######## block 1 ########
Block 1, congestion heat map:
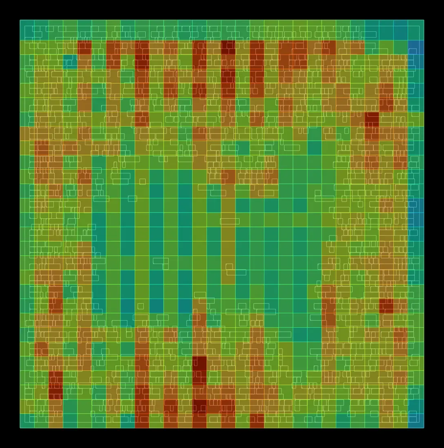
Block 1, routed metal, one colour a layer:
Drawn at 1.5 px/um.
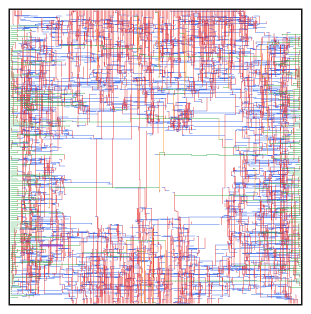
### src/rtl/unified_mem_arbiter_if.sv
// unified_mem_arbiter_if: bundle of the fetch, data and shared-memory signals
// around the unified memory arbiter.
//   slave  modport: the arbiter. It takes the requests and mem_rdata, and drives
//                   the completion data, the ready pulses, the mem_* port and stall.
//   master modport: the surrounding pipeline and memory, which drive and observe
//                   the same signals from the other side.
interface unified_mem_arbiter_if #(
    parameter int unsigned N = 64
);
    // Fetch path
    logic          if_req;
    logic [N-1:0]  if_addr;
    logic [31:0]   if_rdata;
    logic          if_ready;
    // Data path
    logic          d_read;
    logic          d_write;
    logic [N-1:0]  d_addr;
    logic [N-1:0]  d_wdata;
    logic [N-1:0]  d_rdata;
    logic          d_ready;
    // Shared memory port
    logic [N-1:0]  mem_addr;
    logic [N-1:0]  mem_wdata;
    logic          mem_re;
    logic          mem_we;
    logic [N-1:0]  mem_rdata;
    // Pipeline freeze
    logic          stall;

    modport slave (
        input  if_req, if_addr, d_read, d_write, d_addr, d_wdata, mem_rdata,
        output if_rdata, if_ready, d_rdata, d_ready, mem_addr, mem_wdata, mem_re,
               mem_we, stall
    );

    modport master (
        output if_req, if_addr, d_read, d_write, d_addr, d_wdata, mem_rdata,
        input  if_rdata, if_ready, d_rdata, d_ready, mem_addr, mem_wdata, mem_re,
               mem_we, stall
    );
endinterface

### src/rtl/unified_mem_arbiter.sv
// unified_mem_arbiter: shares one fixed-latency memory port between instruction
// fetch and data access. Data requests win over fetch, and only one transaction
// is in flight at a time. Each access holds the memory port for MEM_LATENCY
// cycles. A single DONE cycle follows, in which the matching ready pulses.
// Ports:
//   clk   - rising-edge clock
//   reset - synchronous, active-high reset
//   bus   - unified_mem_arbiter_if.slave, which carries:
//             fetch request and address, and the 32-bit fetched word with if_ready
//             data read/write request, address, write data, and d_rdata with d_ready
//             shared memory address, write data, enables and read data
//             stall
// MEM_LATENCY must be 1..15; the counter is 4 bits wide.
module unified_mem_arbiter #(
    parameter int unsigned N           = 64,
    parameter int unsigned MEM_LATENCY = 2
) (
    input  logic                   clk,
    input  logic                   reset,
    unified_mem_arbiter_if.slave   bus
);

    localparam logic [1:0] StIdle  = 2'd0;
    localparam logic [1:0] StBusyI = 2'd1;
    localparam logic [1:0] StBusyD = 2'd2;
    localparam logic [1:0] StDone  = 2'd3;

    localparam logic [3:0] LatCnt = 4'(MEM_LATENCY - 1);

    logic [1:0]   state_q, state_d;
    logic [3:0]   cnt_q, cnt_d;
    logic         op_write_q, op_write_d;
    logic         d_side_q, d_side_d;     // transaction belongs to the data path
    logic [N-1:0] addr_q, addr_d;
    logic [N-1:0] wdata_q, wdata_d;
    logic [31:0]  if_rdata_q, if_rdata_d;
    logic [N-1:0] d_rdata_q, d_rdata_d;

    always_comb begin
        state_d    = state_q;
        cnt_d      = cnt_q;
        op_write_d = op_write_q;
        d_side_d   = d_side_q;
        addr_d     = addr_q;
        wdata_d    = wdata_q;
        if_rdata_d = if_rdata_q;
        d_rdata_d  = d_rdata_q;
        case (state_q)
            StIdle: begin
                if (bus.d_read || bus.d_write) begin
                    // read and write together count as a write
                    state_d    = StBusyD;
                    addr_d     = bus.d_addr;
                    wdata_d    = bus.d_wdata;
                    op_write_d = bus.d_write;
                    d_side_d   = 1'b1;
                    cnt_d      = LatCnt;
                end else if (bus.if_req) begin
                    state_d    = StBusyI;
                    addr_d     = bus.if_addr;
                    wdata_d    = '0;
                    op_write_d = 1'b0;
                    d_side_d   = 1'b0;
                    cnt_d      = LatCnt;
                end
            end
            StBusyI, StBusyD: begin
                if (cnt_q != 4'd0) begin
                    cnt_d = cnt_q - 4'd1;
                end else begin
                    // mem_rdata is valid in the last busy cycle
                    state_d = StDone;
                    if (state_q == StBusyI) begin
                        if_rdata_d = bus.mem_rdata[31:0];
                    end else if (!op_write_q) begin
                        d_rdata_d = bus.mem_rdata;
                    end
                end
            end
            StDone: begin
                // no grant here, so a request still held becomes a new transaction
                state_d = StIdle;
            end
            default: begin
                state_d = StIdle;
            end
        endcase
    end

    always_ff @(posedge clk) begin
        if (reset) begin
            state_q    <= StIdle;
            cnt_q      <= 4'd0;
            op_write_q <= 1'b0;
            d_side_q   <= 1'b0;
            addr_q     <= '0;
            wdata_q    <= '0;
            if_rdata_q <= '0;
            d_rdata_q  <= '0;
        end else begin
            state_q    <= state_d;
            cnt_q      <= cnt_d;
            op_write_q <= op_write_d;
            d_side_q   <= d_side_d;
            addr_q     <= addr_d;
            wdata_q    <= wdata_d;
            if_rdata_q <= if_rdata_d;
            d_rdata_q  <= d_rdata_d;
        end
    end

    always_comb begin
        bus.mem_addr  = '0;
        bus.mem_wdata = '0;
        bus.mem_re    = 1'b0;
        bus.mem_we    = 1'b0;
        bus.if_ready  = 1'b0;
        bus.d_ready   = 1'b0;
        case (state_q)
            StBusyI: begin
                bus.mem_addr = addr_q;
                bus.mem_re   = 1'b1;
            end
            StBusyD: begin
                bus.mem_addr  = addr_q;
                bus.mem_wdata = wdata_q;
                bus.mem_we    = op_write_q;
                bus.mem_re    = ~op_write_q;
            end
            StDone: begin
                bus.if_ready = ~d_side_q;
                bus.d_ready  = d_side_q;
            end
            default: begin
            end
        endcase
    end

    assign bus.if_rdata = if_rdata_q;
    assign bus.d_rdata  = d_rdata_q;

    // Held low during reset so the pipeline is not frozen while it resets.
    assign bus.stall = (bus.if_req | bus.d_read | bus.d_write) & (state_q != StDone) & ~reset;

endmodule

### src/flat_wrapper.sv
// flat-port wrapper written by rule: the top's interface ports become plain ports
module unified_mem_arbiter_flat 
#(
    parameter int unsigned N           = 64,
    parameter int unsigned MEM_LATENCY = 2
)
  (clk, reset, bus_if_req, bus_if_addr, bus_d_read, bus_d_write, bus_d_addr, bus_d_wdata, bus_mem_rdata, bus_if_rdata, bus_if_ready, bus_d_rdata, bus_d_ready, bus_mem_addr, bus_mem_wdata, bus_mem_re, bus_mem_we, bus_stall);
  unified_mem_arbiter_if #(.N(N)) bus_i ();
  input  logic clk;
  input  logic reset;
  input wire logic [$bits(bus_i.if_req)-1:0] bus_if_req;
  input wire logic [$bits(bus_i.if_addr)-1:0] bus_if_addr;
  input wire logic [$bits(bus_i.d_read)-1:0] bus_d_read;
  input wire logic [$bits(bus_i.d_write)-1:0] bus_d_write;
  input wire logic [$bits(bus_i.d_addr)-1:0] bus_d_addr;
  input wire logic [$bits(bus_i.d_wdata)-1:0] bus_d_wdata;
  input wire logic [$bits(bus_i.mem_rdata)-1:0] bus_mem_rdata;
  output wire logic [$bits(bus_i.if_rdata)-1:0] bus_if_rdata;
  output wire logic [$bits(bus_i.if_ready)-1:0] bus_if_ready;
  output wire logic [$bits(bus_i.d_rdata)-1:0] bus_d_rdata;
  output wire logic [$bits(bus_i.d_ready)-1:0] bus_d_ready;
  output wire logic [$bits(bus_i.mem_addr)-1:0] bus_mem_addr;
  output wire logic [$bits(bus_i.mem_wdata)-1:0] bus_mem_wdata;
  output wire logic [$bits(bus_i.mem_re)-1:0] bus_mem_re;
  output wire logic [$bits(bus_i.mem_we)-1:0] bus_mem_we;
  output wire logic [$bits(bus_i.stall)-1:0] bus_stall;
  assign bus_i.if_req = bus_if_req;
  assign bus_i.if_addr = bus_if_addr;
  assign bus_i.d_read = bus_d_read;
  assign bus_i.d_write = bus_d_write;
  assign bus_i.d_addr = bus_d_addr;
  assign bus_i.d_wdata = bus_d_wdata;
  assign bus_i.mem_rdata = bus_mem_rdata;
  assign bus_if_rdata = bus_i.if_rdata;
  assign bus_if_ready = bus_i.if_ready;
  assign bus_d_rdata = bus_i.d_rdata;
  assign bus_d_ready = bus_i.d_ready;
  assign bus_mem_addr = bus_i.mem_addr;
  assign bus_mem_wdata = bus_i.mem_wdata;
  assign bus_mem_re = bus_i.mem_re;
  assign bus_mem_we = bus_i.mem_we;
  assign bus_stall = bus_i.stall;
  unified_mem_arbiter #(.N(N), .MEM_LATENCY(MEM_LATENCY)) u_core (.clk(clk), .reset(reset), .bus(bus_i));
endmodule
### config.mk
export PLATFORM = sky130hd
export DESIGN_NAME = unified_mem_arbiter_flat
export DESIGN_NICKNAME = d
export VERILOG_FILES = /design/src/rtl/unified_mem_arbiter_if.sv /design/src/rtl/unified_mem_arbiter.sv /design/src/flat_wrapper.sv
export SDC_FILE = /design/constraint.sdc
export NUM_CORES = 1
export LEC_CHECK = 0
export CAP_MARGIN = 20
export CORE_AREA = 2 2 192 194
export CTS_CLUSTER_DIAMETER = 200
export DETAILED_ROUTE_END_ITERATION = 10
export DIE_AREA = 0 0 194 196
export REMOVE_ABC_BUFFERS = 1
export SLEW_MARGIN = 20
export SYNTH_ARGS = -nofsm -noshare
export SYNTH_HDL_FRONTEND = slang
export SYNTH_SLANG_ARGS = --single-unit
export TNS_END_PERCENT = 10
### constraint.sdc
create_clock -name clk -period 4.7 [get_ports clk]
set_input_delay 1.41 -clock clk [delete_from_list [all_inputs] [get_ports clk]]
set_output_delay 1.41 -clock clk [all_outputs]
set_load 0.01 [all_outputs]
==> run notes <==
Implementation status.

- For the combinational group, total power comes out at 3.91 mW.
- TritonCTS built the clock tree.
- The worst IR drop on VDD is 452 uV.
- The relative slew slack is 0.327.
- The run finished with clean final reports.
- The total clock buffers created by CTS is 29.
- The multiplexer area fraction after synthesis is 0.0317.
- The total DRC errors in the routed layout is 0.
- Counting pins that exceed their max-slew limit in the final report gives 0.
- Dividing the final minimum period by the clock period gives 0.932.
- The vertical die size is 196 um.
- Across every metal layer, demand over resource in global routing totals 0.190.
- The most critical hold endpoint after final layout shows a slack of 0.469 ns.
- The final layout reports a setup TNS of 0 ns.
- The post-synthesis xor/xnor area fraction is 0.
- In this run, power in the clock network comes to 2.19 mW.
- Once the clock tree was built, the resizer swapped 0 gates to a different size.
- The flow reports an fmax of 0.228 GHz.
- The final cell area excluding filler cells is around 0.017 sq mm.
- The worst setup path is captured at an output pin.
- The synthesized netlist has a Yosys-reported chip area of ~0.011 sq mm.
- Of the total synthesized cell area, the portion taken by AND-OR and OR-AND cells is 0.235.
- The iteration count recorded for the first detailed-route pass is 5.
- The cell-internal power is 5.47 mW.
- The post-placement cell area is 0.0158 sq mm.
- In this run the post-CTS setup repair buffer count came out at 0.
- The via count of the first global-routing pass is 10210.
Notes on 'congestion heat map' of block 1 above:
share of the core filled with cells: 0.464
GR Util met1: 0.228

Notes on 'routed metal, one colour a layer' of block 1 above:
purple -> M5  # wire length 13.8 um
orange -> M4  # wire length 773 um
green -> M3  # wire length 3230 um
red -> M2  # wire length 18800 um
blue -> M1  # wire length 15700 um

state kept, by name, indices dropped and copies added (netlist names):
name,count
u_core.addr_q,64
u_core.bus.d_rdata,64
u_core.wdata_q,64
u_core.bus.if_rdata,32
u_core.cnt_q,4
u_core.state_q,2
u_core.d_side_q,1
u_core.op_write_q,1
metal layers:
metal  share of wire  GRT usage
met1            0.41      0.228
met2            0.49      0.330
met3           0.084     0.0602
met4           0.020     0.0480
met5         0.00034          0
worst max path at each step:
stage | startpoint | to | cells after the start
3_5_place_dp | bus_if_req | bus_stall | 4
2_1_floorplan | bus_d_read | u_core.addr_q[0]$_SDFFE_PP0P_ | 2
6_report | bus_if_req | bus_stall | 4
3_3_place_gp | bus_if_req | bus_stall | 4
5_1_grt | bus_if_req | bus_stall | 4
4_1_cts | bus_if_req | bus_stall | 4
area by class of cell:
cell class                 instances  area, sq um
clock buffer                      42          845
clock inverter                    11          100
fill                            3549        19300
inverter                           5         18.8
multi-input combinational        853         5430
sequential                       232         4640
tap                              468          586
timing repair buffer             507         5110

######## block 2 ########
Block 2, routed metal, one colour a layer:
Drawn at 1.5 px/um.
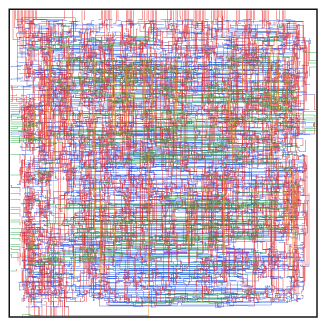
Block 2, signal wires on met3:
Drawn at 1.5 px/um. Cells faint in the background.
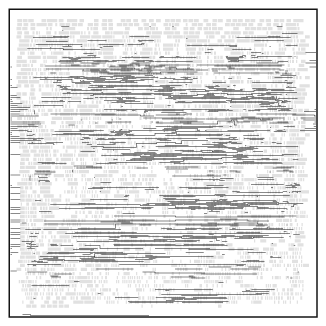
Block 2, congestion heat map:
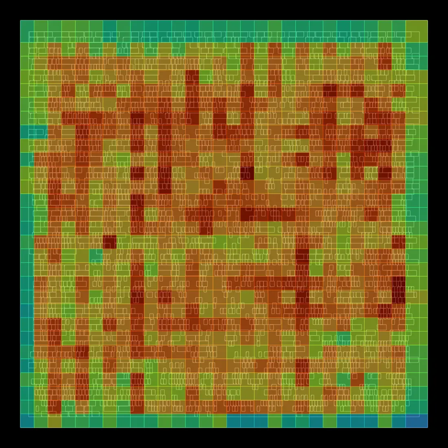
### src/rtl/alu_ctrl_muldiv.sv
`default_nettype none
// ============================================================================
//  Module      : alu_ctrl_muldiv
//  Description : EX-stage ALU control decode with an iterative multiply/divide
//                sequencer that owns the HI/LO registers. Stalls HI/LO ops
//                while the sequencer is busy.
//  Revision    : 1.0  initial release
// ============================================================================
module alu_ctrl_muldiv #(
   parameter int WIDTH = 32
) (
   input  logic             clk,
   input  logic             rst_n,
   input  logic [1:0]       AluOp,
   input  logic [5:0]       Func,
   input  logic             Issue,
   input  logic [WIDTH-1:0] SrcA,
   input  logic [WIDTH-1:0] SrcB,
   output logic [2:0]       AluCtrl,
   output logic             IllegalOp,
   output logic             MdBusy,
   output logic             Stall,
   output logic             MdRead,
   output logic [WIDTH-1:0] MdResult,
   output logic [WIDTH-1:0] Hi,
   output logic [WIDTH-1:0] Lo
);

   localparam int               CNT_W      = $clog2(WIDTH) + 1;
   localparam logic [CNT_W-1:0] c_CNT_LAST = CNT_W'(WIDTH - 1);

   localparam logic [5:0] c_F_MFHI = 6'b010000;
   localparam logic [5:0] c_F_MTHI = 6'b010001;
   localparam logic [5:0] c_F_MFLO = 6'b010010;
   localparam logic [5:0] c_F_MTLO = 6'b010011;

   typedef enum logic [1:0] {
      S_IDLE = 2'd0,
      S_MUL  = 2'd1,
      S_DIV  = 2'd2,
      S_FIX  = 2'd3
   } state_t;

   state_t             r_state;
   logic [CNT_W-1:0]   r_cnt;
   logic [WIDTH-1:0]   r_acc_hi;   // partial product high half / remainder
   logic [WIDTH-1:0]   r_acc_lo;   // multiplier bits / dividend-quotient
   logic [WIDTH-1:0]   r_b;        // multiplicand / divisor magnitude
   logic [WIDTH-1:0]   r_a_raw;    // SrcA as latched, for divide-by-zero
   logic               r_is_div;
   logic               r_neg_q;    // negate product or quotient
   logic               r_neg_r;    // negate remainder
   logic               r_dz;
   logic               r_busy;
   logic [WIDTH-1:0]   r_hi;
   logic [WIDTH-1:0]   r_lo;

   logic [2:0]         w_ctrl;
   logic               w_ill;
   logic               w_md_op;
   logic               w_is_mf;
   logic               w_accept;
   logic               w_signed;
   logic               w_a_neg;
   logic               w_b_neg;
   logic [WIDTH-1:0]   w_a_mag;
   logic [WIDTH-1:0]   w_b_mag;
   logic [WIDTH:0]     w_mul_sum;
   logic [WIDTH:0]     w_div_shift;
   logic [WIDTH:0]     w_div_diff;
   logic [2*WIDTH-1:0] w_prod;
   logic [2*WIDTH-1:0] w_prod_fix;
   logic [WIDTH-1:0]   w_quo_fix;
   logic [WIDTH-1:0]   w_rem_fix;

   // ALU control decode; HI/LO functs are recognised as MD ops
   always_comb begin
      w_ctrl  = 3'b010;
      w_ill   = 1'b0;
      w_md_op = 1'b0;
      case (AluOp)
         2'b00: w_ctrl = 3'b010;
         2'b01: w_ctrl = 3'b110;
         2'b10: begin
            case (Func)
               6'b100000: w_ctrl = 3'b010;
               6'b100010: w_ctrl = 3'b110;
               6'b100100: w_ctrl = 3'b000;
               6'b100101: w_ctrl = 3'b001;
               6'b100111: w_ctrl = 3'b011;
               6'b101010: w_ctrl = 3'b111;
               6'b101011: w_ctrl = 3'b101;
               6'b010000, 6'b010001, 6'b010010, 6'b010011,
               6'b011000, 6'b011001, 6'b011010, 6'b011011: w_md_op = 1'b1;
               default:   w_ill = 1'b1;
            endcase
         end
         default: w_ill = 1'b1;
      endcase
   end

   assign AluCtrl   = w_ctrl;
   assign IllegalOp = w_ill;

   assign w_is_mf  = w_md_op & ((Func == c_F_MFHI) | (Func == c_F_MFLO));
   assign Stall    = Issue & w_md_op & r_busy;
   assign w_accept = Issue & w_md_op & ~r_busy;
   assign MdRead   = w_is_mf & ~Stall;
   assign MdResult = (Func == c_F_MFHI) ? r_hi : r_lo;
   assign MdBusy   = r_busy;
   assign Hi       = r_hi;
   assign Lo       = r_lo;

   // Funct bit 0 set selects the unsigned variant
   assign w_signed = ~Func[0];
   assign w_a_neg  = w_signed & SrcA[WIDTH-1];
   assign w_b_neg  = w_signed & SrcB[WIDTH-1];
   assign w_a_mag  = w_a_neg ? -SrcA : SrcA;
   assign w_b_mag  = w_b_neg ? -SrcB : SrcB;

   // Shift-add: conditionally add multiplicand, then shift {hi,lo} right
   assign w_mul_sum = {1'b0, r_acc_hi} + (r_acc_lo[0] ? {1'b0, r_b} : {(WIDTH+1){1'b0}});

   // Restoring divide: shift next dividend bit into remainder, trial subtract
   assign w_div_shift = {r_acc_hi, r_acc_lo[WIDTH-1]};
   assign w_div_diff  = w_div_shift - {1'b0, r_b};

   // Sign correction applied on the FIX edge
   assign w_prod     = {r_acc_hi, r_acc_lo};
   assign w_prod_fix = r_neg_q ? -w_prod : w_prod;
   assign w_quo_fix  = r_neg_q ? -r_acc_lo : r_acc_lo;
   assign w_rem_fix  = r_neg_r ? -r_acc_hi : r_acc_hi;

   // Sequencer FSM, iteration datapath and HI/LO registers
   always_ff @(posedge clk) begin
      if (!rst_n) begin
         r_state  <= S_IDLE;
         r_busy   <= 1'b0;
         r_cnt    <= '0;
         r_hi     <= '0;
         r_lo     <= '0;
         r_acc_hi <= '0;
         r_acc_lo <= '0;
         r_b      <= '0;
         r_a_raw  <= '0;
         r_is_div <= 1'b0;
         r_neg_q  <= 1'b0;
         r_neg_r  <= 1'b0;
         r_dz     <= 1'b0;
      end else begin
         case (r_state)
            S_IDLE: begin
               if (w_accept) begin
                  if (Func == c_F_MTHI) r_hi <= SrcA;
                  if (Func == c_F_MTLO) r_lo <= SrcA;
                  if (Func[5:2] == 4'b0110) begin
                     r_state  <= Func[1] ? S_DIV : S_MUL;
                     r_busy   <= 1'b1;
                     r_cnt    <= '0;
                     r_is_div <= Func[1];
                     r_acc_hi <= '0;
                     r_acc_lo <= w_a_mag;
                     r_b      <= w_b_mag;
                     r_a_raw  <= SrcA;
                     r_neg_q  <= w_a_neg ^ w_b_neg;
                     r_neg_r  <= w_a_neg;
                     r_dz     <= (SrcB == '0);
                  end
               end
            end
            S_MUL: begin
               r_acc_hi <= w_mul_sum[WIDTH:1];
               r_acc_lo <= {w_mul_sum[0], r_acc_lo[WIDTH-1:1]};
               if (r_cnt == c_CNT_LAST) r_state <= S_FIX;
               else                     r_cnt   <= r_cnt + CNT_W'(1);
            end
            S_DIV: begin
               r_acc_hi <= w_div_diff[WIDTH] ? w_div_shift[WIDTH-1:0] : w_div_diff[WIDTH-1:0];
               r_acc_lo <= {r_acc_lo[WIDTH-2:0], ~w_div_diff[WIDTH]};
               if (r_cnt == c_CNT_LAST) r_state <= S_FIX;
               else                     r_cnt   <= r_cnt + CNT_W'(1);
            end
            S_FIX: begin
               if (!r_is_div) begin
                  r_hi <= w_prod_fix[2*WIDTH-1:WIDTH];
                  r_lo <= w_prod_fix[WIDTH-1:0];
               end else if (r_dz) begin
                  r_hi <= r_a_raw;
                  r_lo <= '1;
               end else begin
                  r_hi <= w_rem_fix;
                  r_lo <= w_quo_fix;
               end
               r_state <= S_IDLE;
               r_busy  <= 1'b0;
            end
            default: begin
               r_state <= S_IDLE;
               r_busy  <= 1'b0;
            end
         endcase
      end
   end

endmodule
`default_nettype wire

### config.mk
export PLATFORM = sky130hd
export DESIGN_NAME = alu_ctrl_muldiv
export DESIGN_NICKNAME = d
export VERILOG_FILES = /design/src/rtl/alu_ctrl_muldiv.sv
export SDC_FILE = /design/constraint.sdc
export NUM_CORES = 1
export LEC_CHECK = 0
export ABC_AREA = 1
export CAP_MARGIN = 30
export CORE_MARGIN = 4
export CORE_UTILIZATION = 50
export DETAILED_ROUTE_END_ITERATION = 6
export PLACE_DENSITY = 0.75
export SYNTH_ARGS = -nofsm -noshare
export SYNTH_HDL_FRONTEND = slang
export SYNTH_SLANG_ARGS = --single-unit
### constraint.sdc
create_clock -name clk -period 3.5 [get_ports clk]
set_input_delay 0.525 -clock clk [delete_from_list [all_inputs] [get_ports clk]]
set_output_delay 0.525 -clock clk [all_outputs]
set_load 0.03 [all_outputs]
==> run notes <==
Implementation status.

- The pin closest to its max-slew limit shows a slew of 1.04 ns.
- The leakage component of the power was reported as 10.8 nW.
- The total clock buffers created by CTS is 26.
- The detail route stage leaves a number of antenna-violating nets equal to 0.
- The power share of the clock group is 0.204.
- The run finished with clean final reports.
- The launch point of the worst reg-to-reg path is r_acc_lo[0]$_SDFFE_PN0P_.
- The DRC violation total after the first TritonRoute iteration is 3338.
- Counting buffers and inverters, the worst setup path is 6 cells deep.
- The first global-routing pass estimated 125000 um of wire.
- The vertical die size is 204 um.
- The post-synthesis instance area is 0.0193 sq mm.
- The origin of the worst setup path is Func[1].
- The timing report gives the worst reg2reg path a setup slack of 0.21 ns.
- The routed layout reports a DRC error count of 0.
- The class of the worst hold path is reg -> reg.
Notes on 'routed metal, one colour a layer' of block 2 above:
blue -> M1  # wire length 35.4 mm
red -> M2  # wire length 33.5 mm
purple -> M5  # wire length 27.6 um
green -> M3  # wire length 10700 um
orange -> M4  # wire length 2850 um

Notes on 'signal wires on met3' of block 2 above:
wire length on this layer = 10700 um
longest straight run = 150 um
nets with wire on the layer = 496
main direction = horizontal
share of all routed wire = 13%

Notes on 'congestion heat map' of block 2 above:
met2 global-route usage: 0.551
total routing resource utilization after global routing: 0.378

cell type report:
class	count	area [sq um]	share of cell area
well taps	511	639	0.0284
clock inverters	13	114	0.00506
diodes	1	2.50	0.000111
inverters	428	1610	0.0715
repair buffers	239	2300	0.103
multi-input cells	2566	13000	0.578
clock buffers	32	724	0.0322
flip-flops and latches	205	4110	0.183
metal layers:
metal / part of all wire / vias to the layer above / wire (um)
met2: 0.41 / 1402 / 33500
li1: - / 11232 / -
met1: 0.43 / 10788 / 35400
met5: 0.00033 / - / 27
met4: 0.034 / 4 / 2850
met3: 0.13 / 211 / 10700
through the flow:
step | setup slack, ns | cell area, sq um | hold WS [ns] | std cells | utilization
global route | 0.0316 | 22500 | 0.474 | 3994 | 0.594
global placement | 0.280 | 21600 | 0.442 | 3947 | 0.571
CTS | 0.218 | 22400 | 0.458 | 3992 | 0.593
floorplan | 0.848 | 19300 | 0.429 | 3340 | -
finish | 0.208 | 22500 | 0.454 | 3995 | 0.594
detailed placement | 0.232 | 21600 | 0.449 | 3947 | 0.571

######## block 3 ########
Block 3, congestion heat map:
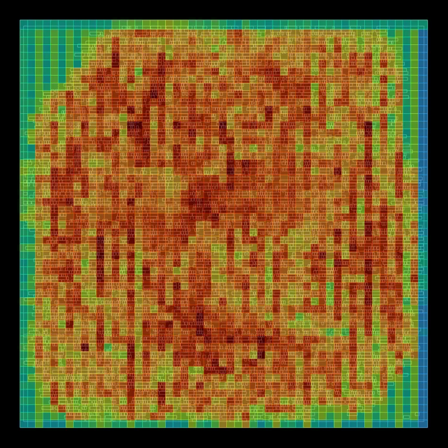
Block 3, register map, names as in the netlist:
Drawn at 1 px/um.
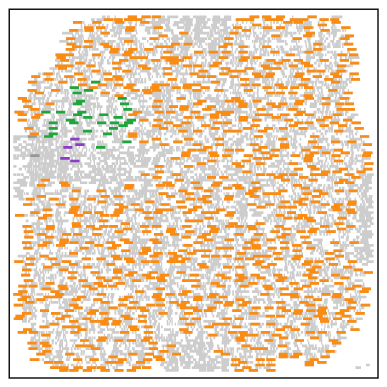
Block 3, signal wires on met3:
Drawn at 1 px/um. Cells faint in the background.
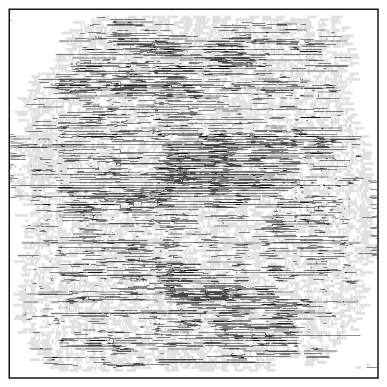
<file path="src/rtl/regfile_pkg.sv">
// Shared constants and FSM encoding for the scoreboarded register file.
package regfile_pkg;
   localparam int XLEN_DEF = 32;
   localparam int NREG_DEF = 32;
   localparam int NRP_DEF  = 2;

   typedef enum logic {
      ST_IDLE  = 1'b0,
      ST_CLEAR = 1'b1
   } rf_state_e;
endpackage

</file>
<file path="src/rtl/regfile_sb_if.sv">
// Writeback, issue, read and sweep-clear signals of the register file.
interface regfile_sb_if
   import regfile_pkg::*;
#(
   parameter int XLEN = XLEN_DEF,
   parameter int NREG = NREG_DEF,
   parameter int NRP  = NRP_DEF,
   localparam int AW  = $clog2(NREG)
) ();
   logic                           wr_en;
   logic [AW-1:0]                  wr_addr;
   logic [XLEN-1:0]                wr_data;
   logic [NRP-1:0]                 rd_en;
   logic [NRP-1:0][AW-1:0]         rd_addr;
   logic [NRP-1:0][XLEN-1:0]       rd_data;
   logic [NRP-1:0]                 rd_busy;
   logic                           iss_en;
   logic [AW-1:0]                  iss_addr;
   logic                           clr_req;
   logic                           clr_busy;

   modport master (
      output wr_en, wr_addr, wr_data, rd_en, rd_addr, iss_en, iss_addr, clr_req,
      input  rd_data, rd_busy, clr_busy
   );

   modport slave (
      input  wr_en, wr_addr, wr_data, rd_en, rd_addr, iss_en, iss_addr, clr_req,
      output rd_data, rd_busy, clr_busy
   );
endinterface

</file>
<file path="src/rtl/regfile_rd_port.sv">
// One combinational read port: array mux, x0 forced to zero, write-through bypass, busy.
module regfile_rd_port #(
   parameter int XLEN = 32,
   parameter int NREG = 32,
   localparam int AW  = $clog2(NREG)
) (
   input  logic                       rd_en,
   input  logic [AW-1:0]              rd_addr,
   input  logic [NREG-1:0][XLEN-1:0]  regs,
   input  logic [NREG-1:0]            pending,
   input  logic                       wr_en,
   input  logic [AW-1:0]              wr_addr,
   input  logic [XLEN-1:0]            wr_data,
   input  logic                       clearing,
   output logic [XLEN-1:0]            rd_data,
   output logic                       rd_busy
);
   logic nz;
   logic hit;

   always_comb begin
      nz      = (rd_addr != '0);
      hit     = wr_en && nz && (wr_addr == rd_addr);
      rd_data = '0;
      if (rd_en && nz) rd_data = hit ? wr_data : regs[rd_addr];
      // during a sweep every enabled read stalls regardless of address
      if (clearing) rd_busy = rd_en;
      else          rd_busy = rd_en && nz && pending[rd_addr] && !hit;
   end
endmodule

</file>
<file path="src/rtl/regfile_sb.sv">
// Register file with pending-bit scoreboard and a one-register-per-cycle sweep clear.
module regfile_sb
   import regfile_pkg::*;
#(
   parameter int XLEN = XLEN_DEF,
   parameter int NREG = NREG_DEF,
   parameter int NRP  = NRP_DEF,
   localparam int AW  = $clog2(NREG)
) (
   input  logic          clk,
   input  logic          reset,
   regfile_sb_if.slave   bus
);
   logic [NREG-1:0][XLEN-1:0] regs;
   logic [NREG-1:0]           pending;
   rf_state_e                 state;
   logic [AW-1:0]             clr_cnt;
   logic                      clr_busy_q;
   logic                      idle;
   logic                      wr_eff;

   assign idle         = (state == ST_IDLE);
   assign wr_eff       = bus.wr_en && idle;
   assign bus.clr_busy = clr_busy_q;

   always_ff @(posedge clk or negedge reset) begin
      if (!reset) begin
         state      <= ST_IDLE;
         clr_cnt    <= AW'(1);
         clr_busy_q <= 1'b0;
         regs       <= '0;
         pending    <= '0;
      end else begin
         case (state)
            ST_IDLE: begin
               if (bus.wr_en && bus.wr_addr != '0) begin
                  regs[bus.wr_addr]    <= bus.wr_data;
                  pending[bus.wr_addr] <= 1'b0;
               end
               // later assignment: issue beats writeback on the same address
               if (bus.iss_en && bus.iss_addr != '0)
                  pending[bus.iss_addr] <= 1'b1;
               if (bus.clr_req) begin
                  state      <= ST_CLEAR;
                  clr_busy_q <= 1'b1;
                  clr_cnt    <= AW'(1);
               end
            end
            ST_CLEAR: begin
               regs[clr_cnt]    <= '0;
               pending[clr_cnt] <= 1'b0;
               if (clr_cnt == AW'(NREG-1)) begin
                  state      <= ST_IDLE;
                  clr_busy_q <= 1'b0;
                  clr_cnt    <= AW'(1);
               end else begin
                  clr_cnt <= clr_cnt + AW'(1);
               end
            end
         endcase
      end
   end

   for (genvar k = 0; k < NRP; k++) begin : g_rd
      regfile_rd_port #(.XLEN(XLEN), .NREG(NREG)) u_rd (
         .rd_en    (bus.rd_en[k]),
         .rd_addr  (bus.rd_addr[k]),
         .regs     (regs),
         .pending  (pending),
         .wr_en    (wr_eff),
         .wr_addr  (bus.wr_addr),
         .wr_data  (bus.wr_data),
         .clearing (!idle),
         .rd_data  (bus.rd_data[k]),
         .rd_busy  (bus.rd_busy[k])
      );
   end
endmodule

</file>
<file path="src/flat_wrapper.sv">
// flat-port wrapper written by rule: the top's interface ports become plain ports
module regfile_sb_flat import regfile_pkg::*;
#(
   parameter int XLEN = XLEN_DEF,
   parameter int NREG = NREG_DEF,
   parameter int NRP  = NRP_DEF,
   localparam int AW  = $clog2(NREG)
)
  (clk, reset, bus_wr_en, bus_wr_addr, bus_wr_data, bus_rd_en, bus_rd_addr, bus_iss_en, bus_iss_addr, bus_clr_req, bus_rd_data, bus_rd_busy, bus_clr_busy);
  regfile_sb_if #(.XLEN(XLEN), .NREG(NREG), .NRP(NRP)) bus_i ();
  input  logic clk;
  input  logic reset;
  input wire logic [$bits(bus_i.wr_en)-1:0] bus_wr_en;
  input wire logic [$bits(bus_i.wr_addr)-1:0] bus_wr_addr;
  input wire logic [$bits(bus_i.wr_data)-1:0] bus_wr_data;
  input wire logic [$bits(bus_i.rd_en)-1:0] bus_rd_en;
  input wire logic [$bits(bus_i.rd_addr)-1:0] bus_rd_addr;
  input wire logic [$bits(bus_i.iss_en)-1:0] bus_iss_en;
  input wire logic [$bits(bus_i.iss_addr)-1:0] bus_iss_addr;
  input wire logic [$bits(bus_i.clr_req)-1:0] bus_clr_req;
  output wire logic [$bits(bus_i.rd_data)-1:0] bus_rd_data;
  output wire logic [$bits(bus_i.rd_busy)-1:0] bus_rd_busy;
  output wire logic [$bits(bus_i.clr_busy)-1:0] bus_clr_busy;
  assign bus_i.wr_en = bus_wr_en;
  assign bus_i.wr_addr = bus_wr_addr;
  assign bus_i.wr_data = bus_wr_data;
  assign bus_i.rd_en = bus_rd_en;
  assign bus_i.rd_addr = bus_rd_addr;
  assign bus_i.iss_en = bus_iss_en;
  assign bus_i.iss_addr = bus_iss_addr;
  assign bus_i.clr_req = bus_clr_req;
  assign bus_rd_data = bus_i.rd_data;
  assign bus_rd_busy = bus_i.rd_busy;
  assign bus_clr_busy = bus_i.clr_busy;
  regfile_sb #(.XLEN(XLEN), .NREG(NREG), .NRP(NRP)) u_core (.clk(clk), .reset(reset), .bus(bus_i));
endmodule
</file>
<file path="config.mk">
export PLATFORM = sky130hd
export DESIGN_NAME = regfile_sb_flat
export DESIGN_NICKNAME = d
export VERILOG_FILES = /design/src/rtl/regfile_pkg.sv /design/src/rtl/regfile_sb_if.sv /design/src/rtl/regfile_rd_port.sv /design/src/rtl/regfile_sb.sv /design/src/flat_wrapper.sv
export SDC_FILE = /design/constraint.sdc
export NUM_CORES = 2
export LEC_CHECK = 0
export ABC_AREA = 1
export CAP_MARGIN = 20
export CORE_MARGIN = 3
export CORE_UTILIZATION = 45
export DETAILED_ROUTE_END_ITERATION = 16
export PLACE_DENSITY = 0.58
export SETUP_SLACK_MARGIN = 0.15
export SYNTH_ARGS = -nofsm -noshare
export SYNTH_HDL_FRONTEND = slang
export SYNTH_SLANG_ARGS = --single-unit
</file>
<file path="constraint.sdc">
create_clock -name clk -period 3.1 [get_ports clk]
set_input_delay 0.775 -clock clk [delete_from_list [all_inputs] [get_ports clk]]
set_output_delay 0.775 -clock clk [all_outputs]
set_load 0.1 [all_outputs]
</file>
==> run notes <==
Implementation status.

- The run finished, with violations left.
- The checks that failed: negative setup slack.
- The register-to-register setup slack is 0.25 ns.
- Hold timing on the final database bottoms out at a slack of 0.481 ns.
- The total clock buffers created by CTS is 119.
- The share of the clock period used by the worst path is 1.10.
- The hold path startpoint is u_core.regs[9]$_DFFE_PN0P_.
- After synthesis, the cell types taking the most area are sky130_fd_sc_hd__dfrtp_1 45%, sky130_fd_sc_hd__o21ai_0 9.0%, sky130_fd_sc_hd__a21oi_1 7.9%, sky130_fd_sc_hd__nand2_1 7.8%, sky130_fd_sc_hd__o22ai_1 7.7%.
- Summing all placed instances gives a cell area of 0.0691 sq mm.
- The via total after detailed routing is about 63000.
- For this run, design rule violations remaining after detail routing come to 0.
- The final-report setup violation count is 66.
- The via count of the first global-routing pass was around 60000.
- The CTS tree is done.
- The post-DP HPWL is approximately 170000 um.
- Across every metal layer, demand over resource in global routing totals 0.399.
- After floorplanning, the core was divided into 131 placement rows.
- The relative slew slack is 0.484.
- The floorplan step set the die width to 367 um.
- In the post-route analysis, the smallest setup slack over all paths is -0.313 ns.
## Picture notes: 'congestion heat map' of block 3
GR Util met1: 0.558
met3 routing resource usage after global routing: 0.122

## Picture notes: 'register map, names as in the netlist' of block 3
orange -> `u_core.regs`  # placed flops 1024, where widely spread
purple -> `u_core.clr_cnt`  # placed flops 5
green -> `u_core.pending`  # placed flops 32
not coloured = 2

## Picture notes: 'signal wires on met3' of block 3
longest straight run = 264 um
wire length on this layer = 37.5 mm

[final cells by class]
type	instances	area, sq um	share of cell area
inverters	907	3490	0.0464
flip-flops and latches	1063	26600	0.354
clock inverters	54	628	0.00836
well taps	1729	2160	0.0288
clock buffers	171	3490	0.0465
multi-input cells	5101	27400	0.365
diodes	7	17.5	0.000233
repair buffers	899	11300	0.151
[synth_stat cells, types with 5 or more instances]
cell type / count
sky130_fd_sc_hd__inv_2: 10
sky130_fd_sc_hd__nand4_1: 13
sky130_fd_sc_hd__o21ai_1: 53
sky130_fd_sc_hd__clkbuf_1: 536
sky130_fd_sc_hd__ha_1: 5
sky130_fd_sc_hd__o21ai_0: 1059
sky130_fd_sc_hd__buf_1: 81
sky130_fd_sc_hd__a21oi_1: 926
sky130_fd_sc_hd__dfrtp_1: 1062
sky130_fd_sc_hd__nand2_1: 1218
sky130_fd_sc_hd__o211ai_1: 294
sky130_fd_sc_hd__buf_2: 147
sky130_fd_sc_hd__nand3_1: 610
sky130_fd_sc_hd__inv_1: 895
sky130_fd_sc_hd__o22ai_1: 719
sky130_fd_sc_hd__nor2_1: 168

######## block 4 ########
Block 4, register map, names as in the netlist:
Drawn at 4 px/um.
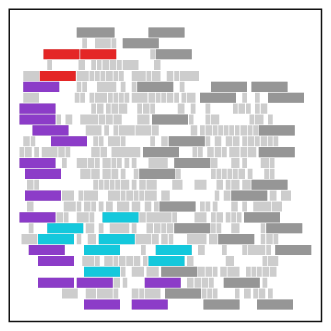
Block 4, routed clock nets over the placement:
Drawn at 4 px/um.
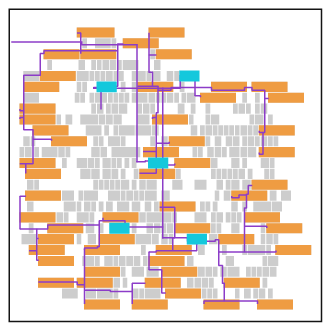
==> config.mk <==
export PLATFORM = sky130hd
export DESIGN_NAME = prog_loader
export DESIGN_NICKNAME = d
export VERILOG_FILES = /design/src/rtl/prog_loader_pkg.sv /design/src/rtl/prog_byte_dec.sv /design/src/rtl/prog_loader.sv
export SDC_FILE = /design/constraint.sdc
export NUM_CORES = 1
export LEC_CHECK = 0
export ABC_AREA = 1
export CORE_MARGIN = 2
export CORE_UTILIZATION = 55
export CTS_CLUSTER_DIAMETER = 60
export DETAILED_ROUTE_END_ITERATION = 16
export DONT_BUFFER_PORTS = 1
export PLACE_DENSITY = 0.79
export REMOVE_ABC_BUFFERS = 1
export SYNTH_ARGS = -nofsm -noshare
export SYNTH_HDL_FRONTEND = slang
export SYNTH_SLANG_ARGS = --single-unit
==> constraint.sdc <==
create_clock -name clk -period 2.3 [get_ports clk]
set_input_delay 0.69 -clock clk [delete_from_list [all_inputs] [get_ports clk]]
set_output_delay 0.69 -clock clk [all_outputs]
set_load 0.02 [all_outputs]
==> src/rtl/prog_loader_pkg.sv <==
// Shared definitions for the instruction-memory loader: state encoding, frame constants and the XOR key.
// The CPU crypto path imports DEF_KEY from here so both sides decrypt identically.
package prog_loader_pkg;

  localparam int unsigned BYTE_W = 8;
  localparam int unsigned WORD_W = 16;
  localparam int unsigned ADDR_W = 8;

  localparam logic [BYTE_W-1:0] DEF_SYNC = 8'hA5;
  localparam logic [BYTE_W-1:0] DEF_KEY  = 8'h5A;

  typedef enum logic [2:0] {
    ST_IDLE,
    ST_LEN,
    ST_HI,
    ST_LO,
    ST_WR,
    ST_CSUM,
    ST_DONE,
    ST_ERR
  } state_e;

  // Same transform the CPU crypto op applies; symmetric, so it both encrypts and decrypts.
  function automatic logic [BYTE_W-1:0] xor_crypt(input logic [BYTE_W-1:0] b,
                                                  input logic [BYTE_W-1:0] key);
    return b ^ key;
  endfunction

endpackage

==> src/rtl/prog_byte_dec.sv <==
// Registered payload decrypt and running checksum for the program loader.
// Decrypted bytes shift into a 16-bit word so {hi, lo} is ready the cycle after the lo byte.
module prog_byte_dec
  import prog_loader_pkg::*;
#(
  parameter logic [BYTE_W-1:0] KEY = DEF_KEY
) (
  input  logic              clk,
  input  logic              rst_n,
  input  logic              clr,
  input  logic              ld,
  input  logic              en,
  input  logic [BYTE_W-1:0] in_data,
  output logic [WORD_W-1:0] word,
  output logic [BYTE_W-1:0] csum
);

  logic [BYTE_W-1:0] plain_c;

  assign plain_c = xor_crypt(in_data, KEY);

  // Checksum seeds from the plain length byte, then folds in each decrypted payload byte.
  always_ff @(posedge clk or negedge rst_n) begin
    if (!rst_n) begin
      word <= '0;
      csum <= '0;
    end else begin
      if (clr) begin
        csum <= '0;
      end else if (ld) begin
        csum <= in_data;
      end else if (en) begin
        csum <= csum ^ plain_c;
      end
      if (en) begin
        word <= {word[BYTE_W-1:0], plain_c};
      end
    end
  end

endmodule

==> src/rtl/prog_loader.sv <==
// Instruction-memory writer: parses SYNC/LEN/payload/CSUM frames, decrypts and writes 16-bit words.
// Holds the CPU off via busy while a frame is in flight and reports sticky done/error.
module prog_loader
  import prog_loader_pkg::*;
#(
  parameter logic [BYTE_W-1:0] KEY       = DEF_KEY,
  parameter logic [ADDR_W-1:0] BASE_ADDR = 8'h00,
  parameter logic [BYTE_W-1:0] SYNC      = DEF_SYNC
) (
  input  logic              clk,
  input  logic              reset,
  input  logic              in_valid,
  input  logic [BYTE_W-1:0] in_data,
  output logic              in_ready,
  output logic              imem_we,
  output logic [ADDR_W-1:0] imem_addr,
  output logic [WORD_W-1:0] imem_wdata,
  output logic              busy,
  output logic              done,
  output logic              error,
  output logic [BYTE_W-1:0] words_loaded
);

  state_e            state_q, state_d;
  logic [BYTE_W-1:0] len_q, len_d;
  logic              in_ready_d, imem_we_d, busy_d, done_d, error_d;
  logic [ADDR_W-1:0] imem_addr_d;
  logic [BYTE_W-1:0] words_loaded_d;
  logic              accept_c, dec_clr_c, dec_ld_c, dec_en_c;
  logic [BYTE_W-1:0] wl_inc_c;
  logic [BYTE_W-1:0] csum;

  assign accept_c = in_valid & in_ready;
  assign wl_inc_c = BYTE_W'(words_loaded + BYTE_W'(1));

  prog_byte_dec #(
    .KEY(KEY)
  ) u_dec (
    .clk     (clk),
    .rst_n   (reset),
    .clr     (dec_clr_c),
    .ld      (dec_ld_c),
    .en      (dec_en_c),
    .in_data (in_data),
    .word    (imem_wdata),
    .csum    (csum)
  );

  // Next-state and next-output logic; every output is registered below.
  always_comb begin
    state_d        = state_q;
    len_d          = len_q;
    imem_we_d      = 1'b0;
    imem_addr_d    = imem_addr;
    busy_d         = busy;
    done_d         = done;
    error_d        = error;
    words_loaded_d = words_loaded;
    dec_clr_c      = 1'b0;
    dec_ld_c       = 1'b0;
    dec_en_c       = 1'b0;

    unique case (state_q)
      // Finished states behave like IDLE, except a new SYNC also drops the sticky flags.
      ST_IDLE, ST_DONE, ST_ERR: begin
        if (accept_c && (in_data == SYNC)) begin
          state_d        = ST_LEN;
          busy_d         = 1'b1;
          done_d         = 1'b0;
          error_d        = 1'b0;
          words_loaded_d = '0;
          imem_addr_d    = BASE_ADDR;
          dec_clr_c      = 1'b1;
        end
      end
      ST_LEN: begin
        if (accept_c) begin
          len_d    = in_data;
          dec_ld_c = 1'b1;
          if (in_data == '0) begin
            state_d = ST_ERR;
            error_d = 1'b1;
            busy_d  = 1'b0;
          end else begin
            state_d = ST_HI;
          end
        end
      end
      ST_HI: begin
        if (accept_c) begin
          dec_en_c = 1'b1;
          state_d  = ST_LO;
        end
      end
      ST_LO: begin
        if (accept_c) begin
          dec_en_c  = 1'b1;
          imem_we_d = 1'b1;
          state_d   = ST_WR;
        end
      end
      ST_WR: begin
        words_loaded_d = wl_inc_c;
        imem_addr_d    = ADDR_W'(imem_addr + ADDR_W'(1));
        state_d        = (wl_inc_c == len_q) ? ST_CSUM : ST_HI;
      end
      ST_CSUM: begin
        if (accept_c) begin
          busy_d = 1'b0;
          if (in_data == csum) begin
            state_d = ST_DONE;
            done_d  = 1'b1;
          end else begin
            state_d = ST_ERR;
            error_d = 1'b1;
          end
        end
      end
      default: state_d = ST_IDLE;
    endcase

    in_ready_d = (state_d != ST_WR);
  end

  always_ff @(posedge clk or negedge reset) begin
    if (!reset) begin
      state_q      <= ST_IDLE;
      len_q        <= '0;
      in_ready     <= 1'b1;
      imem_we      <= 1'b0;
      imem_addr    <= BASE_ADDR;
      busy         <= 1'b0;
      done         <= 1'b0;
      error        <= 1'b0;
      words_loaded <= '0;
    end else begin
      state_q      <= state_d;
      len_q        <= len_d;
      in_ready     <= in_ready_d;
      imem_we      <= imem_we_d;
      imem_addr    <= imem_addr_d;
      busy         <= busy_d;
      done         <= done_d;
      error        <= error_d;
      words_loaded <= words_loaded_d;
    end
  end

endmodule

==> run notes <==
Implementation status.

- The number of nets in the layout is 374.
- Looking at the cell usage after synthesis, the top flip-flop cell is sky130_fd_sc_hd__dfrtp_1.
- The violation tally recorded at the end of detailed-routing iteration 0 is between 100 and 150.
- The final-report setup violation count is 0.
- The number of cells on the worst reg-to-reg path is 10.
- According to the timing report, the critical path is launched from in_ready$_DFF_PN1_.
- The flow ran to the end, and the final reports show no timing, DRC or antenna violations.
- Once detailed placement completed, the half-perimeter wirelength came to 4430 um.
- The most frequent cell after synthesis is sky130_fd_sc_hd__nand2_1.
- The maximum clock skew at final layout is 0.00647 ns.
- Summing every instance area after synthesis gives 0.00299 sq mm.
- The share of synthesized area in the top cell type comes to 0.461.
- The relative area change from synthesis to final layout is 4.57%.
- In this run the count of I/O pins placed on the die edge is 48.
- The routed layout has 2352 vias.
- By startpoint and endpoint, the worst setup path is classified as reg -> reg.
## Picture notes: 'register map, names as in the netlist' of block 4
purple -> `u_dec.word`  # placed flops 16
cyan -> `u_dec.csum`  # placed flops 8
red -> `state_q`  # placed flops 3
not coloured = 29

## Picture notes: 'routed clock nets over the placement' of block 4
cyan -> clock-net drivers  # count 5
orange -> flip-flops  # count 56
purple -> clock wires  # length 590 um
flops lie = widely spread
routed clock nets = 6

## layer usage
metal / vias to the layer above / GRT usage
met1: 1107 / 0.276
met2: 73 / 0.357
li1: 1162 / -
met3: 10 / 0.0570
met5: - / 0
met4: 0 / 0.0732
## state kept, by name, summed over array words and instances (netlist names)
register,cells
words_loaded,8
u_dec.csum,8
busy,1
imem_addr,8
imem_we,1
done,1
in_ready,1
state_q,3
len_q,8
error,1
u_dec.word,16
## layout make-up
| class | instances | area [sq um] |
|---|---|---|
| clock buffers | 6 | 72.6 |
| clock inverters | 1 | 5.00 |
| fillers | 431 | 2050 |
| inverters | 51 | 195 |
| multi-input cells | 242 | 1330 |
| flip-flops and latches | 56 | 1400 |
| well taps | 70 | 87.6 |
| repair buffers | 4 | 30.0 |
## where the power goes
| group | internal [mW] | leakage, nW | switching, mW |
|---|---|---|---|
| logic | 0.820 | 0.790 | 1.27 |
| registers | 1.45 | 0.682 | 0.757 |
| clock network | 0.208 | 0.0410 | 0.296 |

######## block 5 ########
Block 5, routed clock nets over the placement:
Drawn at 10 px/um.
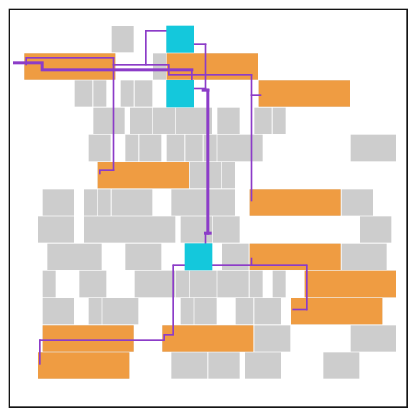
Block 5, signal wires on met3:
Drawn at 6 px/um. Cells faint in the background.
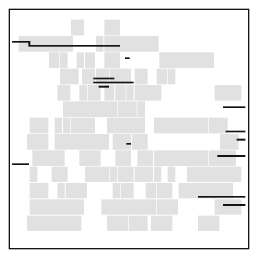
**config.mk**
```make
export PLATFORM = sky130hd
export DESIGN_NAME = rep_chk_chan
export DESIGN_NICKNAME = d
export VERILOG_FILES = /design/src/rtl/rep_chk_pkg.sv /design/src/rtl/rep_chk_chan.sv
export SDC_FILE = /design/constraint.sdc
export NUM_CORES = 1
export LEC_CHECK = 0
export CORE_MARGIN = 1
export CORE_UTILIZATION = 40
export DETAILED_ROUTE_END_ITERATION = 8
export PLACE_DENSITY_LB_ADDON = 0.2
export SLEW_MARGIN = 20
export SYNTH_ARGS = -nofsm -noshare
export SYNTH_HDL_FRONTEND = slang
export SYNTH_SLANG_ARGS = --single-unit
```
**constraint.sdc**
```tcl
create_clock -name clk -period 1.4 [get_ports clk]
set_input_delay 0.21 -clock clk [delete_from_list [all_inputs] [get_ports clk]]
set_output_delay 0.21 -clock clk [all_outputs]
set_load 0.02 [all_outputs]
```
**src/rtl/rep_chk_pkg.sv**
```systemverilog
// Shared types for the repetition checker: channel FSM states, failure causes and
// checking mode.
package rep_chk_pkg;

   typedef enum logic {
      ST_IDLE   = 1'b0,
      ST_ACTIVE = 1'b1
   } state_e;

   typedef enum logic [1:0] {
      CAUSE_NONE    = 2'd0,
      CAUSE_OVERRUN = 2'd1,
      CAUSE_MISS    = 2'd2,
      CAUSE_TIMEOUT = 2'd3
   } cause_e;

   typedef enum logic {
      MODE_NONCONSEC = 1'b0,
      MODE_GOTO      = 1'b1
   } mode_e;

endpackage

```
**src/rtl/rep_chk_chan.sv**
```systemverilog
// One checker channel: a single attempt of "trig |-> ##1 evt[=/->MIN:MAX] ##1 done"
// with registered pass/fail/drop pulses.
module rep_chk_chan
   import rep_chk_pkg::*;
#(
   parameter int MIN_REP = 3,
   parameter int MAX_REP = 3,
   parameter int TIMEOUT = 16,
   parameter int MODE    = 0
) (
   input  logic       clk,
   input  logic       rst_n,
   input  logic       en,
   input  logic       trig,
   input  logic       evt,
   input  logic       done,
   output logic       pass,
   output logic       fail,
   output logic [1:0] fail_cause,
   output logic       busy,
   output logic       drop
);

   localparam int CW = $clog2(MAX_REP + 1);
   localparam int TW = $clog2(TIMEOUT);
   localparam logic [CW:0]   MIN_V    = (CW+1)'(MIN_REP);
   localparam logic [CW:0]   MAX_V    = (CW+1)'(MAX_REP);
   localparam logic [TW-1:0] TMR_LAST = TW'(TIMEOUT - 1);
   localparam bit            IS_GOTO  = (MODE == int'(MODE_GOTO));

   state_e          state_q, state_d;
   logic [CW-1:0]   cnt_q, cnt_d;
   logic            hit_q, hit_d;
   logic [TW-1:0]   tmr_q, tmr_d;
   logic            pass_q, pass_d, fail_q, fail_d, drop_q, drop_d;
   cause_e          cause_q, cause_d;

   logic [CW:0]     cnt_cur, cnt_p;
   logic            ok, term;

   assign cnt_cur = {1'b0, cnt_q};
   assign cnt_p   = cnt_cur + {{CW{1'b0}}, evt};
   assign ok      = IS_GOTO ? hit_q : ((cnt_cur >= MIN_V) && (cnt_cur <= MAX_V));

   always_comb begin
      state_d = state_q;
      cnt_d   = cnt_q;
      hit_d   = hit_q;
      tmr_d   = tmr_q;
      pass_d  = 1'b0;
      fail_d  = 1'b0;
      drop_d  = 1'b0;
      cause_d = CAUSE_NONE;
      term    = 1'b0;
      if (!en) begin
         state_d = ST_IDLE;
      end else if (state_q == ST_IDLE) begin
         if (trig) begin
            state_d = ST_ACTIVE;
            cnt_d   = '0;
            hit_d   = 1'b0;
            tmr_d   = '0;
         end
      end else begin
         term = 1'b1;
         if (done && ok) begin
            pass_d = 1'b1;
         end else if (cnt_p > MAX_V) begin
            fail_d  = 1'b1;
            cause_d = CAUSE_OVERRUN;
         end else if (IS_GOTO && hit_q && !done && (cnt_cur == MAX_V)) begin
            fail_d  = 1'b1;
            cause_d = CAUSE_MISS;
         end else if (tmr_q == TMR_LAST) begin
            fail_d  = 1'b1;
            cause_d = CAUSE_TIMEOUT;
         end else begin
            term  = 1'b0;
            cnt_d = cnt_p[CW-1:0];
            hit_d = evt && (cnt_p >= MIN_V) && (cnt_p <= MAX_V);
            tmr_d = tmr_q + TW'(1);
         end
         // A trigger coinciding with termination restarts immediately.
         if (term) begin
            state_d = trig ? ST_ACTIVE : ST_IDLE;
            cnt_d   = '0;
            hit_d   = 1'b0;
            tmr_d   = '0;
         end else if (trig) begin
            drop_d = 1'b1;
         end
      end
   end

   always_ff @(posedge clk or negedge rst_n) begin
      if (!rst_n) begin
         state_q <= ST_IDLE;
         cnt_q   <= '0;
         hit_q   <= 1'b0;
         tmr_q   <= '0;
         pass_q  <= 1'b0;
         fail_q  <= 1'b0;
         drop_q  <= 1'b0;
         cause_q <= CAUSE_NONE;
      end else begin
         state_q <= state_d;
         cnt_q   <= cnt_d;
         hit_q   <= hit_d;
         tmr_q   <= tmr_d;
         pass_q  <= pass_d;
         fail_q  <= fail_d;
         drop_q  <= drop_d;
         cause_q <= cause_d;
      end
   end

   assign pass       = pass_q;
   assign fail       = fail_q;
   assign fail_cause = cause_q;
   assign drop       = drop_q;
   assign busy       = (state_q == ST_ACTIVE);

endmodule

```
==> run notes <==
Implementation status.

- The number of buffers other than clock buffers in the final layout is 16.
- The post-DP HPWL is 826 um.
- The class of the worst hold path is in -> async.
- The category of the most critical setup path is reg -> reg.
- The share of synthesized area in the top cell type comes to 0.486.
- The number of antenna violations at the first check in global routing is 0.
- The flow ran to the end, and the final reports show no timing, DRC or antenna violations.
- The number of unique standard cell types used by synthesis is 23.
- The critical path endpoint has a required time of 1.60 ns.
- The endpoint identified for the worst register-to-register timing path is busy$_DFF_PN0_.
- Across all register-to-register paths, the minimum setup slack is 0.005 ns.
- The tool warning count for the run is 27.
- After layout, the inverter instance count without clock inverters stands at 3.
- Hold is met by 0.270 ns.
- Summing all multiplexer cells gives an area fraction of 0.
- In the layout the commonest cells are 11 x sky130_fd_sc_hd__dfrtp_1, 10 x sky130_fd_sc_hd__nand2_1, 5 x sky130_fd_sc_hd__clkdlybuf4s50_1, 5 x sky130_fd_sc_hd__buf_4.
- Measured on the final layout, the clock distribution area share stands at 0.0340.
- The time the final worst path needs with I/O delays and setup is 1.39 ns.
- Per the layout area report, the combinational gate area comes to between 200 and 300 sq um.
- The count of endpoints failing hold in the final timing report is 0.
- The sequential share of the synthesized area is 0.486.
- The floorplan report gives the top-level pin count as 12.
- The power per unit of standard cell area is 890 mW/mm^2.
- The kind of end point of the critical path is a flop.
- The layout has 121 filler cells.
- For reference, the post-synthesis area per instance comes to 10.5 sq um.
- In this run the critical path is formed by ha_2 -> ha_4 -> and2b_4 -> nand3_4 -> a21boi_2.
- The flop share of the area is 0.356.
- The number of sequential cells is 11.
- Buffers placed on the I/O ports in this run total 11.
About 'routed clock nets over the placement' of block 5:
cyan -> clock-net drivers  # count 3
purple -> clock wires  # length 151 um
orange -> flip-flops  # count 11
flops lie = widely spread
routed clock nets = 4

About 'signal wires on met3' of block 5:
longest straight run = 14.9 um
share of all routed wire = 5.0%
main direction = horizontal
wire length on this layer = 55.4 um
nets with wire on the layer = 12

[state kept, by name, indices dropped and copies added, names as in the netlist]
name / count
drop: 1
pass: 1
cnt_q: 2
fail: 1
busy: 1
fail_cause: 1
tmr_q: 4
[routing by layer]
metal | track usage | up-vias | wire [um]
met5 | 0 | - | 0
met4 | 0.0517 | 0 | 14
met3 | 0.0341 | 2 | 55
met2 | 0.254 | 18 | 523
met1 | 0.253 | 214 | 521
li1 | - | 233 | -
[synth_stat cells, drive strengths merged]
cell and number:
a21boi 1, a21oi 1, a31oi 1, and2b 1
and3 1, and4 1, and4b 1, buf 1
dfrtp 11, ha 3, inv 3, nand2 10
nand3 4, nand4 3, nor2 2, nor2b 1
o2111a 1, o2111ai 1, o21a 1, o21ai 6
[per-stage QoR]
step / setup WS, ns / std cells / util
floorplan: 0.0590 / 54 / -
global placement: -0.248 / 84 / 0.551
detailed placement: -0.279 / 84 / 0.551
CTS: 0.000515 / 88 / 0.570
global route: -0.0451 / 88 / 0.587
finish: 0.00514 / 88 / 0.587
[where the power goes]
group / switching [mW] / internal (mW)
logic: 0.0603 / 0.0582
registers: 0.0160 / 0.335
clock network: 0.109 / 0.110

######## block 6 ########
File: src/rtl/exop_ldi_field_pipe_pkg.sv
// exop_ldi_pkg
// Shared definitions for the LDI bitfield-insert unit. It holds the insertion
// mode encoding, the bit positions of the control fields inside idUIxt, and a
// helper that extracts the target lane index.
package exop_ldi_pkg;

  // Insertion modes carried in idUIxt[6:5]. Both 1x codes are reserved and
  // decode as a no-op.
  typedef enum logic [1:0] {
    LDI_MODE_ANCH = 2'b00,
    LDI_MODE_POS  = 2'b01,
    LDI_MODE_RSV2 = 2'b10,
    LDI_MODE_RSV3 = 2'b11
  } ldiMode_e;

  // Bit positions inside idUIxt.
  localparam int IXT_CHAIN   = 7;
  localparam int IXT_MODE_HI = 6;
  localparam int IXT_MODE_LO = 5;
  localparam int IXT_LANE_HI = 3;
  localparam int IXT_LANE_LO = 4;

  // The lane index is assembled from two bits that sit in swapped order:
  // bit 3 is the MSB and bit 4 is the LSB.
  function automatic logic [1:0] lane_of(input logic [7:0] ixt);
    return {ixt[IXT_LANE_HI], ixt[IXT_LANE_LO]};
  endfunction

endpackage

File: src/rtl/exop_ldi_field_pipe_if.sv
// exop_ldi_field_pipe_if
// Request and response bundle for the LDI field-insert unit.
//   request : inValid/inReady handshake, idUCmd, idUIxt, valRs, valRi, valPos
//   response: outValid/outReady handshake, valRn, outUCmd, outNop
// The master modport is the operand-fetch/writeback side.
// The slave modport is the unit itself.
interface exop_ldi_field_pipe_if #(
  parameter int DATA_W = 64,
  parameter int LANE_W = 32,
  parameter int IMM_W  = 10
) ();

  logic                      inValid;
  logic                      inReady;
  logic [7:0]                idUCmd;
  logic [7:0]                idUIxt;
  logic [DATA_W-1:0]         valRs;
  logic [IMM_W-1:0]          valRi;
  logic [$clog2(LANE_W)-1:0] valPos;
  logic                      outValid;
  logic                      outReady;
  logic [DATA_W-1:0]         valRn;
  logic [7:0]                outUCmd;
  logic                      outNop;

  modport master (
    output inValid, idUCmd, idUIxt, valRs, valRi, valPos, outReady,
    input  inReady, outValid, valRn, outUCmd, outNop
  );

  modport slave (
    input  inValid, idUCmd, idUIxt, valRs, valRi, valPos, outReady,
    output inReady, outValid, valRn, outUCmd, outNop
  );

endinterface

File: src/rtl/exop_ldi_field_pipe_dec.sv
// exop_ldi_field_dec
// Combinational decoder for the prefix-length-encoded immediate.
//   valRi : encoded immediate
//   len   : field length L (the highest set bit index minus one)
//   side  : bit just below the leading one; 0 = low end, 1 = high end
//   value : valRi[L-1:0], with all bits above L forced to zero
//   nop   : immediate carries no field (valRi < 4)
module exop_ldi_field_dec #(
  parameter int IMM_W = 10,
  parameter int LEN_W = $clog2(IMM_W)
) (
  input  logic [IMM_W-1:0] valRi,
  output logic [LEN_W-1:0] len,
  output logic             side,
  output logic [IMM_W-1:0] value,
  output logic             nop
);

  logic [LEN_W-1:0] msb;

  // Priority encoder. The last set bit found in the ascending scan is the
  // leading one. A leading one at bit 0 or 1 leaves no room for a field.
  always_comb begin
    msb = '0;
    for (int i = 0; i < IMM_W; i++) begin
      if (valRi[i]) msb = LEN_W'(i);
    end
    nop = (msb <= LEN_W'(1));
    len = nop ? '0 : msb - LEN_W'(1);

    side = 1'b0;
    for (int i = 1; i < IMM_W; i++) begin
      if (!nop && int'(msb) == i) side = valRi[i-1];
    end

    value = '0;
    for (int i = 0; i < IMM_W; i++) begin
      if (i < int'(len)) value[i] = valRi[i];
    end
  end

endmodule

File: src/rtl/exop_ldi_field_pipe.sv
// exop_ldi_field_pipe
// Two-stage bitfield-insert unit for the execute stage.
//   clock : rising-edge clock
//   reset : asynchronous, active-high; drops all in-flight ops
//   bus   : slave side of exop_ldi_field_pipe_if (request/response handshakes)
// S1 decodes the immediate and builds a lane-local mask and value.
// S2 merges them into the base and registers valRn. A chained op uses the
// current valRn as its base, so it sees the result of the op directly ahead
// of it with no bubble.
module exop_ldi_field_pipe
  import exop_ldi_pkg::*;
#(
  parameter int DATA_W = 64,
  parameter int LANE_W = 32,
  parameter int IMM_W  = 10
) (
  input  logic                  clock,
  input  logic                  reset,
  exop_ldi_field_pipe_if.slave  bus
);

  localparam int NLANES = DATA_W / LANE_W;
  localparam int LEN_W  = $clog2(IMM_W);
  localparam int SH_W   = $clog2(LANE_W) + 1;

  logic [LEN_W-1:0]  decLen;
  logic              decSide;
  logic [IMM_W-1:0]  decValue;
  logic              decNop;

  ldiMode_e          mode;
  logic [1:0]        laneIdx;
  logic              opNop;
  logic [SH_W-1:0]   shiftAmt;
  logic [LANE_W-1:0] fieldOnes;
  logic [LANE_W-1:0] laneMask;
  logic [LANE_W-1:0] laneVal;

  logic              s1Valid;
  logic [7:0]        s1UCmd;
  logic              s1Chain;
  logic [DATA_W-1:0] s1Rs;
  logic [1:0]        s1Lane;
  logic [LANE_W-1:0] s1Mask;
  logic [LANE_W-1:0] s1Val;
  logic              s1Nop;

  logic              s2Valid;
  logic [DATA_W-1:0] valRnQ;
  logic [7:0]        outUCmdQ;
  logic              outNopQ;

  logic              s2Advance;
  logic              inReadyInt;
  logic [DATA_W-1:0] base;
  logic [DATA_W-1:0] merged;
  logic              unusedIxt;

  exop_ldi_field_dec #(.IMM_W(IMM_W), .LEN_W(LEN_W)) fieldDec (
    .valRi (bus.valRi),
    .len   (decLen),
    .side  (decSide),
    .value (decValue),
    .nop   (decNop)
  );

  assign unusedIxt  = ^bus.idUIxt[2:0];
  assign s2Advance  = !s2Valid || bus.outReady;
  assign inReadyInt = !s1Valid || s2Advance;

  // Build the lane-local mask and value. Both are shifted inside a LANE_W-wide
  // vector, so any field bit shifted past the lane top is dropped. This gives
  // the clipping behaviour in positioned mode. A no-op gets an all-zero mask,
  // so the merge stage passes the base through unchanged.
  always_comb begin
    mode    = ldiMode_e'(bus.idUIxt[IXT_MODE_HI:IXT_MODE_LO]);
    laneIdx = lane_of(bus.idUIxt);
    opNop   = decNop
           || (mode != LDI_MODE_ANCH && mode != LDI_MODE_POS)
           || (int'(laneIdx) >= NLANES);

    if (mode == LDI_MODE_POS)
      shiftAmt = SH_W'(bus.valPos);
    else if (decSide)
      shiftAmt = SH_W'(LANE_W) - SH_W'(decLen);
    else
      shiftAmt = '0;

    fieldOnes = ~({LANE_W{1'b1}} << decLen);
    laneMask  = opNop ? '0 : (fieldOnes << shiftAmt);
    laneVal   = (LANE_W'(decValue) << shiftAmt) & laneMask;
  end

  // S1 register. It loads whenever the stage can hand its op on, or is empty.
  always_ff @(posedge clock or posedge reset) begin
    if (reset) begin
      s1Valid <= 1'b0;
      s1UCmd  <= '0;
      s1Chain <= 1'b0;
      s1Rs    <= '0;
      s1Lane  <= '0;
      s1Mask  <= '0;
      s1Val   <= '0;
      s1Nop   <= 1'b0;
    end else if (inReadyInt) begin
      s1Valid <= bus.inValid;
      if (bus.inValid) begin
        s1UCmd  <= bus.idUCmd;
        s1Chain <= bus.idUIxt[IXT_CHAIN];
        s1Rs    <= bus.valRs;
        s1Lane  <= laneIdx;
        s1Mask  <= laneMask;
        s1Val   <= laneVal;
        s1Nop   <= opNop;
      end
    end
  end

  // Merge. A chained op takes valRnQ as its base, which is the result of the
  // op now leaving S2. Only the selected lane can change.
  always_comb begin
    base   = s1Chain ? valRnQ : s1Rs;
    merged = base;
    for (int k = 0; k < NLANES; k++) begin
      if (int'(s1Lane) == k)
        merged[k*LANE_W +: LANE_W] = (base[k*LANE_W +: LANE_W] & ~s1Mask) | s1Val;
    end
  end

  // S2 register. valRnQ keeps its value after an op is consumed, so a later
  // chained op still finds the most recent result there.
  always_ff @(posedge clock or posedge reset) begin
    if (reset) begin
      s2Valid  <= 1'b0;
      valRnQ   <= '0;
      outUCmdQ <= '0;
      outNopQ  <= 1'b0;
    end else if (s2Advance) begin
      s2Valid <= s1Valid;
      if (s1Valid) begin
        valRnQ   <= merged;
        outUCmdQ <= s1UCmd;
        outNopQ  <= s1Nop;
      end
    end
  end

  assign bus.inReady  = inReadyInt;
  assign bus.outValid = s2Valid;
  assign bus.valRn    = valRnQ;
  assign bus.outUCmd  = outUCmdQ;
  assign bus.outNop   = outNopQ;

endmodule

File: src/flat_wrapper.sv
// flat-port wrapper written by rule: the top's interface ports become plain ports
module exop_ldi_field_pipe_flat import exop_ldi_pkg::*;
#(
  parameter int DATA_W = 64,
  parameter int LANE_W = 32,
  parameter int IMM_W  = 10
)
  (clock, reset, bus_inValid, bus_idUCmd, bus_idUIxt, bus_valRs, bus_valRi, bus_valPos, bus_outReady, bus_inReady, bus_outValid, bus_valRn, bus_outUCmd, bus_outNop);
  exop_ldi_field_pipe_if #(.DATA_W(DATA_W), .LANE_W(LANE_W), .IMM_W(IMM_W)) bus_i ();
  input  logic clock;
  input  logic reset;
  input wire logic [$bits(bus_i.inValid)-1:0] bus_inValid;
  input wire logic [$bits(bus_i.idUCmd)-1:0] bus_idUCmd;
  input wire logic [$bits(bus_i.idUIxt)-1:0] bus_idUIxt;
  input wire logic [$bits(bus_i.valRs)-1:0] bus_valRs;
  input wire logic [$bits(bus_i.valRi)-1:0] bus_valRi;
  input wire logic [$bits(bus_i.valPos)-1:0] bus_valPos;
  input wire logic [$bits(bus_i.outReady)-1:0] bus_outReady;
  output wire logic [$bits(bus_i.inReady)-1:0] bus_inReady;
  output wire logic [$bits(bus_i.outValid)-1:0] bus_outValid;
  output wire logic [$bits(bus_i.valRn)-1:0] bus_valRn;
  output wire logic [$bits(bus_i.outUCmd)-1:0] bus_outUCmd;
  output wire logic [$bits(bus_i.outNop)-1:0] bus_outNop;
  assign bus_i.inValid = bus_inValid;
  assign bus_i.idUCmd = bus_idUCmd;
  assign bus_i.idUIxt = bus_idUIxt;
  assign bus_i.valRs = bus_valRs;
  assign bus_i.valRi = bus_valRi;
  assign bus_i.valPos = bus_valPos;
  assign bus_i.outReady = bus_outReady;
  assign bus_inReady = bus_i.inReady;
  assign bus_outValid = bus_i.outValid;
  assign bus_valRn = bus_i.valRn;
  assign bus_outUCmd = bus_i.outUCmd;
  assign bus_outNop = bus_i.outNop;
  exop_ldi_field_pipe #(.DATA_W(DATA_W), .LANE_W(LANE_W), .IMM_W(IMM_W)) u_core (.clock(clock), .reset(reset), .bus(bus_i));
endmodule
File: config.mk
export PLATFORM = sky130hd
export DESIGN_NAME = exop_ldi_field_pipe_flat
export DESIGN_NICKNAME = d
export VERILOG_FILES = /design/src/rtl/exop_ldi_field_pipe_pkg.sv /design/src/rtl/exop_ldi_field_pipe_if.sv /design/src/rtl/exop_ldi_field_pipe_dec.sv /design/src/rtl/exop_ldi_field_pipe.sv /design/src/flat_wrapper.sv
export SDC_FILE = /design/constraint.sdc
export NUM_CORES = 1
export LEC_CHECK = 0
export CORE_ASPECT_RATIO = 1.2
export CORE_MARGIN = 5
export CORE_UTILIZATION = 50
export DETAILED_ROUTE_END_ITERATION = 10
export GPL_ROUTABILITY_DRIVEN = 1
export GPL_TIMING_DRIVEN = 0
export PLACE_DENSITY = 0.75
export SLEW_MARGIN = 20
export SYNTH_ARGS = -nofsm -noshare
export SYNTH_HDL_FRONTEND = slang
export SYNTH_SLANG_ARGS = --single-unit
File: constraint.sdc
create_clock -name clock -period 15.15 [get_ports clock]
set_input_delay 2.2725 -clock clock [delete_from_list [all_inputs] [get_ports clock]]
set_output_delay 2.2725 -clock clock [all_outputs]
set_load 0.005 [all_outputs]
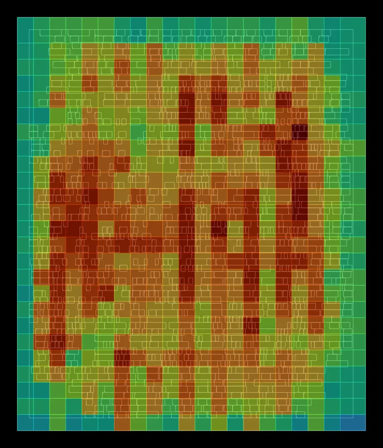
Block 6: congestion heat map
GR Util met1: 0.386
met3 routing resource usage after global routing: 0.0465

==> run notes <==
Implementation status.

- The flow ran to the end, and the final reports show no timing, DRC or antenna violations.
- Compared with the post-synthesis result, the final layout area differs by 25.5%.
- The highest clock rate this design can be run at is 0.134 GHz.
- Per the final timing report, the hold violations number 0.
- The hold path depth is 1.
- Measured along the y axis, the die boundary spans 177 um.
- As logged by OpenROAD, the buffers inserted on ports number 170.
- Looking at the clock tree report, the H-tree level count equals 1.
- Counting every instance in the synthesized netlist gives 1189.
- After synthesis, the most frequently instantiated cells are 215 x sky130_fd_sc_hd__dfrtp_1, 155 x sky130_fd_sc_hd__a21oi_1, 133 x sky130_fd_sc_hd__nand2_1, 103 x sky130_fd_sc_hd__o21ai_0, 89 x sky130_fd_sc_hd__mux2_2.
- The post-place instance area is between 0.01 and 0.015 sq mm.
- The number of violations of the max-capacitance limit is 0.
- The routed length on met3 is approximately 2700 um.
- The part of the total power dissipated in sequential elements is 0.393.
- The post-synthesis simple-gate area fraction is 0.109.
- The via count of the first global-routing pass was around 11000.
- The met1 routed wirelength after detailed routing is 15900 um.
- Summed over all nets, wire length on met2 after detailed routing comes to 20100 um.
- The number of logged tool warnings is 36.
- The share of the synthesized area in the top cell type is 0.465.
- Setup repair after global routing left no endpoint under its margin.
- The routed length per instance is 23.6 um.
- The CTS tree is done.
- Across all layers, the routed design uses 10880 vias.
- The data arrival time of the critical path is a little under 8 ns.
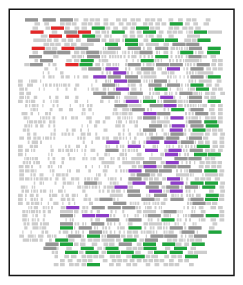
Block 6: register map, names as in the netlist
Drawn at 1.5 px/um.
green -> `u_core.s1Rs`  # placed flops 64
red -> `u_core.bus.outUCmd`  # placed flops 8, where top left
purple -> `u_core.s1Mask`  # placed flops 32
not coloured = 111

==> cell type report <==
type	instances	share of cell area
Buffer	88	0.0234
Timing Repair Buffer	174	0.122
Clock buffer	35	0.0497
Inverter	12	0.00362
Tap cell	315	0.0272
Clock inverter	5	0.00388
Multi-Input combinational cell	874	0.400
Sequential cell	215	0.371
==> flip-flops by register name, indices dropped and copies added, names as in the netlist, 2 cells and up <==
signal,count
u_core.bus.valRn,64
u_core.s1Rs,64
u_core.s1Mask,32
u_core.s1Val,32
u_core.bus.outUCmd,8
u_core.s1UCmd,8
u_core.s1Lane,2
==> per-stage QoR <==
step,util,cells,hold slack (ns)
floorplan,-,1189,0.457
global placement,0.594,1674,0.471
detailed placement,0.598,1677,0.484
CTS,0.632,1717,0.496
global route,0.632,1718,0.519
finish,0.632,1718,0.494
==> power by group through the flow <==
stage | clock [mW] | combinational (mW) | sequential (mW)
2_1_floorplan | 0 | 0.312 | 0.742
3_3_place_gp | 0 | 0.575 | 0.758
3_5_place_dp | 0 | 0.586 | 0.761
4_1_cts | 0.572 | 0.591 | 0.753
5_1_grt | 0.597 | 0.647 | 0.765
6_report | 0.568 | 0.596 | 0.753

######## block 7 ########
## config.mk

```make
export PLATFORM = sky130hd
export DESIGN_NAME = pulse_width_meter
export DESIGN_NICKNAME = d
export VERILOG_FILES = /design/src/rtl/pulse_width_meter.sv
export SDC_FILE = /design/constraint.sdc
export NUM_CORES = 1
export LEC_CHECK = 0
export CAP_MARGIN = 20
export CORE_MARGIN = 5
export CORE_UTILIZATION = 34
export CTS_CLUSTER_DIAMETER = 80
export DETAILED_ROUTE_END_ITERATION = 8
export GPL_TIMING_DRIVEN = 0
export SLEW_MARGIN = 40
export SYNTH_ARGS = -nofsm -noshare
export SYNTH_HDL_FRONTEND = slang
export SYNTH_HIERARCHICAL = 1
export SYNTH_SLANG_ARGS = --single-unit
```

## constraint.sdc

```tcl
create_clock -name clk -period 1.9 [get_ports clk]
set_input_delay 0.475 -clock clk [delete_from_list [all_inputs] [get_ports clk]]
set_output_delay 0.475 -clock clk [all_outputs]
set_load 0.005 [all_outputs]
```

## src/rtl/pulse_width_meter.sv

```systemverilog
// pulse_width_meter
//   Measures the length of each constant-level interval on a filtered bit,
//   counted in sample strobes (en), and queues one {level, count, saturated}
//   record per completed interval in a small first-word-fall-through FIFO.
//
//   Parameters
//     CNT_WIDTH  width of the interval counter / outCount
//     FIFO_LOG2  log2 of the record FIFO depth (>= 1)
//
//   Ports
//     clk       in   system clock
//     rst_n     in   asynchronous active-low reset
//     en        in   sample strobe shared with the upstream filter
//     bitIn     in   filtered bit
//     outReady  in   consumer accepts the head record
//     clrOvf    in   clears the sticky overflow flag
//     outValid  out  head record present
//     outLevel  out  level of the measured interval
//     outCount  out  number of strobes observed at that level
//     outSat    out  outCount saturated
//     overflow  out  sticky: a record was dropped on a full FIFO

// Record FIFO, first-word-fall-through. A push into a full FIFO is accepted
// only if a pop happens on the same edge; otherwise it is reported as a drop.
module pwm_rec_fifo #(
  parameter int W         = 8,
  parameter int FIFO_LOG2 = 2
) (
  input  logic         clk,
  input  logic         rst_n,
  input  logic         push,
  input  logic [W-1:0] wdata,
  input  logic         pop_req,
  output logic         valid,
  output logic [W-1:0] rdata,
  output logic         drop
);
  localparam int DEPTH = 1 << FIFO_LOG2;
  localparam logic [FIFO_LOG2:0] FILL_MAX = (FIFO_LOG2+1)'(DEPTH);

  logic [W-1:0]         mem [DEPTH];
  logic [FIFO_LOG2-1:0] wr_ptr, rd_ptr;
  logic [FIFO_LOG2:0]   fill;
  logic                 full, pop, wr_en;

  assign valid = (fill != '0);
  assign full  = (fill == FILL_MAX);
  assign pop   = valid && pop_req;
  // the same-edge pop frees the slot the push needs
  assign wr_en = push && (!full || pop);
  assign drop  = push && full && !pop;
  assign rdata = mem[rd_ptr];

  // storage is not reset; valid gates everything read from it
  always_ff @(posedge clk) begin
    if (wr_en) mem[wr_ptr] <= wdata;
  end

  always_ff @(posedge clk or negedge rst_n) begin
    if (!rst_n) begin
      wr_ptr <= '0;
      rd_ptr <= '0;
      fill   <= '0;
    end else begin
      if (wr_en) wr_ptr <= wr_ptr + 1'b1;
      if (pop)   rd_ptr <= rd_ptr + 1'b1;
      case ({wr_en, pop})
        2'b10:   fill <= fill + 1'b1;
        2'b01:   fill <= fill - 1'b1;
        default: fill <= fill;
      endcase
    end
  end
endmodule

module pulse_width_meter #(
  parameter int CNT_WIDTH = 16,
  parameter int FIFO_LOG2 = 2
) (
  input  logic                 clk,
  input  logic                 rst_n,
  input  logic                 en,
  input  logic                 bitIn,
  input  logic                 outReady,
  input  logic                 clrOvf,
  output logic                 outValid,
  output logic                 outLevel,
  output logic [CNT_WIDTH-1:0] outCount,
  output logic                 outSat,
  output logic                 overflow
);
  localparam logic [CNT_WIDTH-1:0] CNT_MAX = '1;
  localparam int REC_W = CNT_WIDTH + 2;

  typedef struct packed {
    logic                 level;
    logic [CNT_WIDTH-1:0] count;
    logic                 sat;
  } rec_t;

  typedef enum logic {SYNC = 1'b0, MEASURE = 1'b1} state_t;

  state_t               state, state_nxt;
  logic                 prev_bit;
  logic [CNT_WIDTH-1:0] cnt;
  logic                 sat;
  logic                 edge_det;
  logic                 push, cnt_restart, cnt_inc;
  logic                 drop, head_vld;
  rec_t                 wrec, head;

  assign edge_det = en && (bitIn != prev_bit);

  // ---- FSM: state register
  always_ff @(posedge clk or negedge rst_n) begin
    if (!rst_n) state <= SYNC;
    else        state <= state_nxt;
  end

  // ---- FSM: next state (the first edge only arms measurement)
  always_comb begin
    state_nxt = state;
    case (state)
      SYNC:    if (edge_det) state_nxt = MEASURE;
      MEASURE: state_nxt = MEASURE;
      default: state_nxt = SYNC;
    endcase
  end

  // ---- FSM: outputs
  // The interval before the first edge is partial, so SYNC restarts the
  // counter on that edge without emitting a record.
  always_comb begin
    push        = 1'b0;
    cnt_restart = 1'b0;
    cnt_inc     = 1'b0;
    case (state)
      SYNC: cnt_restart = edge_det;
      MEASURE: begin
        push        = edge_det;
        cnt_restart = edge_det;
        cnt_inc     = en && !edge_det;
      end
      default: ;
    endcase
  end

  // ---- interval counter; the new-level sample is the first of the next
  // interval, hence the restart value of 1
  always_ff @(posedge clk or negedge rst_n) begin
    if (!rst_n) begin
      prev_bit <= 1'b0;
      cnt      <= '0;
      sat      <= 1'b0;
    end else begin
      if (en) prev_bit <= bitIn;
      if (cnt_restart) begin
        cnt <= CNT_WIDTH'(1);
        sat <= 1'b0;
      end else if (cnt_inc) begin
        if (cnt == CNT_MAX) sat <= 1'b1;
        else                cnt <= cnt + 1'b1;
      end
    end
  end

  assign wrec = '{level: prev_bit, count: cnt, sat: sat};

  pwm_rec_fifo #(.W(REC_W), .FIFO_LOG2(FIFO_LOG2)) u_fifo (
    .clk     (clk),
    .rst_n   (rst_n),
    .push    (push),
    .wdata   (wrec),
    .pop_req (outReady),
    .valid   (head_vld),
    .rdata   (head),
    .drop    (drop)
  );

  // set beats clear when both land on the same edge
  always_ff @(posedge clk or negedge rst_n) begin
    if (!rst_n)      overflow <= 1'b0;
    else if (drop)   overflow <= 1'b1;
    else if (clrOvf) overflow <= 1'b0;
  end

  // fields read as zero whenever no record is present, including in reset
  assign outValid = head_vld;
  assign outLevel = head_vld & head.level;
  assign outCount = head_vld ? head.count : '0;
  assign outSat   = head_vld & head.sat;
endmodule

```

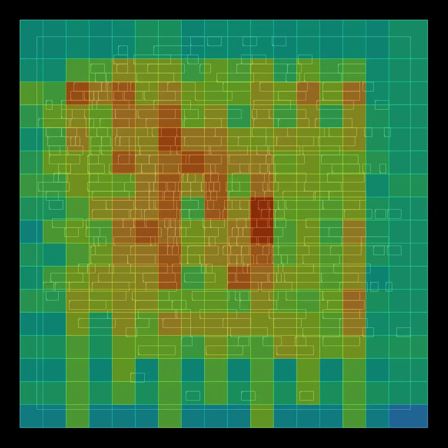
Block 7: congestion heat map
wire per inst: 16.8 um
global-route layer with the greatest usage: met2

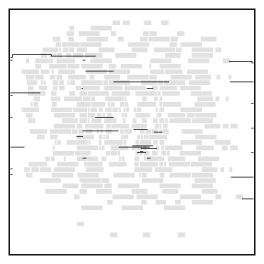
Block 7: signal wires on met3
Drawn at 2 px/um. Cells faint in the background.
nets with wire on the layer = 23
main direction = horizontal
longest straight run = 27.6 um
share of all routed wire = 2.8%
wire length on this layer = 240 um

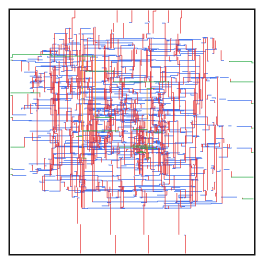
Block 7: routed metal, one colour a layer
Drawn at 2 px/um.
blue -> M1  # wire length 4020 um
red -> M2  # wire length 4330 um
orange -> M4  # wire length 114 um
green -> M3  # wire length 240 um

==> run notes <==
Implementation status.

- The flow ran to the end, but the final reports show violations.
- The final reports fail on negative setup slack.
- The top cell family by delay on the critical path is buffers and inverters.
- The prevailing logic family in the synthesized netlist is simple AND/OR/NAND/NOR gates.
- The via total after detailed routing is between 2000 and 3000.
- Wires add up to 8700 um.
- From the final report, the count of setup violators was given as 20.
- The post-DP HPWL is 5020 um.
- The fraction of the mapped netlist area in adder cells is 0.0223.
- The met1 routed wirelength after detailed routing is 4020 um.
- The class occupying the most area after layout is reported as sequential cells.
- Counting endpoints that fail hold in the final report gives 0.
- The global routing report lists met3 layer usage as 0.0246.
- The worst register-to-register path has a setup slack of -0.11 ns.
- The overall power of the completed layout is 7.95 mW.
- The later pin in the worst-skew pair is clocked with a latency of 0.34 ns.
- The endpoint of the worst register-to-register path is u_fifo/fill[2]$_DFFE_PN0P_.
- The well-tap cell count is about 170.
- The clock sink count is 99.
- The final timing report gives a worst setup slack of -0.403 ns.
- Yosys printed 6 warnings.
- Timing would allow up to 0.434 GHz.
- After the first detailed-routing iteration, the DRC count stood at between 150 and 200.
- In this run the horizontal extent of the chip is roughly 120 um.
- The wire length of the first global-routing pass is 13600 um.
- The timing report gives the clock slew at the launch and capture registers of the worst setup and hold paths as 0.07 ns.
- The via count of the first global-routing pass was about 2600.
- The origin of the worst setup path is u_fifo/rd_ptr[0]$_DFFE_PN0P_.
- The multiplexer area fraction after synthesis is 0.113.
## timing repair
item	in CTS	in global routing
resized	146	27
hold buffers	0	0
hold endpoints to repair	0	0
pin swaps	25	9
setup endpoints to repair	104	106
gates cloned	2	1
setup buffers	26	10
## placed cells by master (no fill, tap or decap), drive strengths merged, types with 2 or more instances in the layout
cell           count
o31ai              5
dlygate4sd2        2
o41ai              2
buf               60
o21ai              4
mux2i              5
or3                6
and2              24
nand4              5
mux2               2
nor2               5
a21oi              7
xor2               4
inv               14
edfxtp            72
nand3              7
nor3               3
or4                5
clkbuf            15
nand2             13
o311ai             2
mux4              18
nor4               5
and3               2
bufinv             2
dfrtp             27
nand2b             4
xnor2              3
a211oi             2
clkdlybuf4s50      2
a31oi              3
ha                 6
## report_power, final
group,internal (mW),switching (mW),total [mW]
Combinational,2.01,1.17,3.18
Clock,1.17,0.795,1.97
Sequential,2.64,0.158,2.80
## metrics by stage
step / cell area, sq um / TNS, ns
after floorplan: 4280 / -0.0674
after global placement: 4750 / -64.94
after detailed placement: 4740 / -63.09
after CTS: 5470 / -7.40
after global routing: 5620 / -7.44
final: 5620 / -6.15

######## block 8 ########
### src/rtl/mips_pkg.sv
// rtl/mips_pkg.sv - shared MIPS pipeline constants, fetch entry type and helpers
package mips_pkg;

  localparam int INSTR_W    = 32;
  localparam int OPCODE_MSB = 31;
  localparam int OPCODE_LSB = 26;
  localparam int FUNC_MSB   = 5;
  localparam int FUNC_LSB   = 0;

  localparam logic [31:0] DEFAULT_RESET_PC = 32'h0000_0000;

  typedef struct packed {
    logic [31:0]        pc;
    logic [INSTR_W-1:0] instr;
  } fetch_entry_t;

  function automatic logic [31:0] word_align(input logic [31:0] addr);
    return {addr[31:2], 2'b00};
  endfunction

endpackage

### src/rtl/instr_fetch_if.sv
// rtl/instr_fetch_if.sv - fetch stage bundle: imem request/response, redirect, decode handoff
interface instr_fetch_if;
  import mips_pkg::*;

  logic               imem_req_valid;
  logic               imem_req_ready;
  logic [31:0]        imem_req_addr;
  logic               imem_rsp_valid;
  logic [INSTR_W-1:0] imem_rsp_data;
  logic               redirect_valid;
  logic [31:0]        redirect_pc;
  logic               if_valid;
  logic               if_ready;
  logic [INSTR_W-1:0] if_instr;
  logic [31:0]        if_pc;
  logic [31:0]        if_pc_plus4;
  logic [5:0]         if_opcode;
  logic [5:0]         if_func;

  modport master (
    output imem_req_valid, imem_req_addr,
    output if_valid, if_instr, if_pc, if_pc_plus4, if_opcode, if_func,
    input  imem_req_ready, imem_rsp_valid, imem_rsp_data,
    input  redirect_valid, redirect_pc, if_ready
  );

  modport slave (
    input  imem_req_valid, imem_req_addr,
    input  if_valid, if_instr, if_pc, if_pc_plus4, if_opcode, if_func,
    output imem_req_ready, imem_rsp_valid, imem_rsp_data,
    output redirect_valid, redirect_pc, if_ready
  );

endinterface

### src/rtl/instr_fifo.sv
// rtl/instr_fifo.sv - synchronous FIFO with flush; push while full is honoured when a pop happens
module instr_fifo #(
  parameter int WIDTH = 64,
  parameter int DEPTH = 4
) (
  input  logic                       clk,
  input  logic                       rst,
  input  logic                       flush,
  input  logic                       push,
  input  logic [WIDTH-1:0]           push_data,
  input  logic                       pop,
  output logic [WIDTH-1:0]           pop_data,
  output logic [$clog2(DEPTH):0]     count,
  output logic                       full,
  output logic                       empty
);

  localparam int AW = $clog2(DEPTH);
  localparam int CW = AW + 1;

  logic [WIDTH-1:0] mem_q [DEPTH];
  logic [WIDTH-1:0] mem_d [DEPTH];
  logic [AW-1:0]    wr_ptr_q, wr_ptr_d;
  logic [AW-1:0]    rd_ptr_q, rd_ptr_d;
  logic [CW-1:0]    count_q, count_d;
  logic             do_push, do_pop;

  assign full     = (count_q == CW'(DEPTH));
  assign empty    = (count_q == '0);
  assign count    = count_q;
  assign pop_data = mem_q[rd_ptr_q];

  always_comb begin
    do_pop   = pop && !empty;
    do_push  = push && (!full || do_pop);
    mem_d    = mem_q;
    wr_ptr_d = wr_ptr_q;
    rd_ptr_d = rd_ptr_q;
    count_d  = count_q;
    if (flush) begin
      wr_ptr_d = '0;
      rd_ptr_d = '0;
      count_d  = '0;
    end else begin
      if (do_push) begin
        mem_d[wr_ptr_q] = push_data;
        wr_ptr_d        = wr_ptr_q + 1'b1;
      end
      if (do_pop) begin
        rd_ptr_d = rd_ptr_q + 1'b1;
      end
      count_d = count_q + CW'(do_push) - CW'(do_pop);
    end
  end

  always_ff @(posedge clk) begin
    if (rst) begin
      wr_ptr_q <= '0;
      rd_ptr_q <= '0;
      count_q  <= '0;
    end else begin
      wr_ptr_q <= wr_ptr_d;
      rd_ptr_q <= rd_ptr_d;
      count_q  <= count_d;
    end
    mem_q <= mem_d;
  end

endmodule

### src/rtl/instr_fetch.sv
// rtl/instr_fetch.sv - MIPS fetch stage: PC, credit-limited imem requests, stale-response drop, decode FIFO
module instr_fetch
  import mips_pkg::*;
#(
  parameter logic [31:0] RESET_PC   = DEFAULT_RESET_PC,
  parameter int          FIFO_DEPTH = 4
) (
  input  logic          clk,
  input  logic          rst,
  instr_fetch_if.master bus
);

  localparam int            CW      = $clog2(FIFO_DEPTH) + 1;
  localparam logic [CW:0]   DEPTH_C = (CW+1)'(FIFO_DEPTH);

  logic [31:0]   fetch_pc_q, fetch_pc_d;
  logic [31:0]   rsp_pc_q, rsp_pc_d;
  logic [CW-1:0] outstanding_q, outstanding_d;
  logic [CW-1:0] drop_q, drop_d;

  logic [CW-1:0] fifo_count;
  logic          fifo_full, fifo_empty;
  logic [CW:0]   credit_used;
  logic          req_valid, req_fire, push, pop, if_valid;
  fetch_entry_t  push_entry, head_entry;

  // Credit counts only registered state so a response always finds FIFO space.
  always_comb begin
    credit_used = {1'b0, outstanding_q} + {1'b0, fifo_count};
    req_valid   = !rst && !bus.redirect_valid && (credit_used < DEPTH_C);
    req_fire    = req_valid && bus.imem_req_ready;
    push        = bus.imem_rsp_valid && !bus.redirect_valid && (drop_q == '0);
    if_valid    = !rst && !bus.redirect_valid && !fifo_empty;
    pop         = if_valid && bus.if_ready;
    push_entry  = '{pc: rsp_pc_q, instr: bus.imem_rsp_data};
  end

  always_comb begin
    fetch_pc_d    = fetch_pc_q;
    rsp_pc_d      = rsp_pc_q;
    outstanding_d = outstanding_q;
    drop_d        = drop_q;
    if (bus.redirect_valid) begin
      // Everything still unanswered after this cycle belongs to the old path.
      fetch_pc_d    = word_align(bus.redirect_pc);
      rsp_pc_d      = word_align(bus.redirect_pc);
      outstanding_d = outstanding_q - CW'(bus.imem_rsp_valid);
      drop_d        = outstanding_q - CW'(bus.imem_rsp_valid);
    end else begin
      if (req_fire) begin
        fetch_pc_d = fetch_pc_q + 32'd4;
      end
      if (push) begin
        rsp_pc_d = rsp_pc_q + 32'd4;
      end
      if (bus.imem_rsp_valid && (drop_q != '0)) begin
        drop_d = drop_q - CW'(1);
      end
      outstanding_d = outstanding_q + CW'(req_fire) - CW'(bus.imem_rsp_valid);
    end
  end

  always_ff @(posedge clk) begin
    if (rst) begin
      fetch_pc_q    <= RESET_PC;
      rsp_pc_q      <= RESET_PC;
      outstanding_q <= '0;
      drop_q        <= '0;
    end else begin
      fetch_pc_q    <= fetch_pc_d;
      rsp_pc_q      <= rsp_pc_d;
      outstanding_q <= outstanding_d;
      drop_q        <= drop_d;
    end
  end

  instr_fifo #(
    .WIDTH ($bits(fetch_entry_t)),
    .DEPTH (FIFO_DEPTH)
  ) u_fifo (
    .clk       (clk),
    .rst       (rst),
    .flush     (bus.redirect_valid),
    .push      (push),
    .push_data (push_entry),
    .pop       (pop),
    .pop_data  (head_entry),
    .count     (fifo_count),
    .full      (fifo_full),
    .empty     (fifo_empty)
  );

  assign bus.imem_req_valid = req_valid;
  assign bus.imem_req_addr  = fetch_pc_q;
  assign bus.if_valid       = if_valid;
  assign bus.if_instr       = head_entry.instr;
  assign bus.if_pc          = head_entry.pc;
  assign bus.if_pc_plus4    = head_entry.pc + 32'd4;
  assign bus.if_opcode      = head_entry.instr[OPCODE_MSB:OPCODE_LSB];
  assign bus.if_func        = head_entry.instr[FUNC_MSB:FUNC_LSB];

  a_rsp_has_space: assert property (@(posedge clk) disable iff (rst)
    !(bus.imem_rsp_valid && !bus.redirect_valid && (drop_q == '0) && fifo_full));

endmodule

### src/flat_wrapper.sv
// flat-port wrapper written by rule: the top's interface ports become plain ports
module instr_fetch_flat import mips_pkg::*;
#(
  parameter logic [31:0] RESET_PC   = DEFAULT_RESET_PC,
  parameter int          FIFO_DEPTH = 4
)
  (clk, rst, bus_imem_req_valid, bus_imem_req_addr, bus_if_valid, bus_if_instr, bus_if_pc, bus_if_pc_plus4, bus_if_opcode, bus_if_func, bus_imem_req_ready, bus_imem_rsp_valid, bus_imem_rsp_data, bus_redirect_valid, bus_redirect_pc, bus_if_ready);
  instr_fetch_if bus_i ();
  input  logic clk;
  input  logic rst;
  output wire logic [$bits(bus_i.imem_req_valid)-1:0] bus_imem_req_valid;
  output wire logic [$bits(bus_i.imem_req_addr)-1:0] bus_imem_req_addr;
  output wire logic [$bits(bus_i.if_valid)-1:0] bus_if_valid;
  output wire logic [$bits(bus_i.if_instr)-1:0] bus_if_instr;
  output wire logic [$bits(bus_i.if_pc)-1:0] bus_if_pc;
  output wire logic [$bits(bus_i.if_pc_plus4)-1:0] bus_if_pc_plus4;
  output wire logic [$bits(bus_i.if_opcode)-1:0] bus_if_opcode;
  output wire logic [$bits(bus_i.if_func)-1:0] bus_if_func;
  input wire logic [$bits(bus_i.imem_req_ready)-1:0] bus_imem_req_ready;
  input wire logic [$bits(bus_i.imem_rsp_valid)-1:0] bus_imem_rsp_valid;
  input wire logic [$bits(bus_i.imem_rsp_data)-1:0] bus_imem_rsp_data;
  input wire logic [$bits(bus_i.redirect_valid)-1:0] bus_redirect_valid;
  input wire logic [$bits(bus_i.redirect_pc)-1:0] bus_redirect_pc;
  input wire logic [$bits(bus_i.if_ready)-1:0] bus_if_ready;
  assign bus_imem_req_valid = bus_i.imem_req_valid;
  assign bus_imem_req_addr = bus_i.imem_req_addr;
  assign bus_if_valid = bus_i.if_valid;
  assign bus_if_instr = bus_i.if_instr;
  assign bus_if_pc = bus_i.if_pc;
  assign bus_if_pc_plus4 = bus_i.if_pc_plus4;
  assign bus_if_opcode = bus_i.if_opcode;
  assign bus_if_func = bus_i.if_func;
  assign bus_i.imem_req_ready = bus_imem_req_ready;
  assign bus_i.imem_rsp_valid = bus_imem_rsp_valid;
  assign bus_i.imem_rsp_data = bus_imem_rsp_data;
  assign bus_i.redirect_valid = bus_redirect_valid;
  assign bus_i.redirect_pc = bus_redirect_pc;
  assign bus_i.if_ready = bus_if_ready;
  instr_fetch #(.RESET_PC(RESET_PC), .FIFO_DEPTH(FIFO_DEPTH)) u_core (.clk(clk), .rst(rst), .bus(bus_i));
endmodule
### config.mk
export PLATFORM = sky130hd
export DESIGN_NAME = instr_fetch_flat
export DESIGN_NICKNAME = d
export VERILOG_FILES = /design/src/rtl/mips_pkg.sv /design/src/rtl/instr_fetch_if.sv /design/src/rtl/instr_fifo.sv /design/src/rtl/instr_fetch.sv /design/src/flat_wrapper.sv
export SDC_FILE = /design/constraint.sdc
export NUM_CORES = 1
export LEC_CHECK = 0
export CAP_MARGIN = 20
export CORE_AREA = 3 3 203 205
export CTS_CLUSTER_DIAMETER = 150
export DETAILED_ROUTE_END_ITERATION = 10
export DIE_AREA = 0 0 206 208
export PLACE_DENSITY = 0.55
export SLEW_MARGIN = 5
export SYNTH_ARGS = -nofsm -noshare
export SYNTH_HDL_FRONTEND = slang
export SYNTH_SLANG_ARGS = --single-unit
### constraint.sdc
create_clock -name clk -period 3.42 [get_ports clk]
set_input_delay 0.342 -clock clk [delete_from_list [all_inputs] [get_ports clk]]
set_output_delay 0.342 -clock clk [all_outputs]
set_load 0.02 [all_outputs]
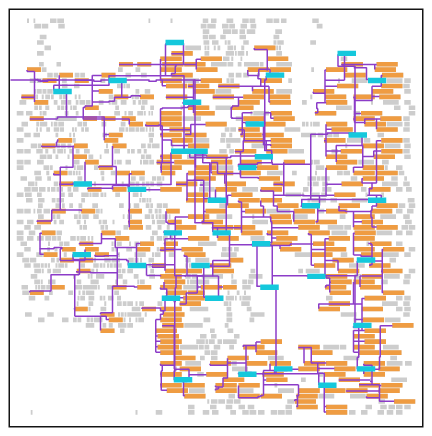
Block 8: routed clock nets over the placement
Drawn at 2 px/um.
cyan -> clock-net drivers  # count 35
orange -> flip-flops  # count 321
purple -> clock wires  # length 4010 um
flops lie = widely spread

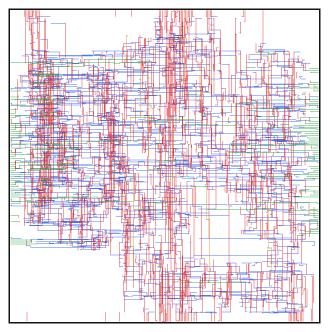
Block 8: routed metal, one colour a layer
Drawn at 1.5 px/um.
green -> M3  # wire length 2200 um
red -> M2  # wire length 15900 um
blue -> M1  # wire length 14900 um
orange -> M4  # wire length 578 um

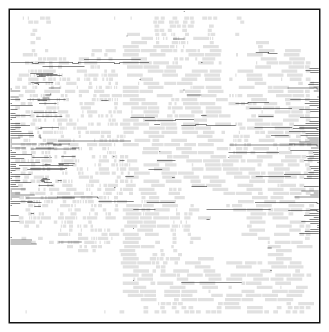
Block 8: signal wires on met3
Drawn at 1.5 px/um. Cells faint in the background.
wire length on this layer = 2200 um
nets with wire on the layer = 179

==> run notes <==
Implementation status.

- The data arrival time of the critical path is 2.94 ns.
- The fraction of the core area occupied by cells at floorplan is 0.349.
- The fraction of registers with async set or reset after synthesis is 0.
- The maximum fanout along the worst path is 14.
- The power per unit of standard cell area is 496 mW/mm^2.
- The run finished with clean final reports.
- The cell-mix breakdown from Yosys lists the simple-gate area share as 0.0995.
- For reference, the critical path cell chain is buf_16 -> mux4_1 -> and3_2 -> nand4_4 -> nor3_2 -> xor2_1 -> dlygate4sd2_1.
- For the clock group, total power comes out at between 3 and 4 mW.
- The transition time at the pin with the least slew margin is 0.829 ns.
- The final cell area excluding filler cells is 0.0177 sq mm.
- The kind of end point of the critical path is an output pin.
- The via total after detailed routing is 8561.
- The final-layout fill cell count is roughly 3500.
- In this run the count of I/O pins placed on the die edge is 212.
- The detail-routed via count per cell is 5.05.
- The share of final layout cell area taken by non-clock buffers is 0.137.
- The number of routed nets with antenna violations is 0.
- The worst pin sits at a relative slew slack of 0.445.
- Across every metal layer, demand over resource in global routing totals 0.153.
- The clock edge transition at the registers on the reported setup and hold paths is 0.06 ns.
- The cell type of the slowest stage on the worst timing path is sky130_fd_sc_hd__mux4_1.
- Entering global routing, the biggest net connects around 54 pins.
- The OpenROAD report gives the critical path a required time of 3.08 ns.
==> metal layers <==
metal	vias to the layer above	global-route usage
met5	-	0
met4	0	0.0337
met3	43	0.0305
met2	288	0.248
met1	4243	0.214
li1	3987	-
==> flip-flops by register name (all words and copies together) (netlist names) <==
| register | cells |
|---|---|
| u_core.drop_q | 3 |
| u_core.outstanding_q | 3 |
| u_core.u_fifo.rd_ptr_q | 2 |
| u_core.u_fifo.count | 3 |
| u_core.u_fifo.mem_q | 248 |
| u_core.u_fifo.wr_ptr_q | 2 |
| u_core.rsp_pc_q | 30 |
| u_core.bus.imem_req_addr | 30 |
==> what timing repair did <==
item	CTS	global route
endpoints found under the setup margin	25	9
buffers inserted	0	0
resized	27	13
gates cloned	1	0
==> worst max path at each step <==
| stage | slack (ns) | to | cells after the start |
|---|---|---|---|
| after detailed placement | 0.24 | bus_if_pc_plus4[28] | 7 |
| after global placement | 0.26 | bus_if_pc_plus4[28] | 7 |
| after global routing | -0.01 | bus_if_pc_plus4[31] | 7 |
| after floorplan | 0.05 | u_core.u_fifo.mem_q[0]$_DFFE_PP_ | 5 |
| final | 0.14 | bus_if_pc_plus4[23] | 7 |
| after CTS | 0.01 | bus_if_pc_plus4[12] | 7 |

######## block 9 ########
Block 9, register map, names as in the netlist:
Drawn at 2 px/um.
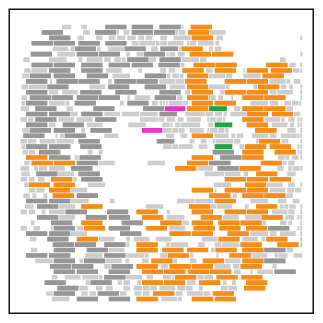
Block 9, signal wires on met3:
Drawn at 2 px/um. Cells faint in the background.
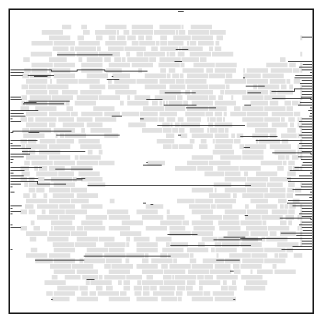
File: src/rtl/store_buffer_if.sv
// Bundle of store-push, load-lookup, memory-drain and flush signals around the store buffer.
// The slave modport is the buffer side; master is the pipeline/memory side.
interface store_buffer_if #(
    parameter int AW = 32,
    parameter int DW = 32,
    parameter int CW = 3
);
    logic          mwmem;
    logic [AW-1:0] ma;
    logic [DW-1:0] mdi;
    logic          sb_full;
    logic          lre;
    logic [AW-1:0] la;
    logic          lhit;
    logic [DW-1:0] ldata;
    logic          load_stall;
    logic          dmem_we;
    logic [AW-1:0] dmem_a;
    logic [DW-1:0] dmem_d;
    logic          dmem_ready;
    logic          flush;
    logic          drained;
    logic [CW-1:0] count;

    modport slave (
        input  mwmem, ma, mdi, lre, la, dmem_ready, flush,
        output sb_full, lhit, ldata, load_stall, dmem_we, dmem_a, dmem_d, drained, count
    );

    modport master (
        output mwmem, ma, mdi, lre, la, dmem_ready, flush,
        input  sb_full, lhit, ldata, load_stall, dmem_we, dmem_a, dmem_d, drained, count
    );
endinterface

File: src/rtl/store_buffer.sv
// Circular-FIFO store buffer draining sw stores into data memory, with load lookup and flush.
// Define SB_FORWARD_EN to build store-to-load forwarding; otherwise loads stall while stores are pending.
module store_buffer #(
    parameter int DEPTH = 4,
    parameter int AW    = 32,
    parameter int DW    = 32
) (
    input  logic           clk,
    input  logic           clrn,
    store_buffer_if.slave  sb
);
    localparam int PW = $clog2(DEPTH);
    localparam int CW = PW + 1;

    typedef enum logic [0:0] {IDLE = 1'b0, FLUSH = 1'b1} state_t;

    state_t        state_r;
    state_t        state_s;
    logic [PW-1:0] wr_ptr_r;
    logic [PW-1:0] rd_ptr_r;
    logic [CW-1:0] count_r;
    logic [AW-1:0] addr_mem_r [DEPTH];
    logic [DW-1:0] data_mem_r [DEPTH];
    logic          nonempty_s;
    logic          full_s;
    logic          push_s;
    logic          pop_s;

    // Handshake decode; full is taken from the registered count only, so a pop never frees a slot early
    always_comb begin
        nonempty_s = (count_r != {CW{1'b0}});
        full_s     = (count_r == CW'(DEPTH)) || (state_r == FLUSH);
        push_s     = sb.mwmem & ~full_s;
        pop_s      = nonempty_s & sb.dmem_ready;
    end

    // Pointer and occupancy registers
    always_ff @(posedge clk or negedge clrn) begin
        if (!clrn) begin
            wr_ptr_r <= {PW{1'b0}};
            rd_ptr_r <= {PW{1'b0}};
            count_r  <= {CW{1'b0}};
        end else begin
            if (push_s) begin
                wr_ptr_r <= wr_ptr_r + PW'(1);
            end
            if (pop_s) begin
                rd_ptr_r <= rd_ptr_r + PW'(1);
            end
            if (push_s && !pop_s) begin
                count_r <= count_r + CW'(1);
            end else if (pop_s && !push_s) begin
                count_r <= count_r - CW'(1);
            end
        end
    end

    // Entry storage; validity is implied by count and rd_ptr
    always_ff @(posedge clk) begin
        if (push_s) begin
            addr_mem_r[wr_ptr_r] <= sb.ma;
            data_mem_r[wr_ptr_r] <= sb.mdi;
        end
    end

    // Flush FSM state register
    always_ff @(posedge clk or negedge clrn) begin
        if (!clrn) begin
            state_r <= IDLE;
        end else begin
            state_r <= state_s;
        end
    end

    // Flush FSM next state; a flush with an empty buffer still spends one cycle in FLUSH
    always_comb begin
        state_s = state_r;
        case (state_r)
            IDLE: begin
                if (sb.flush) begin
                    state_s = FLUSH;
                end else begin
                    state_s = IDLE;
                end
            end
            FLUSH: begin
                if (!nonempty_s) begin
                    state_s = IDLE;
                end else begin
                    state_s = FLUSH;
                end
            end
            default: state_s = IDLE;
        endcase
    end

`ifdef SB_FORWARD_EN
    logic          hit_s;
    logic [DW-1:0] fwd_data_s;
    logic [PW-1:0] idx_s;

    // Walk valid entries oldest to youngest so the last match is the youngest store
    always_comb begin
        hit_s      = 1'b0;
        fwd_data_s = {DW{1'b0}};
        idx_s      = rd_ptr_r;
        for (int i = 0; i < DEPTH; i++) begin
            idx_s = rd_ptr_r + PW'(i);
            if ((CW'(i) < count_r) && (addr_mem_r[idx_s] == sb.la)) begin
                hit_s      = 1'b1;
                fwd_data_s = data_mem_r[idx_s];
            end else begin
                hit_s      = hit_s;
            end
        end
    end

    assign sb.lhit       = sb.lre & hit_s;
    assign sb.ldata      = fwd_data_s;
    assign sb.load_stall = 1'b0;
`else
    assign sb.lhit       = 1'b0;
    assign sb.ldata      = {DW{1'b0}};
    assign sb.load_stall = sb.lre & nonempty_s;
`endif

    assign sb.sb_full = full_s;
    assign sb.dmem_we = nonempty_s;
    assign sb.dmem_a  = nonempty_s ? addr_mem_r[rd_ptr_r] : {AW{1'b0}};
    assign sb.dmem_d  = nonempty_s ? data_mem_r[rd_ptr_r] : {DW{1'b0}};
    assign sb.drained = (state_r == FLUSH) && !nonempty_s;
    assign sb.count   = count_r;
endmodule

File: src/flat_wrapper.sv
// flat-port wrapper written by rule: the top's interface ports become plain ports
module store_buffer_flat 
#(
    parameter int DEPTH = 4,
    parameter int AW    = 32,
    parameter int DW    = 32
)
  (clk, clrn, sb_mwmem, sb_ma, sb_mdi, sb_lre, sb_la, sb_dmem_ready, sb_flush, sb_sb_full, sb_lhit, sb_ldata, sb_load_stall, sb_dmem_we, sb_dmem_a, sb_dmem_d, sb_drained, sb_count);
  store_buffer_if #(.AW(AW), .DW(DW), .CW((3))) sb_i ();
  input  logic clk;
  input  logic clrn;
  input wire logic [$bits(sb_i.mwmem)-1:0] sb_mwmem;
  input wire logic [$bits(sb_i.ma)-1:0] sb_ma;
  input wire logic [$bits(sb_i.mdi)-1:0] sb_mdi;
  input wire logic [$bits(sb_i.lre)-1:0] sb_lre;
  input wire logic [$bits(sb_i.la)-1:0] sb_la;
  input wire logic [$bits(sb_i.dmem_ready)-1:0] sb_dmem_ready;
  input wire logic [$bits(sb_i.flush)-1:0] sb_flush;
  output wire logic [$bits(sb_i.sb_full)-1:0] sb_sb_full;
  output wire logic [$bits(sb_i.lhit)-1:0] sb_lhit;
  output wire logic [$bits(sb_i.ldata)-1:0] sb_ldata;
  output wire logic [$bits(sb_i.load_stall)-1:0] sb_load_stall;
  output wire logic [$bits(sb_i.dmem_we)-1:0] sb_dmem_we;
  output wire logic [$bits(sb_i.dmem_a)-1:0] sb_dmem_a;
  output wire logic [$bits(sb_i.dmem_d)-1:0] sb_dmem_d;
  output wire logic [$bits(sb_i.drained)-1:0] sb_drained;
  output wire logic [$bits(sb_i.count)-1:0] sb_count;
  assign sb_i.mwmem = sb_mwmem;
  assign sb_i.ma = sb_ma;
  assign sb_i.mdi = sb_mdi;
  assign sb_i.lre = sb_lre;
  assign sb_i.la = sb_la;
  assign sb_i.dmem_ready = sb_dmem_ready;
  assign sb_i.flush = sb_flush;
  assign sb_sb_full = sb_i.sb_full;
  assign sb_lhit = sb_i.lhit;
  assign sb_ldata = sb_i.ldata;
  assign sb_load_stall = sb_i.load_stall;
  assign sb_dmem_we = sb_i.dmem_we;
  assign sb_dmem_a = sb_i.dmem_a;
  assign sb_dmem_d = sb_i.dmem_d;
  assign sb_drained = sb_i.drained;
  assign sb_count = sb_i.count;
  store_buffer #(.DEPTH(DEPTH), .AW(AW), .DW(DW)) u_core (.clk(clk), .clrn(clrn), .sb(sb_i));
endmodule
File: config.mk
export PLATFORM = sky130hd
export DESIGN_NAME = store_buffer_flat
export DESIGN_NICKNAME = d
export VERILOG_FILES = /design/src/rtl/store_buffer_if.sv /design/src/rtl/store_buffer.sv /design/src/flat_wrapper.sv
export SDC_FILE = /design/constraint.sdc
export NUM_CORES = 1
export LEC_CHECK = 0
export CORE_MARGIN = 5
export CORE_UTILIZATION = 52
export DETAILED_ROUTE_END_ITERATION = 7
export PLACE_DENSITY = 0.89
export SYNTH_ARGS = -nofsm -noshare
export SYNTH_HDL_FRONTEND = slang
export SYNTH_SLANG_ARGS = --single-unit
File: constraint.sdc
create_clock -name clk -period 3.2 [get_ports clk]
set_input_delay 0.64 -clock clk [delete_from_list [all_inputs] [get_ports clk]]
set_output_delay 0.64 -clock clk [all_outputs]
set_load 0.02 [all_outputs]
==> run notes <==
Implementation status.

- The flow inserted 265 tap cells.
- The final-report setup violation count is 0.
- The routed design uses 10500 um of met2 wire.
- Summed over all nets, the switching power comes to 3.53 mW.
- Setup total negative slack on the finished layout was measured at 0 ns.
- The class of the worst hold path is in -> async.
- The number of gates resized after CTS was 15.
- The share of the synthesized area in the top cell type is 0.741.
- Ranked by total cell area, the synthesized netlist is headed by sky130_fd_sc_hd__edfxtp_1 74%, sky130_fd_sc_hd__mux4_2 14%, sky130_fd_sc_hd__and2_1 4.2%, sky130_fd_sc_hd__buf_4 2.5%, sky130_fd_sc_hd__dfrtp_1 1.9%.
- In the final layout, the share of cells above drive strength 1 is 0.193.
- The number of buffers other than clock buffers in the final layout is 161.
- The total DRC errors in the routed layout is 0.
- The flow ran to the end, and the final reports show no timing, DRC or antenna violations.
- The part of the total power dissipated in sequential elements is 0.368.
- The final antenna diode tally reported by the flow is 1.
- The clock tree cell share of total cell area is 0.0598.
Notes on 'register map, names as in the netlist' of block 9 above:
magenta -> `u_core.rd_ptr_r`  # placed flops 2
orange -> `u_core.data_mem_r`  # placed flops 128
green -> `u_core.sb.count`  # placed flops 3
not coloured = 131

Notes on 'signal wires on met3' of block 9 above:
nets with wire on the layer = 135
longest straight run = 81.4 um
share of all routed wire = 7.2%
main direction = horizontal

[through the flow]
step	hold slack [ns]	cell area [sq um]	power, mW	worst slack (ns)	instances
final	0.449	13000	11.6	0.0825	933
after CTS	0.436	12900	11.6	-0.0108	927
after floorplan	0.344	10500	7.02	0.302	515
after global routing	0.446	13000	12.1	0.00609	933
after detailed placement	0.580	12100	8.81	0.479	880
after global placement	0.545	12100	8.72	0.497	880
[logic make-up (layout without fill, tap and decap cells)]
| group | Yosys count | in the layout | share of synthesized area |
|---|---|---|---|
| and+or+nand+nor | 78 | 78 | 0.0454 |
| other | 1 | 34 | 0.000361 |
| buffers and inverters | 60 | 212 | 0.0389 |
| xor gates and xnor gates | 6 | 6 | 0.00506 |
| adders and majority gates | 6 | 6 | 0.00796 |
| AOI/OAI and AO/OA | 2 | 2 | 0.00133 |
| muxes | 66 | 66 | 0.141 |
| DFF | 264 | 264 | 0.760 |
[Yosys cell counts, drive strengths merged]
cell type  number
nand3           1
inv             5
mux4           64
clkbuf          8
ha              5
mux2            2
or3             1
nand2b          1
nor2            5
and2           69
nand2           1
xor2            2
conb            1
dfrtp           8
buf            47
fa              1
xnor2           4
edfxtp        256
a21oi           2

######## block 10 ########
Block 10, routed clock nets over the placement:
Drawn at 8 px/um.
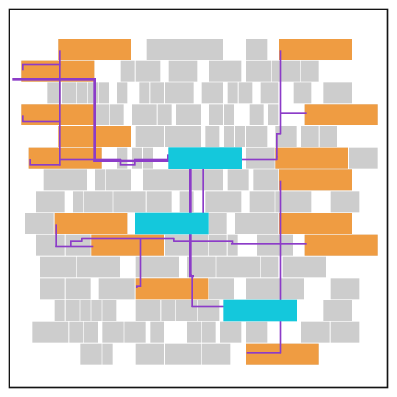
Block 10, congestion heat map:
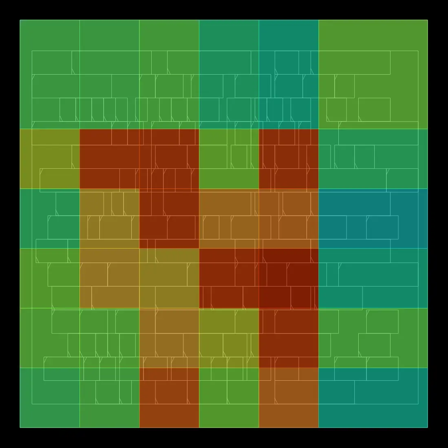
**config.mk**
```make
export PLATFORM = sky130hd
export DESIGN_NAME = gate_actuator_responder
export DESIGN_NICKNAME = d
export VERILOG_FILES = /design/src/rtl/parking_pkg.sv /design/src/rtl/gate_position_counter.sv /design/src/rtl/gate_actuator_responder.sv
export SDC_FILE = /design/constraint.sdc
export NUM_CORES = 1
export LEC_CHECK = 0
export CAP_MARGIN = 10
export CORE_UTILIZATION = 57
export CTS_BUF_LIST = sky130_fd_sc_hd__clkbuf_16
export CTS_CLUSTER_DIAMETER = 30
export CTS_CLUSTER_SIZE = 12
export DETAILED_ROUTE_END_ITERATION = 10
export PLACE_DENSITY = 0.84
export SLEW_MARGIN = 5
export SYNTH_ARGS = -nofsm -noshare
export SYNTH_HDL_FRONTEND = slang
export SYNTH_HIERARCHICAL = 1
export SYNTH_SLANG_ARGS = --single-unit
```
**constraint.sdc**
```tcl
create_clock -name clk -period 7.8 [get_ports clk]
set_input_delay 1.56 -clock clk [delete_from_list [all_inputs] [get_ports clk]]
set_output_delay 1.56 -clock clk [all_outputs]
set_load 0.01 [all_outputs]
```
**src/rtl/parking_pkg.sv**
```systemverilog
// Shared parking-controller definitions: gate FSM encoding and barrier position width.
package parking_pkg;

  localparam int GATE_POS_W = 8;

  typedef enum logic [2:0] {
    GS_CLOSED  = 3'd0,
    GS_OPENING = 3'd1,
    GS_OPEN    = 3'd2,
    GS_CLOSING = 3'd3,
    GS_LOCKED  = 3'd4
  } gate_state_e;

  // Plain constants for code that keeps the state in a logic vector.
  localparam logic [2:0] ST_CLOSED  = 3'd0;
  localparam logic [2:0] ST_OPENING = 3'd1;
  localparam logic [2:0] ST_OPEN    = 3'd2;
  localparam logic [2:0] ST_CLOSING = 3'd3;
  localparam logic [2:0] ST_LOCKED  = 3'd4;

endpackage

```
**src/rtl/gate_position_counter.sv**
```systemverilog
// Saturating up/down counter that tracks barrier position between 0 and MAX_VAL.
module gate_position_counter #(
  parameter int           W       = 8,
  parameter logic [W-1:0] MAX_VAL = W'(8)
) (
  input  logic         clk,
  input  logic         rst,
  input  logic         inc,
  input  logic         dec,
  output logic [W-1:0] pos,
  output logic         at_min,
  output logic         at_max
);

  logic [W-1:0] pos_reg;

  always_ff @(posedge clk or negedge rst) begin
    if (!rst) begin
      pos_reg <= '0;
    end else if (inc && !at_max) begin
      pos_reg <= pos_reg + W'(1);
    end else if (dec && !at_min) begin
      pos_reg <= pos_reg - W'(1);
    end
  end

  assign pos    = pos_reg;
  assign at_min = (pos_reg == '0);
  assign at_max = (pos_reg >= MAX_VAL);

endmodule

```
**src/rtl/gate_actuator_responder.sv**
```systemverilog
// Gate-side responder: turns open/close/blocked command levels into timed barrier motion and a one-cycle ack.
// Define GATE_OBSTRUCTION_EN to let the beam sensor reverse or inhibit closing.
module gate_actuator_responder
  import parking_pkg::*;
#(
  parameter int TRAVEL_CYCLES = 8
) (
  input  logic                  clk,
  input  logic                  rst,
  input  logic                  open_gate,
  input  logic                  close_gate,
  input  logic                  blocked_gate,
  input  logic                  obstruction,
  output logic                  gate_ack,
  output logic                  motor_up,
  output logic                  motor_down,
  output logic                  gate_is_open,
  output logic [GATE_POS_W-1:0] gate_pos
);

  localparam logic [GATE_POS_W-1:0] POS_MAX  = GATE_POS_W'(TRAVEL_CYCLES);
  localparam logic [GATE_POS_W-1:0] POS_LAST = GATE_POS_W'(TRAVEL_CYCLES - 1);

  logic [2:0] state_reg, state_next;
  logic       open_armed_reg, open_armed_next;
  logic       close_armed_reg, close_armed_next;
  logic       pending_reg, pending_next;
  logic       ack_reg, ack_next;
  logic       clr_open, clr_close;
  logic       open_req, close_req, close_inhibit;
  logic       at_min, at_max, open_done, close_done;

  gate_position_counter #(
    .W       (GATE_POS_W),
    .MAX_VAL (POS_MAX)
  ) u_pos (
    .clk    (clk),
    .rst    (rst),
    .inc    (state_reg == ST_OPENING),
    .dec    ((state_reg == ST_CLOSING) || (state_reg == ST_LOCKED)),
    .pos    (gate_pos),
    .at_min (at_min),
    .at_max (at_max)
  );

  // Travel ends on the edge that makes the final step, so the motor runs exactly TRAVEL_CYCLES cycles.
  assign open_done  = at_max || (gate_pos == POS_LAST);
  assign close_done = at_min || (gate_pos == GATE_POS_W'(1));

`ifdef GATE_OBSTRUCTION_EN
  assign close_inhibit = obstruction;
`else
  logic unused_obstruction;
  assign unused_obstruction = obstruction;
  assign close_inhibit      = 1'b0;
`endif

  assign open_req  = open_gate && open_armed_reg;
  assign close_req = close_gate && close_armed_reg && !close_inhibit;

  always_comb begin
    state_next   = state_reg;
    pending_next = pending_reg;
    ack_next     = 1'b0;
    clr_open     = 1'b0;
    clr_close    = 1'b0;
    if (blocked_gate) begin
      state_next   = ST_LOCKED;
      pending_next = 1'b0;
    end else begin
      case (state_reg)
        ST_CLOSED: begin
          if (open_req) begin
            state_next   = ST_OPENING;
            pending_next = 1'b1;
          end else if (close_req) begin
            ack_next  = 1'b1;
            clr_close = 1'b1;
          end
        end
        ST_OPEN: begin
          if (close_req) begin
            state_next   = ST_CLOSING;
            pending_next = 1'b1;
          end else if (open_req) begin
            ack_next = 1'b1;
            clr_open = 1'b1;
          end
        end
        ST_OPENING: begin
          if (open_done) begin
            state_next   = ST_OPEN;
            pending_next = 1'b0;
            ack_next     = pending_reg;
            clr_open     = pending_reg;
          end
        end
        ST_CLOSING: begin
`ifdef GATE_OBSTRUCTION_EN
          if (obstruction) begin
            // Reversal is not a commanded open: no ack, and close stays armed for a retry.
            state_next   = ST_OPENING;
            pending_next = 1'b0;
          end else
`endif
          if (close_done) begin
            state_next   = ST_CLOSED;
            pending_next = 1'b0;
            ack_next     = pending_reg;
            clr_close    = pending_reg;
          end
        end
        ST_LOCKED: begin
          state_next = at_min ? ST_CLOSED : ST_CLOSING;
        end
        default: begin
          state_next   = ST_CLOSED;
          pending_next = 1'b0;
        end
      endcase
    end
  end

  // A flag re-arms whenever its command is seen low; clearing only bites while the command is still held.
  assign open_armed_next  = !open_gate  || (open_armed_reg  && !clr_open);
  assign close_armed_next = !close_gate || (close_armed_reg && !clr_close);

  always_ff @(posedge clk or negedge rst) begin
    if (!rst) begin
      state_reg       <= ST_CLOSED;
      open_armed_reg  <= 1'b0;
      close_armed_reg <= 1'b0;
      pending_reg     <= 1'b0;
      ack_reg         <= 1'b0;
    end else begin
      state_reg       <= state_next;
      open_armed_reg  <= open_armed_next;
      close_armed_reg <= close_armed_next;
      pending_reg     <= pending_next;
      ack_reg         <= ack_next;
    end
  end

  assign gate_ack     = ack_reg;
  assign motor_up     = (state_reg == ST_OPENING);
  assign motor_down   = (state_reg == ST_CLOSING) || ((state_reg == ST_LOCKED) && !at_min);
  assign gate_is_open = (state_reg == ST_OPEN);

endmodule

```
==> run notes <==
Implementation status.

- For this run, the slowest stage of the critical path takes about 0.77 ns.
- In this run the worst hold path is classified as reg -> reg.
- Detailed-route iteration 0 reported a violation count of 19.
- The number of gates given a new drive strength after cts is 0.
- The post-place instance area is 0.00132 sq mm.
- The total clock buffers created by CTS is 3.
- The post-layout worst setup margin is 3.42 ns.
- The run finished with clean final reports.
- The relative area change from synthesis to final layout is 21.1%.
- The share of the clock period used by the worst path is 0.561.
- Per the final layout report, the fraction of cells sized above drive strength 1 comes to 0.131.
- The final cell area excluding filler cells is roughly 0.0014 sq mm.
- For the worst setup path, the data arrival time is 2.82 ns.
- STA classifies the critical path endpoint as an output pin.
- On the worst setup and hold paths after CTS, the clock-pin slew comes to 0.05 ns.
- Broken down by cell family, the worst path's largest delay share belongs to simple AND/OR/NAND/NOR gates.
- The maximum clock skew at final layout is about 0.0015 ns.
- The die is between 40 and 50 um wide.
- The placeable core region is 0.00182 sq mm.
- After synthesis, the share of flip-flops with an asynchronous set or reset is 1.00.
- Synthesis produced a netlist with a net count of 127.
- The vertical die size is 47.1 um.
- By area the synthesized netlist is led by sky130_fd_sc_hd__dfrtp_1 32%, sky130_fd_sc_hd__mux2_4 7.8%, sky130_fd_sc_hd__ha_1 6.5%, sky130_fd_sc_hd__a21oi_1 4.8%, sky130_fd_sc_hd__xnor2_1 3.8%.
- The clock latency reported for the late side of the worst-skew pair is 0.25 ns.
- For this run, the post-layout net count is 144.
- The origin of the worst setup path is u_pos/pos[5]$_DFFE_PN0P_.
Notes on 'routed clock nets over the placement' of block 10 above:
cyan -> clock-net drivers  # count 3
orange -> flip-flops  # count 15
purple -> clock wires  # length 223 um
routed clock nets = 4

Notes on 'congestion heat map' of block 10 above:
share of the core filled with cells: 0.770
total routing resource utilization after global routing: 0.262
met3 routing resource usage after global routing: 0.0346

-- layout make-up --
class / instances / area, sq um
clock inverters: 1 / 3.75
repair buffers: 16 / 160
well taps: 25 / 31.3
multi-input cells: 91 / 742
fillers: 133 / 418
clock buffers: 3 / 75.1
inverters: 4 / 15.0
flip-flops and latches: 15 / 375
-- worst paths after layout --
path | cells after the start | to | slack [ns]
worst max register to register | 9 | u_pos/pos[7]$_DFFE_PN0P_ | 4.85
worst min register to register | 2 | pending_reg$_DFFE_PN0P_ | 0.54
worst min-delay path | 2 | pending_reg$_DFFE_PN0P_ | 0.54
min in group asynchronous | 1 | close_armed_reg$_DFF_PN0_ | 1.72
max in group asynchronous | 1 | u_pos/pos[6]$_DFFE_PN0P_ | 5.66
worst max-delay path | 6 | motor_down | 3.42
-- power breakdown --
group / switching (mW) / leakage, nW / internal, mW
logic: 0.137 / 0.331 / 0.172
clock network: 0.0316 / 0.0423 / 0.0680
registers: 0.0539 / 0.177 / 0.105
total: 0.222 / 0.551 / 0.344
-- routing by layer --
layer,global-route usage,part of all wire
met1,0.360,0.47
met2,0.425,0.47
met3,0.0346,0.045
met4,0.0914,0.016
met5,0,0

######## block 11 ########
Block 11, congestion heat map:
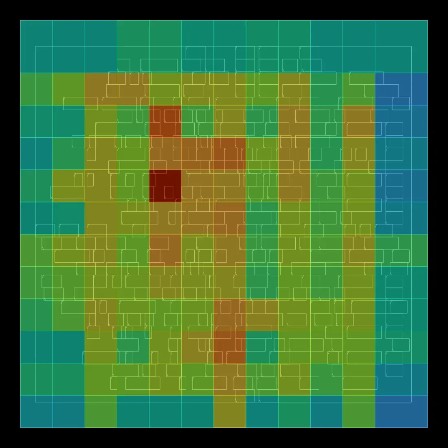
File: src/rtl/vga_pkg.sv
// vga_pkg
// Shared constants for the 640x480@60 Hz raster: porch and pulse lengths,
// derived line/frame totals, sync start/end positions, the layout of the
// 12-bit colour word and the sync polarity.
// No ports (package).
package vga_pkg;

    localparam int H_ACTIVE = 640;
    localparam int H_FP     = 16;
    localparam int H_SYNC   = 96;
    localparam int H_BP     = 48;
    localparam int H_TOTAL  = H_ACTIVE + H_FP + H_SYNC + H_BP;

    localparam int V_ACTIVE = 480;
    localparam int V_FP     = 10;
    localparam int V_SYNC   = 2;
    localparam int V_BP     = 33;
    localparam int V_TOTAL  = V_ACTIVE + V_FP + V_SYNC + V_BP;

    // Inclusive counter ranges during which the sync pulses are asserted.
    localparam int H_SYNC_START = H_ACTIVE + H_FP;
    localparam int H_SYNC_END   = H_SYNC_START + H_SYNC - 1;
    localparam int V_SYNC_START = V_ACTIVE + V_FP;
    localparam int V_SYNC_END   = V_SYNC_START + V_SYNC - 1;

    // Counters and coordinates are 10 bits wide (800 and 525 both fit).
    localparam int CNT_W = 10;

    // Colour word layout: [11:8]=B, [7:4]=G, [3:0]=R.
    localparam int COLOR_W     = 4;
    localparam int COLOR_R_LSB = 0;
    localparam int COLOR_G_LSB = 4;
    localparam int COLOR_B_LSB = 8;

    // Both syncs are active-low for this mode.
    localparam logic SYNC_ACTIVE = 1'b0;

endpackage

File: src/rtl/vga_scan_counter.sv
// vga_scan_counter
// Stage-0 raster scanner: free-running horizontal/vertical counters plus the
// combinational display-enable, sync and frame-start flags they imply.
// Ports:
//   vga_clk  in   pixel clock
//   vga_rst  in   synchronous active-low reset
//   h_cnt    out  column counter, 0..line total-1
//   v_cnt    out  row counter, 0..frame total-1
//   de0      out  counters address a visible pixel
//   hs0/vs0  out  undelayed syncs (SYNC_ACTIVE polarity)
//   fs0      out  counters sit at (0,0)
module vga_scan_counter
    import vga_pkg::*;
#(
    parameter int H_ACTIVE_CFG = H_ACTIVE,
    parameter int H_FP_CFG     = H_FP,
    parameter int H_SYNC_CFG   = H_SYNC,
    parameter int H_BP_CFG     = H_BP,
    parameter int V_ACTIVE_CFG = V_ACTIVE,
    parameter int V_FP_CFG     = V_FP,
    parameter int V_SYNC_CFG   = V_SYNC,
    parameter int V_BP_CFG     = V_BP
) (
    input  logic             vga_clk,
    input  logic             vga_rst,
    output logic [CNT_W-1:0] h_cnt,
    output logic [CNT_W-1:0] v_cnt,
    output logic             de0,
    output logic             hs0,
    output logic             vs0,
    output logic             fs0
);

    localparam logic [CNT_W-1:0] H_ACT_END = CNT_W'(H_ACTIVE_CFG);
    localparam logic [CNT_W-1:0] H_LAST    = CNT_W'(H_ACTIVE_CFG + H_FP_CFG + H_SYNC_CFG + H_BP_CFG - 1);
    localparam logic [CNT_W-1:0] H_SS      = CNT_W'(H_ACTIVE_CFG + H_FP_CFG);
    localparam logic [CNT_W-1:0] H_SE      = CNT_W'(H_ACTIVE_CFG + H_FP_CFG + H_SYNC_CFG - 1);
    localparam logic [CNT_W-1:0] V_ACT_END = CNT_W'(V_ACTIVE_CFG);
    localparam logic [CNT_W-1:0] V_LAST    = CNT_W'(V_ACTIVE_CFG + V_FP_CFG + V_SYNC_CFG + V_BP_CFG - 1);
    localparam logic [CNT_W-1:0] V_SS      = CNT_W'(V_ACTIVE_CFG + V_FP_CFG);
    localparam logic [CNT_W-1:0] V_SE      = CNT_W'(V_ACTIVE_CFG + V_FP_CFG + V_SYNC_CFG - 1);

    // The row counter only moves when the column counter wraps, so a frame
    // wrap happens on the same edge as the last line's column wrap.
    always_ff @(posedge vga_clk) begin
        if (!vga_rst) begin
            h_cnt <= '0;
            v_cnt <= '0;
        end else if (h_cnt == H_LAST) begin
            h_cnt <= '0;
            v_cnt <= (v_cnt == V_LAST) ? '0 : v_cnt + 1'b1;
        end else begin
            h_cnt <= h_cnt + 1'b1;
        end
    end

    // vs0 depends only on v_cnt, so it covers whole lines and switches at h_cnt=0.
    assign de0 = (h_cnt < H_ACT_END) && (v_cnt < V_ACT_END);
    assign hs0 = ((h_cnt >= H_SS) && (h_cnt <= H_SE)) ? SYNC_ACTIVE : ~SYNC_ACTIVE;
    assign vs0 = ((v_cnt >= V_SS) && (v_cnt <= V_SE)) ? SYNC_ACTIVE : ~SYNC_ACTIVE;
    assign fs0 = (h_cnt == '0) && (v_cnt == '0);

endmodule

File: src/rtl/vga_timing_ctrl.sv
// vga_timing_ctrl
// VGA raster controller. Presents pixel coordinates to a registered pixel
// source and delays the syncs by the same two clocks the colour takes, so
// colour and sync leave on the same edge.
// Ports:
//   vga_clk      in   25 MHz pixel clock
//   vga_rst      in   synchronous active-low reset
//   pixel_data   in   12-bit {B,G,R} colour, one clock after x_pos/y_pos
//   x_pos/y_pos  out  visible coordinate being requested, 0 in blanking
//   pixel_req    out  x_pos/y_pos address a visible pixel
//   vga_hs/vs    out  active-low syncs to the connector
//   vga_r/g/b    out  4-bit colour to the DAC, 0 in blanking
//   frame_start  out  one-clock pulse with pixel (0,0) at the pins
module vga_timing_ctrl
    import vga_pkg::*;
#(
    parameter int H_ACTIVE_CFG = H_ACTIVE,
    parameter int H_FP_CFG     = H_FP,
    parameter int H_SYNC_CFG   = H_SYNC,
    parameter int H_BP_CFG     = H_BP,
    parameter int V_ACTIVE_CFG = V_ACTIVE,
    parameter int V_FP_CFG     = V_FP,
    parameter int V_SYNC_CFG   = V_SYNC,
    parameter int V_BP_CFG     = V_BP
) (
    input  logic             vga_clk,
    input  logic             vga_rst,
    input  logic [11:0]      pixel_data,
    output logic [CNT_W-1:0] x_pos,
    output logic [CNT_W-1:0] y_pos,
    output logic             pixel_req,
    output logic             vga_hs,
    output logic             vga_vs,
    output logic [3:0]       vga_r,
    output logic [3:0]       vga_g,
    output logic [3:0]       vga_b,
    output logic             frame_start
);

    logic [CNT_W-1:0] h_cnt;
    logic [CNT_W-1:0] v_cnt;
    logic             de0, hs0, vs0, fs0;
    logic             de1, hs1, vs1, fs1;

    vga_scan_counter #(
        .H_ACTIVE_CFG (H_ACTIVE_CFG),
        .H_FP_CFG     (H_FP_CFG),
        .H_SYNC_CFG   (H_SYNC_CFG),
        .H_BP_CFG     (H_BP_CFG),
        .V_ACTIVE_CFG (V_ACTIVE_CFG),
        .V_FP_CFG     (V_FP_CFG),
        .V_SYNC_CFG   (V_SYNC_CFG),
        .V_BP_CFG     (V_BP_CFG)
    ) u_scan (
        .vga_clk (vga_clk),
        .vga_rst (vga_rst),
        .h_cnt   (h_cnt),
        .v_cnt   (v_cnt),
        .de0     (de0),
        .hs0     (hs0),
        .vs0     (vs0),
        .fs0     (fs0)
    );

    // Gating with vga_rst keeps the address bus quiet for the whole reset,
    // including the cycle before the counters are first cleared.
    assign pixel_req = de0 & vga_rst;
    assign x_pos     = pixel_req ? h_cnt : '0;
    assign y_pos     = pixel_req ? v_cnt : '0;

    // Stage 1: hold the flags while the pixel source fetches the colour.
    always_ff @(posedge vga_clk) begin
        if (!vga_rst) begin
            de1 <= 1'b0;
            hs1 <= ~SYNC_ACTIVE;
            vs1 <= ~SYNC_ACTIVE;
            fs1 <= 1'b0;
        end else begin
            de1 <= de0;
            hs1 <= hs0;
            vs1 <= vs0;
            fs1 <= fs0;
        end
    end

    // Stage 2: pin registers. pixel_data now belongs to the stage-1 address,
    // so de1 decides whether it is shown or blanked.
    always_ff @(posedge vga_clk) begin
        if (!vga_rst) begin
            vga_hs      <= ~SYNC_ACTIVE;
            vga_vs      <= ~SYNC_ACTIVE;
            frame_start <= 1'b0;
            vga_r       <= '0;
            vga_g       <= '0;
            vga_b       <= '0;
        end else begin
            vga_hs      <= hs1;
            vga_vs      <= vs1;
            frame_start <= fs1;
            vga_r       <= de1 ? pixel_data[COLOR_R_LSB +: COLOR_W] : '0;
            vga_g       <= de1 ? pixel_data[COLOR_G_LSB +: COLOR_W] : '0;
            vga_b       <= de1 ? pixel_data[COLOR_B_LSB +: COLOR_W] : '0;
        end
    end

endmodule

File: config.mk
export PLATFORM = sky130hd
export DESIGN_NAME = vga_timing_ctrl
export DESIGN_NICKNAME = d
export VERILOG_FILES = /design/src/rtl/vga_pkg.sv /design/src/rtl/vga_scan_counter.sv /design/src/rtl/vga_timing_ctrl.sv
export SDC_FILE = /design/constraint.sdc
export NUM_CORES = 1
export LEC_CHECK = 0
export CELL_PAD_IN_SITES_DETAIL_PLACEMENT = 1
export CELL_PAD_IN_SITES_GLOBAL_PLACEMENT = 2
export CORE_MARGIN = 3
export CORE_UTILIZATION = 28
export DETAILED_ROUTE_END_ITERATION = 6
export GPL_ROUTABILITY_DRIVEN = 0
export PLACE_DENSITY_LB_ADDON = 0.25
export SKIP_LAST_GASP = 1
export SYNTH_ARGS = -nofsm -noshare
export SYNTH_HDL_FRONTEND = slang
export SYNTH_HIERARCHICAL = 1
export SYNTH_SLANG_ARGS = --single-unit
File: constraint.sdc
create_clock -name vga_clk -period 1.81 [get_ports vga_clk]
set_input_delay 0.4525 -clock vga_clk [delete_from_list [all_inputs] [get_ports vga_clk]]
set_output_delay 0.4525 -clock vga_clk [all_outputs]
set_load 0.02 [all_outputs]
==> run notes <==
Implementation status.

- The flow ran to the end, but the final reports show violations.
- The clock tree cell share of total cell area is 0.0398.
- Of the synthesized area, sequential elements account for 0.423.
- Endpoints with negative setup slack in the final report add up to 21.
- Entering global routing, the biggest net connects 22 pins.
- between 100 and 150 cells are multi-input combinational gates.
- Per the placement report, the placed cell count is between 300 and 400.
- The total clock buffers created by CTS is 5.
- The post-synthesis chip area from yosys is approximately 0.0018 sq mm.
- In this run the worst setup path begins at u_scan/v_cnt[5]$_SDFFE_PN0N_.
- The most frequent cell after synthesis is sky130_fd_sc_hd__dfxtp_1.
- Counting instances, the worst hold path has a depth of 1.
- According to the cell report, flip-flops and latches in the layout number 39.
- Of the total power, the clock network draws 0.420.
- Ranked by total cell area, the synthesized netlist is headed by sky130_fd_sc_hd__dfxtp_1 42%, sky130_fd_sc_hd__and3_1 11%, sky130_fd_sc_hd__xnor2_1 4.7%, sky130_fd_sc_hd__nand3_1 3.3%, sky130_fd_sc_hd__nor2_1 2.8%.
- For the final routed database, the setup TNS stands at -4.47 ns.
- The post-synthesis simple-gate area fraction is 0.379.
- Of all nets on the critical path, the largest fanout is 6.
- TritonCTS built the clock tree.
- Measured against its own limit, the worst slew margin works out to 0.698.
- The post-layout worst setup margin is -0.245 ns.
- OpenSTA lists the critical path endpoint as x_pos[4].
- The power per unit of standard cell area is 619 mW/mm^2.
- Looking at the reg2reg group, the worst path starts from u_scan/h_cnt[0]$_SDFF_PP0_.
- The root buffer cell chosen for the clock tree is sky130_fd_sc_hd__clkbuf_8.
- Of the total synthesized cell area, the portion taken by full adders, half adders and majority gates is 0.0271.
- The global-route usage over all layers is 0.150.
- The maximum operating frequency is between 0.4 and 0.5 GHz.
- The checks that failed: negative setup slack.
- The violation tally recorded at the end of detailed-routing iteration 0 is roughly 57.
Notes on 'congestion heat map' of block 11 above:
wire per inst: 15.5 um
GR Util met1: 0.207
met3 routing resource usage after global routing: 0.0350

## metal layers
| metal | vias up | track usage | share of wire |
|---|---|---|---|
| met2 | 45 | 0.237 | 0.45 |
| met5 | - | 0 | 0 |
| met1 | 802 | 0.207 | 0.49 |
| li1 | 847 | - | - |
| met3 | 6 | 0.0350 | 0.055 |
| met4 | 0 | 0.0377 | 0.011 |
## critical path, stage by stage (launching register included)
cell,delay [ns]
sky130_fd_sc_hd__dfxtp_2,0.33
sky130_fd_sc_hd__and4_4,0.20
sky130_fd_sc_hd__nor3_4,0.22
sky130_fd_sc_hd__buf_6,0.15
sky130_fd_sc_hd__buf_6,0.12
sky130_fd_sc_hd__and3_4,0.18
sky130_fd_sc_hd__buf_6,0.11
## stage by stage
| step | setup slack (ns) | power (mW) |
|---|---|---|
| 6_report | -0.245 | 1.83 |
| 5_1_grt | -0.303 | 1.91 |
| 4_1_cts | -0.274 | 1.85 |
| 3_5_place_dp | -0.581 | 1.08 |
| 3_3_place_gp | -0.566 | 1.07 |
| 2_1_floorplan | 0.00969 | 0.980 |

######## block 12 ########
--- src/rtl/tx_pattern_gen.sv ---
// Serial test-pattern transmitter: toggle, fixed word, PRBS7 or constant zero,
// with an optional bit budget and a per-word strobe. All outputs are registered.
module tx_pattern_gen #(
    parameter int               DATA_W  = 8,
    parameter int               CNT_W   = 32,
    parameter logic [DATA_W-1:0] PATTERN = 8'h9A
) (
    input  logic             clk,
    input  logic             rst,
    input  logic             en,
    input  logic             start,
    input  logic [1:0]       mode,
    input  logic [CNT_W-1:0] max_tx_count,
    output logic             tx_bit_data,
    output logic             tx_valid,
    output logic             byte_strobe,
    output logic [CNT_W-1:0] bit_count,
    output logic             max_tx_flag
);

    localparam int                IDX_W    = (DATA_W > 1) ? $clog2(DATA_W) : 1;
    localparam logic [IDX_W-1:0]  IDX_LAST = IDX_W'(DATA_W - 1);
    localparam logic [6:0]        LFSR_SEED = 7'h7F;

    typedef enum logic [1:0] {
        ST_IDLE = 2'd0,
        ST_RUN  = 2'd1,
        ST_DONE = 2'd2
    } state_t;

    state_t           state_r, state_s;
    logic [1:0]       mode_r, mode_s;
    logic [IDX_W-1:0] index_r, index_s;
    logic [IDX_W-1:0] word_r, word_s;
    logic [6:0]       lfsr_r, lfsr_s;
    logic             toggle_r, toggle_s;
    logic             data_r, data_s;
    logic             valid_r, valid_s;
    logic             strobe_r, strobe_s;
    logic [CNT_W-1:0] count_r, count_s;
    logic             flag_r, flag_s;
    logic             bit_s;
    logic             budget_on_s, last_s, over_s;

    assign budget_on_s = (max_tx_count != {CNT_W{1'b0}});
    assign last_s      = budget_on_s && ((count_r + CNT_W'(1)) == max_tx_count);
    // A budget lowered to or below the running count ends the run without another bit.
    assign over_s      = budget_on_s && (count_r >= max_tx_count);

    // State register.
    always_ff @(posedge clk or posedge rst) begin
        if (rst) begin
            state_r <= ST_IDLE;
        end else begin
            state_r <= state_s;
        end
    end

    // Next-state, generator and output computation; start overrides everything.
    always_comb begin
        state_s  = state_r;
        mode_s   = mode_r;
        index_s  = index_r;
        word_s   = word_r;
        lfsr_s   = lfsr_r;
        toggle_s = toggle_r;
        data_s   = 1'b0;
        valid_s  = 1'b0;
        strobe_s = 1'b0;
        count_s  = count_r;
        flag_s   = 1'b0;
        bit_s    = 1'b0;
        if (start) begin
            state_s = ST_IDLE;
            count_s = {CNT_W{1'b0}};
            index_s = IDX_LAST;
            lfsr_s  = LFSR_SEED;
        end else begin
            case (state_r)
                ST_IDLE: begin
                    count_s = {CNT_W{1'b0}};
                    if (en) begin
                        state_s  = ST_RUN;
                        mode_s   = mode;
                        index_s  = IDX_LAST;
                        lfsr_s   = LFSR_SEED;
                        toggle_s = 1'b0;
                        word_s   = {IDX_W{1'b0}};
                    end else begin
                        state_s = ST_IDLE;
                    end
                end
                ST_RUN: begin
                    if (!en) begin
                        state_s = ST_IDLE;
                        count_s = {CNT_W{1'b0}};
                    end else if (over_s) begin
                        state_s = ST_DONE;
                        flag_s  = 1'b1;
                    end else begin
                        case (mode_r)
                            2'b00: begin
                                bit_s    = ~toggle_r;
                                toggle_s = ~toggle_r;
                            end
                            2'b01: begin
                                bit_s   = PATTERN[index_r];
                                index_s = (index_r == {IDX_W{1'b0}}) ? IDX_LAST : (index_r - IDX_W'(1));
                            end
                            2'b10: begin
                                bit_s  = lfsr_r[6];
                                lfsr_s = {lfsr_r[5:0], lfsr_r[6] ^ lfsr_r[5]};
                            end
                            default: begin
                                bit_s = 1'b0;
                            end
                        endcase
                        data_s   = bit_s;
                        valid_s  = 1'b1;
                        strobe_s = (word_r == IDX_LAST);
                        word_s   = (word_r == IDX_LAST) ? {IDX_W{1'b0}} : (word_r + IDX_W'(1));
                        count_s  = count_r + CNT_W'(1);
                        if (last_s) begin
                            state_s = ST_DONE;
                        end else begin
                            state_s = ST_RUN;
                        end
                    end
                end
                ST_DONE: begin
                    state_s = ST_DONE;
                    flag_s  = 1'b1;
                end
                default: begin
                    state_s = ST_IDLE;
                    count_s = {CNT_W{1'b0}};
                end
            endcase
        end
    end

    // Datapath and output registers.
    always_ff @(posedge clk or posedge rst) begin
        if (rst) begin
            mode_r   <= 2'b00;
            index_r  <= IDX_LAST;
            word_r   <= {IDX_W{1'b0}};
            lfsr_r   <= LFSR_SEED;
            toggle_r <= 1'b0;
            data_r   <= 1'b0;
            valid_r  <= 1'b0;
            strobe_r <= 1'b0;
            count_r  <= {CNT_W{1'b0}};
            flag_r   <= 1'b0;
        end else begin
            mode_r   <= mode_s;
            index_r  <= index_s;
            word_r   <= word_s;
            lfsr_r   <= lfsr_s;
            toggle_r <= toggle_s;
            data_r   <= data_s;
            valid_r  <= valid_s;
            strobe_r <= strobe_s;
            count_r  <= count_s;
            flag_r   <= flag_s;
        end
    end

    assign tx_bit_data = data_r;
    assign tx_valid    = valid_r;
    assign byte_strobe = strobe_r;
    assign bit_count   = count_r;
    assign max_tx_flag = flag_r;

endmodule

--- config.mk ---
export PLATFORM = sky130hd
export DESIGN_NAME = tx_pattern_gen
export DESIGN_NICKNAME = d
export VERILOG_FILES = /design/src/rtl/tx_pattern_gen.sv
export SDC_FILE = /design/constraint.sdc
export NUM_CORES = 1
export LEC_CHECK = 0
export ABC_CLOCK_PERIOD_IN_PS = 2900
export CORE_ASPECT_RATIO = 1.1
export CORE_MARGIN = 10
export CORE_UTILIZATION = 63
export DETAILED_ROUTE_END_ITERATION = 10
export DONT_BUFFER_PORTS = 1
export GPL_ROUTABILITY_DRIVEN = 0
export HOLD_SLACK_MARGIN = 0.12
export PLACE_DENSITY = 0.79
export SLEW_MARGIN = 0
export SYNTH_ARGS = -nofsm -noshare
export SYNTH_HDL_FRONTEND = slang
export SYNTH_SLANG_ARGS = --single-unit
--- constraint.sdc ---
create_clock -name clk -period 2.9 [get_ports clk]
set_input_delay 0.725 -clock clk [delete_from_list [all_inputs] [get_ports clk]]
set_output_delay 0.725 -clock clk [all_outputs]
set_load 0.05 [all_outputs]
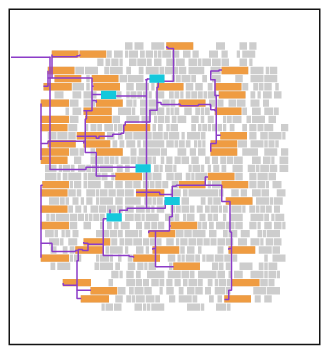
Block 12: routed clock nets over the placement
Drawn at 3 px/um.
orange -> flip-flops  # count 54
cyan -> clock-net drivers  # count 5
purple -> clock wires  # length 658 um
routed clock nets = 6

==> run notes <==
Implementation status.

- As logged by OpenROAD, the buffers inserted on ports number 0.
- Post-CTS timing repair inserted 3 buffers for setup.
- Per the OpenROAD power report, switching power amounts to 0.440 mW.
- After clock tree synthesis, the repair step resized 3 gates.
- STA on the placed design reports a worst setup slack of -0.453 ns.
- The final-report setup violation count is 1.
- The largest buffer count on any clock path is 2.
- The synthesis run shows the most used standard cells to be 50 x sky130_fd_sc_hd__inv_1, 50 x sky130_fd_sc_hd__o21ai_0, 44 x sky130_fd_sc_hd__dfrtp_1, 41 x sky130_fd_sc_hd__ha_1, 39 x sky130_fd_sc_hd__nand2_1.
- The maximum fanout along the worst path is 5.
- Internal power comes to 1.05 mW.
- The synthesis report gives the async set-or-reset register share as 1.00.
- The worst-case max-slew headroom was logged as 0.304.
- On the critical path, the stage with the largest delay is an instance of sky130_fd_sc_hd__dfrtp_2.
- The share of final layout cell area taken by non-clock buffers is 0.122.
- The clock buffer count in the final layout is 5.
- The topmost layer with routed signal wires is met4.
- The checks that failed: negative setup slack.
- The run finished, with violations left.
- The number of cells in Yosys stat is 578.
- The well-tap cell count is 87.
- The non-clock inverter instance count of the final layout is 51.
- Per the GRT congestion report, total overflow comes to 0.
- For met1 alone, demand over resource in global routing was 0.317.
- In the post-route analysis, the smallest setup slack over all paths is -0.00567 ns.
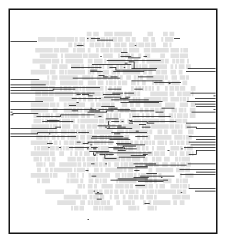
Block 12: signal wires on met3
Drawn at 2 px/um. Cells faint in the background.
wire length on this layer = 1590 um
longest straight run = 44.4 um
share of all routed wire = 10%
nets with wire on the layer = 117

## cell usage in the layout, fill, tap and decap left out, types with 7 or more instances in the layout
| master | instances |
|---|---|
| sky130_fd_sc_hd__a21o_1 | 7 |
| sky130_fd_sc_hd__and4_1 | 13 |
| sky130_fd_sc_hd__a21oi_1 | 37 |
| sky130_fd_sc_hd__xor2_1 | 16 |
| sky130_fd_sc_hd__nor4_1 | 12 |
| sky130_fd_sc_hd__xnor2_1 | 23 |
| sky130_fd_sc_hd__dfrtp_1 | 40 |
| sky130_fd_sc_hd__nor2_1 | 33 |
| sky130_fd_sc_hd__o31ai_1 | 10 |
| sky130_fd_sc_hd__a31oi_1 | 15 |
| sky130_fd_sc_hd__ha_1 | 41 |
| sky130_fd_sc_hd__nor3_1 | 8 |
| sky130_fd_sc_hd__inv_1 | 49 |
| sky130_fd_sc_hd__buf_4 | 91 |
| sky130_fd_sc_hd__and3_1 | 8 |
| sky130_fd_sc_hd__nand4_1 | 18 |
| sky130_fd_sc_hd__nand3_1 | 22 |
| sky130_fd_sc_hd__o21ai_0 | 49 |
| sky130_fd_sc_hd__nand2_1 | 39 |
| sky130_fd_sc_hd__dfstp_2 | 10 |

######## block 13 ########
File: config.mk
export PLATFORM = sky130hd
export DESIGN_NAME = mm_result_drain
export DESIGN_NICKNAME = d
export VERILOG_FILES = /design/src/rtl/mm_pkg.sv /design/src/rtl/rise_detect.sv /design/src/rtl/mm_result_drain.sv
export SDC_FILE = /design/constraint.sdc
export NUM_CORES = 1
export LEC_CHECK = 0
export ABC_AREA = 1
export CAP_MARGIN = 10
export CORE_MARGIN = 1
export CORE_UTILIZATION = 49
export CTS_CLUSTER_SIZE = 10
export DETAILED_ROUTE_END_ITERATION = 12
export PLACE_DENSITY = 0.84
export SKIP_CTS_REPAIR_TIMING = 1
export SLEW_MARGIN = 20
export SYNTH_ARGS = -nofsm -noshare
export SYNTH_HDL_FRONTEND = slang
export SYNTH_SLANG_ARGS = --single-unit
File: constraint.sdc
create_clock -name clk -period 5.5 [get_ports clk]
set_input_delay 1.1 -clock clk [delete_from_list [all_inputs] [get_ports clk]]
set_output_delay 1.1 -clock clk [all_outputs]
set_load 0.05 [all_outputs]
File: src/rtl/mm_pkg.sv
// Shared definitions for the systolic-array result drain: default sizes,
// FSM state encoding and the PE-index width helper.
// No ports; imported by mm_result_drain.
package mm_pkg;

  localparam int DEF_ACC_WIDTH = 32;
  localparam int DEF_EXP_WIDTH = 5;
  localparam int DEF_N         = 2;

  // Drain FSM encoding: IDLE waits for a job, STREAM presents beats.
  localparam logic [0:0] ST_IDLE   = 1'b0;
  localparam logic [0:0] ST_STREAM = 1'b1;

  // Width of a PE index for an n x n array, never narrower than one bit.
  function automatic int idx_width(input int n);
    int w;
    w = $clog2(n * n);
    return (w < 1) ? 1 : w;
  endfunction

endpackage

File: src/rtl/rise_detect.sv
// Rising-edge detector: registers the previous input level and pulses for
// one cycle when the input is high and the registered copy is low.
// Latency: combinational pulse, valid in the cycle the level first reads 1.
// Ports: clk, rst (sync active-low), d_i level in, pulse_o rise pulse out.
module rise_detect (
  input  logic clk,
  input  logic rst,
  input  logic d_i,
  output logic pulse_o
);

  logic d_q;

  // Clearing d_q on reset makes a level already high at release count as a rise.
  always_ff @(posedge clk) begin
    if (!rst) begin
      d_q <= 1'b0;
    end else begin
      d_q <= d_i;
    end
  end

  assign pulse_o = d_i & ~d_q;

endmodule

File: src/rtl/mm_result_drain.sv
// Drains the N*N accumulator/exponent results of a finished systolic job as a
// valid/ready stream, one PE per beat, index 0 first.
// Latency: first beat one cycle after the capture edge. Backpressure: beat
// holds while out_ready=0; a job arriving mid-stream is dropped and flagged.
// Ports: clk, rst (sync active-low), done, acc_in/exp_in (flattened PE
// results), out_valid/out_ready handshake, out_acc/out_exp/out_idx/out_last
// beat payload, busy (job in flight), overrun (sticky dropped-job flag).
module mm_result_drain
  import mm_pkg::*;
#(
  parameter int ACC_WIDTH = DEF_ACC_WIDTH,
  parameter int EXP_WIDTH = DEF_EXP_WIDTH,
  parameter int N         = DEF_N
) (
  input  logic                          clk,
  input  logic                          rst,
  input  logic                          done,
  input  logic [N*N*ACC_WIDTH-1:0]      acc_in,
  input  logic [N*N*EXP_WIDTH-1:0]      exp_in,
  output logic                          out_valid,
  input  logic                          out_ready,
  output logic [ACC_WIDTH-1:0]          out_acc,
  output logic [EXP_WIDTH-1:0]          out_exp,
  output logic [idx_width(N)-1:0]       out_idx,
  output logic                          out_last,
  output logic                          busy,
  output logic                          overrun
);

  localparam int NN = N * N;
  localparam int IW = idx_width(N);
  localparam logic [IW-1:0] LAST_IDX = IW'(NN - 1);

  logic [0:0]           state_q, state_d;
  logic [IW-1:0]        idx_q, idx_d;
  logic                 overrun_q, overrun_d;
  logic [ACC_WIDTH-1:0] acc_sh_q [NN];
  logic [EXP_WIDTH-1:0] exp_sh_q [NN];

  logic done_rise;
  logic streaming;
  logic at_last;
  logic xfer;
  logic last_xfer;
  logic capture;

  rise_detect u_done_rise (
    .clk     (clk),
    .rst     (rst),
    .d_i     (done),
    .pulse_o (done_rise)
  );

  assign streaming = (state_q == ST_STREAM);
  assign at_last   = (idx_q == LAST_IDX);
  assign xfer      = streaming & out_ready;
  assign last_xfer = xfer & at_last;
  // The shadow copy is free either when idle or on the edge its last beat leaves,
  // so a job landing exactly then chains on without a bubble.
  assign capture   = done_rise & (~streaming | last_xfer);

  always_comb begin
    state_d   = state_q;
    idx_d     = idx_q;
    overrun_d = overrun_q | (done_rise & streaming & ~last_xfer);
    if (capture) begin
      state_d = ST_STREAM;
      idx_d   = '0;
    end else if (last_xfer) begin
      state_d = ST_IDLE;
      idx_d   = '0;
    end else if (xfer) begin
      idx_d = idx_q + 1'b1;
    end
  end

  always_ff @(posedge clk) begin
    if (!rst) begin
      state_q   <= ST_IDLE;
      idx_q     <= '0;
      overrun_q <= 1'b0;
      for (int i = 0; i < NN; i++) begin
        acc_sh_q[i] <= '0;
        exp_sh_q[i] <= '0;
      end
    end else begin
      state_q   <= state_d;
      idx_q     <= idx_d;
      overrun_q <= overrun_d;
      if (capture) begin
        for (int i = 0; i < NN; i++) begin
          acc_sh_q[i] <= acc_in[i*ACC_WIDTH +: ACC_WIDTH];
          exp_sh_q[i] <= exp_in[i*EXP_WIDTH +: EXP_WIDTH];
        end
      end
    end
  end

  // Payload is a straight mux off the shadow copy, so it is stable whenever
  // idx_q is, i.e. throughout any stall.
  assign out_valid = streaming;
  assign busy      = streaming;
  assign out_idx   = idx_q;
  assign out_last  = streaming & at_last;
  assign out_acc   = acc_sh_q[idx_q];
  assign out_exp   = exp_sh_q[idx_q];
  assign overrun   = overrun_q;

endmodule

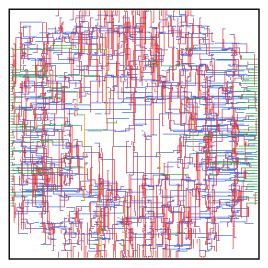
Block 13: routed metal, one colour a layer
Drawn at 2 px/um.
green -> M3  # wire length 973 um
red -> M2  # wire length 7660 um
orange -> M4  # wire length 180 um
blue -> M1  # wire length 6120 um

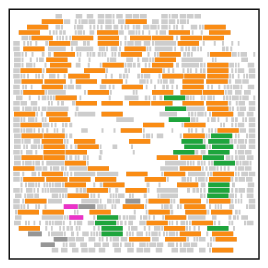
Block 13: register map, names as in the netlist
Drawn at 2 px/um.
orange -> `acc_sh_q`  # placed flops 128, where widely spread
magenta -> `out_idx`  # placed flops 2
green -> `exp_sh_q`  # placed flops 20
not coloured = 5

==> run notes <==
Implementation status.

- The total of buffers placed on input and output ports is a little under 200.
- The number of placed I/O pins is 195.
- The count of endpoints failing hold in the final timing report is 0.
- The clock sink count is 155.
- The area recorded from the Yosys report for this design is 0.00731 sq mm.
- The number of max-slew violations in the final report is 0.
- The storage element area is 0.00459 sq mm.
- The placer congestion estimate is 0.786.
- The time the final worst path needs with I/O delays and setup is 4.01 ns.
- Setup slack on the worst reg-to-reg path comes out at 3.00 ns.
- The worst hold slack after final layout is ~0.46 ns.
- The share of synthesized area in the top cell type comes to 0.608.
- The category of the most critical setup path is reg -> out.
- The post-synth count of flops with an enable pin is 148.
- The first global-routing pass estimated 23200 um of wire.
- The worst setup path is launched from a flop.
- The total DRC errors in the routed layout is 0.
- The overall power of the completed layout is 3.27 mW.
- The global routing report lists combined usage of all routing layers as 0.201.
- The combinational cell area excluding buffers and inverters is 0.00161 sq mm.
- Detailed placement reports a standard cell area of roughly 0.0093 sq mm.
- The flow ran to the end, and the final reports show no timing, DRC or antenna violations.
- Per the OpenROAD floorplan log, the area of the core is between 0.01 and 0.015 sq mm.
- Per the OpenROAD timing report, the critical path contains 4 cells.
- The most frequently placed logic cell in the final layout is sky130_fd_sc_hd__inv_1.
- STA puts the critical path data required time at 4.40 ns.
- The kind of end point of the critical path is an output pin.
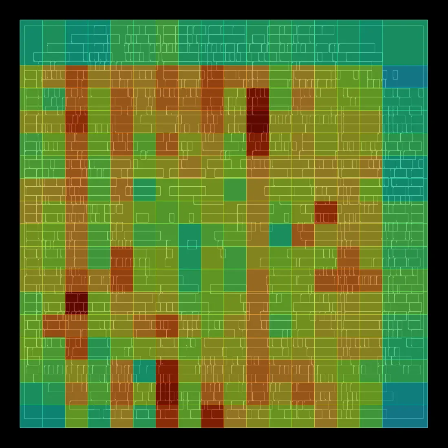
Block 13: congestion heat map
GR Util met1: 0.239
met3 routing resource usage after global routing: 0.0522
share of the core filled with cells: 0.687

## metal layers
metal / track usage / wire length, um / up-vias
met1: 0.239 / 6120 / 2426
met4: 0.0818 / 179 / 0
met3: 0.0522 / 973 / 19
met5: 0 / 0 / -
met2: 0.346 / 7660 / 183
li1: - / - / 2752
## final cells by class
class,count,share of cell area
clock buffer,18,0.0430
clock inverter,13,0.0271
inverter,230,0.0864
multi-input combinational,357,0.161
sequential,155,0.459
tap,184,0.0230
timing repair buffer,198,0.200
## power breakdown
group | total (mW) | leakage (nW) | internal (mW) | switching (mW)
clock network | 1.38 | 0.338 | 0.938 | 0.439
logic | 0.468 | 2.52 | 0.195 | 0.273
registers | 1.42 | 1.64 | 1.39 | 0.0327
total | 3.27 | 4.50 | 2.52 | 0.744
## kinds of logic after synthesis
family	share of synthesized area
buf+inv	0.155
simple gates	0.125
flops	0.627
compound gates	0.0900
xor+xnor	0.00120
fa+ha+maj	0.00171
## flip-flops by register name (all words and copies together), names as in the netlist, named ones only
| name | count |
|---|---|
| acc_sh_q | 128 |
| exp_sh_q | 20 |
| out_idx | 2 |
| busy | 1 |
| overrun | 1 |
| u_done_rise.d_q | 1 |

######## block 14 ########
Block 14, register map, names as in the netlist:
Drawn at 4 px/um.
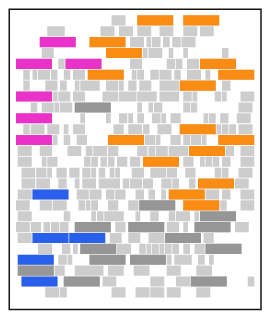
Block 14, congestion heat map:
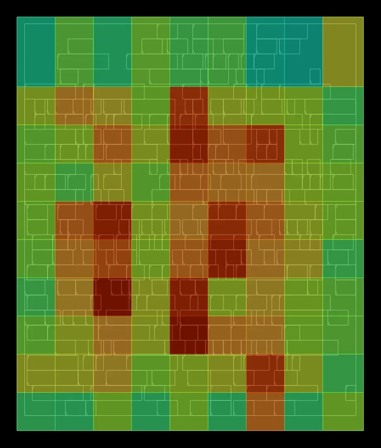
`config.mk`:
```
export PLATFORM = sky130hd
export DESIGN_NAME = stage_sequencer
export DESIGN_NICKNAME = d
export VERILOG_FILES = /design/src/rtl/stage_sequencer.sv
export SDC_FILE = /design/constraint.sdc
export NUM_CORES = 1
export LEC_CHECK = 0
export CAP_MARGIN = 20
export CORE_ASPECT_RATIO = 1.2
export CORE_UTILIZATION = 51
export DETAILED_ROUTE_END_ITERATION = 12
export GPL_ROUTABILITY_DRIVEN = 0
export MAX_ROUTING_LAYER = met4
export PLACE_DENSITY = 0.79
export SLEW_MARGIN = 20
export SYNTH_ARGS = -nofsm -noshare
export SYNTH_HDL_FRONTEND = slang
export SYNTH_SLANG_ARGS = --single-unit
```
`constraint.sdc`:
```
create_clock -name clock -period 2.8 [get_ports clock]
set_clock_uncertainty 0.15 [all_clocks]
set_input_delay 0.28 -clock clock [delete_from_list [all_inputs] [get_ports clock]]
set_output_delay 0.28 -clock clock [all_outputs]
set_load 0.005 [all_outputs]
```
`src/rtl/stage_sequencer.sv`:
```
// rtl/stage_sequencer.sv - multi-cycle MIPS stage sequencer: PC, one-hot stage enables, watchdog, retire count
// Optional: define STAGE_SEQ_MEM_SKIP_EN to send non-memory instructions from EXEC straight to WB.
module stage_sequencer #(
    parameter int PC_W     = 4,
    parameter int RESET_PC = 0,
    parameter int CNT_W    = 16,
    parameter int TIMEOUT  = 64
) (
    input  logic             clock,
    input  logic             reset_n,
    input  logic             run,
    input  logic [4:0]       stage_done,
    input  logic             end_program,
    input  logic             branch,
    input  logic             zero,
    input  logic [PC_W-1:0]  branch_target,
    input  logic             mem_read,
    input  logic             mem_write,
    output logic             stage1,
    output logic             stage2,
    output logic             stage3,
    output logic             stage4,
    output logic             stage5,
    output logic [PC_W-1:0]  pc,
    output logic             busy,
    output logic             halted,
    output logic             timeout_err,
    output logic [CNT_W-1:0] retired
);

`ifdef STAGE_SEQ_MEM_SKIP_EN
    localparam bit MEM_SKIP = 1'b1;
`else
    localparam bit MEM_SKIP = 1'b0;
`endif

    localparam int              WD_W    = (TIMEOUT > 1) ? $clog2(TIMEOUT) : 1;
    localparam logic [WD_W-1:0] WD_LAST = WD_W'((TIMEOUT > 0) ? TIMEOUT - 1 : 0);
    localparam logic [PC_W-1:0] PC_INIT = PC_W'(RESET_PC);

    typedef enum logic [2:0] {
        S_IDLE,
        S_FETCH,
        S_DECODE,
        S_EXEC,
        S_MEM,
        S_WB,
        S_HALT
    } state_t;

    state_t           state_q, state_d;
    logic [4:0]       stage_q, stage_d;
    logic [PC_W-1:0]  pc_q, pc_d;
    logic [PC_W-1:0]  br_target_q, br_target_d;
    logic [CNT_W-1:0] retired_q, retired_d;
    logic [WD_W-1:0]  wd_q, wd_d;
    logic             br_taken_q, br_taken_d;
    logic             is_mem_q, is_mem_d;
    logic             halted_q, halted_d;
    logic             timeout_err_q, timeout_err_d;
    logic             done_cur;
    logic             wd_expired;

    always_comb begin
        state_d       = state_q;
        pc_d          = pc_q;
        br_target_d   = br_target_q;
        retired_d     = retired_q;
        br_taken_d    = br_taken_q;
        is_mem_d      = is_mem_q;
        timeout_err_d = timeout_err_q;
        // Only the done bit of the currently enabled stage can advance the sequence.
        done_cur      = |(stage_done & stage_q);
        wd_expired    = (TIMEOUT > 0) && (wd_q == WD_LAST);

        case (state_q)
            S_IDLE: begin
                if (run) state_d = S_FETCH;
            end
            S_FETCH: begin
                if (done_cur) state_d = S_DECODE;
            end
            S_DECODE: begin
                if (done_cur) begin
                    if (end_program) begin
                        state_d = S_HALT;
                    end else begin
                        is_mem_d = mem_read | mem_write;
                        state_d  = S_EXEC;
                    end
                end
            end
            S_EXEC: begin
                if (done_cur) begin
                    br_taken_d  = branch & zero;
                    br_target_d = branch_target;
                    state_d     = (MEM_SKIP && !is_mem_q) ? S_WB : S_MEM;
                end
            end
            S_MEM: begin
                if (done_cur) state_d = S_WB;
            end
            S_WB: begin
                if (done_cur) begin
                    pc_d       = br_taken_q ? br_target_q : pc_q + 1'b1;
                    retired_d  = (retired_q == '1) ? retired_q : retired_q + 1'b1;
                    br_taken_d = 1'b0;
                    state_d    = S_FETCH;
                end
            end
            S_HALT: begin
                if (run) begin
                    timeout_err_d = 1'b0;
                    pc_d          = PC_INIT;
                    retired_d     = '0;
                    br_taken_d    = 1'b0;
                    is_mem_d      = 1'b0;
                    state_d       = S_FETCH;
                end
            end
            default: state_d = S_IDLE;
        endcase

        // A done on the expiry edge still advances; abort only when the stage stalled.
        if ((|stage_q) && !done_cur && wd_expired) begin
            state_d       = S_HALT;
            timeout_err_d = 1'b1;
        end

        case (state_d)
            S_FETCH:  stage_d = 5'b00001;
            S_DECODE: stage_d = 5'b00010;
            S_EXEC:   stage_d = 5'b00100;
            S_MEM:    stage_d = 5'b01000;
            S_WB:     stage_d = 5'b10000;
            default:  stage_d = 5'b00000;
        endcase

        halted_d = (state_d == S_HALT);
        wd_d     = ((state_d != state_q) || !(|stage_q)) ? '0 : wd_q + 1'b1;
    end

    always_ff @(posedge clock or negedge reset_n) begin
        if (!reset_n) begin
            state_q       <= S_IDLE;
            stage_q       <= '0;
            pc_q          <= PC_INIT;
            br_target_q   <= '0;
            retired_q     <= '0;
            wd_q          <= '0;
            br_taken_q    <= 1'b0;
            is_mem_q      <= 1'b0;
            halted_q      <= 1'b0;
            timeout_err_q <= 1'b0;
        end else begin
            state_q       <= state_d;
            stage_q       <= stage_d;
            pc_q          <= pc_d;
            br_target_q   <= br_target_d;
            retired_q     <= retired_d;
            wd_q          <= wd_d;
            br_taken_q    <= br_taken_d;
            is_mem_q      <= is_mem_d;
            halted_q      <= halted_d;
            timeout_err_q <= timeout_err_d;
        end
    end

    assign stage1      = stage_q[0];
    assign stage2      = stage_q[1];
    assign stage3      = stage_q[2];
    assign stage4      = stage_q[3];
    assign stage5      = stage_q[4];
    assign busy        = |stage_q;
    assign halted      = halted_q;
    assign timeout_err = timeout_err_q;
    assign pc          = pc_q;
    assign retired     = retired_q;

endmodule

```
==> run notes <==
Implementation status.

- Timing analysis after detailed placement gives a worst setup slack of 0.244 ns.
- The post-DP HPWL is 3760 um.
- The final layout report lists a non-clock buffer count of a little over 50.
- STA lists the startpoint of the worst register-to-register path as state_q[0]$_DFF_PN0_.
- The checks that failed: negative hold slack.
- The slew check shows that the tightest pin keeps a relative margin of 0.380.
- The worst path meets setup with 0.376 ns of slack.
- The final hold violation count recorded for this run is 41.
- The post-synthesis instance total is 234.
- The fraction of the mapped netlist area in adder cells is 0.0167.
- The post-synth count of flops with an enable pin is 0.
- The part of the total power dissipated in sequential elements is 0.404.
- The synthesized netlist has a Yosys-reported chip area of 0.00224 sq mm.
- Yosys printed 0 warnings.
- The analysis attributes to net switching a power of 0.831 mW.
- The synthesized net count is 254.
- Of the total power, combinational logic draws 0.418.
- Counting cells, the worst reg-to-reg path comes to 5.
- Final hold analysis gives a worst-case slack of -0.0207 ns.
- The critical path is of the reg -> reg type.
- Setup repair after global routing left no endpoint under its margin.
- The biggest power consumer among the groups is combinational logic.
- Per the timing report, the biggest fanout along the worst path comes to 17.
- The run finished, with violations left.
- Registers represent a cell area share of 0.361.
- Measured on the final layout, buffering overhead outside the clock network stands at 0.170.
- Leaving out filler cells and counting taps, the final layout contains 339.
About 'register map, names as in the netlist' of block 14:
blue -> `stage_q`  # placed flops 5, where bottom left
orange -> `retired`  # placed flops 16
magenta -> `wd_q`  # placed flops 6, where top left

About 'congestion heat map' of block 14:
met2 global-route usage: 0.435
GR Util met1: 0.291
share of the core filled with cells: 0.673
global-route layer with the greatest usage: met2
met3 routing resource usage after global routing: 0.0455

[layer usage]
layer	part of all wire	track usage
met5	0	-
met3	0.045	0.0455
met1	0.43	0.291
met4	0.015	0.0930
met2	0.51	0.435
[synth_stat cells (all sizes together), types with 6 or more instances]
cell type | n | area share
o31ai | 6 | 0.020
nor3 | 6 | 0.013
nand3 | 15 | 0.033
a21oi | 23 | 0.053
inv | 6 | 0.010
o2111ai | 6 | 0.023
mux2i | 6 | 0.027
nand2 | 24 | 0.040
o21ai | 9 | 0.020
nor2 | 13 | 0.022
dfrtp | 41 | 0.46
clkbuf | 7 | 0.012
[worst max-delay path by stage]
stage	startpoint	endpoint	slack (ns)	cells past startpoint
CTS	state_q[0]$_DFF_PN0_	retired[0]$_DFFE_PN0P_	0.41	5
global route	state_q[0]$_DFF_PN0_	retired[0]$_DFFE_PN0P_	0.20	5
global placement	stage_done[0]	retired[15]$_DFFE_PN0P_	0.29	7
finish	state_q[0]$_DFF_PN0_	retired[0]$_DFFE_PN0P_	0.38	5
floorplan	stage_q[0]$_DFF_PN0_	wd_q[0]$_DFF_PN0_	0.56	5
detailed placement	stage_done[0]	retired[15]$_DFFE_PN0P_	0.24	7

######## block 15 ########
Block 15, register map, names as in the netlist:
Drawn at 1.5 px/um.
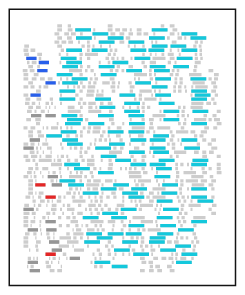
Block 15, signal wires on met3:
Drawn at 1.5 px/um. Cells faint in the background.
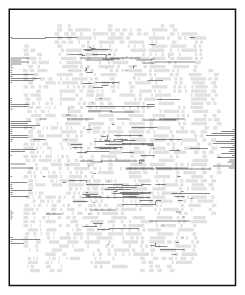
==> config.mk <==
export PLATFORM = sky130hd
export DESIGN_NAME = alu_ctrl
export DESIGN_NICKNAME = d
export VERILOG_FILES = /design/src/rtl/alu_ctrl_pkg.sv /design/src/rtl/alu_ctrl_regfile.sv /design/src/rtl/alu_ctrl.sv
export SDC_FILE = /design/constraint.sdc
export NUM_CORES = 1
export LEC_CHECK = 0
export CAP_MARGIN = 40
export CELL_PAD_IN_SITES_DETAIL_PLACEMENT = 1
export CELL_PAD_IN_SITES_GLOBAL_PLACEMENT = 1
export CORE_ASPECT_RATIO = 1.25
export CORE_MARGIN = 8
export CORE_UTILIZATION = 40
export CTS_CLUSTER_DIAMETER = 30
export CTS_CLUSTER_SIZE = 30
export DETAILED_ROUTE_END_ITERATION = 10
export PLACE_DENSITY_LB_ADDON = 0.08
export SLEW_MARGIN = 20
export SYNTH_ARGS = -nofsm -noshare
export SYNTH_HDL_FRONTEND = slang
export SYNTH_SLANG_ARGS = --single-unit
==> constraint.sdc <==
create_clock -name i_clk -period 4.5 [get_ports i_clk]
set_clock_uncertainty 0.2 [all_clocks]
set_input_delay 0.675 -clock i_clk [delete_from_list [all_inputs] [get_ports i_clk]]
set_output_delay 0.675 -clock i_clk [all_outputs]
set_load 0.02 [all_outputs]
==> src/rtl/alu_ctrl_pkg.sv <==
// Shared definitions for the ALU sequencing controller: opcodes, flag
// positions, instruction field layout and FSM encoding.
package alu_ctrl_pkg;

  localparam int unsigned DataW   = 16;
  localparam int unsigned NumRegs = 8;
  localparam int unsigned AddrW   = 3;
  localparam int unsigned FlgW    = 5;

  // External ALU operation codes
  typedef enum logic [2:0] {
    OpAdd   = 3'b000,
    OpSub   = 3'b001,
    OpAnd   = 3'b010,
    OpOr    = 3'b011,
    OpXor   = 3'b100,
    OpNot   = 3'b101,
    OpPass1 = 3'b110,
    OpPass2 = 3'b111
  } alu_op_e;

  // Flag bit positions, flag vector is {Z,CY,S,P,OV}
  localparam int unsigned FlgZ  = 4;
  localparam int unsigned FlgCy = 3;
  localparam int unsigned FlgS  = 2;
  localparam int unsigned FlgP  = 1;
  localparam int unsigned FlgOv = 0;

  // Instruction field positions
  localparam int unsigned OpMsb   = 15;
  localparam int unsigned OpLsb   = 13;
  localparam int unsigned RdMsb   = 12;
  localparam int unsigned RdLsb   = 10;
  localparam int unsigned Rs1Msb  = 9;
  localparam int unsigned Rs1Lsb  = 7;
  localparam int unsigned Rs2Msb  = 6;
  localparam int unsigned Rs2Lsb  = 4;
  localparam int unsigned WideBit = 3;
  localparam int unsigned KeepBit = 2;

  // Controller FSM encoding
  typedef enum logic [1:0] {
    StIdle   = 2'b00,
    StExecLo = 2'b01,
    StExecHi = 2'b10,
    StDone   = 2'b11
  } state_e;

  // Low (even) register of the pair containing addr
  function automatic logic [AddrW-1:0] pair_lo(input logic [AddrW-1:0] addr);
    return {addr[AddrW-1:1], 1'b0};
  endfunction

  // High (odd) register of the pair containing addr
  function automatic logic [AddrW-1:0] pair_hi(input logic [AddrW-1:0] addr);
    return {addr[AddrW-1:1], 1'b1};
  endfunction

endpackage

==> src/rtl/alu_ctrl_regfile.sv <==
// 8x16 register file: two combinational read ports, one execution write
// port and one external load port, synchronously cleared.
module regfile8x16
  import alu_ctrl_pkg::*;
(
  input  logic             i_clk,
  input  logic             i_rst_n,
  input  logic [AddrW-1:0] i_raddr1,
  output logic [DataW-1:0] o_rdata1,
  input  logic [AddrW-1:0] i_raddr2,
  output logic [DataW-1:0] o_rdata2,
  input  logic             i_we,
  input  logic [AddrW-1:0] i_waddr,
  input  logic [DataW-1:0] i_wdata,
  input  logic             i_ld_we,
  input  logic [AddrW-1:0] i_ld_addr,
  input  logic [DataW-1:0] i_ld_data
);

  logic [DataW-1:0] r_mem [NumRegs];

  // Storage update; reset wins so an aborted op never leaves a partial write
  always_ff @(posedge i_clk) begin
    if (!i_rst_n) begin
      for (int i = 0; i < NumRegs; i++) begin
        r_mem[i] <= '0;
      end
    end else begin
      if (i_we) begin
        r_mem[i_waddr] <= i_wdata;
      end
      // The controller never raises both together; load is ordered last anyway
      if (i_ld_we) begin
        r_mem[i_ld_addr] <= i_ld_data;
      end
    end
  end

  assign o_rdata1 = r_mem[i_raddr1];
  assign o_rdata2 = r_mem[i_raddr2];

endmodule

==> src/rtl/alu_ctrl.sv <==
// Sequencer for an external 16-bit ALU: accepts instructions, reads operands
// from the register file, writes results back and maintains the flag
// register. Wide ops run as two chained 16-bit steps on register pairs.
module alu_ctrl
  import alu_ctrl_pkg::*;
(
  input  logic             i_clk,
  input  logic             i_rst_n,
  input  logic             i_instr_valid,
  input  logic [15:0]      i_instr,
  output logic             o_instr_ready,
  input  logic             i_ld_valid,
  input  logic [AddrW-1:0] i_ld_addr,
  input  logic [DataW-1:0] i_ld_data,
  output logic [2:0]       o_alu_opcode,
  output logic [DataW-1:0] o_alu_arg1,
  output logic [DataW-1:0] o_alu_arg2,
  output logic [FlgW-1:0]  o_alu_in_flg,
  output logic             o_alu_block,
  input  logic [DataW-1:0] i_alu_res,
  input  logic [FlgW-1:0]  i_alu_out_flg,
  output logic [FlgW-1:0]  o_flags,
  output logic             o_done,
  output logic             o_busy
);

  state_e           r_state;
  state_e           w_state_next;

  logic [2:0]       r_op;
  logic [AddrW-1:0] r_rd;
  logic [AddrW-1:0] r_rs1;
  logic [AddrW-1:0] r_rs2;
  logic             r_wide;
  logic             r_keep;
  logic             r_lo_z;
  logic             r_lo_cy;
  logic [FlgW-1:0]  r_flags;

  logic             w_accept;
  logic             w_ld_we;
  logic             w_we;
  logic [AddrW-1:0] w_raddr1;
  logic [AddrW-1:0] w_raddr2;
  logic [AddrW-1:0] w_waddr;
  logic [DataW-1:0] w_rdata1;
  logic [DataW-1:0] w_rdata2;
  logic [FlgW-1:0]  w_hi_flags;
  logic             w_unused_instr;

  assign w_accept       = i_instr_valid && (r_state == StIdle);
  assign w_ld_we        = i_ld_valid && (r_state == StIdle);
  assign w_unused_instr = ^i_instr[1:0];

  // State register
  always_ff @(posedge i_clk) begin
    if (!i_rst_n) begin
      r_state <= StIdle;
    end else begin
      r_state <= w_state_next;
    end
  end

  // Next-state logic
  always_comb begin
    w_state_next = r_state;
    case (r_state)
      StIdle:   if (w_accept) w_state_next = StExecLo;
      StExecLo: w_state_next = r_wide ? StExecHi : StDone;
      StExecHi: w_state_next = StDone;
      StDone:   w_state_next = StIdle;
      default:  w_state_next = StIdle;
    endcase
  end

  // Latch the accepted instruction fields
  always_ff @(posedge i_clk) begin
    if (!i_rst_n) begin
      r_op   <= '0;
      r_rd   <= '0;
      r_rs1  <= '0;
      r_rs2  <= '0;
      r_wide <= 1'b0;
      r_keep <= 1'b0;
    end else if (w_accept) begin
      r_op   <= i_instr[OpMsb:OpLsb];
      r_rd   <= i_instr[RdMsb:RdLsb];
      r_rs1  <= i_instr[Rs1Msb:Rs1Lsb];
      r_rs2  <= i_instr[Rs2Msb:Rs2Lsb];
      r_wide <= i_instr[WideBit];
      r_keep <= i_instr[KeepBit];
    end
  end

  // Register-file addressing: pair halves for wide steps, raw fields otherwise.
  // Low step writes an even register and high step reads odd ones, so the
  // high operands are always the pre-instruction values.
  always_comb begin
    w_raddr1 = r_rs1;
    w_raddr2 = r_rs2;
    w_waddr  = r_rd;
    w_we     = 1'b0;
    case (r_state)
      StExecLo: begin
        w_we = 1'b1;
        if (r_wide) begin
          w_raddr1 = pair_lo(r_rs1);
          w_raddr2 = pair_lo(r_rs2);
          w_waddr  = pair_lo(r_rd);
        end
      end
      StExecHi: begin
        w_we     = 1'b1;
        w_raddr1 = pair_hi(r_rs1);
        w_raddr2 = pair_hi(r_rs2);
        w_waddr  = pair_hi(r_rd);
      end
      default: ;
    endcase
  end

  // Combined flags for the end of a wide op
  always_comb begin
    w_hi_flags        = i_alu_out_flg;
    w_hi_flags[FlgZ]  = r_lo_z & i_alu_out_flg[FlgZ];
    w_hi_flags[FlgCy] = r_lo_cy;
  end

  // Flag register and the low-half zero/carry carried into the high step
  always_ff @(posedge i_clk) begin
    if (!i_rst_n) begin
      r_flags <= '0;
      r_lo_z  <= 1'b0;
      r_lo_cy <= 1'b0;
    end else begin
      case (r_state)
        StExecLo: begin
          if (r_wide) begin
            r_lo_z  <= i_alu_out_flg[FlgZ];
            r_lo_cy <= i_alu_out_flg[FlgCy];
          end else begin
            r_flags <= i_alu_out_flg;
          end
        end
        StExecHi: r_flags <= w_hi_flags;
        default: ;
      endcase
    end
  end

  // FSM outputs and ALU drive; idle pattern is PASS2 of zero with block set
  always_comb begin
    o_instr_ready = (r_state == StIdle);
    o_busy        = (r_state != StIdle);
    o_done        = (r_state == StDone);
    o_flags       = r_flags;
    o_alu_opcode  = OpPass2;
    o_alu_arg1    = '0;
    o_alu_arg2    = '0;
    o_alu_block   = 1'b1;
    o_alu_in_flg  = r_flags;
    case (r_state)
      StExecLo: begin
        o_alu_opcode = r_op;
        o_alu_arg1   = w_rdata1;
        o_alu_arg2   = w_rdata2;
        o_alu_block  = r_wide ? 1'b0 : r_keep;
      end
      StExecHi: begin
        o_alu_opcode        = r_op;
        o_alu_arg1          = w_rdata1;
        o_alu_arg2          = w_rdata2;
        o_alu_block         = 1'b1;
        o_alu_in_flg[FlgCy] = r_lo_cy;
      end
      default: ;
    endcase
  end

  regfile8x16 u_regfile (
    .i_clk     (i_clk),
    .i_rst_n   (i_rst_n),
    .i_raddr1  (w_raddr1),
    .o_rdata1  (w_rdata1),
    .i_raddr2  (w_raddr2),
    .o_rdata2  (w_rdata2),
    .i_we      (w_we),
    .i_waddr   (w_waddr),
    .i_wdata   (i_alu_res),
    .i_ld_we   (w_ld_we),
    .i_ld_addr (i_ld_addr),
    .i_ld_data (i_ld_data)
  );

endmodule

==> run notes <==
Implementation status.

- The flow ran to the end, and the final reports show no timing, DRC or antenna violations.
- The die extent in x is 150 um.
- Setup repair after global routing left no endpoint under its margin.
- For this design the static power due to leakage is 4.11 nW.
- The worst setup path is captured at an output pin.
- The placed instances occupy a cell area of 0.0103 sq mm.
- The number of placed I/O pins is ~110.
- Adding up every negative setup slack in the final design gives 0 ns.
- The leftover overflow at the end of global routing is 0.
- The end-of-flow timing check tallies setup violations at 0.
- Per the post-place timing report, worst setup slack is 0.133 ns.
- The relative slew slack is 0.430.
- The number of instances in the placed design is between 1000 and 1500.
- The number of antenna violations at the first check in global routing is 1.
- Clock latency on the worst-skew pair, taken at its later pin, is 0.43 ns.
- The global routing report lists met3 layer usage as 0.0476.
- Summing every instance area after synthesis gives 0.00895 sq mm.
- Buffers inserted to repair hold after CTS numbered 0.
- The routed wire length is 33400 um.
- At the pin with the least slew margin, the transition time is ~0.83 ns.
- The global-route usage over all layers is 0.244.
- The clock edge transition at the registers on the reported setup and hold paths is 0.07 ns.
- Entering global routing, the biggest net connects ~50 pins.
- The worst IR drop on VDD is 352 uV.
- After floorplanning, the core was sized to cover 0.0221 sq mm.
- The commonest register cell is sky130_fd_sc_hd__edfxtp_1.
Notes on 'register map, names as in the netlist' of block 15 above:
blue -> `o_flags`  # placed flops 5, where top left
cyan -> `u_regfile.r_mem`  # placed flops 128
red -> `r_rd`  # placed flops 3

Notes on 'signal wires on met3' of block 15 above:
main direction = horizontal
nets with wire on the layer = 133

[where the power goes]
part	internal (mW)	switching, mW
sequential	1.74	0.112
combinational	1.52	2.35
clock	0.786	0.599
total	4.04	3.06
[final timing paths]
path,end,slack (ns),startpoint,cells past startpoint
setup / recovery,o_alu_arg1[15],0.15,r_state[1]$_SDFFE_PN0P_,8
hold / removal,r_op[0]$_SDFFE_PN0P_,0.27,r_op[0]$_SDFFE_PN0P_,2
setup reg to reg,u_regfile.r_mem[6][13]$_SDFFCE_PN0P_,0.93,r_state[0]$_SDFFE_PN0P_,8
hold reg to reg,r_op[0]$_SDFFE_PN0P_,0.27,r_op[0]$_SDFFE_PN0P_,2
[timing repair]
item,in CTS,in global routing
cloned,0,0
resized,32,7
endpoints found under the setup margin,32,15
[logic make-up after synthesis]
group / share of synthesized area
DFF: 0.481
buffers and inverters: 0.0558
muxes: 0.0343
adders and majority gates: 0.00839
and+or+nand+nor: 0.277
AOI/OAI and AO/OA: 0.143
[flip-flops by register name, summed over array words and instances (netlist names)]
register and cells:
r_wide 1, r_op 3, u_regfile.r_mem 128, r_state 2
r_rs2 3, o_flags 5, r_lo_z 1, r_rs1 3
r_lo_cy 1, r_keep 1, r_rd 3

######## block 16 ########
Block 16, register map, names as in the netlist:
Drawn at 2 px/um.
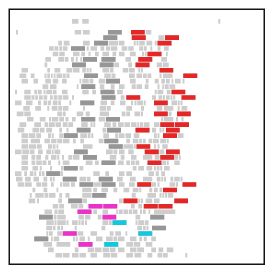
Block 16, congestion heat map:
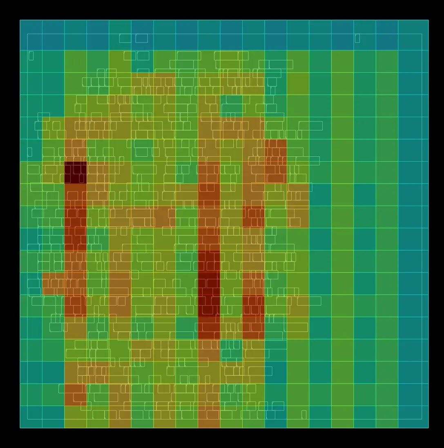
**src/rtl/psk_pkg.sv**
```systemverilog
// Shared types and helpers for the PSK modulator: mode/state encodings,
// quadrant sign lookup and the Gray-to-binary dibit conversion.
package psk_pkg;

   typedef enum logic {
      MODE_BPSK = 1'b0,
      MODE_QPSK = 1'b1
   } mode_e;

   typedef enum logic {
      IDLE = 1'b0,
      HOLD = 1'b1
   } state_e;

   // Quadrant index -> {I negative, Q negative}:
   // 0 (+,+), 1 (-,+), 2 (-,-), 3 (+,-)
   function automatic logic [1:0] quad_sign(input logic [1:0] k);
      logic [1:0] s;
      case (k)
         2'd0:    s = 2'b00;
         2'd1:    s = 2'b10;
         2'd2:    s = 2'b11;
         default: s = 2'b01;
      endcase
      return s;
   endfunction

   // Gray-coded dibit to quadrant step: {d1, d1^d0}
   function automatic logic [1:0] gray2bin(input logic [1:0] d);
      return {d[1], d[1] ^ d[0]};
   endfunction

endpackage

```
**src/rtl/psk_modulator_if.sv**
```systemverilog
// Symbol input handshake and I/Q output bundle of the PSK modulator.
interface psk_modulator_if #(
   parameter int IQ_WIDTH  = 13,
   parameter int CNT_WIDTH = 32
);
   logic                        mode_i;
   logic                        diff_en_i;
   logic [CNT_WIDTH-1:0]        cycles_per_sym_i;
   logic [1:0]                  data_i;
   logic                        valid_i;
   logic                        ready_o;
   logic signed [IQ_WIDTH-1:0]  i_data_o;
   logic signed [IQ_WIDTH-1:0]  q_data_o;
   logic                        valid_o;
   logic                        underrun_o;

   // Upstream side: drives symbols, observes I/Q
   modport master (
      output mode_i, diff_en_i, cycles_per_sym_i, data_i, valid_i,
      input  ready_o, i_data_o, q_data_o, valid_o, underrun_o
   );

   // Modulator side
   modport slave (
      input  mode_i, diff_en_i, cycles_per_sym_i, data_i, valid_i,
      output ready_o, i_data_o, q_data_o, valid_o, underrun_o
   );
endinterface

```
**src/rtl/psk_mapper.sv**
```systemverilog
// Combinational symbol mapper: BPSK/QPSK, optional differential encoding.
// Produces the I/Q sample and the next differential state.
module psk_mapper
   import psk_pkg::*;
#(
   parameter int IQ_WIDTH = 13,
   parameter int AMP_BPSK = 4095,
   parameter int AMP_QPSK = 2896
) (
   input  logic                       i_mode,
   input  logic                       i_diff_en,
   input  logic [1:0]                 i_data,
   input  logic [1:0]                 i_k,
   output logic signed [IQ_WIDTH-1:0] o_i,
   output logic signed [IQ_WIDTH-1:0] o_q,
   output logic [1:0]                 o_k_next
);

   localparam logic signed [IQ_WIDTH-1:0] AMP_B = IQ_WIDTH'(AMP_BPSK);
   localparam logic signed [IQ_WIDTH-1:0] AMP_Q = IQ_WIDTH'(AMP_QPSK);

   logic       w_e;
   logic [1:0] w_quad;
   logic [1:0] w_sign;

   // Map symbol to quadrant, then quadrant to signed rail values
   always_comb begin
      w_e      = 1'b0;
      w_quad   = 2'd0;
      w_sign   = 2'b00;
      o_i      = '0;
      o_q      = '0;
      o_k_next = 2'd0;
      if (i_mode == MODE_BPSK) begin
         // Differential BPSK keeps the encoded bit itself in k[0]
         w_e      = i_diff_en ? (i_data[0] ^ i_k[0]) : i_data[0];
         w_quad   = w_e ? 2'd0 : 2'd2;
         w_sign   = quad_sign(w_quad);
         o_i      = w_sign[1] ? -AMP_B : AMP_B;
         o_q      = '0;
         o_k_next = i_diff_en ? {1'b0, w_e} : w_quad;
      end else begin
         w_quad   = i_diff_en ? (i_k + gray2bin(i_data)) : gray2bin(i_data);
         w_sign   = quad_sign(w_quad);
         o_i      = w_sign[1] ? -AMP_Q : AMP_Q;
         o_q      = w_sign[0] ? -AMP_Q : AMP_Q;
         o_k_next = w_quad;
      end
   end

endmodule

```
**src/rtl/psk_modulator.sv**
```systemverilog
// PSK modulator top: symbol handshake, per-symbol hold counter, underrun
// flagging and registered I/Q outputs.
module psk_modulator
   import psk_pkg::*;
#(
   parameter int IQ_WIDTH  = 13,
   parameter int AMP_BPSK  = 4095,
   parameter int AMP_QPSK  = 2896,
   parameter int CNT_WIDTH = 32
) (
   input  logic           clk_i,
   input  logic           rst_i,
   psk_modulator_if.slave bus
);

   state_e                      r_state;
   logic [CNT_WIDTH-1:0]        r_cnt;
   logic [CNT_WIDTH-1:0]        r_last;
   logic [1:0]                  r_k;
   logic signed [IQ_WIDTH-1:0]  r_i;
   logic signed [IQ_WIDTH-1:0]  r_q;
   logic                        r_valid;
   logic                        r_underrun;

   logic                        w_end;
   logic                        w_ready;
   logic                        w_accept;
   logic signed [IQ_WIDTH-1:0]  w_i;
   logic signed [IQ_WIDTH-1:0]  w_q;
   logic [1:0]                  w_k_next;

   psk_mapper #(
      .IQ_WIDTH (IQ_WIDTH),
      .AMP_BPSK (AMP_BPSK),
      .AMP_QPSK (AMP_QPSK)
   ) u_mapper (
      .i_mode    (bus.mode_i),
      .i_diff_en (bus.diff_en_i),
      .i_data    (bus.data_i),
      .i_k       (r_k),
      .o_i       (w_i),
      .o_q       (w_q),
      .o_k_next  (w_k_next)
   );

   // Ready in IDLE or on the last cycle of a held symbol
   always_comb begin
      w_end    = (r_state == HOLD) && (r_cnt == r_last);
      w_ready  = (r_state == IDLE) || w_end;
      w_accept = w_ready && bus.valid_i;
   end

   // Symbol FSM: accept, hold for the latched period, flag underrun on starve
   always_ff @(posedge clk_i) begin
      if (rst_i) begin
         r_state    <= IDLE;
         r_cnt      <= '0;
         r_last     <= '0;
         r_k        <= 2'd0;
         r_i        <= '0;
         r_q        <= '0;
         r_valid    <= 1'b0;
         r_underrun <= 1'b0;
      end else if (w_accept) begin
         r_state    <= HOLD;
         r_cnt      <= '0;
         r_last     <= (bus.cycles_per_sym_i == '0) ? '0
                       : bus.cycles_per_sym_i - CNT_WIDTH'(1);
         r_k        <= w_k_next;
         r_i        <= w_i;
         r_q        <= w_q;
         r_valid    <= 1'b1;
         r_underrun <= 1'b0;
      end else if (w_end) begin
         r_state    <= IDLE;
         r_cnt      <= '0;
         r_i        <= '0;
         r_q        <= '0;
         r_valid    <= 1'b0;
         r_underrun <= 1'b1;
      end else begin
         if (r_state == HOLD) begin
            r_cnt <= r_cnt + CNT_WIDTH'(1);
         end
         r_underrun <= 1'b0;
      end
   end

   assign bus.ready_o    = w_ready;
   assign bus.i_data_o   = r_i;
   assign bus.q_data_o   = r_q;
   assign bus.valid_o    = r_valid;
   assign bus.underrun_o = r_underrun;

endmodule

```
**src/flat_wrapper.sv**
```systemverilog
// flat-port wrapper written by rule: the top's interface ports become plain ports
module psk_modulator_flat import psk_pkg::*;
#(
   parameter int IQ_WIDTH  = 13,
   parameter int AMP_BPSK  = 4095,
   parameter int AMP_QPSK  = 2896,
   parameter int CNT_WIDTH = 32
)
  (clk_i, rst_i, bus_mode_i, bus_diff_en_i, bus_cycles_per_sym_i, bus_data_i, bus_valid_i, bus_ready_o, bus_i_data_o, bus_q_data_o, bus_valid_o, bus_underrun_o);
  psk_modulator_if #(.IQ_WIDTH(IQ_WIDTH), .CNT_WIDTH(CNT_WIDTH)) bus_i ();
  input  logic clk_i;
  input  logic rst_i;
  input wire logic [$bits(bus_i.mode_i)-1:0] bus_mode_i;
  input wire logic [$bits(bus_i.diff_en_i)-1:0] bus_diff_en_i;
  input wire logic [$bits(bus_i.cycles_per_sym_i)-1:0] bus_cycles_per_sym_i;
  input wire logic [$bits(bus_i.data_i)-1:0] bus_data_i;
  input wire logic [$bits(bus_i.valid_i)-1:0] bus_valid_i;
  output wire logic [$bits(bus_i.ready_o)-1:0] bus_ready_o;
  output wire logic [$bits(bus_i.i_data_o)-1:0] bus_i_data_o;
  output wire logic [$bits(bus_i.q_data_o)-1:0] bus_q_data_o;
  output wire logic [$bits(bus_i.valid_o)-1:0] bus_valid_o;
  output wire logic [$bits(bus_i.underrun_o)-1:0] bus_underrun_o;
  assign bus_i.mode_i = bus_mode_i;
  assign bus_i.diff_en_i = bus_diff_en_i;
  assign bus_i.cycles_per_sym_i = bus_cycles_per_sym_i;
  assign bus_i.data_i = bus_data_i;
  assign bus_i.valid_i = bus_valid_i;
  assign bus_ready_o = bus_i.ready_o;
  assign bus_i_data_o = bus_i.i_data_o;
  assign bus_q_data_o = bus_i.q_data_o;
  assign bus_valid_o = bus_i.valid_o;
  assign bus_underrun_o = bus_i.underrun_o;
  psk_modulator #(.IQ_WIDTH(IQ_WIDTH), .AMP_BPSK(AMP_BPSK), .AMP_QPSK(AMP_QPSK), .CNT_WIDTH(CNT_WIDTH)) u_core (.clk_i(clk_i), .rst_i(rst_i), .bus(bus_i));
endmodule
```
**config.mk**
```make
export PLATFORM = sky130hd
export DESIGN_NAME = psk_modulator_flat
export DESIGN_NICKNAME = d
export VERILOG_FILES = /design/src/rtl/psk_pkg.sv /design/src/rtl/psk_modulator_if.sv /design/src/rtl/psk_mapper.sv /design/src/rtl/psk_modulator.sv /design/src/flat_wrapper.sv
export SDC_FILE = /design/constraint.sdc
export NUM_CORES = 1
export LEC_CHECK = 0
export CAP_MARGIN = 20
export CORE_MARGIN = 2
export CORE_UTILIZATION = 30
export CTS_BUF_LIST = sky130_fd_sc_hd__clkbuf_4 sky130_fd_sc_hd__clkbuf_8
export DETAILED_ROUTE_END_ITERATION = 8
export SYNTH_ARGS = -nofsm -noshare
export SYNTH_HDL_FRONTEND = slang
export SYNTH_SLANG_ARGS = --single-unit
```
**constraint.sdc**
```tcl
create_clock -name clk_i -period 3.1 [get_ports clk_i]
set_input_delay 0.31 -clock clk_i [delete_from_list [all_inputs] [get_ports clk_i]]
set_output_delay 0.31 -clock clk_i [all_outputs]
set_load 0.1 [all_outputs]
```
==> run notes <==
Implementation status.

- The flow ran to the end, and the final reports show no timing, DRC or antenna violations.
- The post-layout worst setup margin is about 0.44 ns.
- The cell-internal power is approximately 1.7 mW.
- The design draws roughly 2.4 mW.
- The number of logged tool warnings is 27.
- The detailed placer reported the number of placed instances as 767.
- The number of nets in the layout is 638.
- Leaving out fill and tap cells, the most frequent cells in the layout are 77 x sky130_fd_sc_hd__dfxtp_1, 68 x sky130_fd_sc_hd__xor2_1, 57 x sky130_fd_sc_hd__clkdlybuf4s50_1.
- The peak-usage layer in the global routing report is met2.
- In this run the number of H-tree levels came out at 3.
- Per the OpenROAD floorplan log, the height of the die is roughly 130 um.
- The number of antenna violations at the first check in global routing is 0.
- The post-synthesis instance area is 0.00452 sq mm.
- The post-synthesis instance total is ~540.
- The total number of yosys warnings is 0.
- On the critical path, the stage with the largest delay is an instance of sky130_fd_sc_hd__or4b_1.
- For this run the aggregate overflow at the end of global routing stands at 0.
- The cell at the root of the clock tree is sky130_fd_sc_hd__clkbuf_8.
- In the global route stage, met2 resource usage came out at 0.216.
- The clock passes through at most 2 buffers.
- The largest incremental delay on the critical path is 0.62 ns.
- In the floorplan report the effective utilization is 0.308.
- The switching power share of the total is 0.320.
- The routed wirelength on the met1 layer is recorded as 5030 um.
- The placer congestion estimate is ~0.9.
About 'register map, names as in the netlist' of block 16:
cyan -> `u_core.bus.q_data_o`  # placed flops 3
red -> `u_core.r_cnt`  # placed flops 32, where a column down the middle
magenta -> `u_core.bus.i_data_o`  # placed flops 6
not coloured = 36

About 'congestion heat map' of block 16:
wire per inst: 13.4 um
met3 routing resource usage after global routing: 0.0198
total routing resource utilization after global routing: 0.135
share of the core filled with cells: 0.378
GR Util met1: 0.183

-- worst paths after layout --
path	from	end	cells past startpoint
worst min-delay path	u_core.bus.q_data_o[4]$_SDFFE_PP0P_	u_core.bus.q_data_o[4]$_SDFFE_PP0P_	2
worst max register to register	u_core.r_cnt[13]$_SDFFE_PP0P_	u_core.r_cnt[17]$_SDFFE_PP0P_	7
worst min register to register	u_core.bus.q_data_o[4]$_SDFFE_PP0P_	u_core.bus.q_data_o[4]$_SDFFE_PP0P_	2
worst max-delay path	bus_cycles_per_sym_i[12]	u_core.r_last[20]$_SDFFE_PP0P_	7
-- kinds of logic after synthesis --
kind of cell / after synthesis / synth area share
other cells: 1 / 0.000830
compound gates: 39 / 0.0609
xor+xnor: 90 / 0.175
flops: 77 / 0.341
mux: 31 / 0.0693
buf+inv: 60 / 0.0659
fa+ha+maj: 5 / 0.0139
simple gates: 237 / 0.273
-- area by class of cell --
| class | count | share of cell area |
|---|---|---|
| timing repair buffer | 85 | 0.143 |
| clock inverter | 4 | 0.00995 |
| multi-input combinational | 406 | 0.487 |
| sequential | 77 | 0.279 |
| clock buffer | 12 | 0.0287 |
| inverter | 15 | 0.0102 |
| tap | 184 | 0.0416 |

######## block 17 ########
$ cat src/rtl/fifo_pkg.sv
// Shared constants and Gray/binary conversion helpers for the dual-clock FIFO.
// Both clock domains use the same helpers so their pointer encodings always agree.
package fifo_pkg;

    localparam int FIFO_ADDR_SIZE  = 3;
    localparam int FIFO_DATA_WIDTH = 8;

    // Helpers work on a fixed wide vector. Callers zero-extend narrower
    // pointers and truncate the result; zero upper bits stay zero through
    // both conversions, so the result is correct for any width up to FN_W.
    localparam int FN_W = 32;

    function automatic logic [FN_W-1:0] bin2gray(input logic [FN_W-1:0] b);
        return b ^ (b >> 1);
    endfunction

    function automatic logic [FN_W-1:0] gray2bin(input logic [FN_W-1:0] g);
        logic [FN_W-1:0] b;
        b[FN_W-1] = g[FN_W-1];
        for (int i = FN_W - 2; i >= 0; i--) begin
            b[i] = b[i+1] ^ g[i];
        end
        return b;
    endfunction

endpackage

$ cat src/rtl/fifo_ptr_sync.sv
// Two-flop synchronizer for a Gray-coded pointer crossing into the local clock domain.
// The same block serves the write side, where it carries the read pointer.
module fifo_ptr_sync
    import fifo_pkg::*;
#(
    parameter int WIDTH = FIFO_ADDR_SIZE + 1
) (
    input  logic             r_clk,
    input  logic             r_rst,
    input  logic [WIDTH-1:0] i_d,
    output logic [WIDTH-1:0] o_q
);

    logic [WIDTH-1:0] r_meta;

    always_ff @(posedge r_clk) begin
        if (r_rst) begin
            r_meta <= '0;
            o_q    <= '0;
        end else begin
            r_meta <= i_d;
            o_q    <= r_meta;
        end
    end

endmodule

$ cat src/rtl/fifo_rd_ctrl.sv
// Read-side controller: read pointer, empty flag, fill level and a one-entry
// registered valid/ready output stage in front of the read-domain consumer.
module fifo_rd_ctrl
    import fifo_pkg::*;
#(
    parameter int DATA_WIDTH = FIFO_DATA_WIDTH,
    parameter int ADDR_SIZE  = FIFO_ADDR_SIZE
) (
    input  logic                  r_clk,
    input  logic                  r_rst,
    input  logic [ADDR_SIZE:0]    r_wptr_gray,
    input  logic [DATA_WIDTH-1:0] mem_rdata,
    output logic [ADDR_SIZE-1:0]  raddr,
    output logic [ADDR_SIZE:0]    rptr_gray,
    output logic                  rempty,
    output logic [DATA_WIDTH-1:0] out_data,
    output logic                  out_valid,
    input  logic                  out_ready,
    output logic [ADDR_SIZE:0]    fill_level
);

    localparam int PTR_W = ADDR_SIZE + 1;

    logic [PTR_W-1:0] r_rbin;
    logic [PTR_W-1:0] w_rq2_wptr;
    logic [PTR_W-1:0] w_rbin_next;
    logic [PTR_W-1:0] w_rgray_next;
    logic             w_pop;

    fifo_ptr_sync #(
        .WIDTH (PTR_W)
    ) u_wptr_sync (
        .r_clk (r_clk),
        .r_rst (r_rst),
        .i_d   (r_wptr_gray),
        .o_q   (w_rq2_wptr)
    );

    // Fetch a new word whenever memory has one and the output slot is free
    // or being drained this cycle, giving one word per cycle when streaming.
    assign w_pop        = !rempty && (!out_valid || out_ready);
    assign w_rbin_next  = r_rbin + PTR_W'(w_pop);
    assign w_rgray_next = PTR_W'(bin2gray(FN_W'(w_rbin_next)));

    assign raddr      = r_rbin[ADDR_SIZE-1:0];
    assign fill_level = PTR_W'(gray2bin(FN_W'(w_rq2_wptr)) - FN_W'(r_rbin));

    // Empty is judged against the post-pop pointer, so draining the last
    // word raises rempty on the same edge the pointer moves.
    always_ff @(posedge r_clk) begin
        if (r_rst) begin
            r_rbin    <= '0;
            rptr_gray <= '0;
            rempty    <= 1'b1;
            out_valid <= 1'b0;
            out_data  <= '0;
        end else begin
            r_rbin    <= w_rbin_next;
            rptr_gray <= w_rgray_next;
            rempty    <= (w_rgray_next == w_rq2_wptr);
            if (w_pop) begin
                out_data  <= mem_rdata;
                out_valid <= 1'b1;
            end else if (out_ready) begin
                out_valid <= 1'b0;
            end
        end
    end

endmodule

$ cat config.mk
export PLATFORM = sky130hd
export DESIGN_NAME = fifo_rd_ctrl
export DESIGN_NICKNAME = d
export VERILOG_FILES = /design/src/rtl/fifo_pkg.sv /design/src/rtl/fifo_ptr_sync.sv /design/src/rtl/fifo_rd_ctrl.sv
export SDC_FILE = /design/constraint.sdc
export NUM_CORES = 1
export LEC_CHECK = 0
export ABC_CLOCK_PERIOD_IN_PS = 1900
export CAP_MARGIN = 20
export CELL_PAD_IN_SITES_DETAIL_PLACEMENT = 1
export CELL_PAD_IN_SITES_GLOBAL_PLACEMENT = 1
export CORE_ASPECT_RATIO = 1.4
export CORE_MARGIN = 2
export CORE_UTILIZATION = 30
export DETAILED_ROUTE_END_ITERATION = 12
export PLACE_DENSITY = 0.72
export RECOVER_POWER = 25
export SYNTH_ARGS = -nofsm -noshare
export SYNTH_HDL_FRONTEND = slang
export SYNTH_SLANG_ARGS = --single-unit
$ cat constraint.sdc
create_clock -name r_clk -period 1.9 [get_ports r_clk]
set_input_delay 0.38 -clock r_clk [delete_from_list [all_inputs] [get_ports r_clk]]
set_output_delay 0.38 -clock r_clk [all_outputs]
set_load 0.1 [all_outputs]
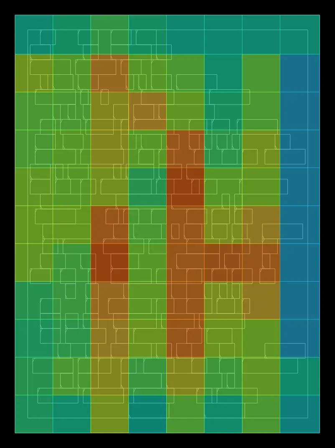
Block 17: congestion heat map
wire per inst: 13.9 um
met2 global-route usage: 0.283
total routing resource utilization after global routing: 0.135
met3 routing resource usage after global routing: 0.0238
global-route layer with the greatest usage: met2

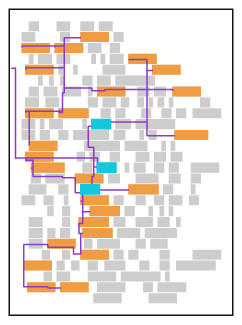
Block 17: routed clock nets over the placement
Drawn at 4 px/um.
orange -> flip-flops  # count 25
cyan -> clock-net drivers  # count 3
purple -> clock wires  # length 298 um
routed clock nets = 4

==> run notes <==
Implementation status.

- The flow ran to the end, but the final reports show violations.
- The final reports fail on negative setup slack.
- The required time reported for the critical path endpoint is 1.52 ns.
- The area of the die is 0.00423 sq mm.
- The count of buffers added on input and output ports is 35.
- The final-report setup violation count is 4.
- The time the final worst path needs with I/O delays and setup is 2.56 ns.
- The length of the first detailed-routing pass in iterations is 2.
- The startpoint identified for the worst hold timing path is out_ready.
- Broken down by cell family, the worst path's largest delay share belongs to XOR/XNOR gates.
- Timing would allow up to approximately 0.39 GHz.
- The launch point of the worst reg-to-reg path is out_valid$_SDFFE_PP0P_.
- The fraction of registers with async set or reset after synthesis is 0.
- The post-layout worst setup margin is -0.663 ns.
- The number of antenna violations at the first check in global routing is 0.
- In this run the mean area of a mapped cell was 10.3 sq um.
- At floorplan, the net count of the design was reported as 129.
==> sequential cells by signal (all words and copies together), names as in the netlist <==
register	flops
out_data	8
out_valid	1
r_rbin	3
rempty	1
rptr_gray	4
u_wptr_sync.o_q	4
u_wptr_sync.r_meta	4
==> routing by layer <==
layer,vias up,track usage,wire length [um]
met5,-,0,0
met4,0,0.0366,22
met3,2,0.0238,102
met2,21,0.283,1780
met1,442,0.127,994
li1,455,-,-
==> kinds of logic (layout without fill, tap and decap cells) <==
group                      Yosys count  count (layout)  share of synthesized area
muxes                                8               8                     0.0718
and+or+nand+nor                     33              33                      0.148
buffers and inverters               12              70                     0.0617
AOI/OAI and AO/OA                    7               7                     0.0449
adders and majority gates            6               6                     0.0741
DFF                                 25              25                      0.449
xor gates and xnor gates            17              17                      0.150
==> power breakdown <==
group          switching [mW]  total [mW]  internal [mW]
sequential             0.0598       0.683          0.624
clock                   0.156       0.306          0.150
combinational            1.43        2.32          0.881
total                    1.65        3.30           1.65
==> repair_timing <==
action                     in CTS  in global routing
cloned                          0                  0
pin swaps                       8                  8
buffers inserted                1                  1
setup endpoints to repair       7                  6
gates resized                  10                  6

######## block 18 ########
Block 18, routed metal, one colour a layer:
Drawn at 4 px/um.
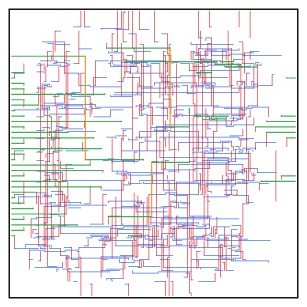
Block 18, congestion heat map:
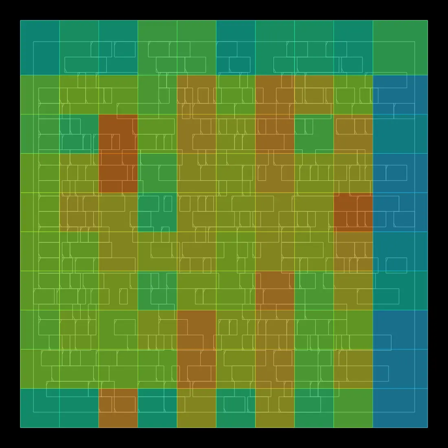
<file path="config.mk">
export PLATFORM = sky130hd
export DESIGN_NAME = bcd_conv_scheduler
export DESIGN_NICKNAME = d
export VERILOG_FILES = /design/src/rtl/bcd_sched_pkg.sv /design/src/rtl/bcd_conv_scheduler_rr_arbiter.sv /design/src/rtl/bcd_conv_scheduler.sv
export SDC_FILE = /design/constraint.sdc
export NUM_CORES = 1
export LEC_CHECK = 0
export CORE_MARGIN = 2
export CORE_UTILIZATION = 40
export DETAILED_ROUTE_END_ITERATION = 12
export PLACE_DENSITY_LB_ADDON = 0.08
export RECOVER_POWER = 50
export SETUP_SLACK_MARGIN = 0.2
export SLEW_MARGIN = 20
export SYNTH_ARGS = -nofsm -noshare
export SYNTH_HDL_FRONTEND = slang
export SYNTH_SLANG_ARGS = --single-unit
export TNS_END_PERCENT = 30
</file>
<file path="constraint.sdc">
create_clock -name clk -period 2.6 [get_ports clk]
set_clock_uncertainty 0.2 [all_clocks]
set_input_delay 0.39 -clock clk [delete_from_list [all_inputs] [get_ports clk]]
set_output_delay 0.39 -clock clk [all_outputs]
set_load 0.005 [all_outputs]
</file>
<file path="src/rtl/bcd_sched_pkg.sv">
// bcd_sched_pkg: scheduler state encoding, blank BCD code and index-width helper
package bcd_sched_pkg;
  typedef enum logic [1:0] {S_IDLE, S_START, S_WAIT, S_DONE} state_t;
  localparam logic [3:0] BCD_BLANK = 4'hF;
  function automatic int unsigned clog2_min1(int unsigned n);
    return (n > 1) ? $clog2(n) : 1;
  endfunction
endpackage

</file>
<file path="src/rtl/bcd_conv_scheduler_rr_arbiter.sv">
// rr_arbiter: combinational round-robin pick; req_i+ptr_i in, one-hot gnt_o and idx_o out
module rr_arbiter
  import bcd_sched_pkg::*;
#(
  parameter int NUM_REQ = 2,
  parameter int IW      = clog2_min1(NUM_REQ)
) (
  input  logic [NUM_REQ-1:0] req_i,
  input  logic [IW-1:0]      ptr_i,
  output logic [NUM_REQ-1:0] gnt_o,
  output logic [IW-1:0]      idx_o
);
  always_comb begin
    idx_o = '0;
    gnt_o = '0;
    for (int i = NUM_REQ - 1; i >= 0; i--)
      if (req_i[IW'((int'(ptr_i) + i) % NUM_REQ)]) idx_o = IW'((int'(ptr_i) + i) % NUM_REQ);
    gnt_o[idx_o] = |req_i;
  end
endmodule

</file>
<file path="src/rtl/bcd_conv_scheduler.sv">
// bcd_conv_scheduler: round-robin time-share of one binary-to-BCD converter; req_*/rsp_* per requester, conv_* to converter, busy/timeout_err status
module bcd_conv_scheduler
  import bcd_sched_pkg::*;
#(
  parameter int NUM_REQ        = 2,
  parameter int INPUT_WIDTH    = 8,
  parameter int DECIMAL_DIGITS = 3,
  parameter int TIMEOUT_CYCLES = 64
) (
  input  logic                          clk,
  input  logic                          reset,
  input  logic [NUM_REQ-1:0]            req_valid,
  input  logic [NUM_REQ*INPUT_WIDTH-1:0] req_data,
  output logic [NUM_REQ-1:0]            req_ready,
  output logic                          conv_start,
  output logic [INPUT_WIDTH-1:0]        conv_binary,
  input  logic [DECIMAL_DIGITS*4-1:0]   conv_bcd,
  input  logic                          conv_dv,
  output logic [NUM_REQ-1:0]            rsp_valid,
  output logic [DECIMAL_DIGITS*4-1:0]   rsp_bcd,
  output logic                          busy,
  output logic                          timeout_err
);
  localparam int IW = clog2_min1(NUM_REQ);
  localparam int CW = clog2_min1(TIMEOUT_CYCLES);
  localparam int BW = DECIMAL_DIGITS * 4;
  state_t                 state_q, state_d;
  logic [IW-1:0]          ptr_q, ptr_d, gidx_q, gidx_d, arb_idx;
  logic [NUM_REQ-1:0]     arb_gnt;
  logic [INPUT_WIDTH-1:0] bin_q, bin_d;
  logic [BW-1:0]          cap_q, cap_d, bcd_q, bcd_d;
  logic [CW-1:0]          cnt_q, cnt_d;
  logic                   dv_q, dv_d, err_q, err_d;
  rr_arbiter #(.NUM_REQ(NUM_REQ), .IW(IW)) u_arb (
    .req_i(req_valid),
    .ptr_i(ptr_q),
    .gnt_o(arb_gnt),
    .idx_o(arb_idx)
  );
  assign conv_binary = bin_q;
  assign rsp_bcd     = bcd_q;
  assign timeout_err = err_q;
  assign busy        = state_q != S_IDLE;
  assign conv_start  = state_q == S_START;
  assign req_ready   = (state_q == S_IDLE) ? arb_gnt : '0;
  assign rsp_valid   = (state_q == S_DONE) ? NUM_REQ'(1) << gidx_q : '0;
  always_comb begin
    state_d = state_q;
    ptr_d   = ptr_q;
    gidx_d  = gidx_q;
    bin_d   = bin_q;
    bcd_d   = bcd_q;
    cnt_d   = cnt_q;
    err_d   = err_q;
    // converter result is registered once so rsp_bcd only changes on entry to DONE
    dv_d    = (state_q == S_WAIT) && conv_dv && !dv_q;
    cap_d   = ((state_q == S_WAIT) && conv_dv) ? conv_bcd : cap_q;
    case (state_q)
      S_IDLE: if (|req_valid) begin
        bin_d   = req_data[arb_idx*INPUT_WIDTH +: INPUT_WIDTH];
        gidx_d  = arb_idx;
        state_d = S_START;
      end
      S_START: begin
        cnt_d   = '0;
        state_d = S_WAIT;
      end
      S_WAIT: begin
        cnt_d = cnt_q + 1'b1;
        if (dv_q) begin
          bcd_d   = cap_q;
          state_d = S_DONE;
        end else if (!conv_dv && cnt_q == CW'(TIMEOUT_CYCLES - 1)) begin
          bcd_d   = {DECIMAL_DIGITS{BCD_BLANK}};
          err_d   = 1'b1;
          state_d = S_DONE;
        end
      end
      S_DONE: begin
        ptr_d   = (gidx_q == IW'(NUM_REQ - 1)) ? '0 : gidx_q + 1'b1;
        state_d = S_IDLE;
      end
    endcase
  end
  always_ff @(posedge clk) begin
    if (reset) begin
      state_q <= S_IDLE;
      ptr_q   <= '0;
      gidx_q  <= '0;
      bin_q   <= '0;
      cap_q   <= '0;
      bcd_q   <= '0;
      cnt_q   <= '0;
      dv_q    <= 1'b0;
      err_q   <= 1'b0;
    end else begin
      state_q <= state_d;
      ptr_q   <= ptr_d;
      gidx_q  <= gidx_d;
      bin_q   <= bin_d;
      cap_q   <= cap_d;
      bcd_q   <= bcd_d;
      cnt_q   <= cnt_d;
      dv_q    <= dv_d;
      err_q   <= err_d;
    end
  end
endmodule

</file>
==> run notes <==
Implementation status.

- The final-report setup violation count is 0.
- The worst hold slack after final layout is approximately 0.26 ns.
- For this configuration, the core starts out at a cell density of 0.419.
- The fraction of final layout cells with drive strength greater than 1 is 0.0545.
- The power per unit of standard cell area is around 720 mW/mm^2.
- The length of the first detailed-routing pass in iterations is 4.
- Post-synth the commonest register cell is sky130_fd_sc_hd__dfxtp_1.
- Before any placement, the netlist area is recorded as around 0.0018 sq mm.
- The fraction of registers with async set or reset after synthesis is 0.
- The number of logged tool warnings is 29.
- The first global-routing pass estimated 6770 um of wire.
- The number of gates given a new drive strength after cts is 0.
- The run finished with clean final reports.
- For reference, the critical path is captured by req_ready[0].
- The share of the synthesized area in the top cell type is 0.480.
- The clock reaches the later pin of the worst-skew pair after 0.30 ns.
- Synthesis instantiated 29 different standard cells from the library.
- The CTS tree is done.
- The critical path's slowest stage uses the library cell sky130_fd_sc_hd__dlygate4sd3_1.
- Yosys reported a register bit count of 44.
- The count of endpoints failing hold in the final timing report is 0.
- For the final routed database, the setup TNS stands at 0 ns.
- The area fraction in compound gates is 0.202.
Notes on 'routed metal, one colour a layer' of block 18 above:
green -> M3  # wire length 451 um
red -> M2  # wire length 1780 um
orange -> M4  # wire length 59.2 um
blue -> M1  # wire length 1880 um

Notes on 'congestion heat map' of block 18 above:
GR Util met1: 0.217
met3 routing resource usage after global routing: 0.0872
global-route layer with the greatest usage: met2
share of the core filled with cells: 0.584
met2 global-route usage: 0.238

## final cells by class
class	instances	area share
Clock inverter	1	0.00293
Multi-Input combinational cell	154	0.342
Clock buffer	7	0.0337
Tap cell	52	0.0254
Inverter	5	0.00733
Sequential cell	44	0.344
Timing Repair Buffer	64	0.244
## stage by stage
| stage | total power, mW | setup WS, ns | cells | area, sq um |
|---|---|---|---|---|
| floorplan | 1.17 | 0.932 | 217 | 1840 |
| global placement | 1.42 | 0.358 | 319 | 2460 |
| detailed placement | 1.42 | 0.362 | 319 | 2460 |
| CTS | 1.87 | 0.203 | 327 | 2550 |
| global route | 1.97 | 0.163 | 327 | 2560 |
| finish | 1.85 | 0.217 | 327 | 2560 |
## layer usage
| metal | vias to the layer above | track usage |
|---|---|---|
| li1 | 882 | - |
| met1 | 742 | 0.217 |
| met2 | 63 | 0.238 |
| met3 | 6 | 0.0872 |
| met4 | 0 | 0.0692 |
| met5 | - | 0 |
## power breakdown
group / total (mW) / internal [mW] / switching, mW
clock network: 0.447 / 0.216 / 0.231
logic: 0.577 / 0.304 / 0.273
registers: 0.822 / 0.764 / 0.0581

######## block 19 ########
$ cat config.mk
export PLATFORM = sky130hd
export DESIGN_NAME = ex_mem_stage
export DESIGN_NICKNAME = d
export VERILOG_FILES = /design/src/rtl/risc_pkg.sv /design/src/rtl/stack_pointer_unit.sv /design/src/rtl/ex_mem_stage.sv
export SDC_FILE = /design/constraint.sdc
export NUM_CORES = 1
export LEC_CHECK = 0
export CAP_MARGIN = 20
export CORE_UTILIZATION = 50
export DETAILED_ROUTE_END_ITERATION = 12
export GPL_ROUTABILITY_DRIVEN = 0
export PLACE_DENSITY = 0.86
export SLEW_MARGIN = 20
export SYNTH_ARGS = -nofsm -noshare
export SYNTH_HDL_FRONTEND = slang
export SYNTH_SLANG_ARGS = --single-unit
$ cat constraint.sdc
create_clock -name clk -period 3.4 [get_ports clk]
set_clock_uncertainty 0.2 [all_clocks]
set_input_delay 0.68 -clock clk [delete_from_list [all_inputs] [get_ports clk]]
set_output_delay 0.68 -clock clk [all_outputs]
set_load 0.02 [all_outputs]
$ cat src/rtl/risc_pkg.sv
// Shared widths, reset constants and control bundles for the EX/MEM stage.
package risc_pkg;

  localparam int unsigned DATA_W   = 16;
  localparam int unsigned ADDR_W   = 16;
  localparam int unsigned RD_W     = 3;
  localparam int unsigned SP_RESET = 2047;

  typedef struct packed {
    logic read;
    logic write;
    logic push;
    logic pop;
  } mem_ctrl_t;

  typedef struct packed {
    logic reg_write;
    logic mem_to_reg;
  } wb_ctrl_t;

endpackage

$ cat src/rtl/stack_pointer_unit.sv
// Stack pointer register with push/pop address formation.
// Optional under/overflow guard enabled by macro STACK_GUARD_EN.
module stack_pointer_unit
  import risc_pkg::*;
(
  input  logic              clk,
  input  logic              rst_n,
  input  logic              stall,
  input  logic              flush,
  input  logic              push_req,
  input  logic              pop_req,
  output logic [ADDR_W-1:0] sp,
  output logic [ADDR_W-1:0] stack_addr,
  output logic              push_ok,
  output logic              pop_ok,
  output logic              guard_fault
);

  localparam logic [ADDR_W-1:0] SpInit = ADDR_W'(SP_RESET);

  logic [ADDR_W-1:0] sp_q, sp_d;

  always_comb begin
    push_ok     = push_req;
    pop_ok      = pop_req;
    guard_fault = 1'b0;
`ifdef STACK_GUARD_EN
    if (push_req && (sp_q == '0)) begin
      push_ok     = 1'b0;
      guard_fault = 1'b1;
    end
    if (pop_req && (sp_q == SpInit)) begin
      pop_ok      = 1'b0;
      guard_fault = 1'b1;
    end
`endif
    // Push uses SP as-is (post-decrement), pop uses SP+1 (pre-increment).
    stack_addr = pop_req ? sp_q + ADDR_W'(1) : sp_q;

    sp_d = sp_q;
    if (!stall && !flush) begin
      if (push_ok) begin
        sp_d = sp_q - ADDR_W'(1);
      end else if (pop_ok) begin
        sp_d = sp_q + ADDR_W'(1);
      end
    end
  end

  always_ff @(posedge clk or negedge rst_n) begin
    if (!rst_n) begin
      sp_q <= SpInit;
    end else begin
      sp_q <= sp_d;
    end
  end

  assign sp = sp_q;

endmodule

$ cat src/rtl/ex_mem_stage.sv
// EX/MEM pipeline register: owns the stack pointer, forms memory addresses, forwards WB controls.
// Macro STACK_GUARD_EN turns stack under/overflow into bubbles plus a sticky fault.
module ex_mem_stage
  import risc_pkg::*;
(
  input  logic              clk,
  input  logic              rst_n,
  input  logic              stall,
  input  logic              flush,
  input  logic              ex_mem_read,
  input  logic              ex_mem_write,
  input  logic              ex_push,
  input  logic              ex_pop,
  input  logic [DATA_W-1:0] ex_alu_result,
  input  logic [DATA_W-1:0] ex_store_data,
  input  logic [RD_W-1:0]   ex_rd,
  input  logic              ex_reg_write,
  input  logic              ex_mem_to_reg,
  output logic              memory_read,
  output logic              memory_write,
  output logic              memory_push,
  output logic              memory_pop,
  output logic [ADDR_W-1:0] address,
  output logic [DATA_W-1:0] write_data,
  output logic [DATA_W-1:0] mem_alu_result,
  output logic [RD_W-1:0]   mem_rd,
  output logic              mem_reg_write,
  output logic              mem_mem_to_reg,
  output logic [ADDR_W-1:0] sp_out,
  output logic              stack_fault
);

  mem_ctrl_t         mem_ctrl_q, mem_ctrl_d;
  wb_ctrl_t          wb_ctrl_q, wb_ctrl_d;
  logic [ADDR_W-1:0] address_q, address_d;
  logic [DATA_W-1:0] write_data_q, write_data_d;
  logic [DATA_W-1:0] alu_q, alu_d;
  logic [RD_W-1:0]   rd_q, rd_d;
  logic              fault_q, fault_d;

  logic [2:0]        op_count;
  logic              illegal;
  logic              push_ok, pop_ok, guard_fault;
  logic [ADDR_W-1:0] stack_addr;

  assign op_count = {2'b00, ex_mem_read} + {2'b00, ex_mem_write} +
                    {2'b00, ex_push} + {2'b00, ex_pop};
  assign illegal  = (op_count > 3'd1);

  stack_pointer_unit u_sp (
    .clk         (clk),
    .rst_n       (rst_n),
    .stall       (stall),
    .flush       (flush),
    .push_req    (ex_push & ~illegal),
    .pop_req     (ex_pop & ~illegal),
    .sp          (sp_out),
    .stack_addr  (stack_addr),
    .push_ok     (push_ok),
    .pop_ok      (pop_ok),
    .guard_fault (guard_fault)
  );

  always_comb begin
    mem_ctrl_d   = mem_ctrl_q;
    wb_ctrl_d    = wb_ctrl_q;
    address_d    = address_q;
    write_data_d = write_data_q;
    alu_d        = alu_q;
    rd_d         = rd_q;
    fault_d      = fault_q;
    if (flush) begin
      // Bubble: controls cleared, data fields keep their last values.
      mem_ctrl_d = '0;
      wb_ctrl_d  = '0;
    end else if (!stall) begin
      write_data_d = ex_store_data;
      alu_d        = ex_alu_result;
      rd_d         = ex_rd;
      address_d    = ex_alu_result[ADDR_W-1:0];
      mem_ctrl_d   = '{read: ex_mem_read, write: ex_mem_write, push: push_ok, pop: pop_ok};
      wb_ctrl_d    = '{reg_write: ex_reg_write, mem_to_reg: ex_mem_to_reg};
      if (push_ok || pop_ok) begin
        address_d = stack_addr;
      end
      if (illegal || guard_fault) begin
        mem_ctrl_d = '0;
        wb_ctrl_d  = '0;
        fault_d    = 1'b1;
      end
    end
  end

  always_ff @(posedge clk or negedge rst_n) begin
    if (!rst_n) begin
      mem_ctrl_q   <= '0;
      wb_ctrl_q    <= '0;
      address_q    <= '0;
      write_data_q <= '0;
      alu_q        <= '0;
      rd_q         <= '0;
      fault_q      <= 1'b0;
    end else begin
      mem_ctrl_q   <= mem_ctrl_d;
      wb_ctrl_q    <= wb_ctrl_d;
      address_q    <= address_d;
      write_data_q <= write_data_d;
      alu_q        <= alu_d;
      rd_q         <= rd_d;
      fault_q      <= fault_d;
    end
  end

  assign memory_read    = mem_ctrl_q.read;
  assign memory_write   = mem_ctrl_q.write;
  assign memory_push    = mem_ctrl_q.push;
  assign memory_pop     = mem_ctrl_q.pop;
  assign address        = address_q;
  assign write_data     = write_data_q;
  assign mem_alu_result = alu_q;
  assign mem_rd         = rd_q;
  assign mem_reg_write  = wb_ctrl_q.reg_write;
  assign mem_mem_to_reg = wb_ctrl_q.mem_to_reg;
  assign stack_fault    = fault_q;

endmodule
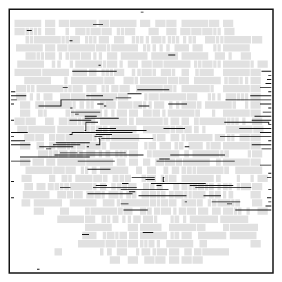
Block 19: signal wires on met3
Drawn at 3 px/um. Cells faint in the background.
main direction = horizontal
wire length on this layer = 704 um
longest straight run = 29.4 um
nets with wire on the layer = 92
share of all routed wire = 6.7%

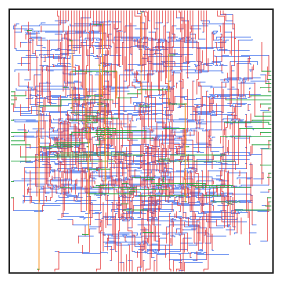
Block 19: routed metal, one colour a layer
Drawn at 3 px/um.
orange -> M4  # wire length 283 um
red -> M2  # wire length 5250 um
blue -> M1  # wire length 4230 um
green -> M3  # wire length 704 um

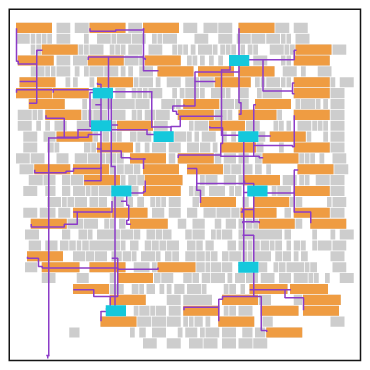
Block 19: routed clock nets over the placement
Drawn at 4 px/um.
purple -> clock wires  # length 901 um
cyan -> clock-net drivers  # count 9
orange -> flip-flops  # count 74
flops lie = widely spread

==> run notes <==
Implementation status.

- For this block, the initial DRC count from the detailed router was 289.
- The clock network power reported by the tool is about 0.78 mW.
- The mapped netlist covers 0.00365 sq mm.
- The relative area change from synthesis to final layout is 41.3%.
- The utilization after layout is 0.746.
- The die is 87.4 um tall.
- The number of cells in Yosys stat is 415.
- The run finished with clean final reports.
- The cell type of the slowest stage on the worst timing path is sky130_fd_sc_hd__fa_1.
- The maximum fanout along the worst path is 9.
- The number of setup buffers added after CTS is 0.
- The critical path goes through clkdlybuf4s50_1 -> inv_1 -> fa_1 -> nand2b_1 -> nand4_1 -> nor2_1 -> xnor2_1 -> o221ai_1.
- The post-synthesis xor/xnor area fraction is 0.0528.
- The final timing report derives a shortest allowable period of 3.08 ns.
- The tightest min-delay check is of the in -> async type.
- Per the OpenROAD floorplan log, the area of the die is 0.00764 sq mm.
- Per the OpenROAD power report, switching power amounts to 0.943 mW.
- Yosys attributes the largest share of cell area to sky130_fd_sc_hd__dfrtp_1 43%, sky130_fd_sc_hd__nand2_1 14%, sky130_fd_sc_hd__dfstp_2 7.9%, sky130_fd_sc_hd__xnor2_1 3.8%, sky130_fd_sc_hd__nor3_1 2.2%.
- about 120 I/O pins were placed.
- By instance count after routing, the leading logic cell type is sky130_fd_sc_hd__nand2_1.
- The final timing summary puts the cycle share of the worst path at 0.905.
- The detail route stage leaves a number of antenna-violating nets equal to 0.
- Per the final layout report, the fraction of cells sized above drive strength 1 comes to 0.0972.
- The first global-routing pass estimated 16300 um of wire.
## worst paths after layout
path                       slack [ns]                       endpoint                    start  depth (start not counted)
setup reg to reg                 0.97         address[8]$_DFFE_PN0P_   u_sp.sp[0]$_DFFE_PN1P_                          5
hold / removal                   0.25     mem_mem_to_reg$_DFFE_PN0P_                    rst_n                          1
hold reg to reg                  0.27        stack_fault$_DFFE_PN0P_  stack_fault$_DFFE_PN0P_                          1
setup / recovery                 0.32         address[8]$_DFFE_PN0P_              ex_mem_read                          8
min in group clk                 0.27        stack_fault$_DFFE_PN0P_  stack_fault$_DFFE_PN0P_                          1
max in group asynchronous        2.14  mem_alu_result[3]$_DFFE_PN0P_                    rst_n                          1
## metal layers
layer,global-route usage,vias up
met5,0,-
met4,0.140,0
met3,0.0389,23
met2,0.460,174
met1,0.371,1671
li1,-,1641
## cell type report
type,instances,area [sq um],area share
inverter,9,33.8,0.00655
timing repair buffer,132,1280,0.249
multi-input combinational,304,1630,0.315
sequential,74,1870,0.362
clock inverter,6,88.8,0.0172
tap,96,120,0.0233
clock buffer,10,138,0.0267

######## block 20 ########
Block 20, routed metal, one colour a layer:
Drawn at 4 px/um.
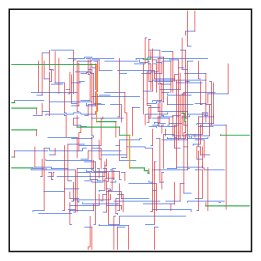
Block 20, signal wires on met3:
Drawn at 4 px/um. Cells faint in the background.
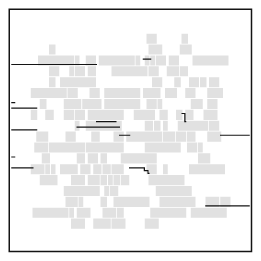
`src/rtl/mod2_pkg.sv`:
```
// mod2_pkg: shared types and default sizing for the mod2_0 radix-2 stage.
//   BF_DEPTH     - delay-line depth of each BF2I_4bundle butterfly (cycles)
//   FRAME_CYC    - input cycles per 512-point frame at 8 samples per cycle
//   ctrl_state_e - sequencer state, decoded for debug visibility
//   blk_idx_t    - sub-block index type sized for the default frame length
package mod2_pkg;

  localparam int BF_DEPTH   = 4;
  localparam int FRAME_CYC  = 64;
  localparam int BLK_IDX_W  = $clog2(FRAME_CYC);

  typedef enum logic [1:0] {
    IDLE  = 2'd0,
    RUN   = 2'd1,
    DRAIN = 2'd2
  } ctrl_state_e;

  typedef logic [BLK_IDX_W-1:0] blk_idx_t;

endpackage

```
`src/rtl/valid_dly_line.sv`:
```
// valid_dly_line: DEPTH-stage 1-bit shift register used to delay strobes by
// the butterfly latency.
//   clk   - stage clock
//   rstn  - asynchronous active-low reset, clears every stage
//   din   - strobe entering the line
//   taps  - all stages; taps[0] is din delayed by one cycle,
//           taps[DEPTH-1] is din delayed by DEPTH cycles
module valid_dly_line #(
  parameter int DEPTH = 4
) (
  input  logic             clk,
  input  logic             rstn,
  input  logic             din,
  output logic [DEPTH-1:0] taps
);

  // NOTE: sequential state uses non-blocking assignments so every stage
  // samples the value its neighbour held before this edge.
  always_ff @(posedge clk or negedge rstn) begin
    if (!rstn) begin
      taps <= '0;
    end else begin
      taps <= {taps[DEPTH-2:0], din};
    end
  end

endmodule

```
`src/rtl/mod2_0_ctrl.sv`:
```
// mod2_0_ctrl: sequencer for the mod2_0 radix-2 stage (four BF2I_4bundle
// butterflies sharing one control set).
//   clk          - stage clock
//   rstn         - asynchronous active-low reset
//   alert_cbfp1  - input sample valid, high FRAME_CYC cycles per frame
//   bf_en        - butterfly enable (input cycles plus DEPTH drain cycles)
//   bf_phase     - 0 = store / emit stored difference, 1 = butterfly compute
//   blk_idx      - input cycle index within the frame
//   dout_valid   - stage output valid, alert_cbfp1 delayed by DEPTH
//   frame_start  - first output cycle of a frame
//   frame_done   - last output cycle of a complete frame
//   err_gap      - one-cycle pulse after alert_cbfp1 drops mid-frame
//   busy         - sequencer not idle
module mod2_0_ctrl
  import mod2_pkg::*;
#(
  parameter int DEPTH     = mod2_pkg::BF_DEPTH,
  parameter int FRAME_CYC = mod2_pkg::FRAME_CYC,
  parameter int CNT_W     = $clog2(FRAME_CYC)
) (
  input  logic             clk,
  input  logic             rstn,
  input  logic             alert_cbfp1,
  output logic             bf_en,
  output logic             bf_phase,
  output logic [CNT_W-1:0] blk_idx,
  output logic             dout_valid,
  output logic             frame_start,
  output logic             frame_done,
  output logic             err_gap,
  output logic             busy
);

  localparam int DRN_W     = $clog2(DEPTH + 1);
  localparam int PHASE_BIT = $clog2(DEPTH);
  localparam logic [CNT_W-1:0] CNT_LAST = CNT_W'(FRAME_CYC - 1);

  logic             alert;
  logic             alert_q;
  logic [CNT_W-1:0] in_cnt,    in_cnt_nxt;
  logic [CNT_W-1:0] out_cnt,   out_cnt_nxt;
  logic [DRN_W-1:0] drain_cnt, drain_nxt;
  logic [DEPTH-1:0] vld_dly;
  logic [DEPTH-1:0] err_dly;
  logic             gap;
  ctrl_state_e      state;

  assign alert = alert_cbfp1;

  // ---------------------------------------------------------------------
  // State register
  // ---------------------------------------------------------------------
  always_ff @(posedge clk or negedge rstn) begin
    if (!rstn) begin
      alert_q   <= 1'b0;
      in_cnt    <= '0;
      out_cnt   <= '0;
      drain_cnt <= '0;
    end else begin
      alert_q   <= alert;
      in_cnt    <= in_cnt_nxt;
      out_cnt   <= out_cnt_nxt;
      drain_cnt <= drain_nxt;
    end
  end

  // ---------------------------------------------------------------------
  // Next-state logic
  // ---------------------------------------------------------------------
  // NOTE: every signal driven here gets a default first, so no path through
  // the case leaves it unassigned and no latch is inferred.
  always_comb begin
    drain_nxt   = '0;
    in_cnt_nxt  = '0;
    out_cnt_nxt = out_cnt;

    if (alert) begin
      state = RUN;
    end else if (drain_cnt != '0) begin
      state = DRAIN;
    end else begin
      state = IDLE;
    end

    case (state)
      RUN: begin
        // A rising alert during DRAIN lands here too: the drain is dropped.
        drain_nxt  = '0;
        in_cnt_nxt = (in_cnt == CNT_LAST) ? '0 : in_cnt + CNT_W'(1);
      end
      DRAIN: begin
        drain_nxt = drain_cnt - DRN_W'(1);
      end
      default: begin
        // The falling-edge cycle already decodes as IDLE because alert is
        // low; alert_q still marks it, and the drain window is armed here.
        drain_nxt = alert_q ? DRN_W'(DEPTH) : '0;
      end
    endcase

    // Error resync wins: the partial frame's output count is abandoned at
    // the exact output cycle that follows its last valid sample.
    if (err_dly[DEPTH-1]) begin
      out_cnt_nxt = '0;
    end else if (dout_valid) begin
      out_cnt_nxt = (out_cnt == CNT_LAST) ? '0 : out_cnt + CNT_W'(1);
    end
  end

  // A drop that does not land on a frame boundary is a broken frame.
  assign gap = !alert && alert_q && (in_cnt != '0);

  // ---------------------------------------------------------------------
  // Strobe delay lines (output valid and error resync)
  // ---------------------------------------------------------------------
  valid_dly_line #(.DEPTH(DEPTH)) u_vld_dly (
    .clk  (clk),
    .rstn (rstn),
    .din  (alert),
    .taps (vld_dly)
  );

  valid_dly_line #(.DEPTH(DEPTH)) u_err_dly (
    .clk  (clk),
    .rstn (rstn),
    .din  (gap),
    .taps (err_dly)
  );

  // ---------------------------------------------------------------------
  // Outputs
  // ---------------------------------------------------------------------
  always_comb begin
    bf_en       = (state != IDLE);
    busy        = (state != IDLE);
    // Compute phase only while samples arrive; the drain only emits the
    // stored differences.
    bf_phase    = (state == RUN) && in_cnt[PHASE_BIT];
    blk_idx     = in_cnt;
    dout_valid  = vld_dly[DEPTH-1];
    frame_start = dout_valid && (out_cnt == '0);
    frame_done  = dout_valid && (out_cnt == CNT_LAST);
    err_gap     = err_dly[0];
  end

endmodule

```
`config.mk`:
```
export PLATFORM = sky130hd
export DESIGN_NAME = mod2_0_ctrl
export DESIGN_NICKNAME = d
export VERILOG_FILES = /design/src/rtl/mod2_pkg.sv /design/src/rtl/valid_dly_line.sv /design/src/rtl/mod2_0_ctrl.sv
export SDC_FILE = /design/constraint.sdc
export NUM_CORES = 1
export LEC_CHECK = 0
export CELL_PAD_IN_SITES_DETAIL_PLACEMENT = 0
export CELL_PAD_IN_SITES_GLOBAL_PLACEMENT = 1
export CORE_MARGIN = 5
export CORE_UTILIZATION = 40
export DETAILED_ROUTE_END_ITERATION = 8
export PLACE_DENSITY = 0.73
export SLEW_MARGIN = 10
export SYNTH_ARGS = -nofsm -noshare
export SYNTH_HDL_FRONTEND = slang
export SYNTH_SLANG_ARGS = --single-unit
export TNS_END_PERCENT = 1
```
`constraint.sdc`:
```
create_clock -name clk -period 1.85 [get_ports clk]
set_clock_uncertainty 0.1 [all_clocks]
set_input_delay 0.37 -clock clk [delete_from_list [all_inputs] [get_ports clk]]
set_output_delay 0.37 -clock clk [all_outputs]
set_load 0.005 [all_outputs]
```
==> run notes <==
Implementation status.

- The flow ran to the end, and the final reports show no timing, DRC or antenna violations.
- The fraction of the mapped netlist area in adder cells is 0.0744.
- The detail-routed via count per cell is 4.91.
- The layout has 232 filler cells.
- The topmost layer with routed signal wires is met4.
- The clock buffer count in the final layout is 4.
- The launching element type of the critical path is a flop.
- The share of final layout cell area taken by non-clock buffers is 0.214.
- In this run the worst path has a maximum fanout of 2.
- The largest incremental delay on the critical path is slightly above 0.4 ns.
- The clock reaches the later pin of the worst-skew pair after 0.31 ns.
- The final report lists the setup-violating endpoint count as 0.
- Per the timing report, the most critical flop-to-flop path originates at blk_idx[0]$_DFF_PN0_.
- At the end of the flow the core is filled with cells to 0.564.
- At floorplan, the net count of the design was reported as 98.
Notes on 'routed metal, one colour a layer' of block 20 above:
orange -> M4  # wire length 22.4 um
blue -> M1  # wire length 823 um
red -> M2  # wire length 1070 um
green -> M3  # wire length 87.1 um

Notes on 'signal wires on met3' of block 20 above:
share of all routed wire = 4.4%
longest straight run = 21.2 um
wire length on this layer = 87.1 um
main direction = horizontal
nets with wire on the layer = 11

-- synthesized netlist by cell type --
master	instances
sky130_fd_sc_hd__xnor2_1	2
sky130_fd_sc_hd__nand2_1	4
sky130_fd_sc_hd__nand2b_1	2
sky130_fd_sc_hd__nand4_1	1
sky130_fd_sc_hd__a21oi_1	2
sky130_fd_sc_hd__o2111ai_1	1
sky130_fd_sc_hd__or3_1	2
sky130_fd_sc_hd__nor4_1	2
sky130_fd_sc_hd__o211ai_1	1
sky130_fd_sc_hd__and2_1	4
sky130_fd_sc_hd__nand3_2	2
sky130_fd_sc_hd__xor2_1	5
sky130_fd_sc_hd__buf_4	3
sky130_fd_sc_hd__a211oi_1	2
sky130_fd_sc_hd__ha_1	6
sky130_fd_sc_hd__clkbuf_1	1
sky130_fd_sc_hd__nor3_1	4
sky130_fd_sc_hd__mux2i_1	1
sky130_fd_sc_hd__and3_1	1
sky130_fd_sc_hd__inv_1	6
sky130_fd_sc_hd__a31oi_1	1
sky130_fd_sc_hd__o21ai_0	2
sky130_fd_sc_hd__dfrtp_1	23
sky130_fd_sc_hd__nand3_1	3
sky130_fd_sc_hd__nor2_1	6
sky130_fd_sc_hd__nor2b_1	2

######## block 21 ########
===== src/rtl/config_loader_pkg.sv =====
// Shared types and constants for the configuration bitstream loader.
package config_loader_pkg;

    localparam int unsigned CONFIG_BITS_PER_TILE = 29;

    typedef enum logic [1:0] {
        ST_IDLE   = 2'd0,
        ST_LOAD   = 2'd1,
        ST_VERIFY = 2'd2,
        ST_DONE   = 2'd3
    } loader_state_e;

endpackage


===== src/rtl/config_word_serializer.sv =====
// Word buffer and bit serialiser feeding the configuration shift chain.
// The output flops are the first stage of the stream: a bit is on the chain pins while it is counted as shifting.
module config_word_serializer
    import config_loader_pkg::*;
#(
    parameter int unsigned WORD_WIDTH   = 8,
    parameter int unsigned CHAIN_LENGTH = CONFIG_BITS_PER_TILE
) (
    input  logic                  clock,
    input  logic                  nreset,
    input  logic                  clear,
    input  logic                  active,
    input  logic [WORD_WIDTH-1:0] word_data,
    input  logic                  word_valid,
    output logic                  ready_c,
    output logic                  shift_bit,
    output logic                  shift_en,
    output logic                  last_shift_c
);

    localparam int unsigned LEFT_W  = $clog2(WORD_WIDTH + 1);
    localparam int unsigned TOTAL_W = $clog2(CHAIN_LENGTH + 1);

    logic [WORD_WIDTH-1:0] word_q;
    logic [LEFT_W-1:0]     bits_left_q;
    logic [TOTAL_W-1:0]    bits_queued_q;
    logic [TOTAL_W-1:0]    bits_total_q;
    logic [31:0]           remaining_c;
    logic [LEFT_W-1:0]     take_c;
    logic                  accept_c;

    // The final word only contributes the bits still needed to fill the chain.
    always_comb begin
        remaining_c = CHAIN_LENGTH - 32'(bits_queued_q);
        take_c      = (remaining_c >= WORD_WIDTH) ? LEFT_W'(WORD_WIDTH) : LEFT_W'(remaining_c);
    end

    // Accepting while the last bit of a word is on the pins keeps the stream gapless.
    assign ready_c      = active && (bits_left_q <= LEFT_W'(1))
                          && (bits_queued_q != TOTAL_W'(CHAIN_LENGTH));
    assign accept_c     = word_valid && ready_c;
    assign last_shift_c = shift_en && (bits_total_q == TOTAL_W'(CHAIN_LENGTH - 1));

    always_ff @(posedge clock or negedge nreset) begin
        if (!nreset) begin
            word_q        <= '0;
            bits_left_q   <= '0;
            bits_queued_q <= '0;
            bits_total_q  <= '0;
            shift_bit     <= 1'b0;
            shift_en      <= 1'b0;
        end else if (clear) begin
            word_q        <= '0;
            bits_left_q   <= '0;
            bits_queued_q <= '0;
            bits_total_q  <= '0;
            shift_en      <= 1'b0;
        end else if (!active) begin
            shift_en <= 1'b0;
        end else begin
            if (shift_en) begin
                bits_total_q <= bits_total_q + TOTAL_W'(1);
            end
            if (accept_c) begin
                shift_en      <= 1'b1;
                shift_bit     <= word_data[0];
                word_q        <= word_data >> 1;
                bits_left_q   <= take_c;
                bits_queued_q <= bits_queued_q + TOTAL_W'(take_c);
            end else if (bits_left_q > LEFT_W'(1)) begin
                shift_en    <= 1'b1;
                shift_bit   <= word_q[0];
                word_q      <= word_q >> 1;
                bits_left_q <= bits_left_q - LEFT_W'(1);
            end else begin
                // Stall: data pin keeps its last value.
                shift_en    <= 1'b0;
                bits_left_q <= '0;
            end
        end
    end

endmodule


===== src/rtl/config_loader.sv =====
// Configuration bitstream loader: host words in, serial chain data and shift enable out.
// Define CONFIG_LOADER_VERIFY_EN to add a parity-checked recirculation pass after each load.
module config_loader
    import config_loader_pkg::*;
#(
    parameter int unsigned WORD_WIDTH   = 8,
    parameter int unsigned CHAIN_LENGTH = CONFIG_BITS_PER_TILE
) (
    input  logic                  clock,
    input  logic                  nreset,
    input  logic                  start,
    input  logic [WORD_WIDTH-1:0] word_data,
    input  logic                  word_valid,
    output logic                  word_ready,
    output logic                  chain_data_out,
    output logic                  chain_enable,
    input  logic                  chain_data_in,
    output logic                  busy,
    output logic                  done,
    output logic                  error
);

    localparam logic [1:0] S_IDLE   = 2'(ST_IDLE);
    localparam logic [1:0] S_LOAD   = 2'(ST_LOAD);
    localparam logic [1:0] S_DONE   = 2'(ST_DONE);
`ifdef CONFIG_LOADER_VERIFY_EN
    localparam logic [1:0] S_VERIFY = 2'(ST_VERIFY);
    localparam int unsigned TOTAL_W = $clog2(CHAIN_LENGTH + 1);
`endif

    logic [1:0] state_q;
    logic [1:0] state_d;
    logic       busy_d;
    logic       done_d;
    logic       start_load_c;
    logic       loading_c;
    logic       ser_ready_c;
    logic       ser_bit;
    logic       ser_en;
    logic       last_shift_c;

    assign loading_c = (state_q == S_LOAD);

    config_word_serializer #(
        .WORD_WIDTH   (WORD_WIDTH),
        .CHAIN_LENGTH (CHAIN_LENGTH)
    ) u_serializer (
        .clock        (clock),
        .nreset       (nreset),
        .clear        (start_load_c),
        .active       (loading_c),
        .word_data    (word_data),
        .word_valid   (word_valid),
        .ready_c      (ser_ready_c),
        .shift_bit    (ser_bit),
        .shift_en     (ser_en),
        .last_shift_c (last_shift_c)
    );

    assign word_ready = ser_ready_c;

`ifdef CONFIG_LOADER_VERIFY_EN
    logic [TOTAL_W-1:0] verify_cnt_q;
    logic               load_par_q;
    logic               verify_par_q;
    logic               error_d;
    logic               verifying_c;
    logic               verify_last_c;

    assign verifying_c   = (state_q == S_VERIFY);
    assign verify_last_c = verifying_c && (verify_cnt_q == TOTAL_W'(CHAIN_LENGTH - 1));

    // During verify the chain tail feeds straight back into its head for one revolution.
    assign chain_enable   = ser_en | verifying_c;
    assign chain_data_out = verifying_c ? chain_data_in : ser_bit;
`else
    logic unused_chain_data_in;

    assign unused_chain_data_in = chain_data_in;
    assign chain_enable         = ser_en;
    assign chain_data_out       = ser_bit;
    assign error                = 1'b0;
`endif

    // Next-state and registered-output decode.
    always_comb begin
        state_d      = state_q;
        start_load_c = 1'b0;
`ifdef CONFIG_LOADER_VERIFY_EN
        error_d      = error;
`endif
        case (state_q)
            S_IDLE: begin
                if (start) begin
                    state_d      = S_LOAD;
                    start_load_c = 1'b1;
`ifdef CONFIG_LOADER_VERIFY_EN
                    error_d      = 1'b0;
`endif
                end
            end
            S_LOAD: begin
                if (last_shift_c) begin
`ifdef CONFIG_LOADER_VERIFY_EN
                    state_d = S_VERIFY;
`else
                    state_d = S_DONE;
`endif
                end
            end
`ifdef CONFIG_LOADER_VERIFY_EN
            S_VERIFY: begin
                if (verify_last_c) begin
                    state_d = S_DONE;
                    error_d = load_par_q ^ verify_par_q ^ chain_data_in;
                end
            end
`endif
            S_DONE: begin
                state_d = S_IDLE;
            end
            default: begin
                state_d = S_IDLE;
            end
        endcase
        busy_d = (state_d != S_IDLE) && (state_d != S_DONE);
        done_d = (state_d == S_DONE);
    end

    always_ff @(posedge clock or negedge nreset) begin
        if (!nreset) begin
            state_q <= S_IDLE;
            busy    <= 1'b0;
            done    <= 1'b0;
        end else begin
            state_q <= state_d;
            busy    <= busy_d;
            done    <= done_d;
        end
    end

`ifdef CONFIG_LOADER_VERIFY_EN
    // Parity of the loaded stream versus parity seen coming back off the chain tail.
    always_ff @(posedge clock or negedge nreset) begin
        if (!nreset) begin
            error        <= 1'b0;
            load_par_q   <= 1'b0;
            verify_par_q <= 1'b0;
            verify_cnt_q <= '0;
        end else begin
            error <= error_d;
            if (start_load_c) begin
                load_par_q   <= 1'b0;
                verify_par_q <= 1'b0;
                verify_cnt_q <= '0;
            end else begin
                if (ser_en) begin
                    load_par_q <= load_par_q ^ ser_bit;
                end
                if (verifying_c) begin
                    verify_par_q <= verify_par_q ^ chain_data_in;
                    verify_cnt_q <= verify_cnt_q + TOTAL_W'(1);
                end
            end
        end
    end
`endif

endmodule


===== config.mk =====
export PLATFORM = sky130hd
export DESIGN_NAME = config_loader
export DESIGN_NICKNAME = d
export VERILOG_FILES = /design/src/rtl/config_loader_pkg.sv /design/src/rtl/config_word_serializer.sv /design/src/rtl/config_loader.sv
export SDC_FILE = /design/constraint.sdc
export NUM_CORES = 1
export LEC_CHECK = 0
export ABC_AREA = 0
export CAP_MARGIN = 20
export CORE_UTILIZATION = 34
export CTS_BUF_LIST = sky130_fd_sc_hd__clkbuf_16
export DETAILED_ROUTE_END_ITERATION = 6
export PLACE_DENSITY = 0.56
export SKIP_LAST_GASP = 1
export SYNTH_ARGS = -nofsm -noshare
export SYNTH_HDL_FRONTEND = slang
export SYNTH_SLANG_ARGS = --single-unit

===== constraint.sdc =====
create_clock -name clock -period 2.8 [get_ports clock]
set_clock_uncertainty 0.05 [all_clocks]
set_input_delay 0.56 -clock clock [delete_from_list [all_inputs] [get_ports clock]]
set_output_delay 0.56 -clock clock [all_outputs]
set_load 0.05 [all_outputs]

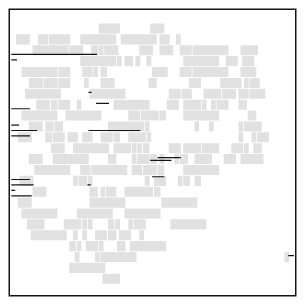
Block 21: signal wires on met3
Drawn at 4 px/um. Cells faint in the background.
share of all routed wire = 2.5%
wire length on this layer = 84.7 um

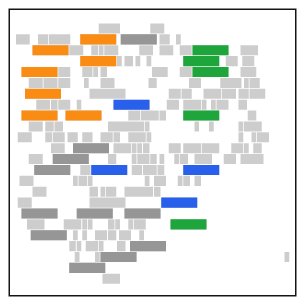
Block 21: register map, names as in the netlist
Drawn at 4 px/um.
blue -> `u_serializer.bits_left_q`  # placed flops 4, where middle
green -> `u_serializer.bits_queued_q`  # placed flops 5
orange -> `u_serializer.word_q`  # placed flops 7, where top left
not coloured = 11

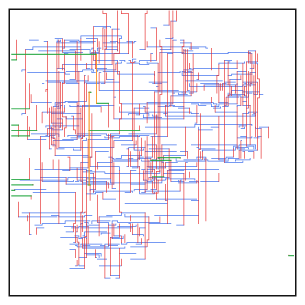
Block 21: routed metal, one colour a layer
Drawn at 4 px/um.
blue -> M1  # wire length 1650 um
orange -> M4  # wire length 35.4 um
red -> M2  # wire length 1590 um
green -> M3  # wire length 84.7 um

==> run notes <==
Implementation status.

- The run finished with clean final reports.
- The floorplan step records an initial core utilization of 0.365.
- The critical path goes through ha_1 -> nand2b_1 -> o22ai_2 -> inv_2 -> ha_1 -> a221oi_2 -> o211ai_1 -> o311ai_1.
- The global routing met2 resource utilization is 0.239.
- The buffer-and-inverter tally for the worst setup path is 1.
- The largest register by flop count is u_serializer.word_q.
- In this run the cell area of the synthesized design comes to roughly 0.0016 sq mm.
- The cell type of the slowest stage on the worst timing path is sky130_fd_sc_hd__dfrtp_1.
- For this run, the leading register cell type out of synthesis is sky130_fd_sc_hd__dfrtp_1.
- Gates resized during post-CTS repair numbered 0.
- Entering global routing, the biggest net connects 28 pins.
- The clock latency reported for the late side of the worst-skew pair is 0.26 ns.
- The via count of the first global-routing pass is 1251.
- The required time reported for the critical path endpoint is 2.92 ns.
- Hold repair after CTS inserted 0 buffers.
## stage by stage
step                setup WS [ns]  hold slack [ns]  utilization  total power, mW  instances
global route                0.164            0.469        0.421             2.30        225
finish                      0.358            0.432        0.421             2.14        225
detailed placement          0.338            0.417        0.403             1.82        221
global placement            0.427            0.416        0.403             1.78        221
floorplan                   0.763            0.214            -             1.61        159
CTS                         0.325            0.433        0.421             2.15        225
## where the power goes
group	total, mW	switching, mW	internal, mW	leakage (nW)
Combinational	1.09	0.589	0.497	0.471
Clock	0.325	0.134	0.191	0.0423
Sequential	0.726	0.170	0.556	0.330
Total	2.14	0.893	1.24	0.844
## routing by layer
layer	vias to the layer above	routed length (um)
li1	587	-
met1	585	1650
met2	20	1590
met3	5	84
met4	0	35
met5	-	0
## layout make-up
type | instances | area [sq um] | share of cell area
clock inverters | 1 | 3.75 | 0.00199
multi-input cells | 114 | 848 | 0.451
well taps | 52 | 65.1 | 0.0346
repair buffers | 19 | 180 | 0.0957
clock buffers | 3 | 75.1 | 0.0399
inverters | 9 | 33.8 | 0.0180
flip-flops and latches | 27 | 676 | 0.359

######## block 22 ########
Block 22, routed metal, one colour a layer:
Drawn at 3 px/um.
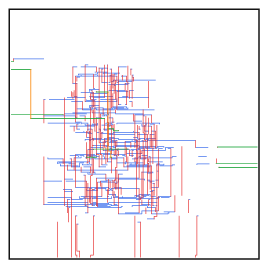
Block 22, signal wires on met3:
Drawn at 3 px/um. Cells faint in the background.
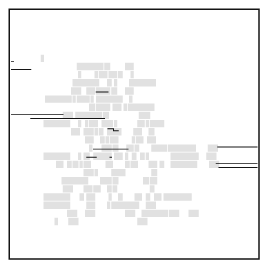
[src/rtl/cyclic_lamp_pkg.sv]
// cyclic_lamp_pkg: state codes and lamp encodings shared by cyclic_lamp_ctrl
package cyclic_lamp_pkg;
  typedef enum logic [2:0] {
    A_GREEN  = 3'd0,
    A_YELLOW = 3'd1,
    CLR_1    = 3'd2,
    B_GREEN  = 3'd3,
    B_YELLOW = 3'd4,
    CLR_2    = 3'd5,
    WALK     = 3'd6,
    FLASH    = 3'd7
  } state_t;
  localparam logic [0:2] LAMP_RED = 3'b100;
  localparam logic [0:2] LAMP_GRN = 3'b010;
  localparam logic [0:2] LAMP_YEL = 3'b001;
  localparam logic [0:2] LAMP_OFF = 3'b000;
endpackage

[src/rtl/cyclic_lamp_ctrl_if.sv]
// cyclic_lamp_ctrl_if: control inputs and lamp outputs of cyclic_lamp_ctrl
interface cyclic_lamp_ctrl_if;
  logic       en;
  logic       flash_req;
  logic       ped_req;
  logic [0:2] light_a;
  logic [0:2] light_b;
  logic       walk;
  logic       ped_ack;
  logic [2:0] phase;
  modport master (output en, flash_req, ped_req,
                  input  light_a, light_b, walk, ped_ack, phase);
  modport slave  (input  en, flash_req, ped_req,
                  output light_a, light_b, walk, ped_ack, phase);
endinterface

[src/rtl/cyclic_lamp_timer.sv]
// cyclic_lamp_timer: dwell up-counter with clear/enable and terminal-count compare
module cyclic_lamp_timer #(
  parameter int CNT_W = 8
) (
  input  logic             clk,
  input  logic             rst_n,
  input  logic             i_clr,
  input  logic             i_en,
  input  logic [CNT_W-1:0] i_last,
  output logic [CNT_W-1:0] o_cnt,
  output logic             o_done
);
  logic [CNT_W-1:0] r_cnt;
  // clear wins over counting; en=0 holds the count
  always_ff @(posedge clk or negedge rst_n) begin
    if (!rst_n) r_cnt <= '0;
    else if (i_clr) r_cnt <= '0;
    else if (i_en) r_cnt <= r_cnt + CNT_W'(1);
  end
  assign o_cnt  = r_cnt;
  assign o_done = r_cnt == i_last;
endmodule

[src/rtl/cyclic_lamp_ctrl.sv]
// cyclic_lamp_ctrl: two-approach lamp sequencer; pedestrian logic built when CYCLIC_LAMP_PED_EN is defined
module cyclic_lamp_ctrl #(
  parameter int CNT_W       = 8,
  parameter int GREEN_CYC   = 20,
  parameter int YELLOW_CYC  = 4,
  parameter int RED_CLR_CYC = 2,
  parameter int MIN_GREEN   = 8,
  parameter int WALK_CYC    = 10,
  parameter int FLASH_HALF  = 5
) (
  input logic               clk,
  input logic               rst_n,
  cyclic_lamp_ctrl_if.slave bus
);
  import cyclic_lamp_pkg::*;
  localparam logic [CNT_W-1:0] L_GRN = CNT_W'(GREEN_CYC - 1);
  localparam logic [CNT_W-1:0] L_YEL = CNT_W'(YELLOW_CYC - 1);
  localparam logic [CNT_W-1:0] L_CLR = CNT_W'(RED_CLR_CYC - 1);
  localparam logic [CNT_W-1:0] L_WLK = CNT_W'(WALK_CYC - 1);
  localparam logic [CNT_W-1:0] L_FLS = CNT_W'(FLASH_HALF - 1);
  localparam logic [CNT_W-1:0] L_MIN = CNT_W'(MIN_GREEN - 1);
  state_t           r_state, w_nxt;
  logic [CNT_W-1:0] w_last, w_cnt;
  logic             w_done, w_clr, w_trunc, w_blink, w_pend, w_walk_b;
  logic             r_flash_on, w_flash_on_nxt;
  logic [0:2]       r_light_a, r_light_b, w_lamp_a, w_lamp_b;
  logic             w_walk_entry;
  cyclic_lamp_timer #(.CNT_W(CNT_W)) u_timer (
    .clk    (clk),
    .rst_n  (rst_n),
    .i_clr  (w_clr),
    .i_en   (bus.en),
    .i_last (w_last),
    .o_cnt  (w_cnt),
    .o_done (w_done)
  );
  // terminal count for the dwell of the current state
  always_comb begin
    w_last = (r_state == A_GREEN  || r_state == B_GREEN ) ? L_GRN :
             (r_state == A_YELLOW || r_state == B_YELLOW) ? L_YEL :
             (r_state == WALK)                            ? L_WLK :
             (r_state == FLASH)                           ? L_FLS : L_CLR;
  end
  assign w_trunc      = w_pend && (w_cnt >= L_MIN);
  assign w_blink      = (r_state == FLASH) && bus.flash_req && bus.en && w_done;
  assign w_clr        = (w_nxt != r_state) || w_blink;
  assign w_walk_entry = (w_nxt == WALK) && (r_state != WALK);
  // next state: flash overrides everything, en=0 freezes, then dwell expiry / ped truncation
  always_comb begin
    w_nxt = r_state;
    if (bus.flash_req) w_nxt = FLASH;
    else if (bus.en) begin
      case (r_state)
        A_GREEN:  if (w_done || w_trunc) w_nxt = A_YELLOW;
        A_YELLOW: if (w_done) w_nxt = CLR_1;
        CLR_1:    if (w_done) w_nxt = w_pend ? WALK : B_GREEN;
        B_GREEN:  if (w_done || w_trunc) w_nxt = B_YELLOW;
        B_YELLOW: if (w_done) w_nxt = CLR_2;
        CLR_2:    if (w_done) w_nxt = w_pend ? WALK : A_GREEN;
        WALK:     if (w_done) w_nxt = w_walk_b ? B_GREEN : A_GREEN;
        default:  w_nxt = CLR_2;
      endcase
    end
  end
  // lamps for the state being entered, so the registered outputs move with the state
  always_comb begin
    w_flash_on_nxt = (r_state != FLASH) ? 1'b1 : w_blink ? ~r_flash_on : r_flash_on;
    w_lamp_a = LAMP_RED;
    w_lamp_b = LAMP_RED;
    case (w_nxt)
      A_GREEN:  w_lamp_a = LAMP_GRN;
      A_YELLOW: w_lamp_a = LAMP_YEL;
      B_GREEN:  w_lamp_b = LAMP_GRN;
      B_YELLOW: w_lamp_b = LAMP_YEL;
      FLASH: begin
        w_lamp_a = w_flash_on_nxt ? LAMP_YEL : LAMP_OFF;
        w_lamp_b = w_flash_on_nxt ? LAMP_YEL : LAMP_OFF;
      end
      default: ;
    endcase
  end
  // state and registered lamp outputs
  always_ff @(posedge clk or negedge rst_n) begin
    if (!rst_n) begin
      r_state    <= CLR_2;
      r_flash_on <= 1'b0;
      r_light_a  <= LAMP_RED;
      r_light_b  <= LAMP_RED;
    end else begin
      r_state    <= w_nxt;
      r_flash_on <= w_flash_on_nxt;
      r_light_a  <= w_lamp_a;
      r_light_b  <= w_lamp_b;
    end
  end
  assign bus.light_a = r_light_a;
  assign bus.light_b = r_light_b;
  assign bus.phase   = r_state;
`ifdef CYCLIC_LAMP_PED_EN
  logic r_ped_pend, r_walk_b, r_walk, r_ack;
  // pending request, walk return target and walk outputs
  always_ff @(posedge clk or negedge rst_n) begin
    if (!rst_n) begin
      r_ped_pend <= 1'b0;
      r_walk_b   <= 1'b0;
      r_walk     <= 1'b0;
      r_ack      <= 1'b0;
    end else begin
      r_ped_pend <= bus.flash_req ? 1'b0 :
                    w_walk_entry  ? 1'b0 :
                    (bus.ped_req && r_state != WALK) ? 1'b1 : r_ped_pend;
      if (w_walk_entry) r_walk_b <= r_state == CLR_1;
      r_walk     <= w_nxt == WALK;
      r_ack      <= w_walk_entry;
    end
  end
  assign w_pend      = r_ped_pend;
  assign w_walk_b    = r_walk_b;
  assign bus.walk    = r_walk;
  assign bus.ped_ack = r_ack;
`else
  assign w_pend      = 1'b0;
  assign w_walk_b    = w_walk_entry & 1'b0;
  assign bus.walk    = 1'b0;
  assign bus.ped_ack = 1'b0;
`endif
endmodule
[src/flat_wrapper.sv]
// flat-port wrapper written by rule: the top's interface ports become plain ports
module cyclic_lamp_ctrl_flat import cyclic_lamp_pkg::*;
#(
  parameter int CNT_W       = 8,
  parameter int GREEN_CYC   = 20,
  parameter int YELLOW_CYC  = 4,
  parameter int RED_CLR_CYC = 2,
  parameter int MIN_GREEN   = 8,
  parameter int WALK_CYC    = 10,
  parameter int FLASH_HALF  = 5
)
  (clk, rst_n, bus_en, bus_flash_req, bus_ped_req, bus_light_a, bus_light_b, bus_walk, bus_ped_ack, bus_phase);
  cyclic_lamp_ctrl_if bus_i ();
  input logic clk;
  input logic rst_n;
  input wire logic [$bits(bus_i.en)-1:0] bus_en;
  input wire logic [$bits(bus_i.flash_req)-1:0] bus_flash_req;
  input wire logic [$bits(bus_i.ped_req)-1:0] bus_ped_req;
  output wire logic [$bits(bus_i.light_a)-1:0] bus_light_a;
  output wire logic [$bits(bus_i.light_b)-1:0] bus_light_b;
  output wire logic [$bits(bus_i.walk)-1:0] bus_walk;
  output wire logic [$bits(bus_i.ped_ack)-1:0] bus_ped_ack;
  output wire logic [$bits(bus_i.phase)-1:0] bus_phase;
  assign bus_i.en = bus_en;
  assign bus_i.flash_req = bus_flash_req;
  assign bus_i.ped_req = bus_ped_req;
  assign bus_light_a = bus_i.light_a;
  assign bus_light_b = bus_i.light_b;
  assign bus_walk = bus_i.walk;
  assign bus_ped_ack = bus_i.ped_ack;
  assign bus_phase = bus_i.phase;
  cyclic_lamp_ctrl #(.CNT_W(CNT_W), .GREEN_CYC(GREEN_CYC), .YELLOW_CYC(YELLOW_CYC), .RED_CLR_CYC(RED_CLR_CYC), .MIN_GREEN(MIN_GREEN), .WALK_CYC(WALK_CYC), .FLASH_HALF(FLASH_HALF)) u_core (.clk(clk), .rst_n(rst_n), .bus(bus_i));
endmodule
[config.mk]
export PLATFORM = sky130hd
export DESIGN_NAME = cyclic_lamp_ctrl_flat
export DESIGN_NICKNAME = d
export VERILOG_FILES = /design/src/rtl/cyclic_lamp_pkg.sv /design/src/rtl/cyclic_lamp_ctrl_if.sv /design/src/rtl/cyclic_lamp_timer.sv /design/src/rtl/cyclic_lamp_ctrl.sv /design/src/flat_wrapper.sv
export SDC_FILE = /design/constraint.sdc
export NUM_CORES = 1
export LEC_CHECK = 0
export CORE_MARGIN = 10
export CORE_UTILIZATION = 30
export DETAILED_ROUTE_END_ITERATION = 7
export PLACE_DENSITY = 0.5
export SETUP_SLACK_MARGIN = 0.3
export SKIP_LAST_GASP = 1
export SLEW_MARGIN = 0
export SYNTH_ARGS = -nofsm -noshare
export SYNTH_HDL_FRONTEND = slang
export SYNTH_SLANG_ARGS = --single-unit
[constraint.sdc]
create_clock -name clk -period 5.79 [get_ports clk]
set_input_delay 1.158 -clock clk [delete_from_list [all_inputs] [get_ports clk]]
set_output_delay 1.158 -clock clk [all_outputs]
set_load 0.1 [all_outputs]
==> run notes <==
Implementation status.

- The number of placed I/O pins is 16.
- The run finished with clean final reports.
- Across all checked pins, the minimum headroom to the slew limit is 0.351.
- The combinational share of cell area is 0.463.
- For this run, the script counts the antenna cells in the layout as 0.
- The non-clock inverter instance count of the final layout is 3.
- The top cell type in the final layout, fill and taps aside, is sky130_fd_sc_hd__dfrtp_1.
- The clock buffer count in the final layout is 4.
- The routed length per instance is 13.9 um.
- The placeable core region is about 0.0037 sq mm.
- The via total after detailed routing is 895.
- Overall power consumption after layout is estimated at about 0.67 mW.
- For reference, the critical path cell chain is clkdlybuf4s50_1.
- The synth_stat.txt file lists the number of cells as between 100 and 150.
- The fraction of the core area occupied by cells at floorplan is 0.316.
- The hold path startpoint is u_core.u_timer.o_cnt[7]$_DFFE_PN0P_.
- In this run, the synthesized area fraction spent on adder and majority cells is recorded as 0.0106.
- The timing endpoint of the critical path is bus_phase[1].
## Picture notes: 'routed metal, one colour a layer' of block 22
blue -> M1  # wire length 1120 um
red -> M2  # wire length 1150 um
green -> M3  # wire length 111 um
orange -> M4  # wire length 39.0 um

## Picture notes: 'signal wires on met3' of block 22
nets with wire on the layer = 9
longest straight run = 24.6 um
share of all routed wire = 4.6%
main direction = horizontal

[where the power goes]
| part | total [mW] | leakage (nW) | switching [mW] | internal (mW) |
|---|---|---|---|---|
| registers | 0.208 | 0.221 | 0.0487 | 0.160 |
| clock network | 0.104 | 0.0288 | 0.0437 | 0.0605 |
| logic | 0.358 | 0.271 | 0.246 | 0.111 |
| total | 0.670 | 0.520 | 0.339 | 0.331 |
[through the flow]
step / worst slack, ns / cells / util
final: 2.40 / 174 / 0.349
after global routing: 2.32 / 174 / 0.349
after CTS: 2.38 / 174 / 0.349
after detailed placement: 2.67 / 170 / 0.335
after global placement: 2.69 / 170 / 0.335
after floorplan: 3.27 / 122 / -
[routing by layer]
layer  global-route usage  part of all wire
met2                0.125              0.47
met4               0.0351             0.016
met1               0.0941              0.46
met3               0.0194             0.046
met5                    0                 0
[worst reg2reg max path, cell delays in order, from the launching register on]
cell and delay, ns:
sky130_fd_sc_hd__dfstp_2 0.75, sky130_fd_sc_hd__xnor2_1 0.15, sky130_fd_sc_hd__and4b_2 0.26, sky130_fd_sc_hd__or3_1 0.48
sky130_fd_sc_hd__nand3_4 0.19, sky130_fd_sc_hd__mux2_2 0.36, sky130_fd_sc_hd__o21ai_1 0.12


## Gallery

Routed clock nets over the placement.
image #1
Drawn at 3 px/um.
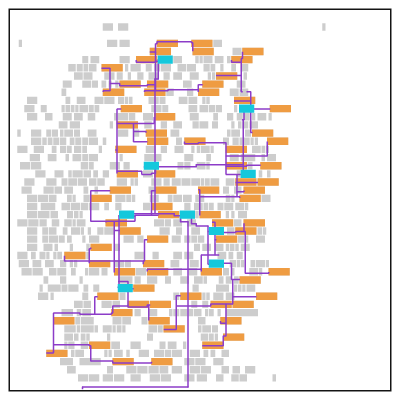
image #2
Drawn at 1 px/um.
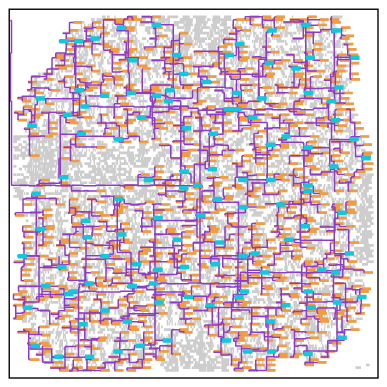
image #3
Drawn at 2 px/um.
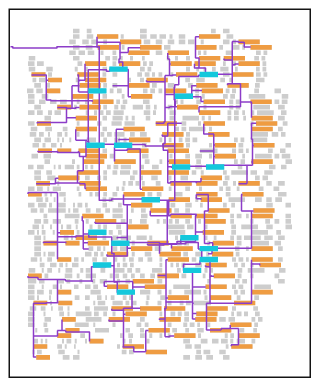
image #4
Drawn at 3 px/um.
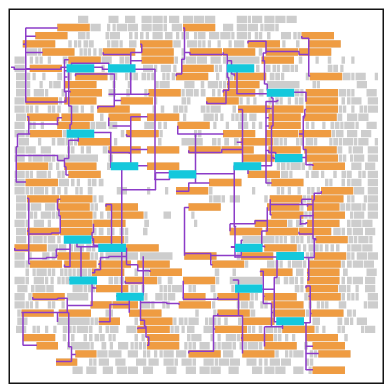
image #5
Drawn at 4 px/um.
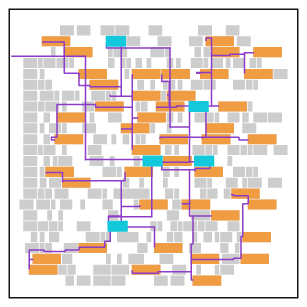
image #6
Drawn at 2 px/um.
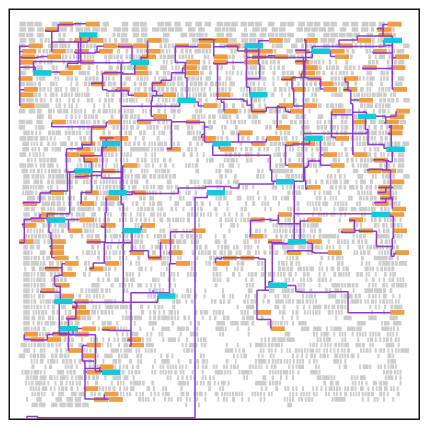
- largest die: image #2
Image #6 comes from block 2.
Image #1 comes from block 16.
Image #2 comes from block 3.
Image #5 comes from block 18.
Image #3 comes from block 15.
Image #4 comes from block 13.

Key to image #3:
cyan -> clock-net drivers  # count 17
orange -> flip-flops  # count 151
purple -> clock wires  # length 2100 um
routed clock nets = 18


==> layout pictures side by side <==
Signal wires on met3.
picture 1
Drawn at 2 px/um. Cells faint in the background.
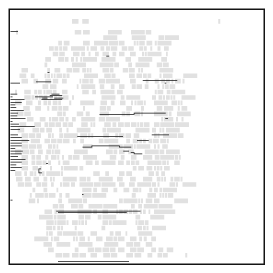
picture 2
Drawn at 4 px/um. Cells faint in the background.
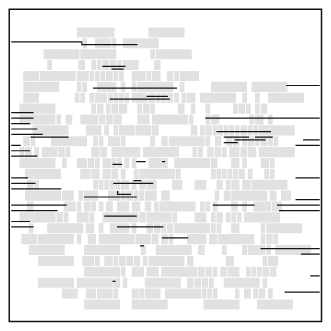
picture 3
Drawn at 6 px/um. Cells faint in the background.
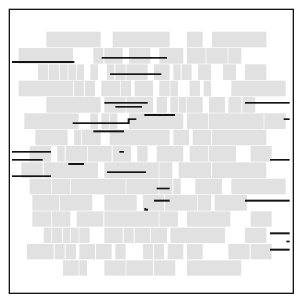
picture 4
Drawn at 3 px/um. Cells faint in the background.
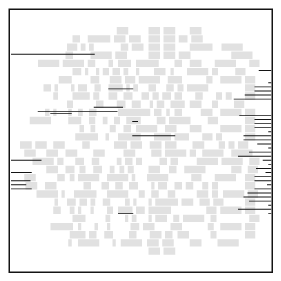
picture 5
Drawn at 4 px/um. Cells faint in the background.
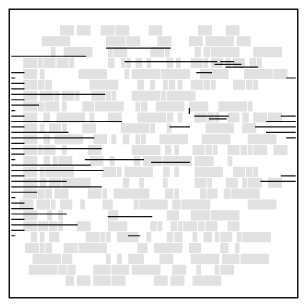
picture 6
Drawn at 2 px/um. Cells faint in the background.
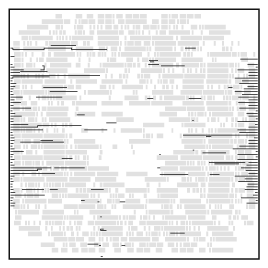
For block 18, see picture 5.
For block 13, see picture 6.
For block 11, see picture 4.
For block 4, see picture 2.
For block 16, see picture 1.
For block 10, see picture 3.

Key to picture 5:
nets with wire on the layer = 49
longest straight run = 27.4 um
share of all routed wire = 11%
main direction = horizontal

Power and IR drop assume default switching activity.
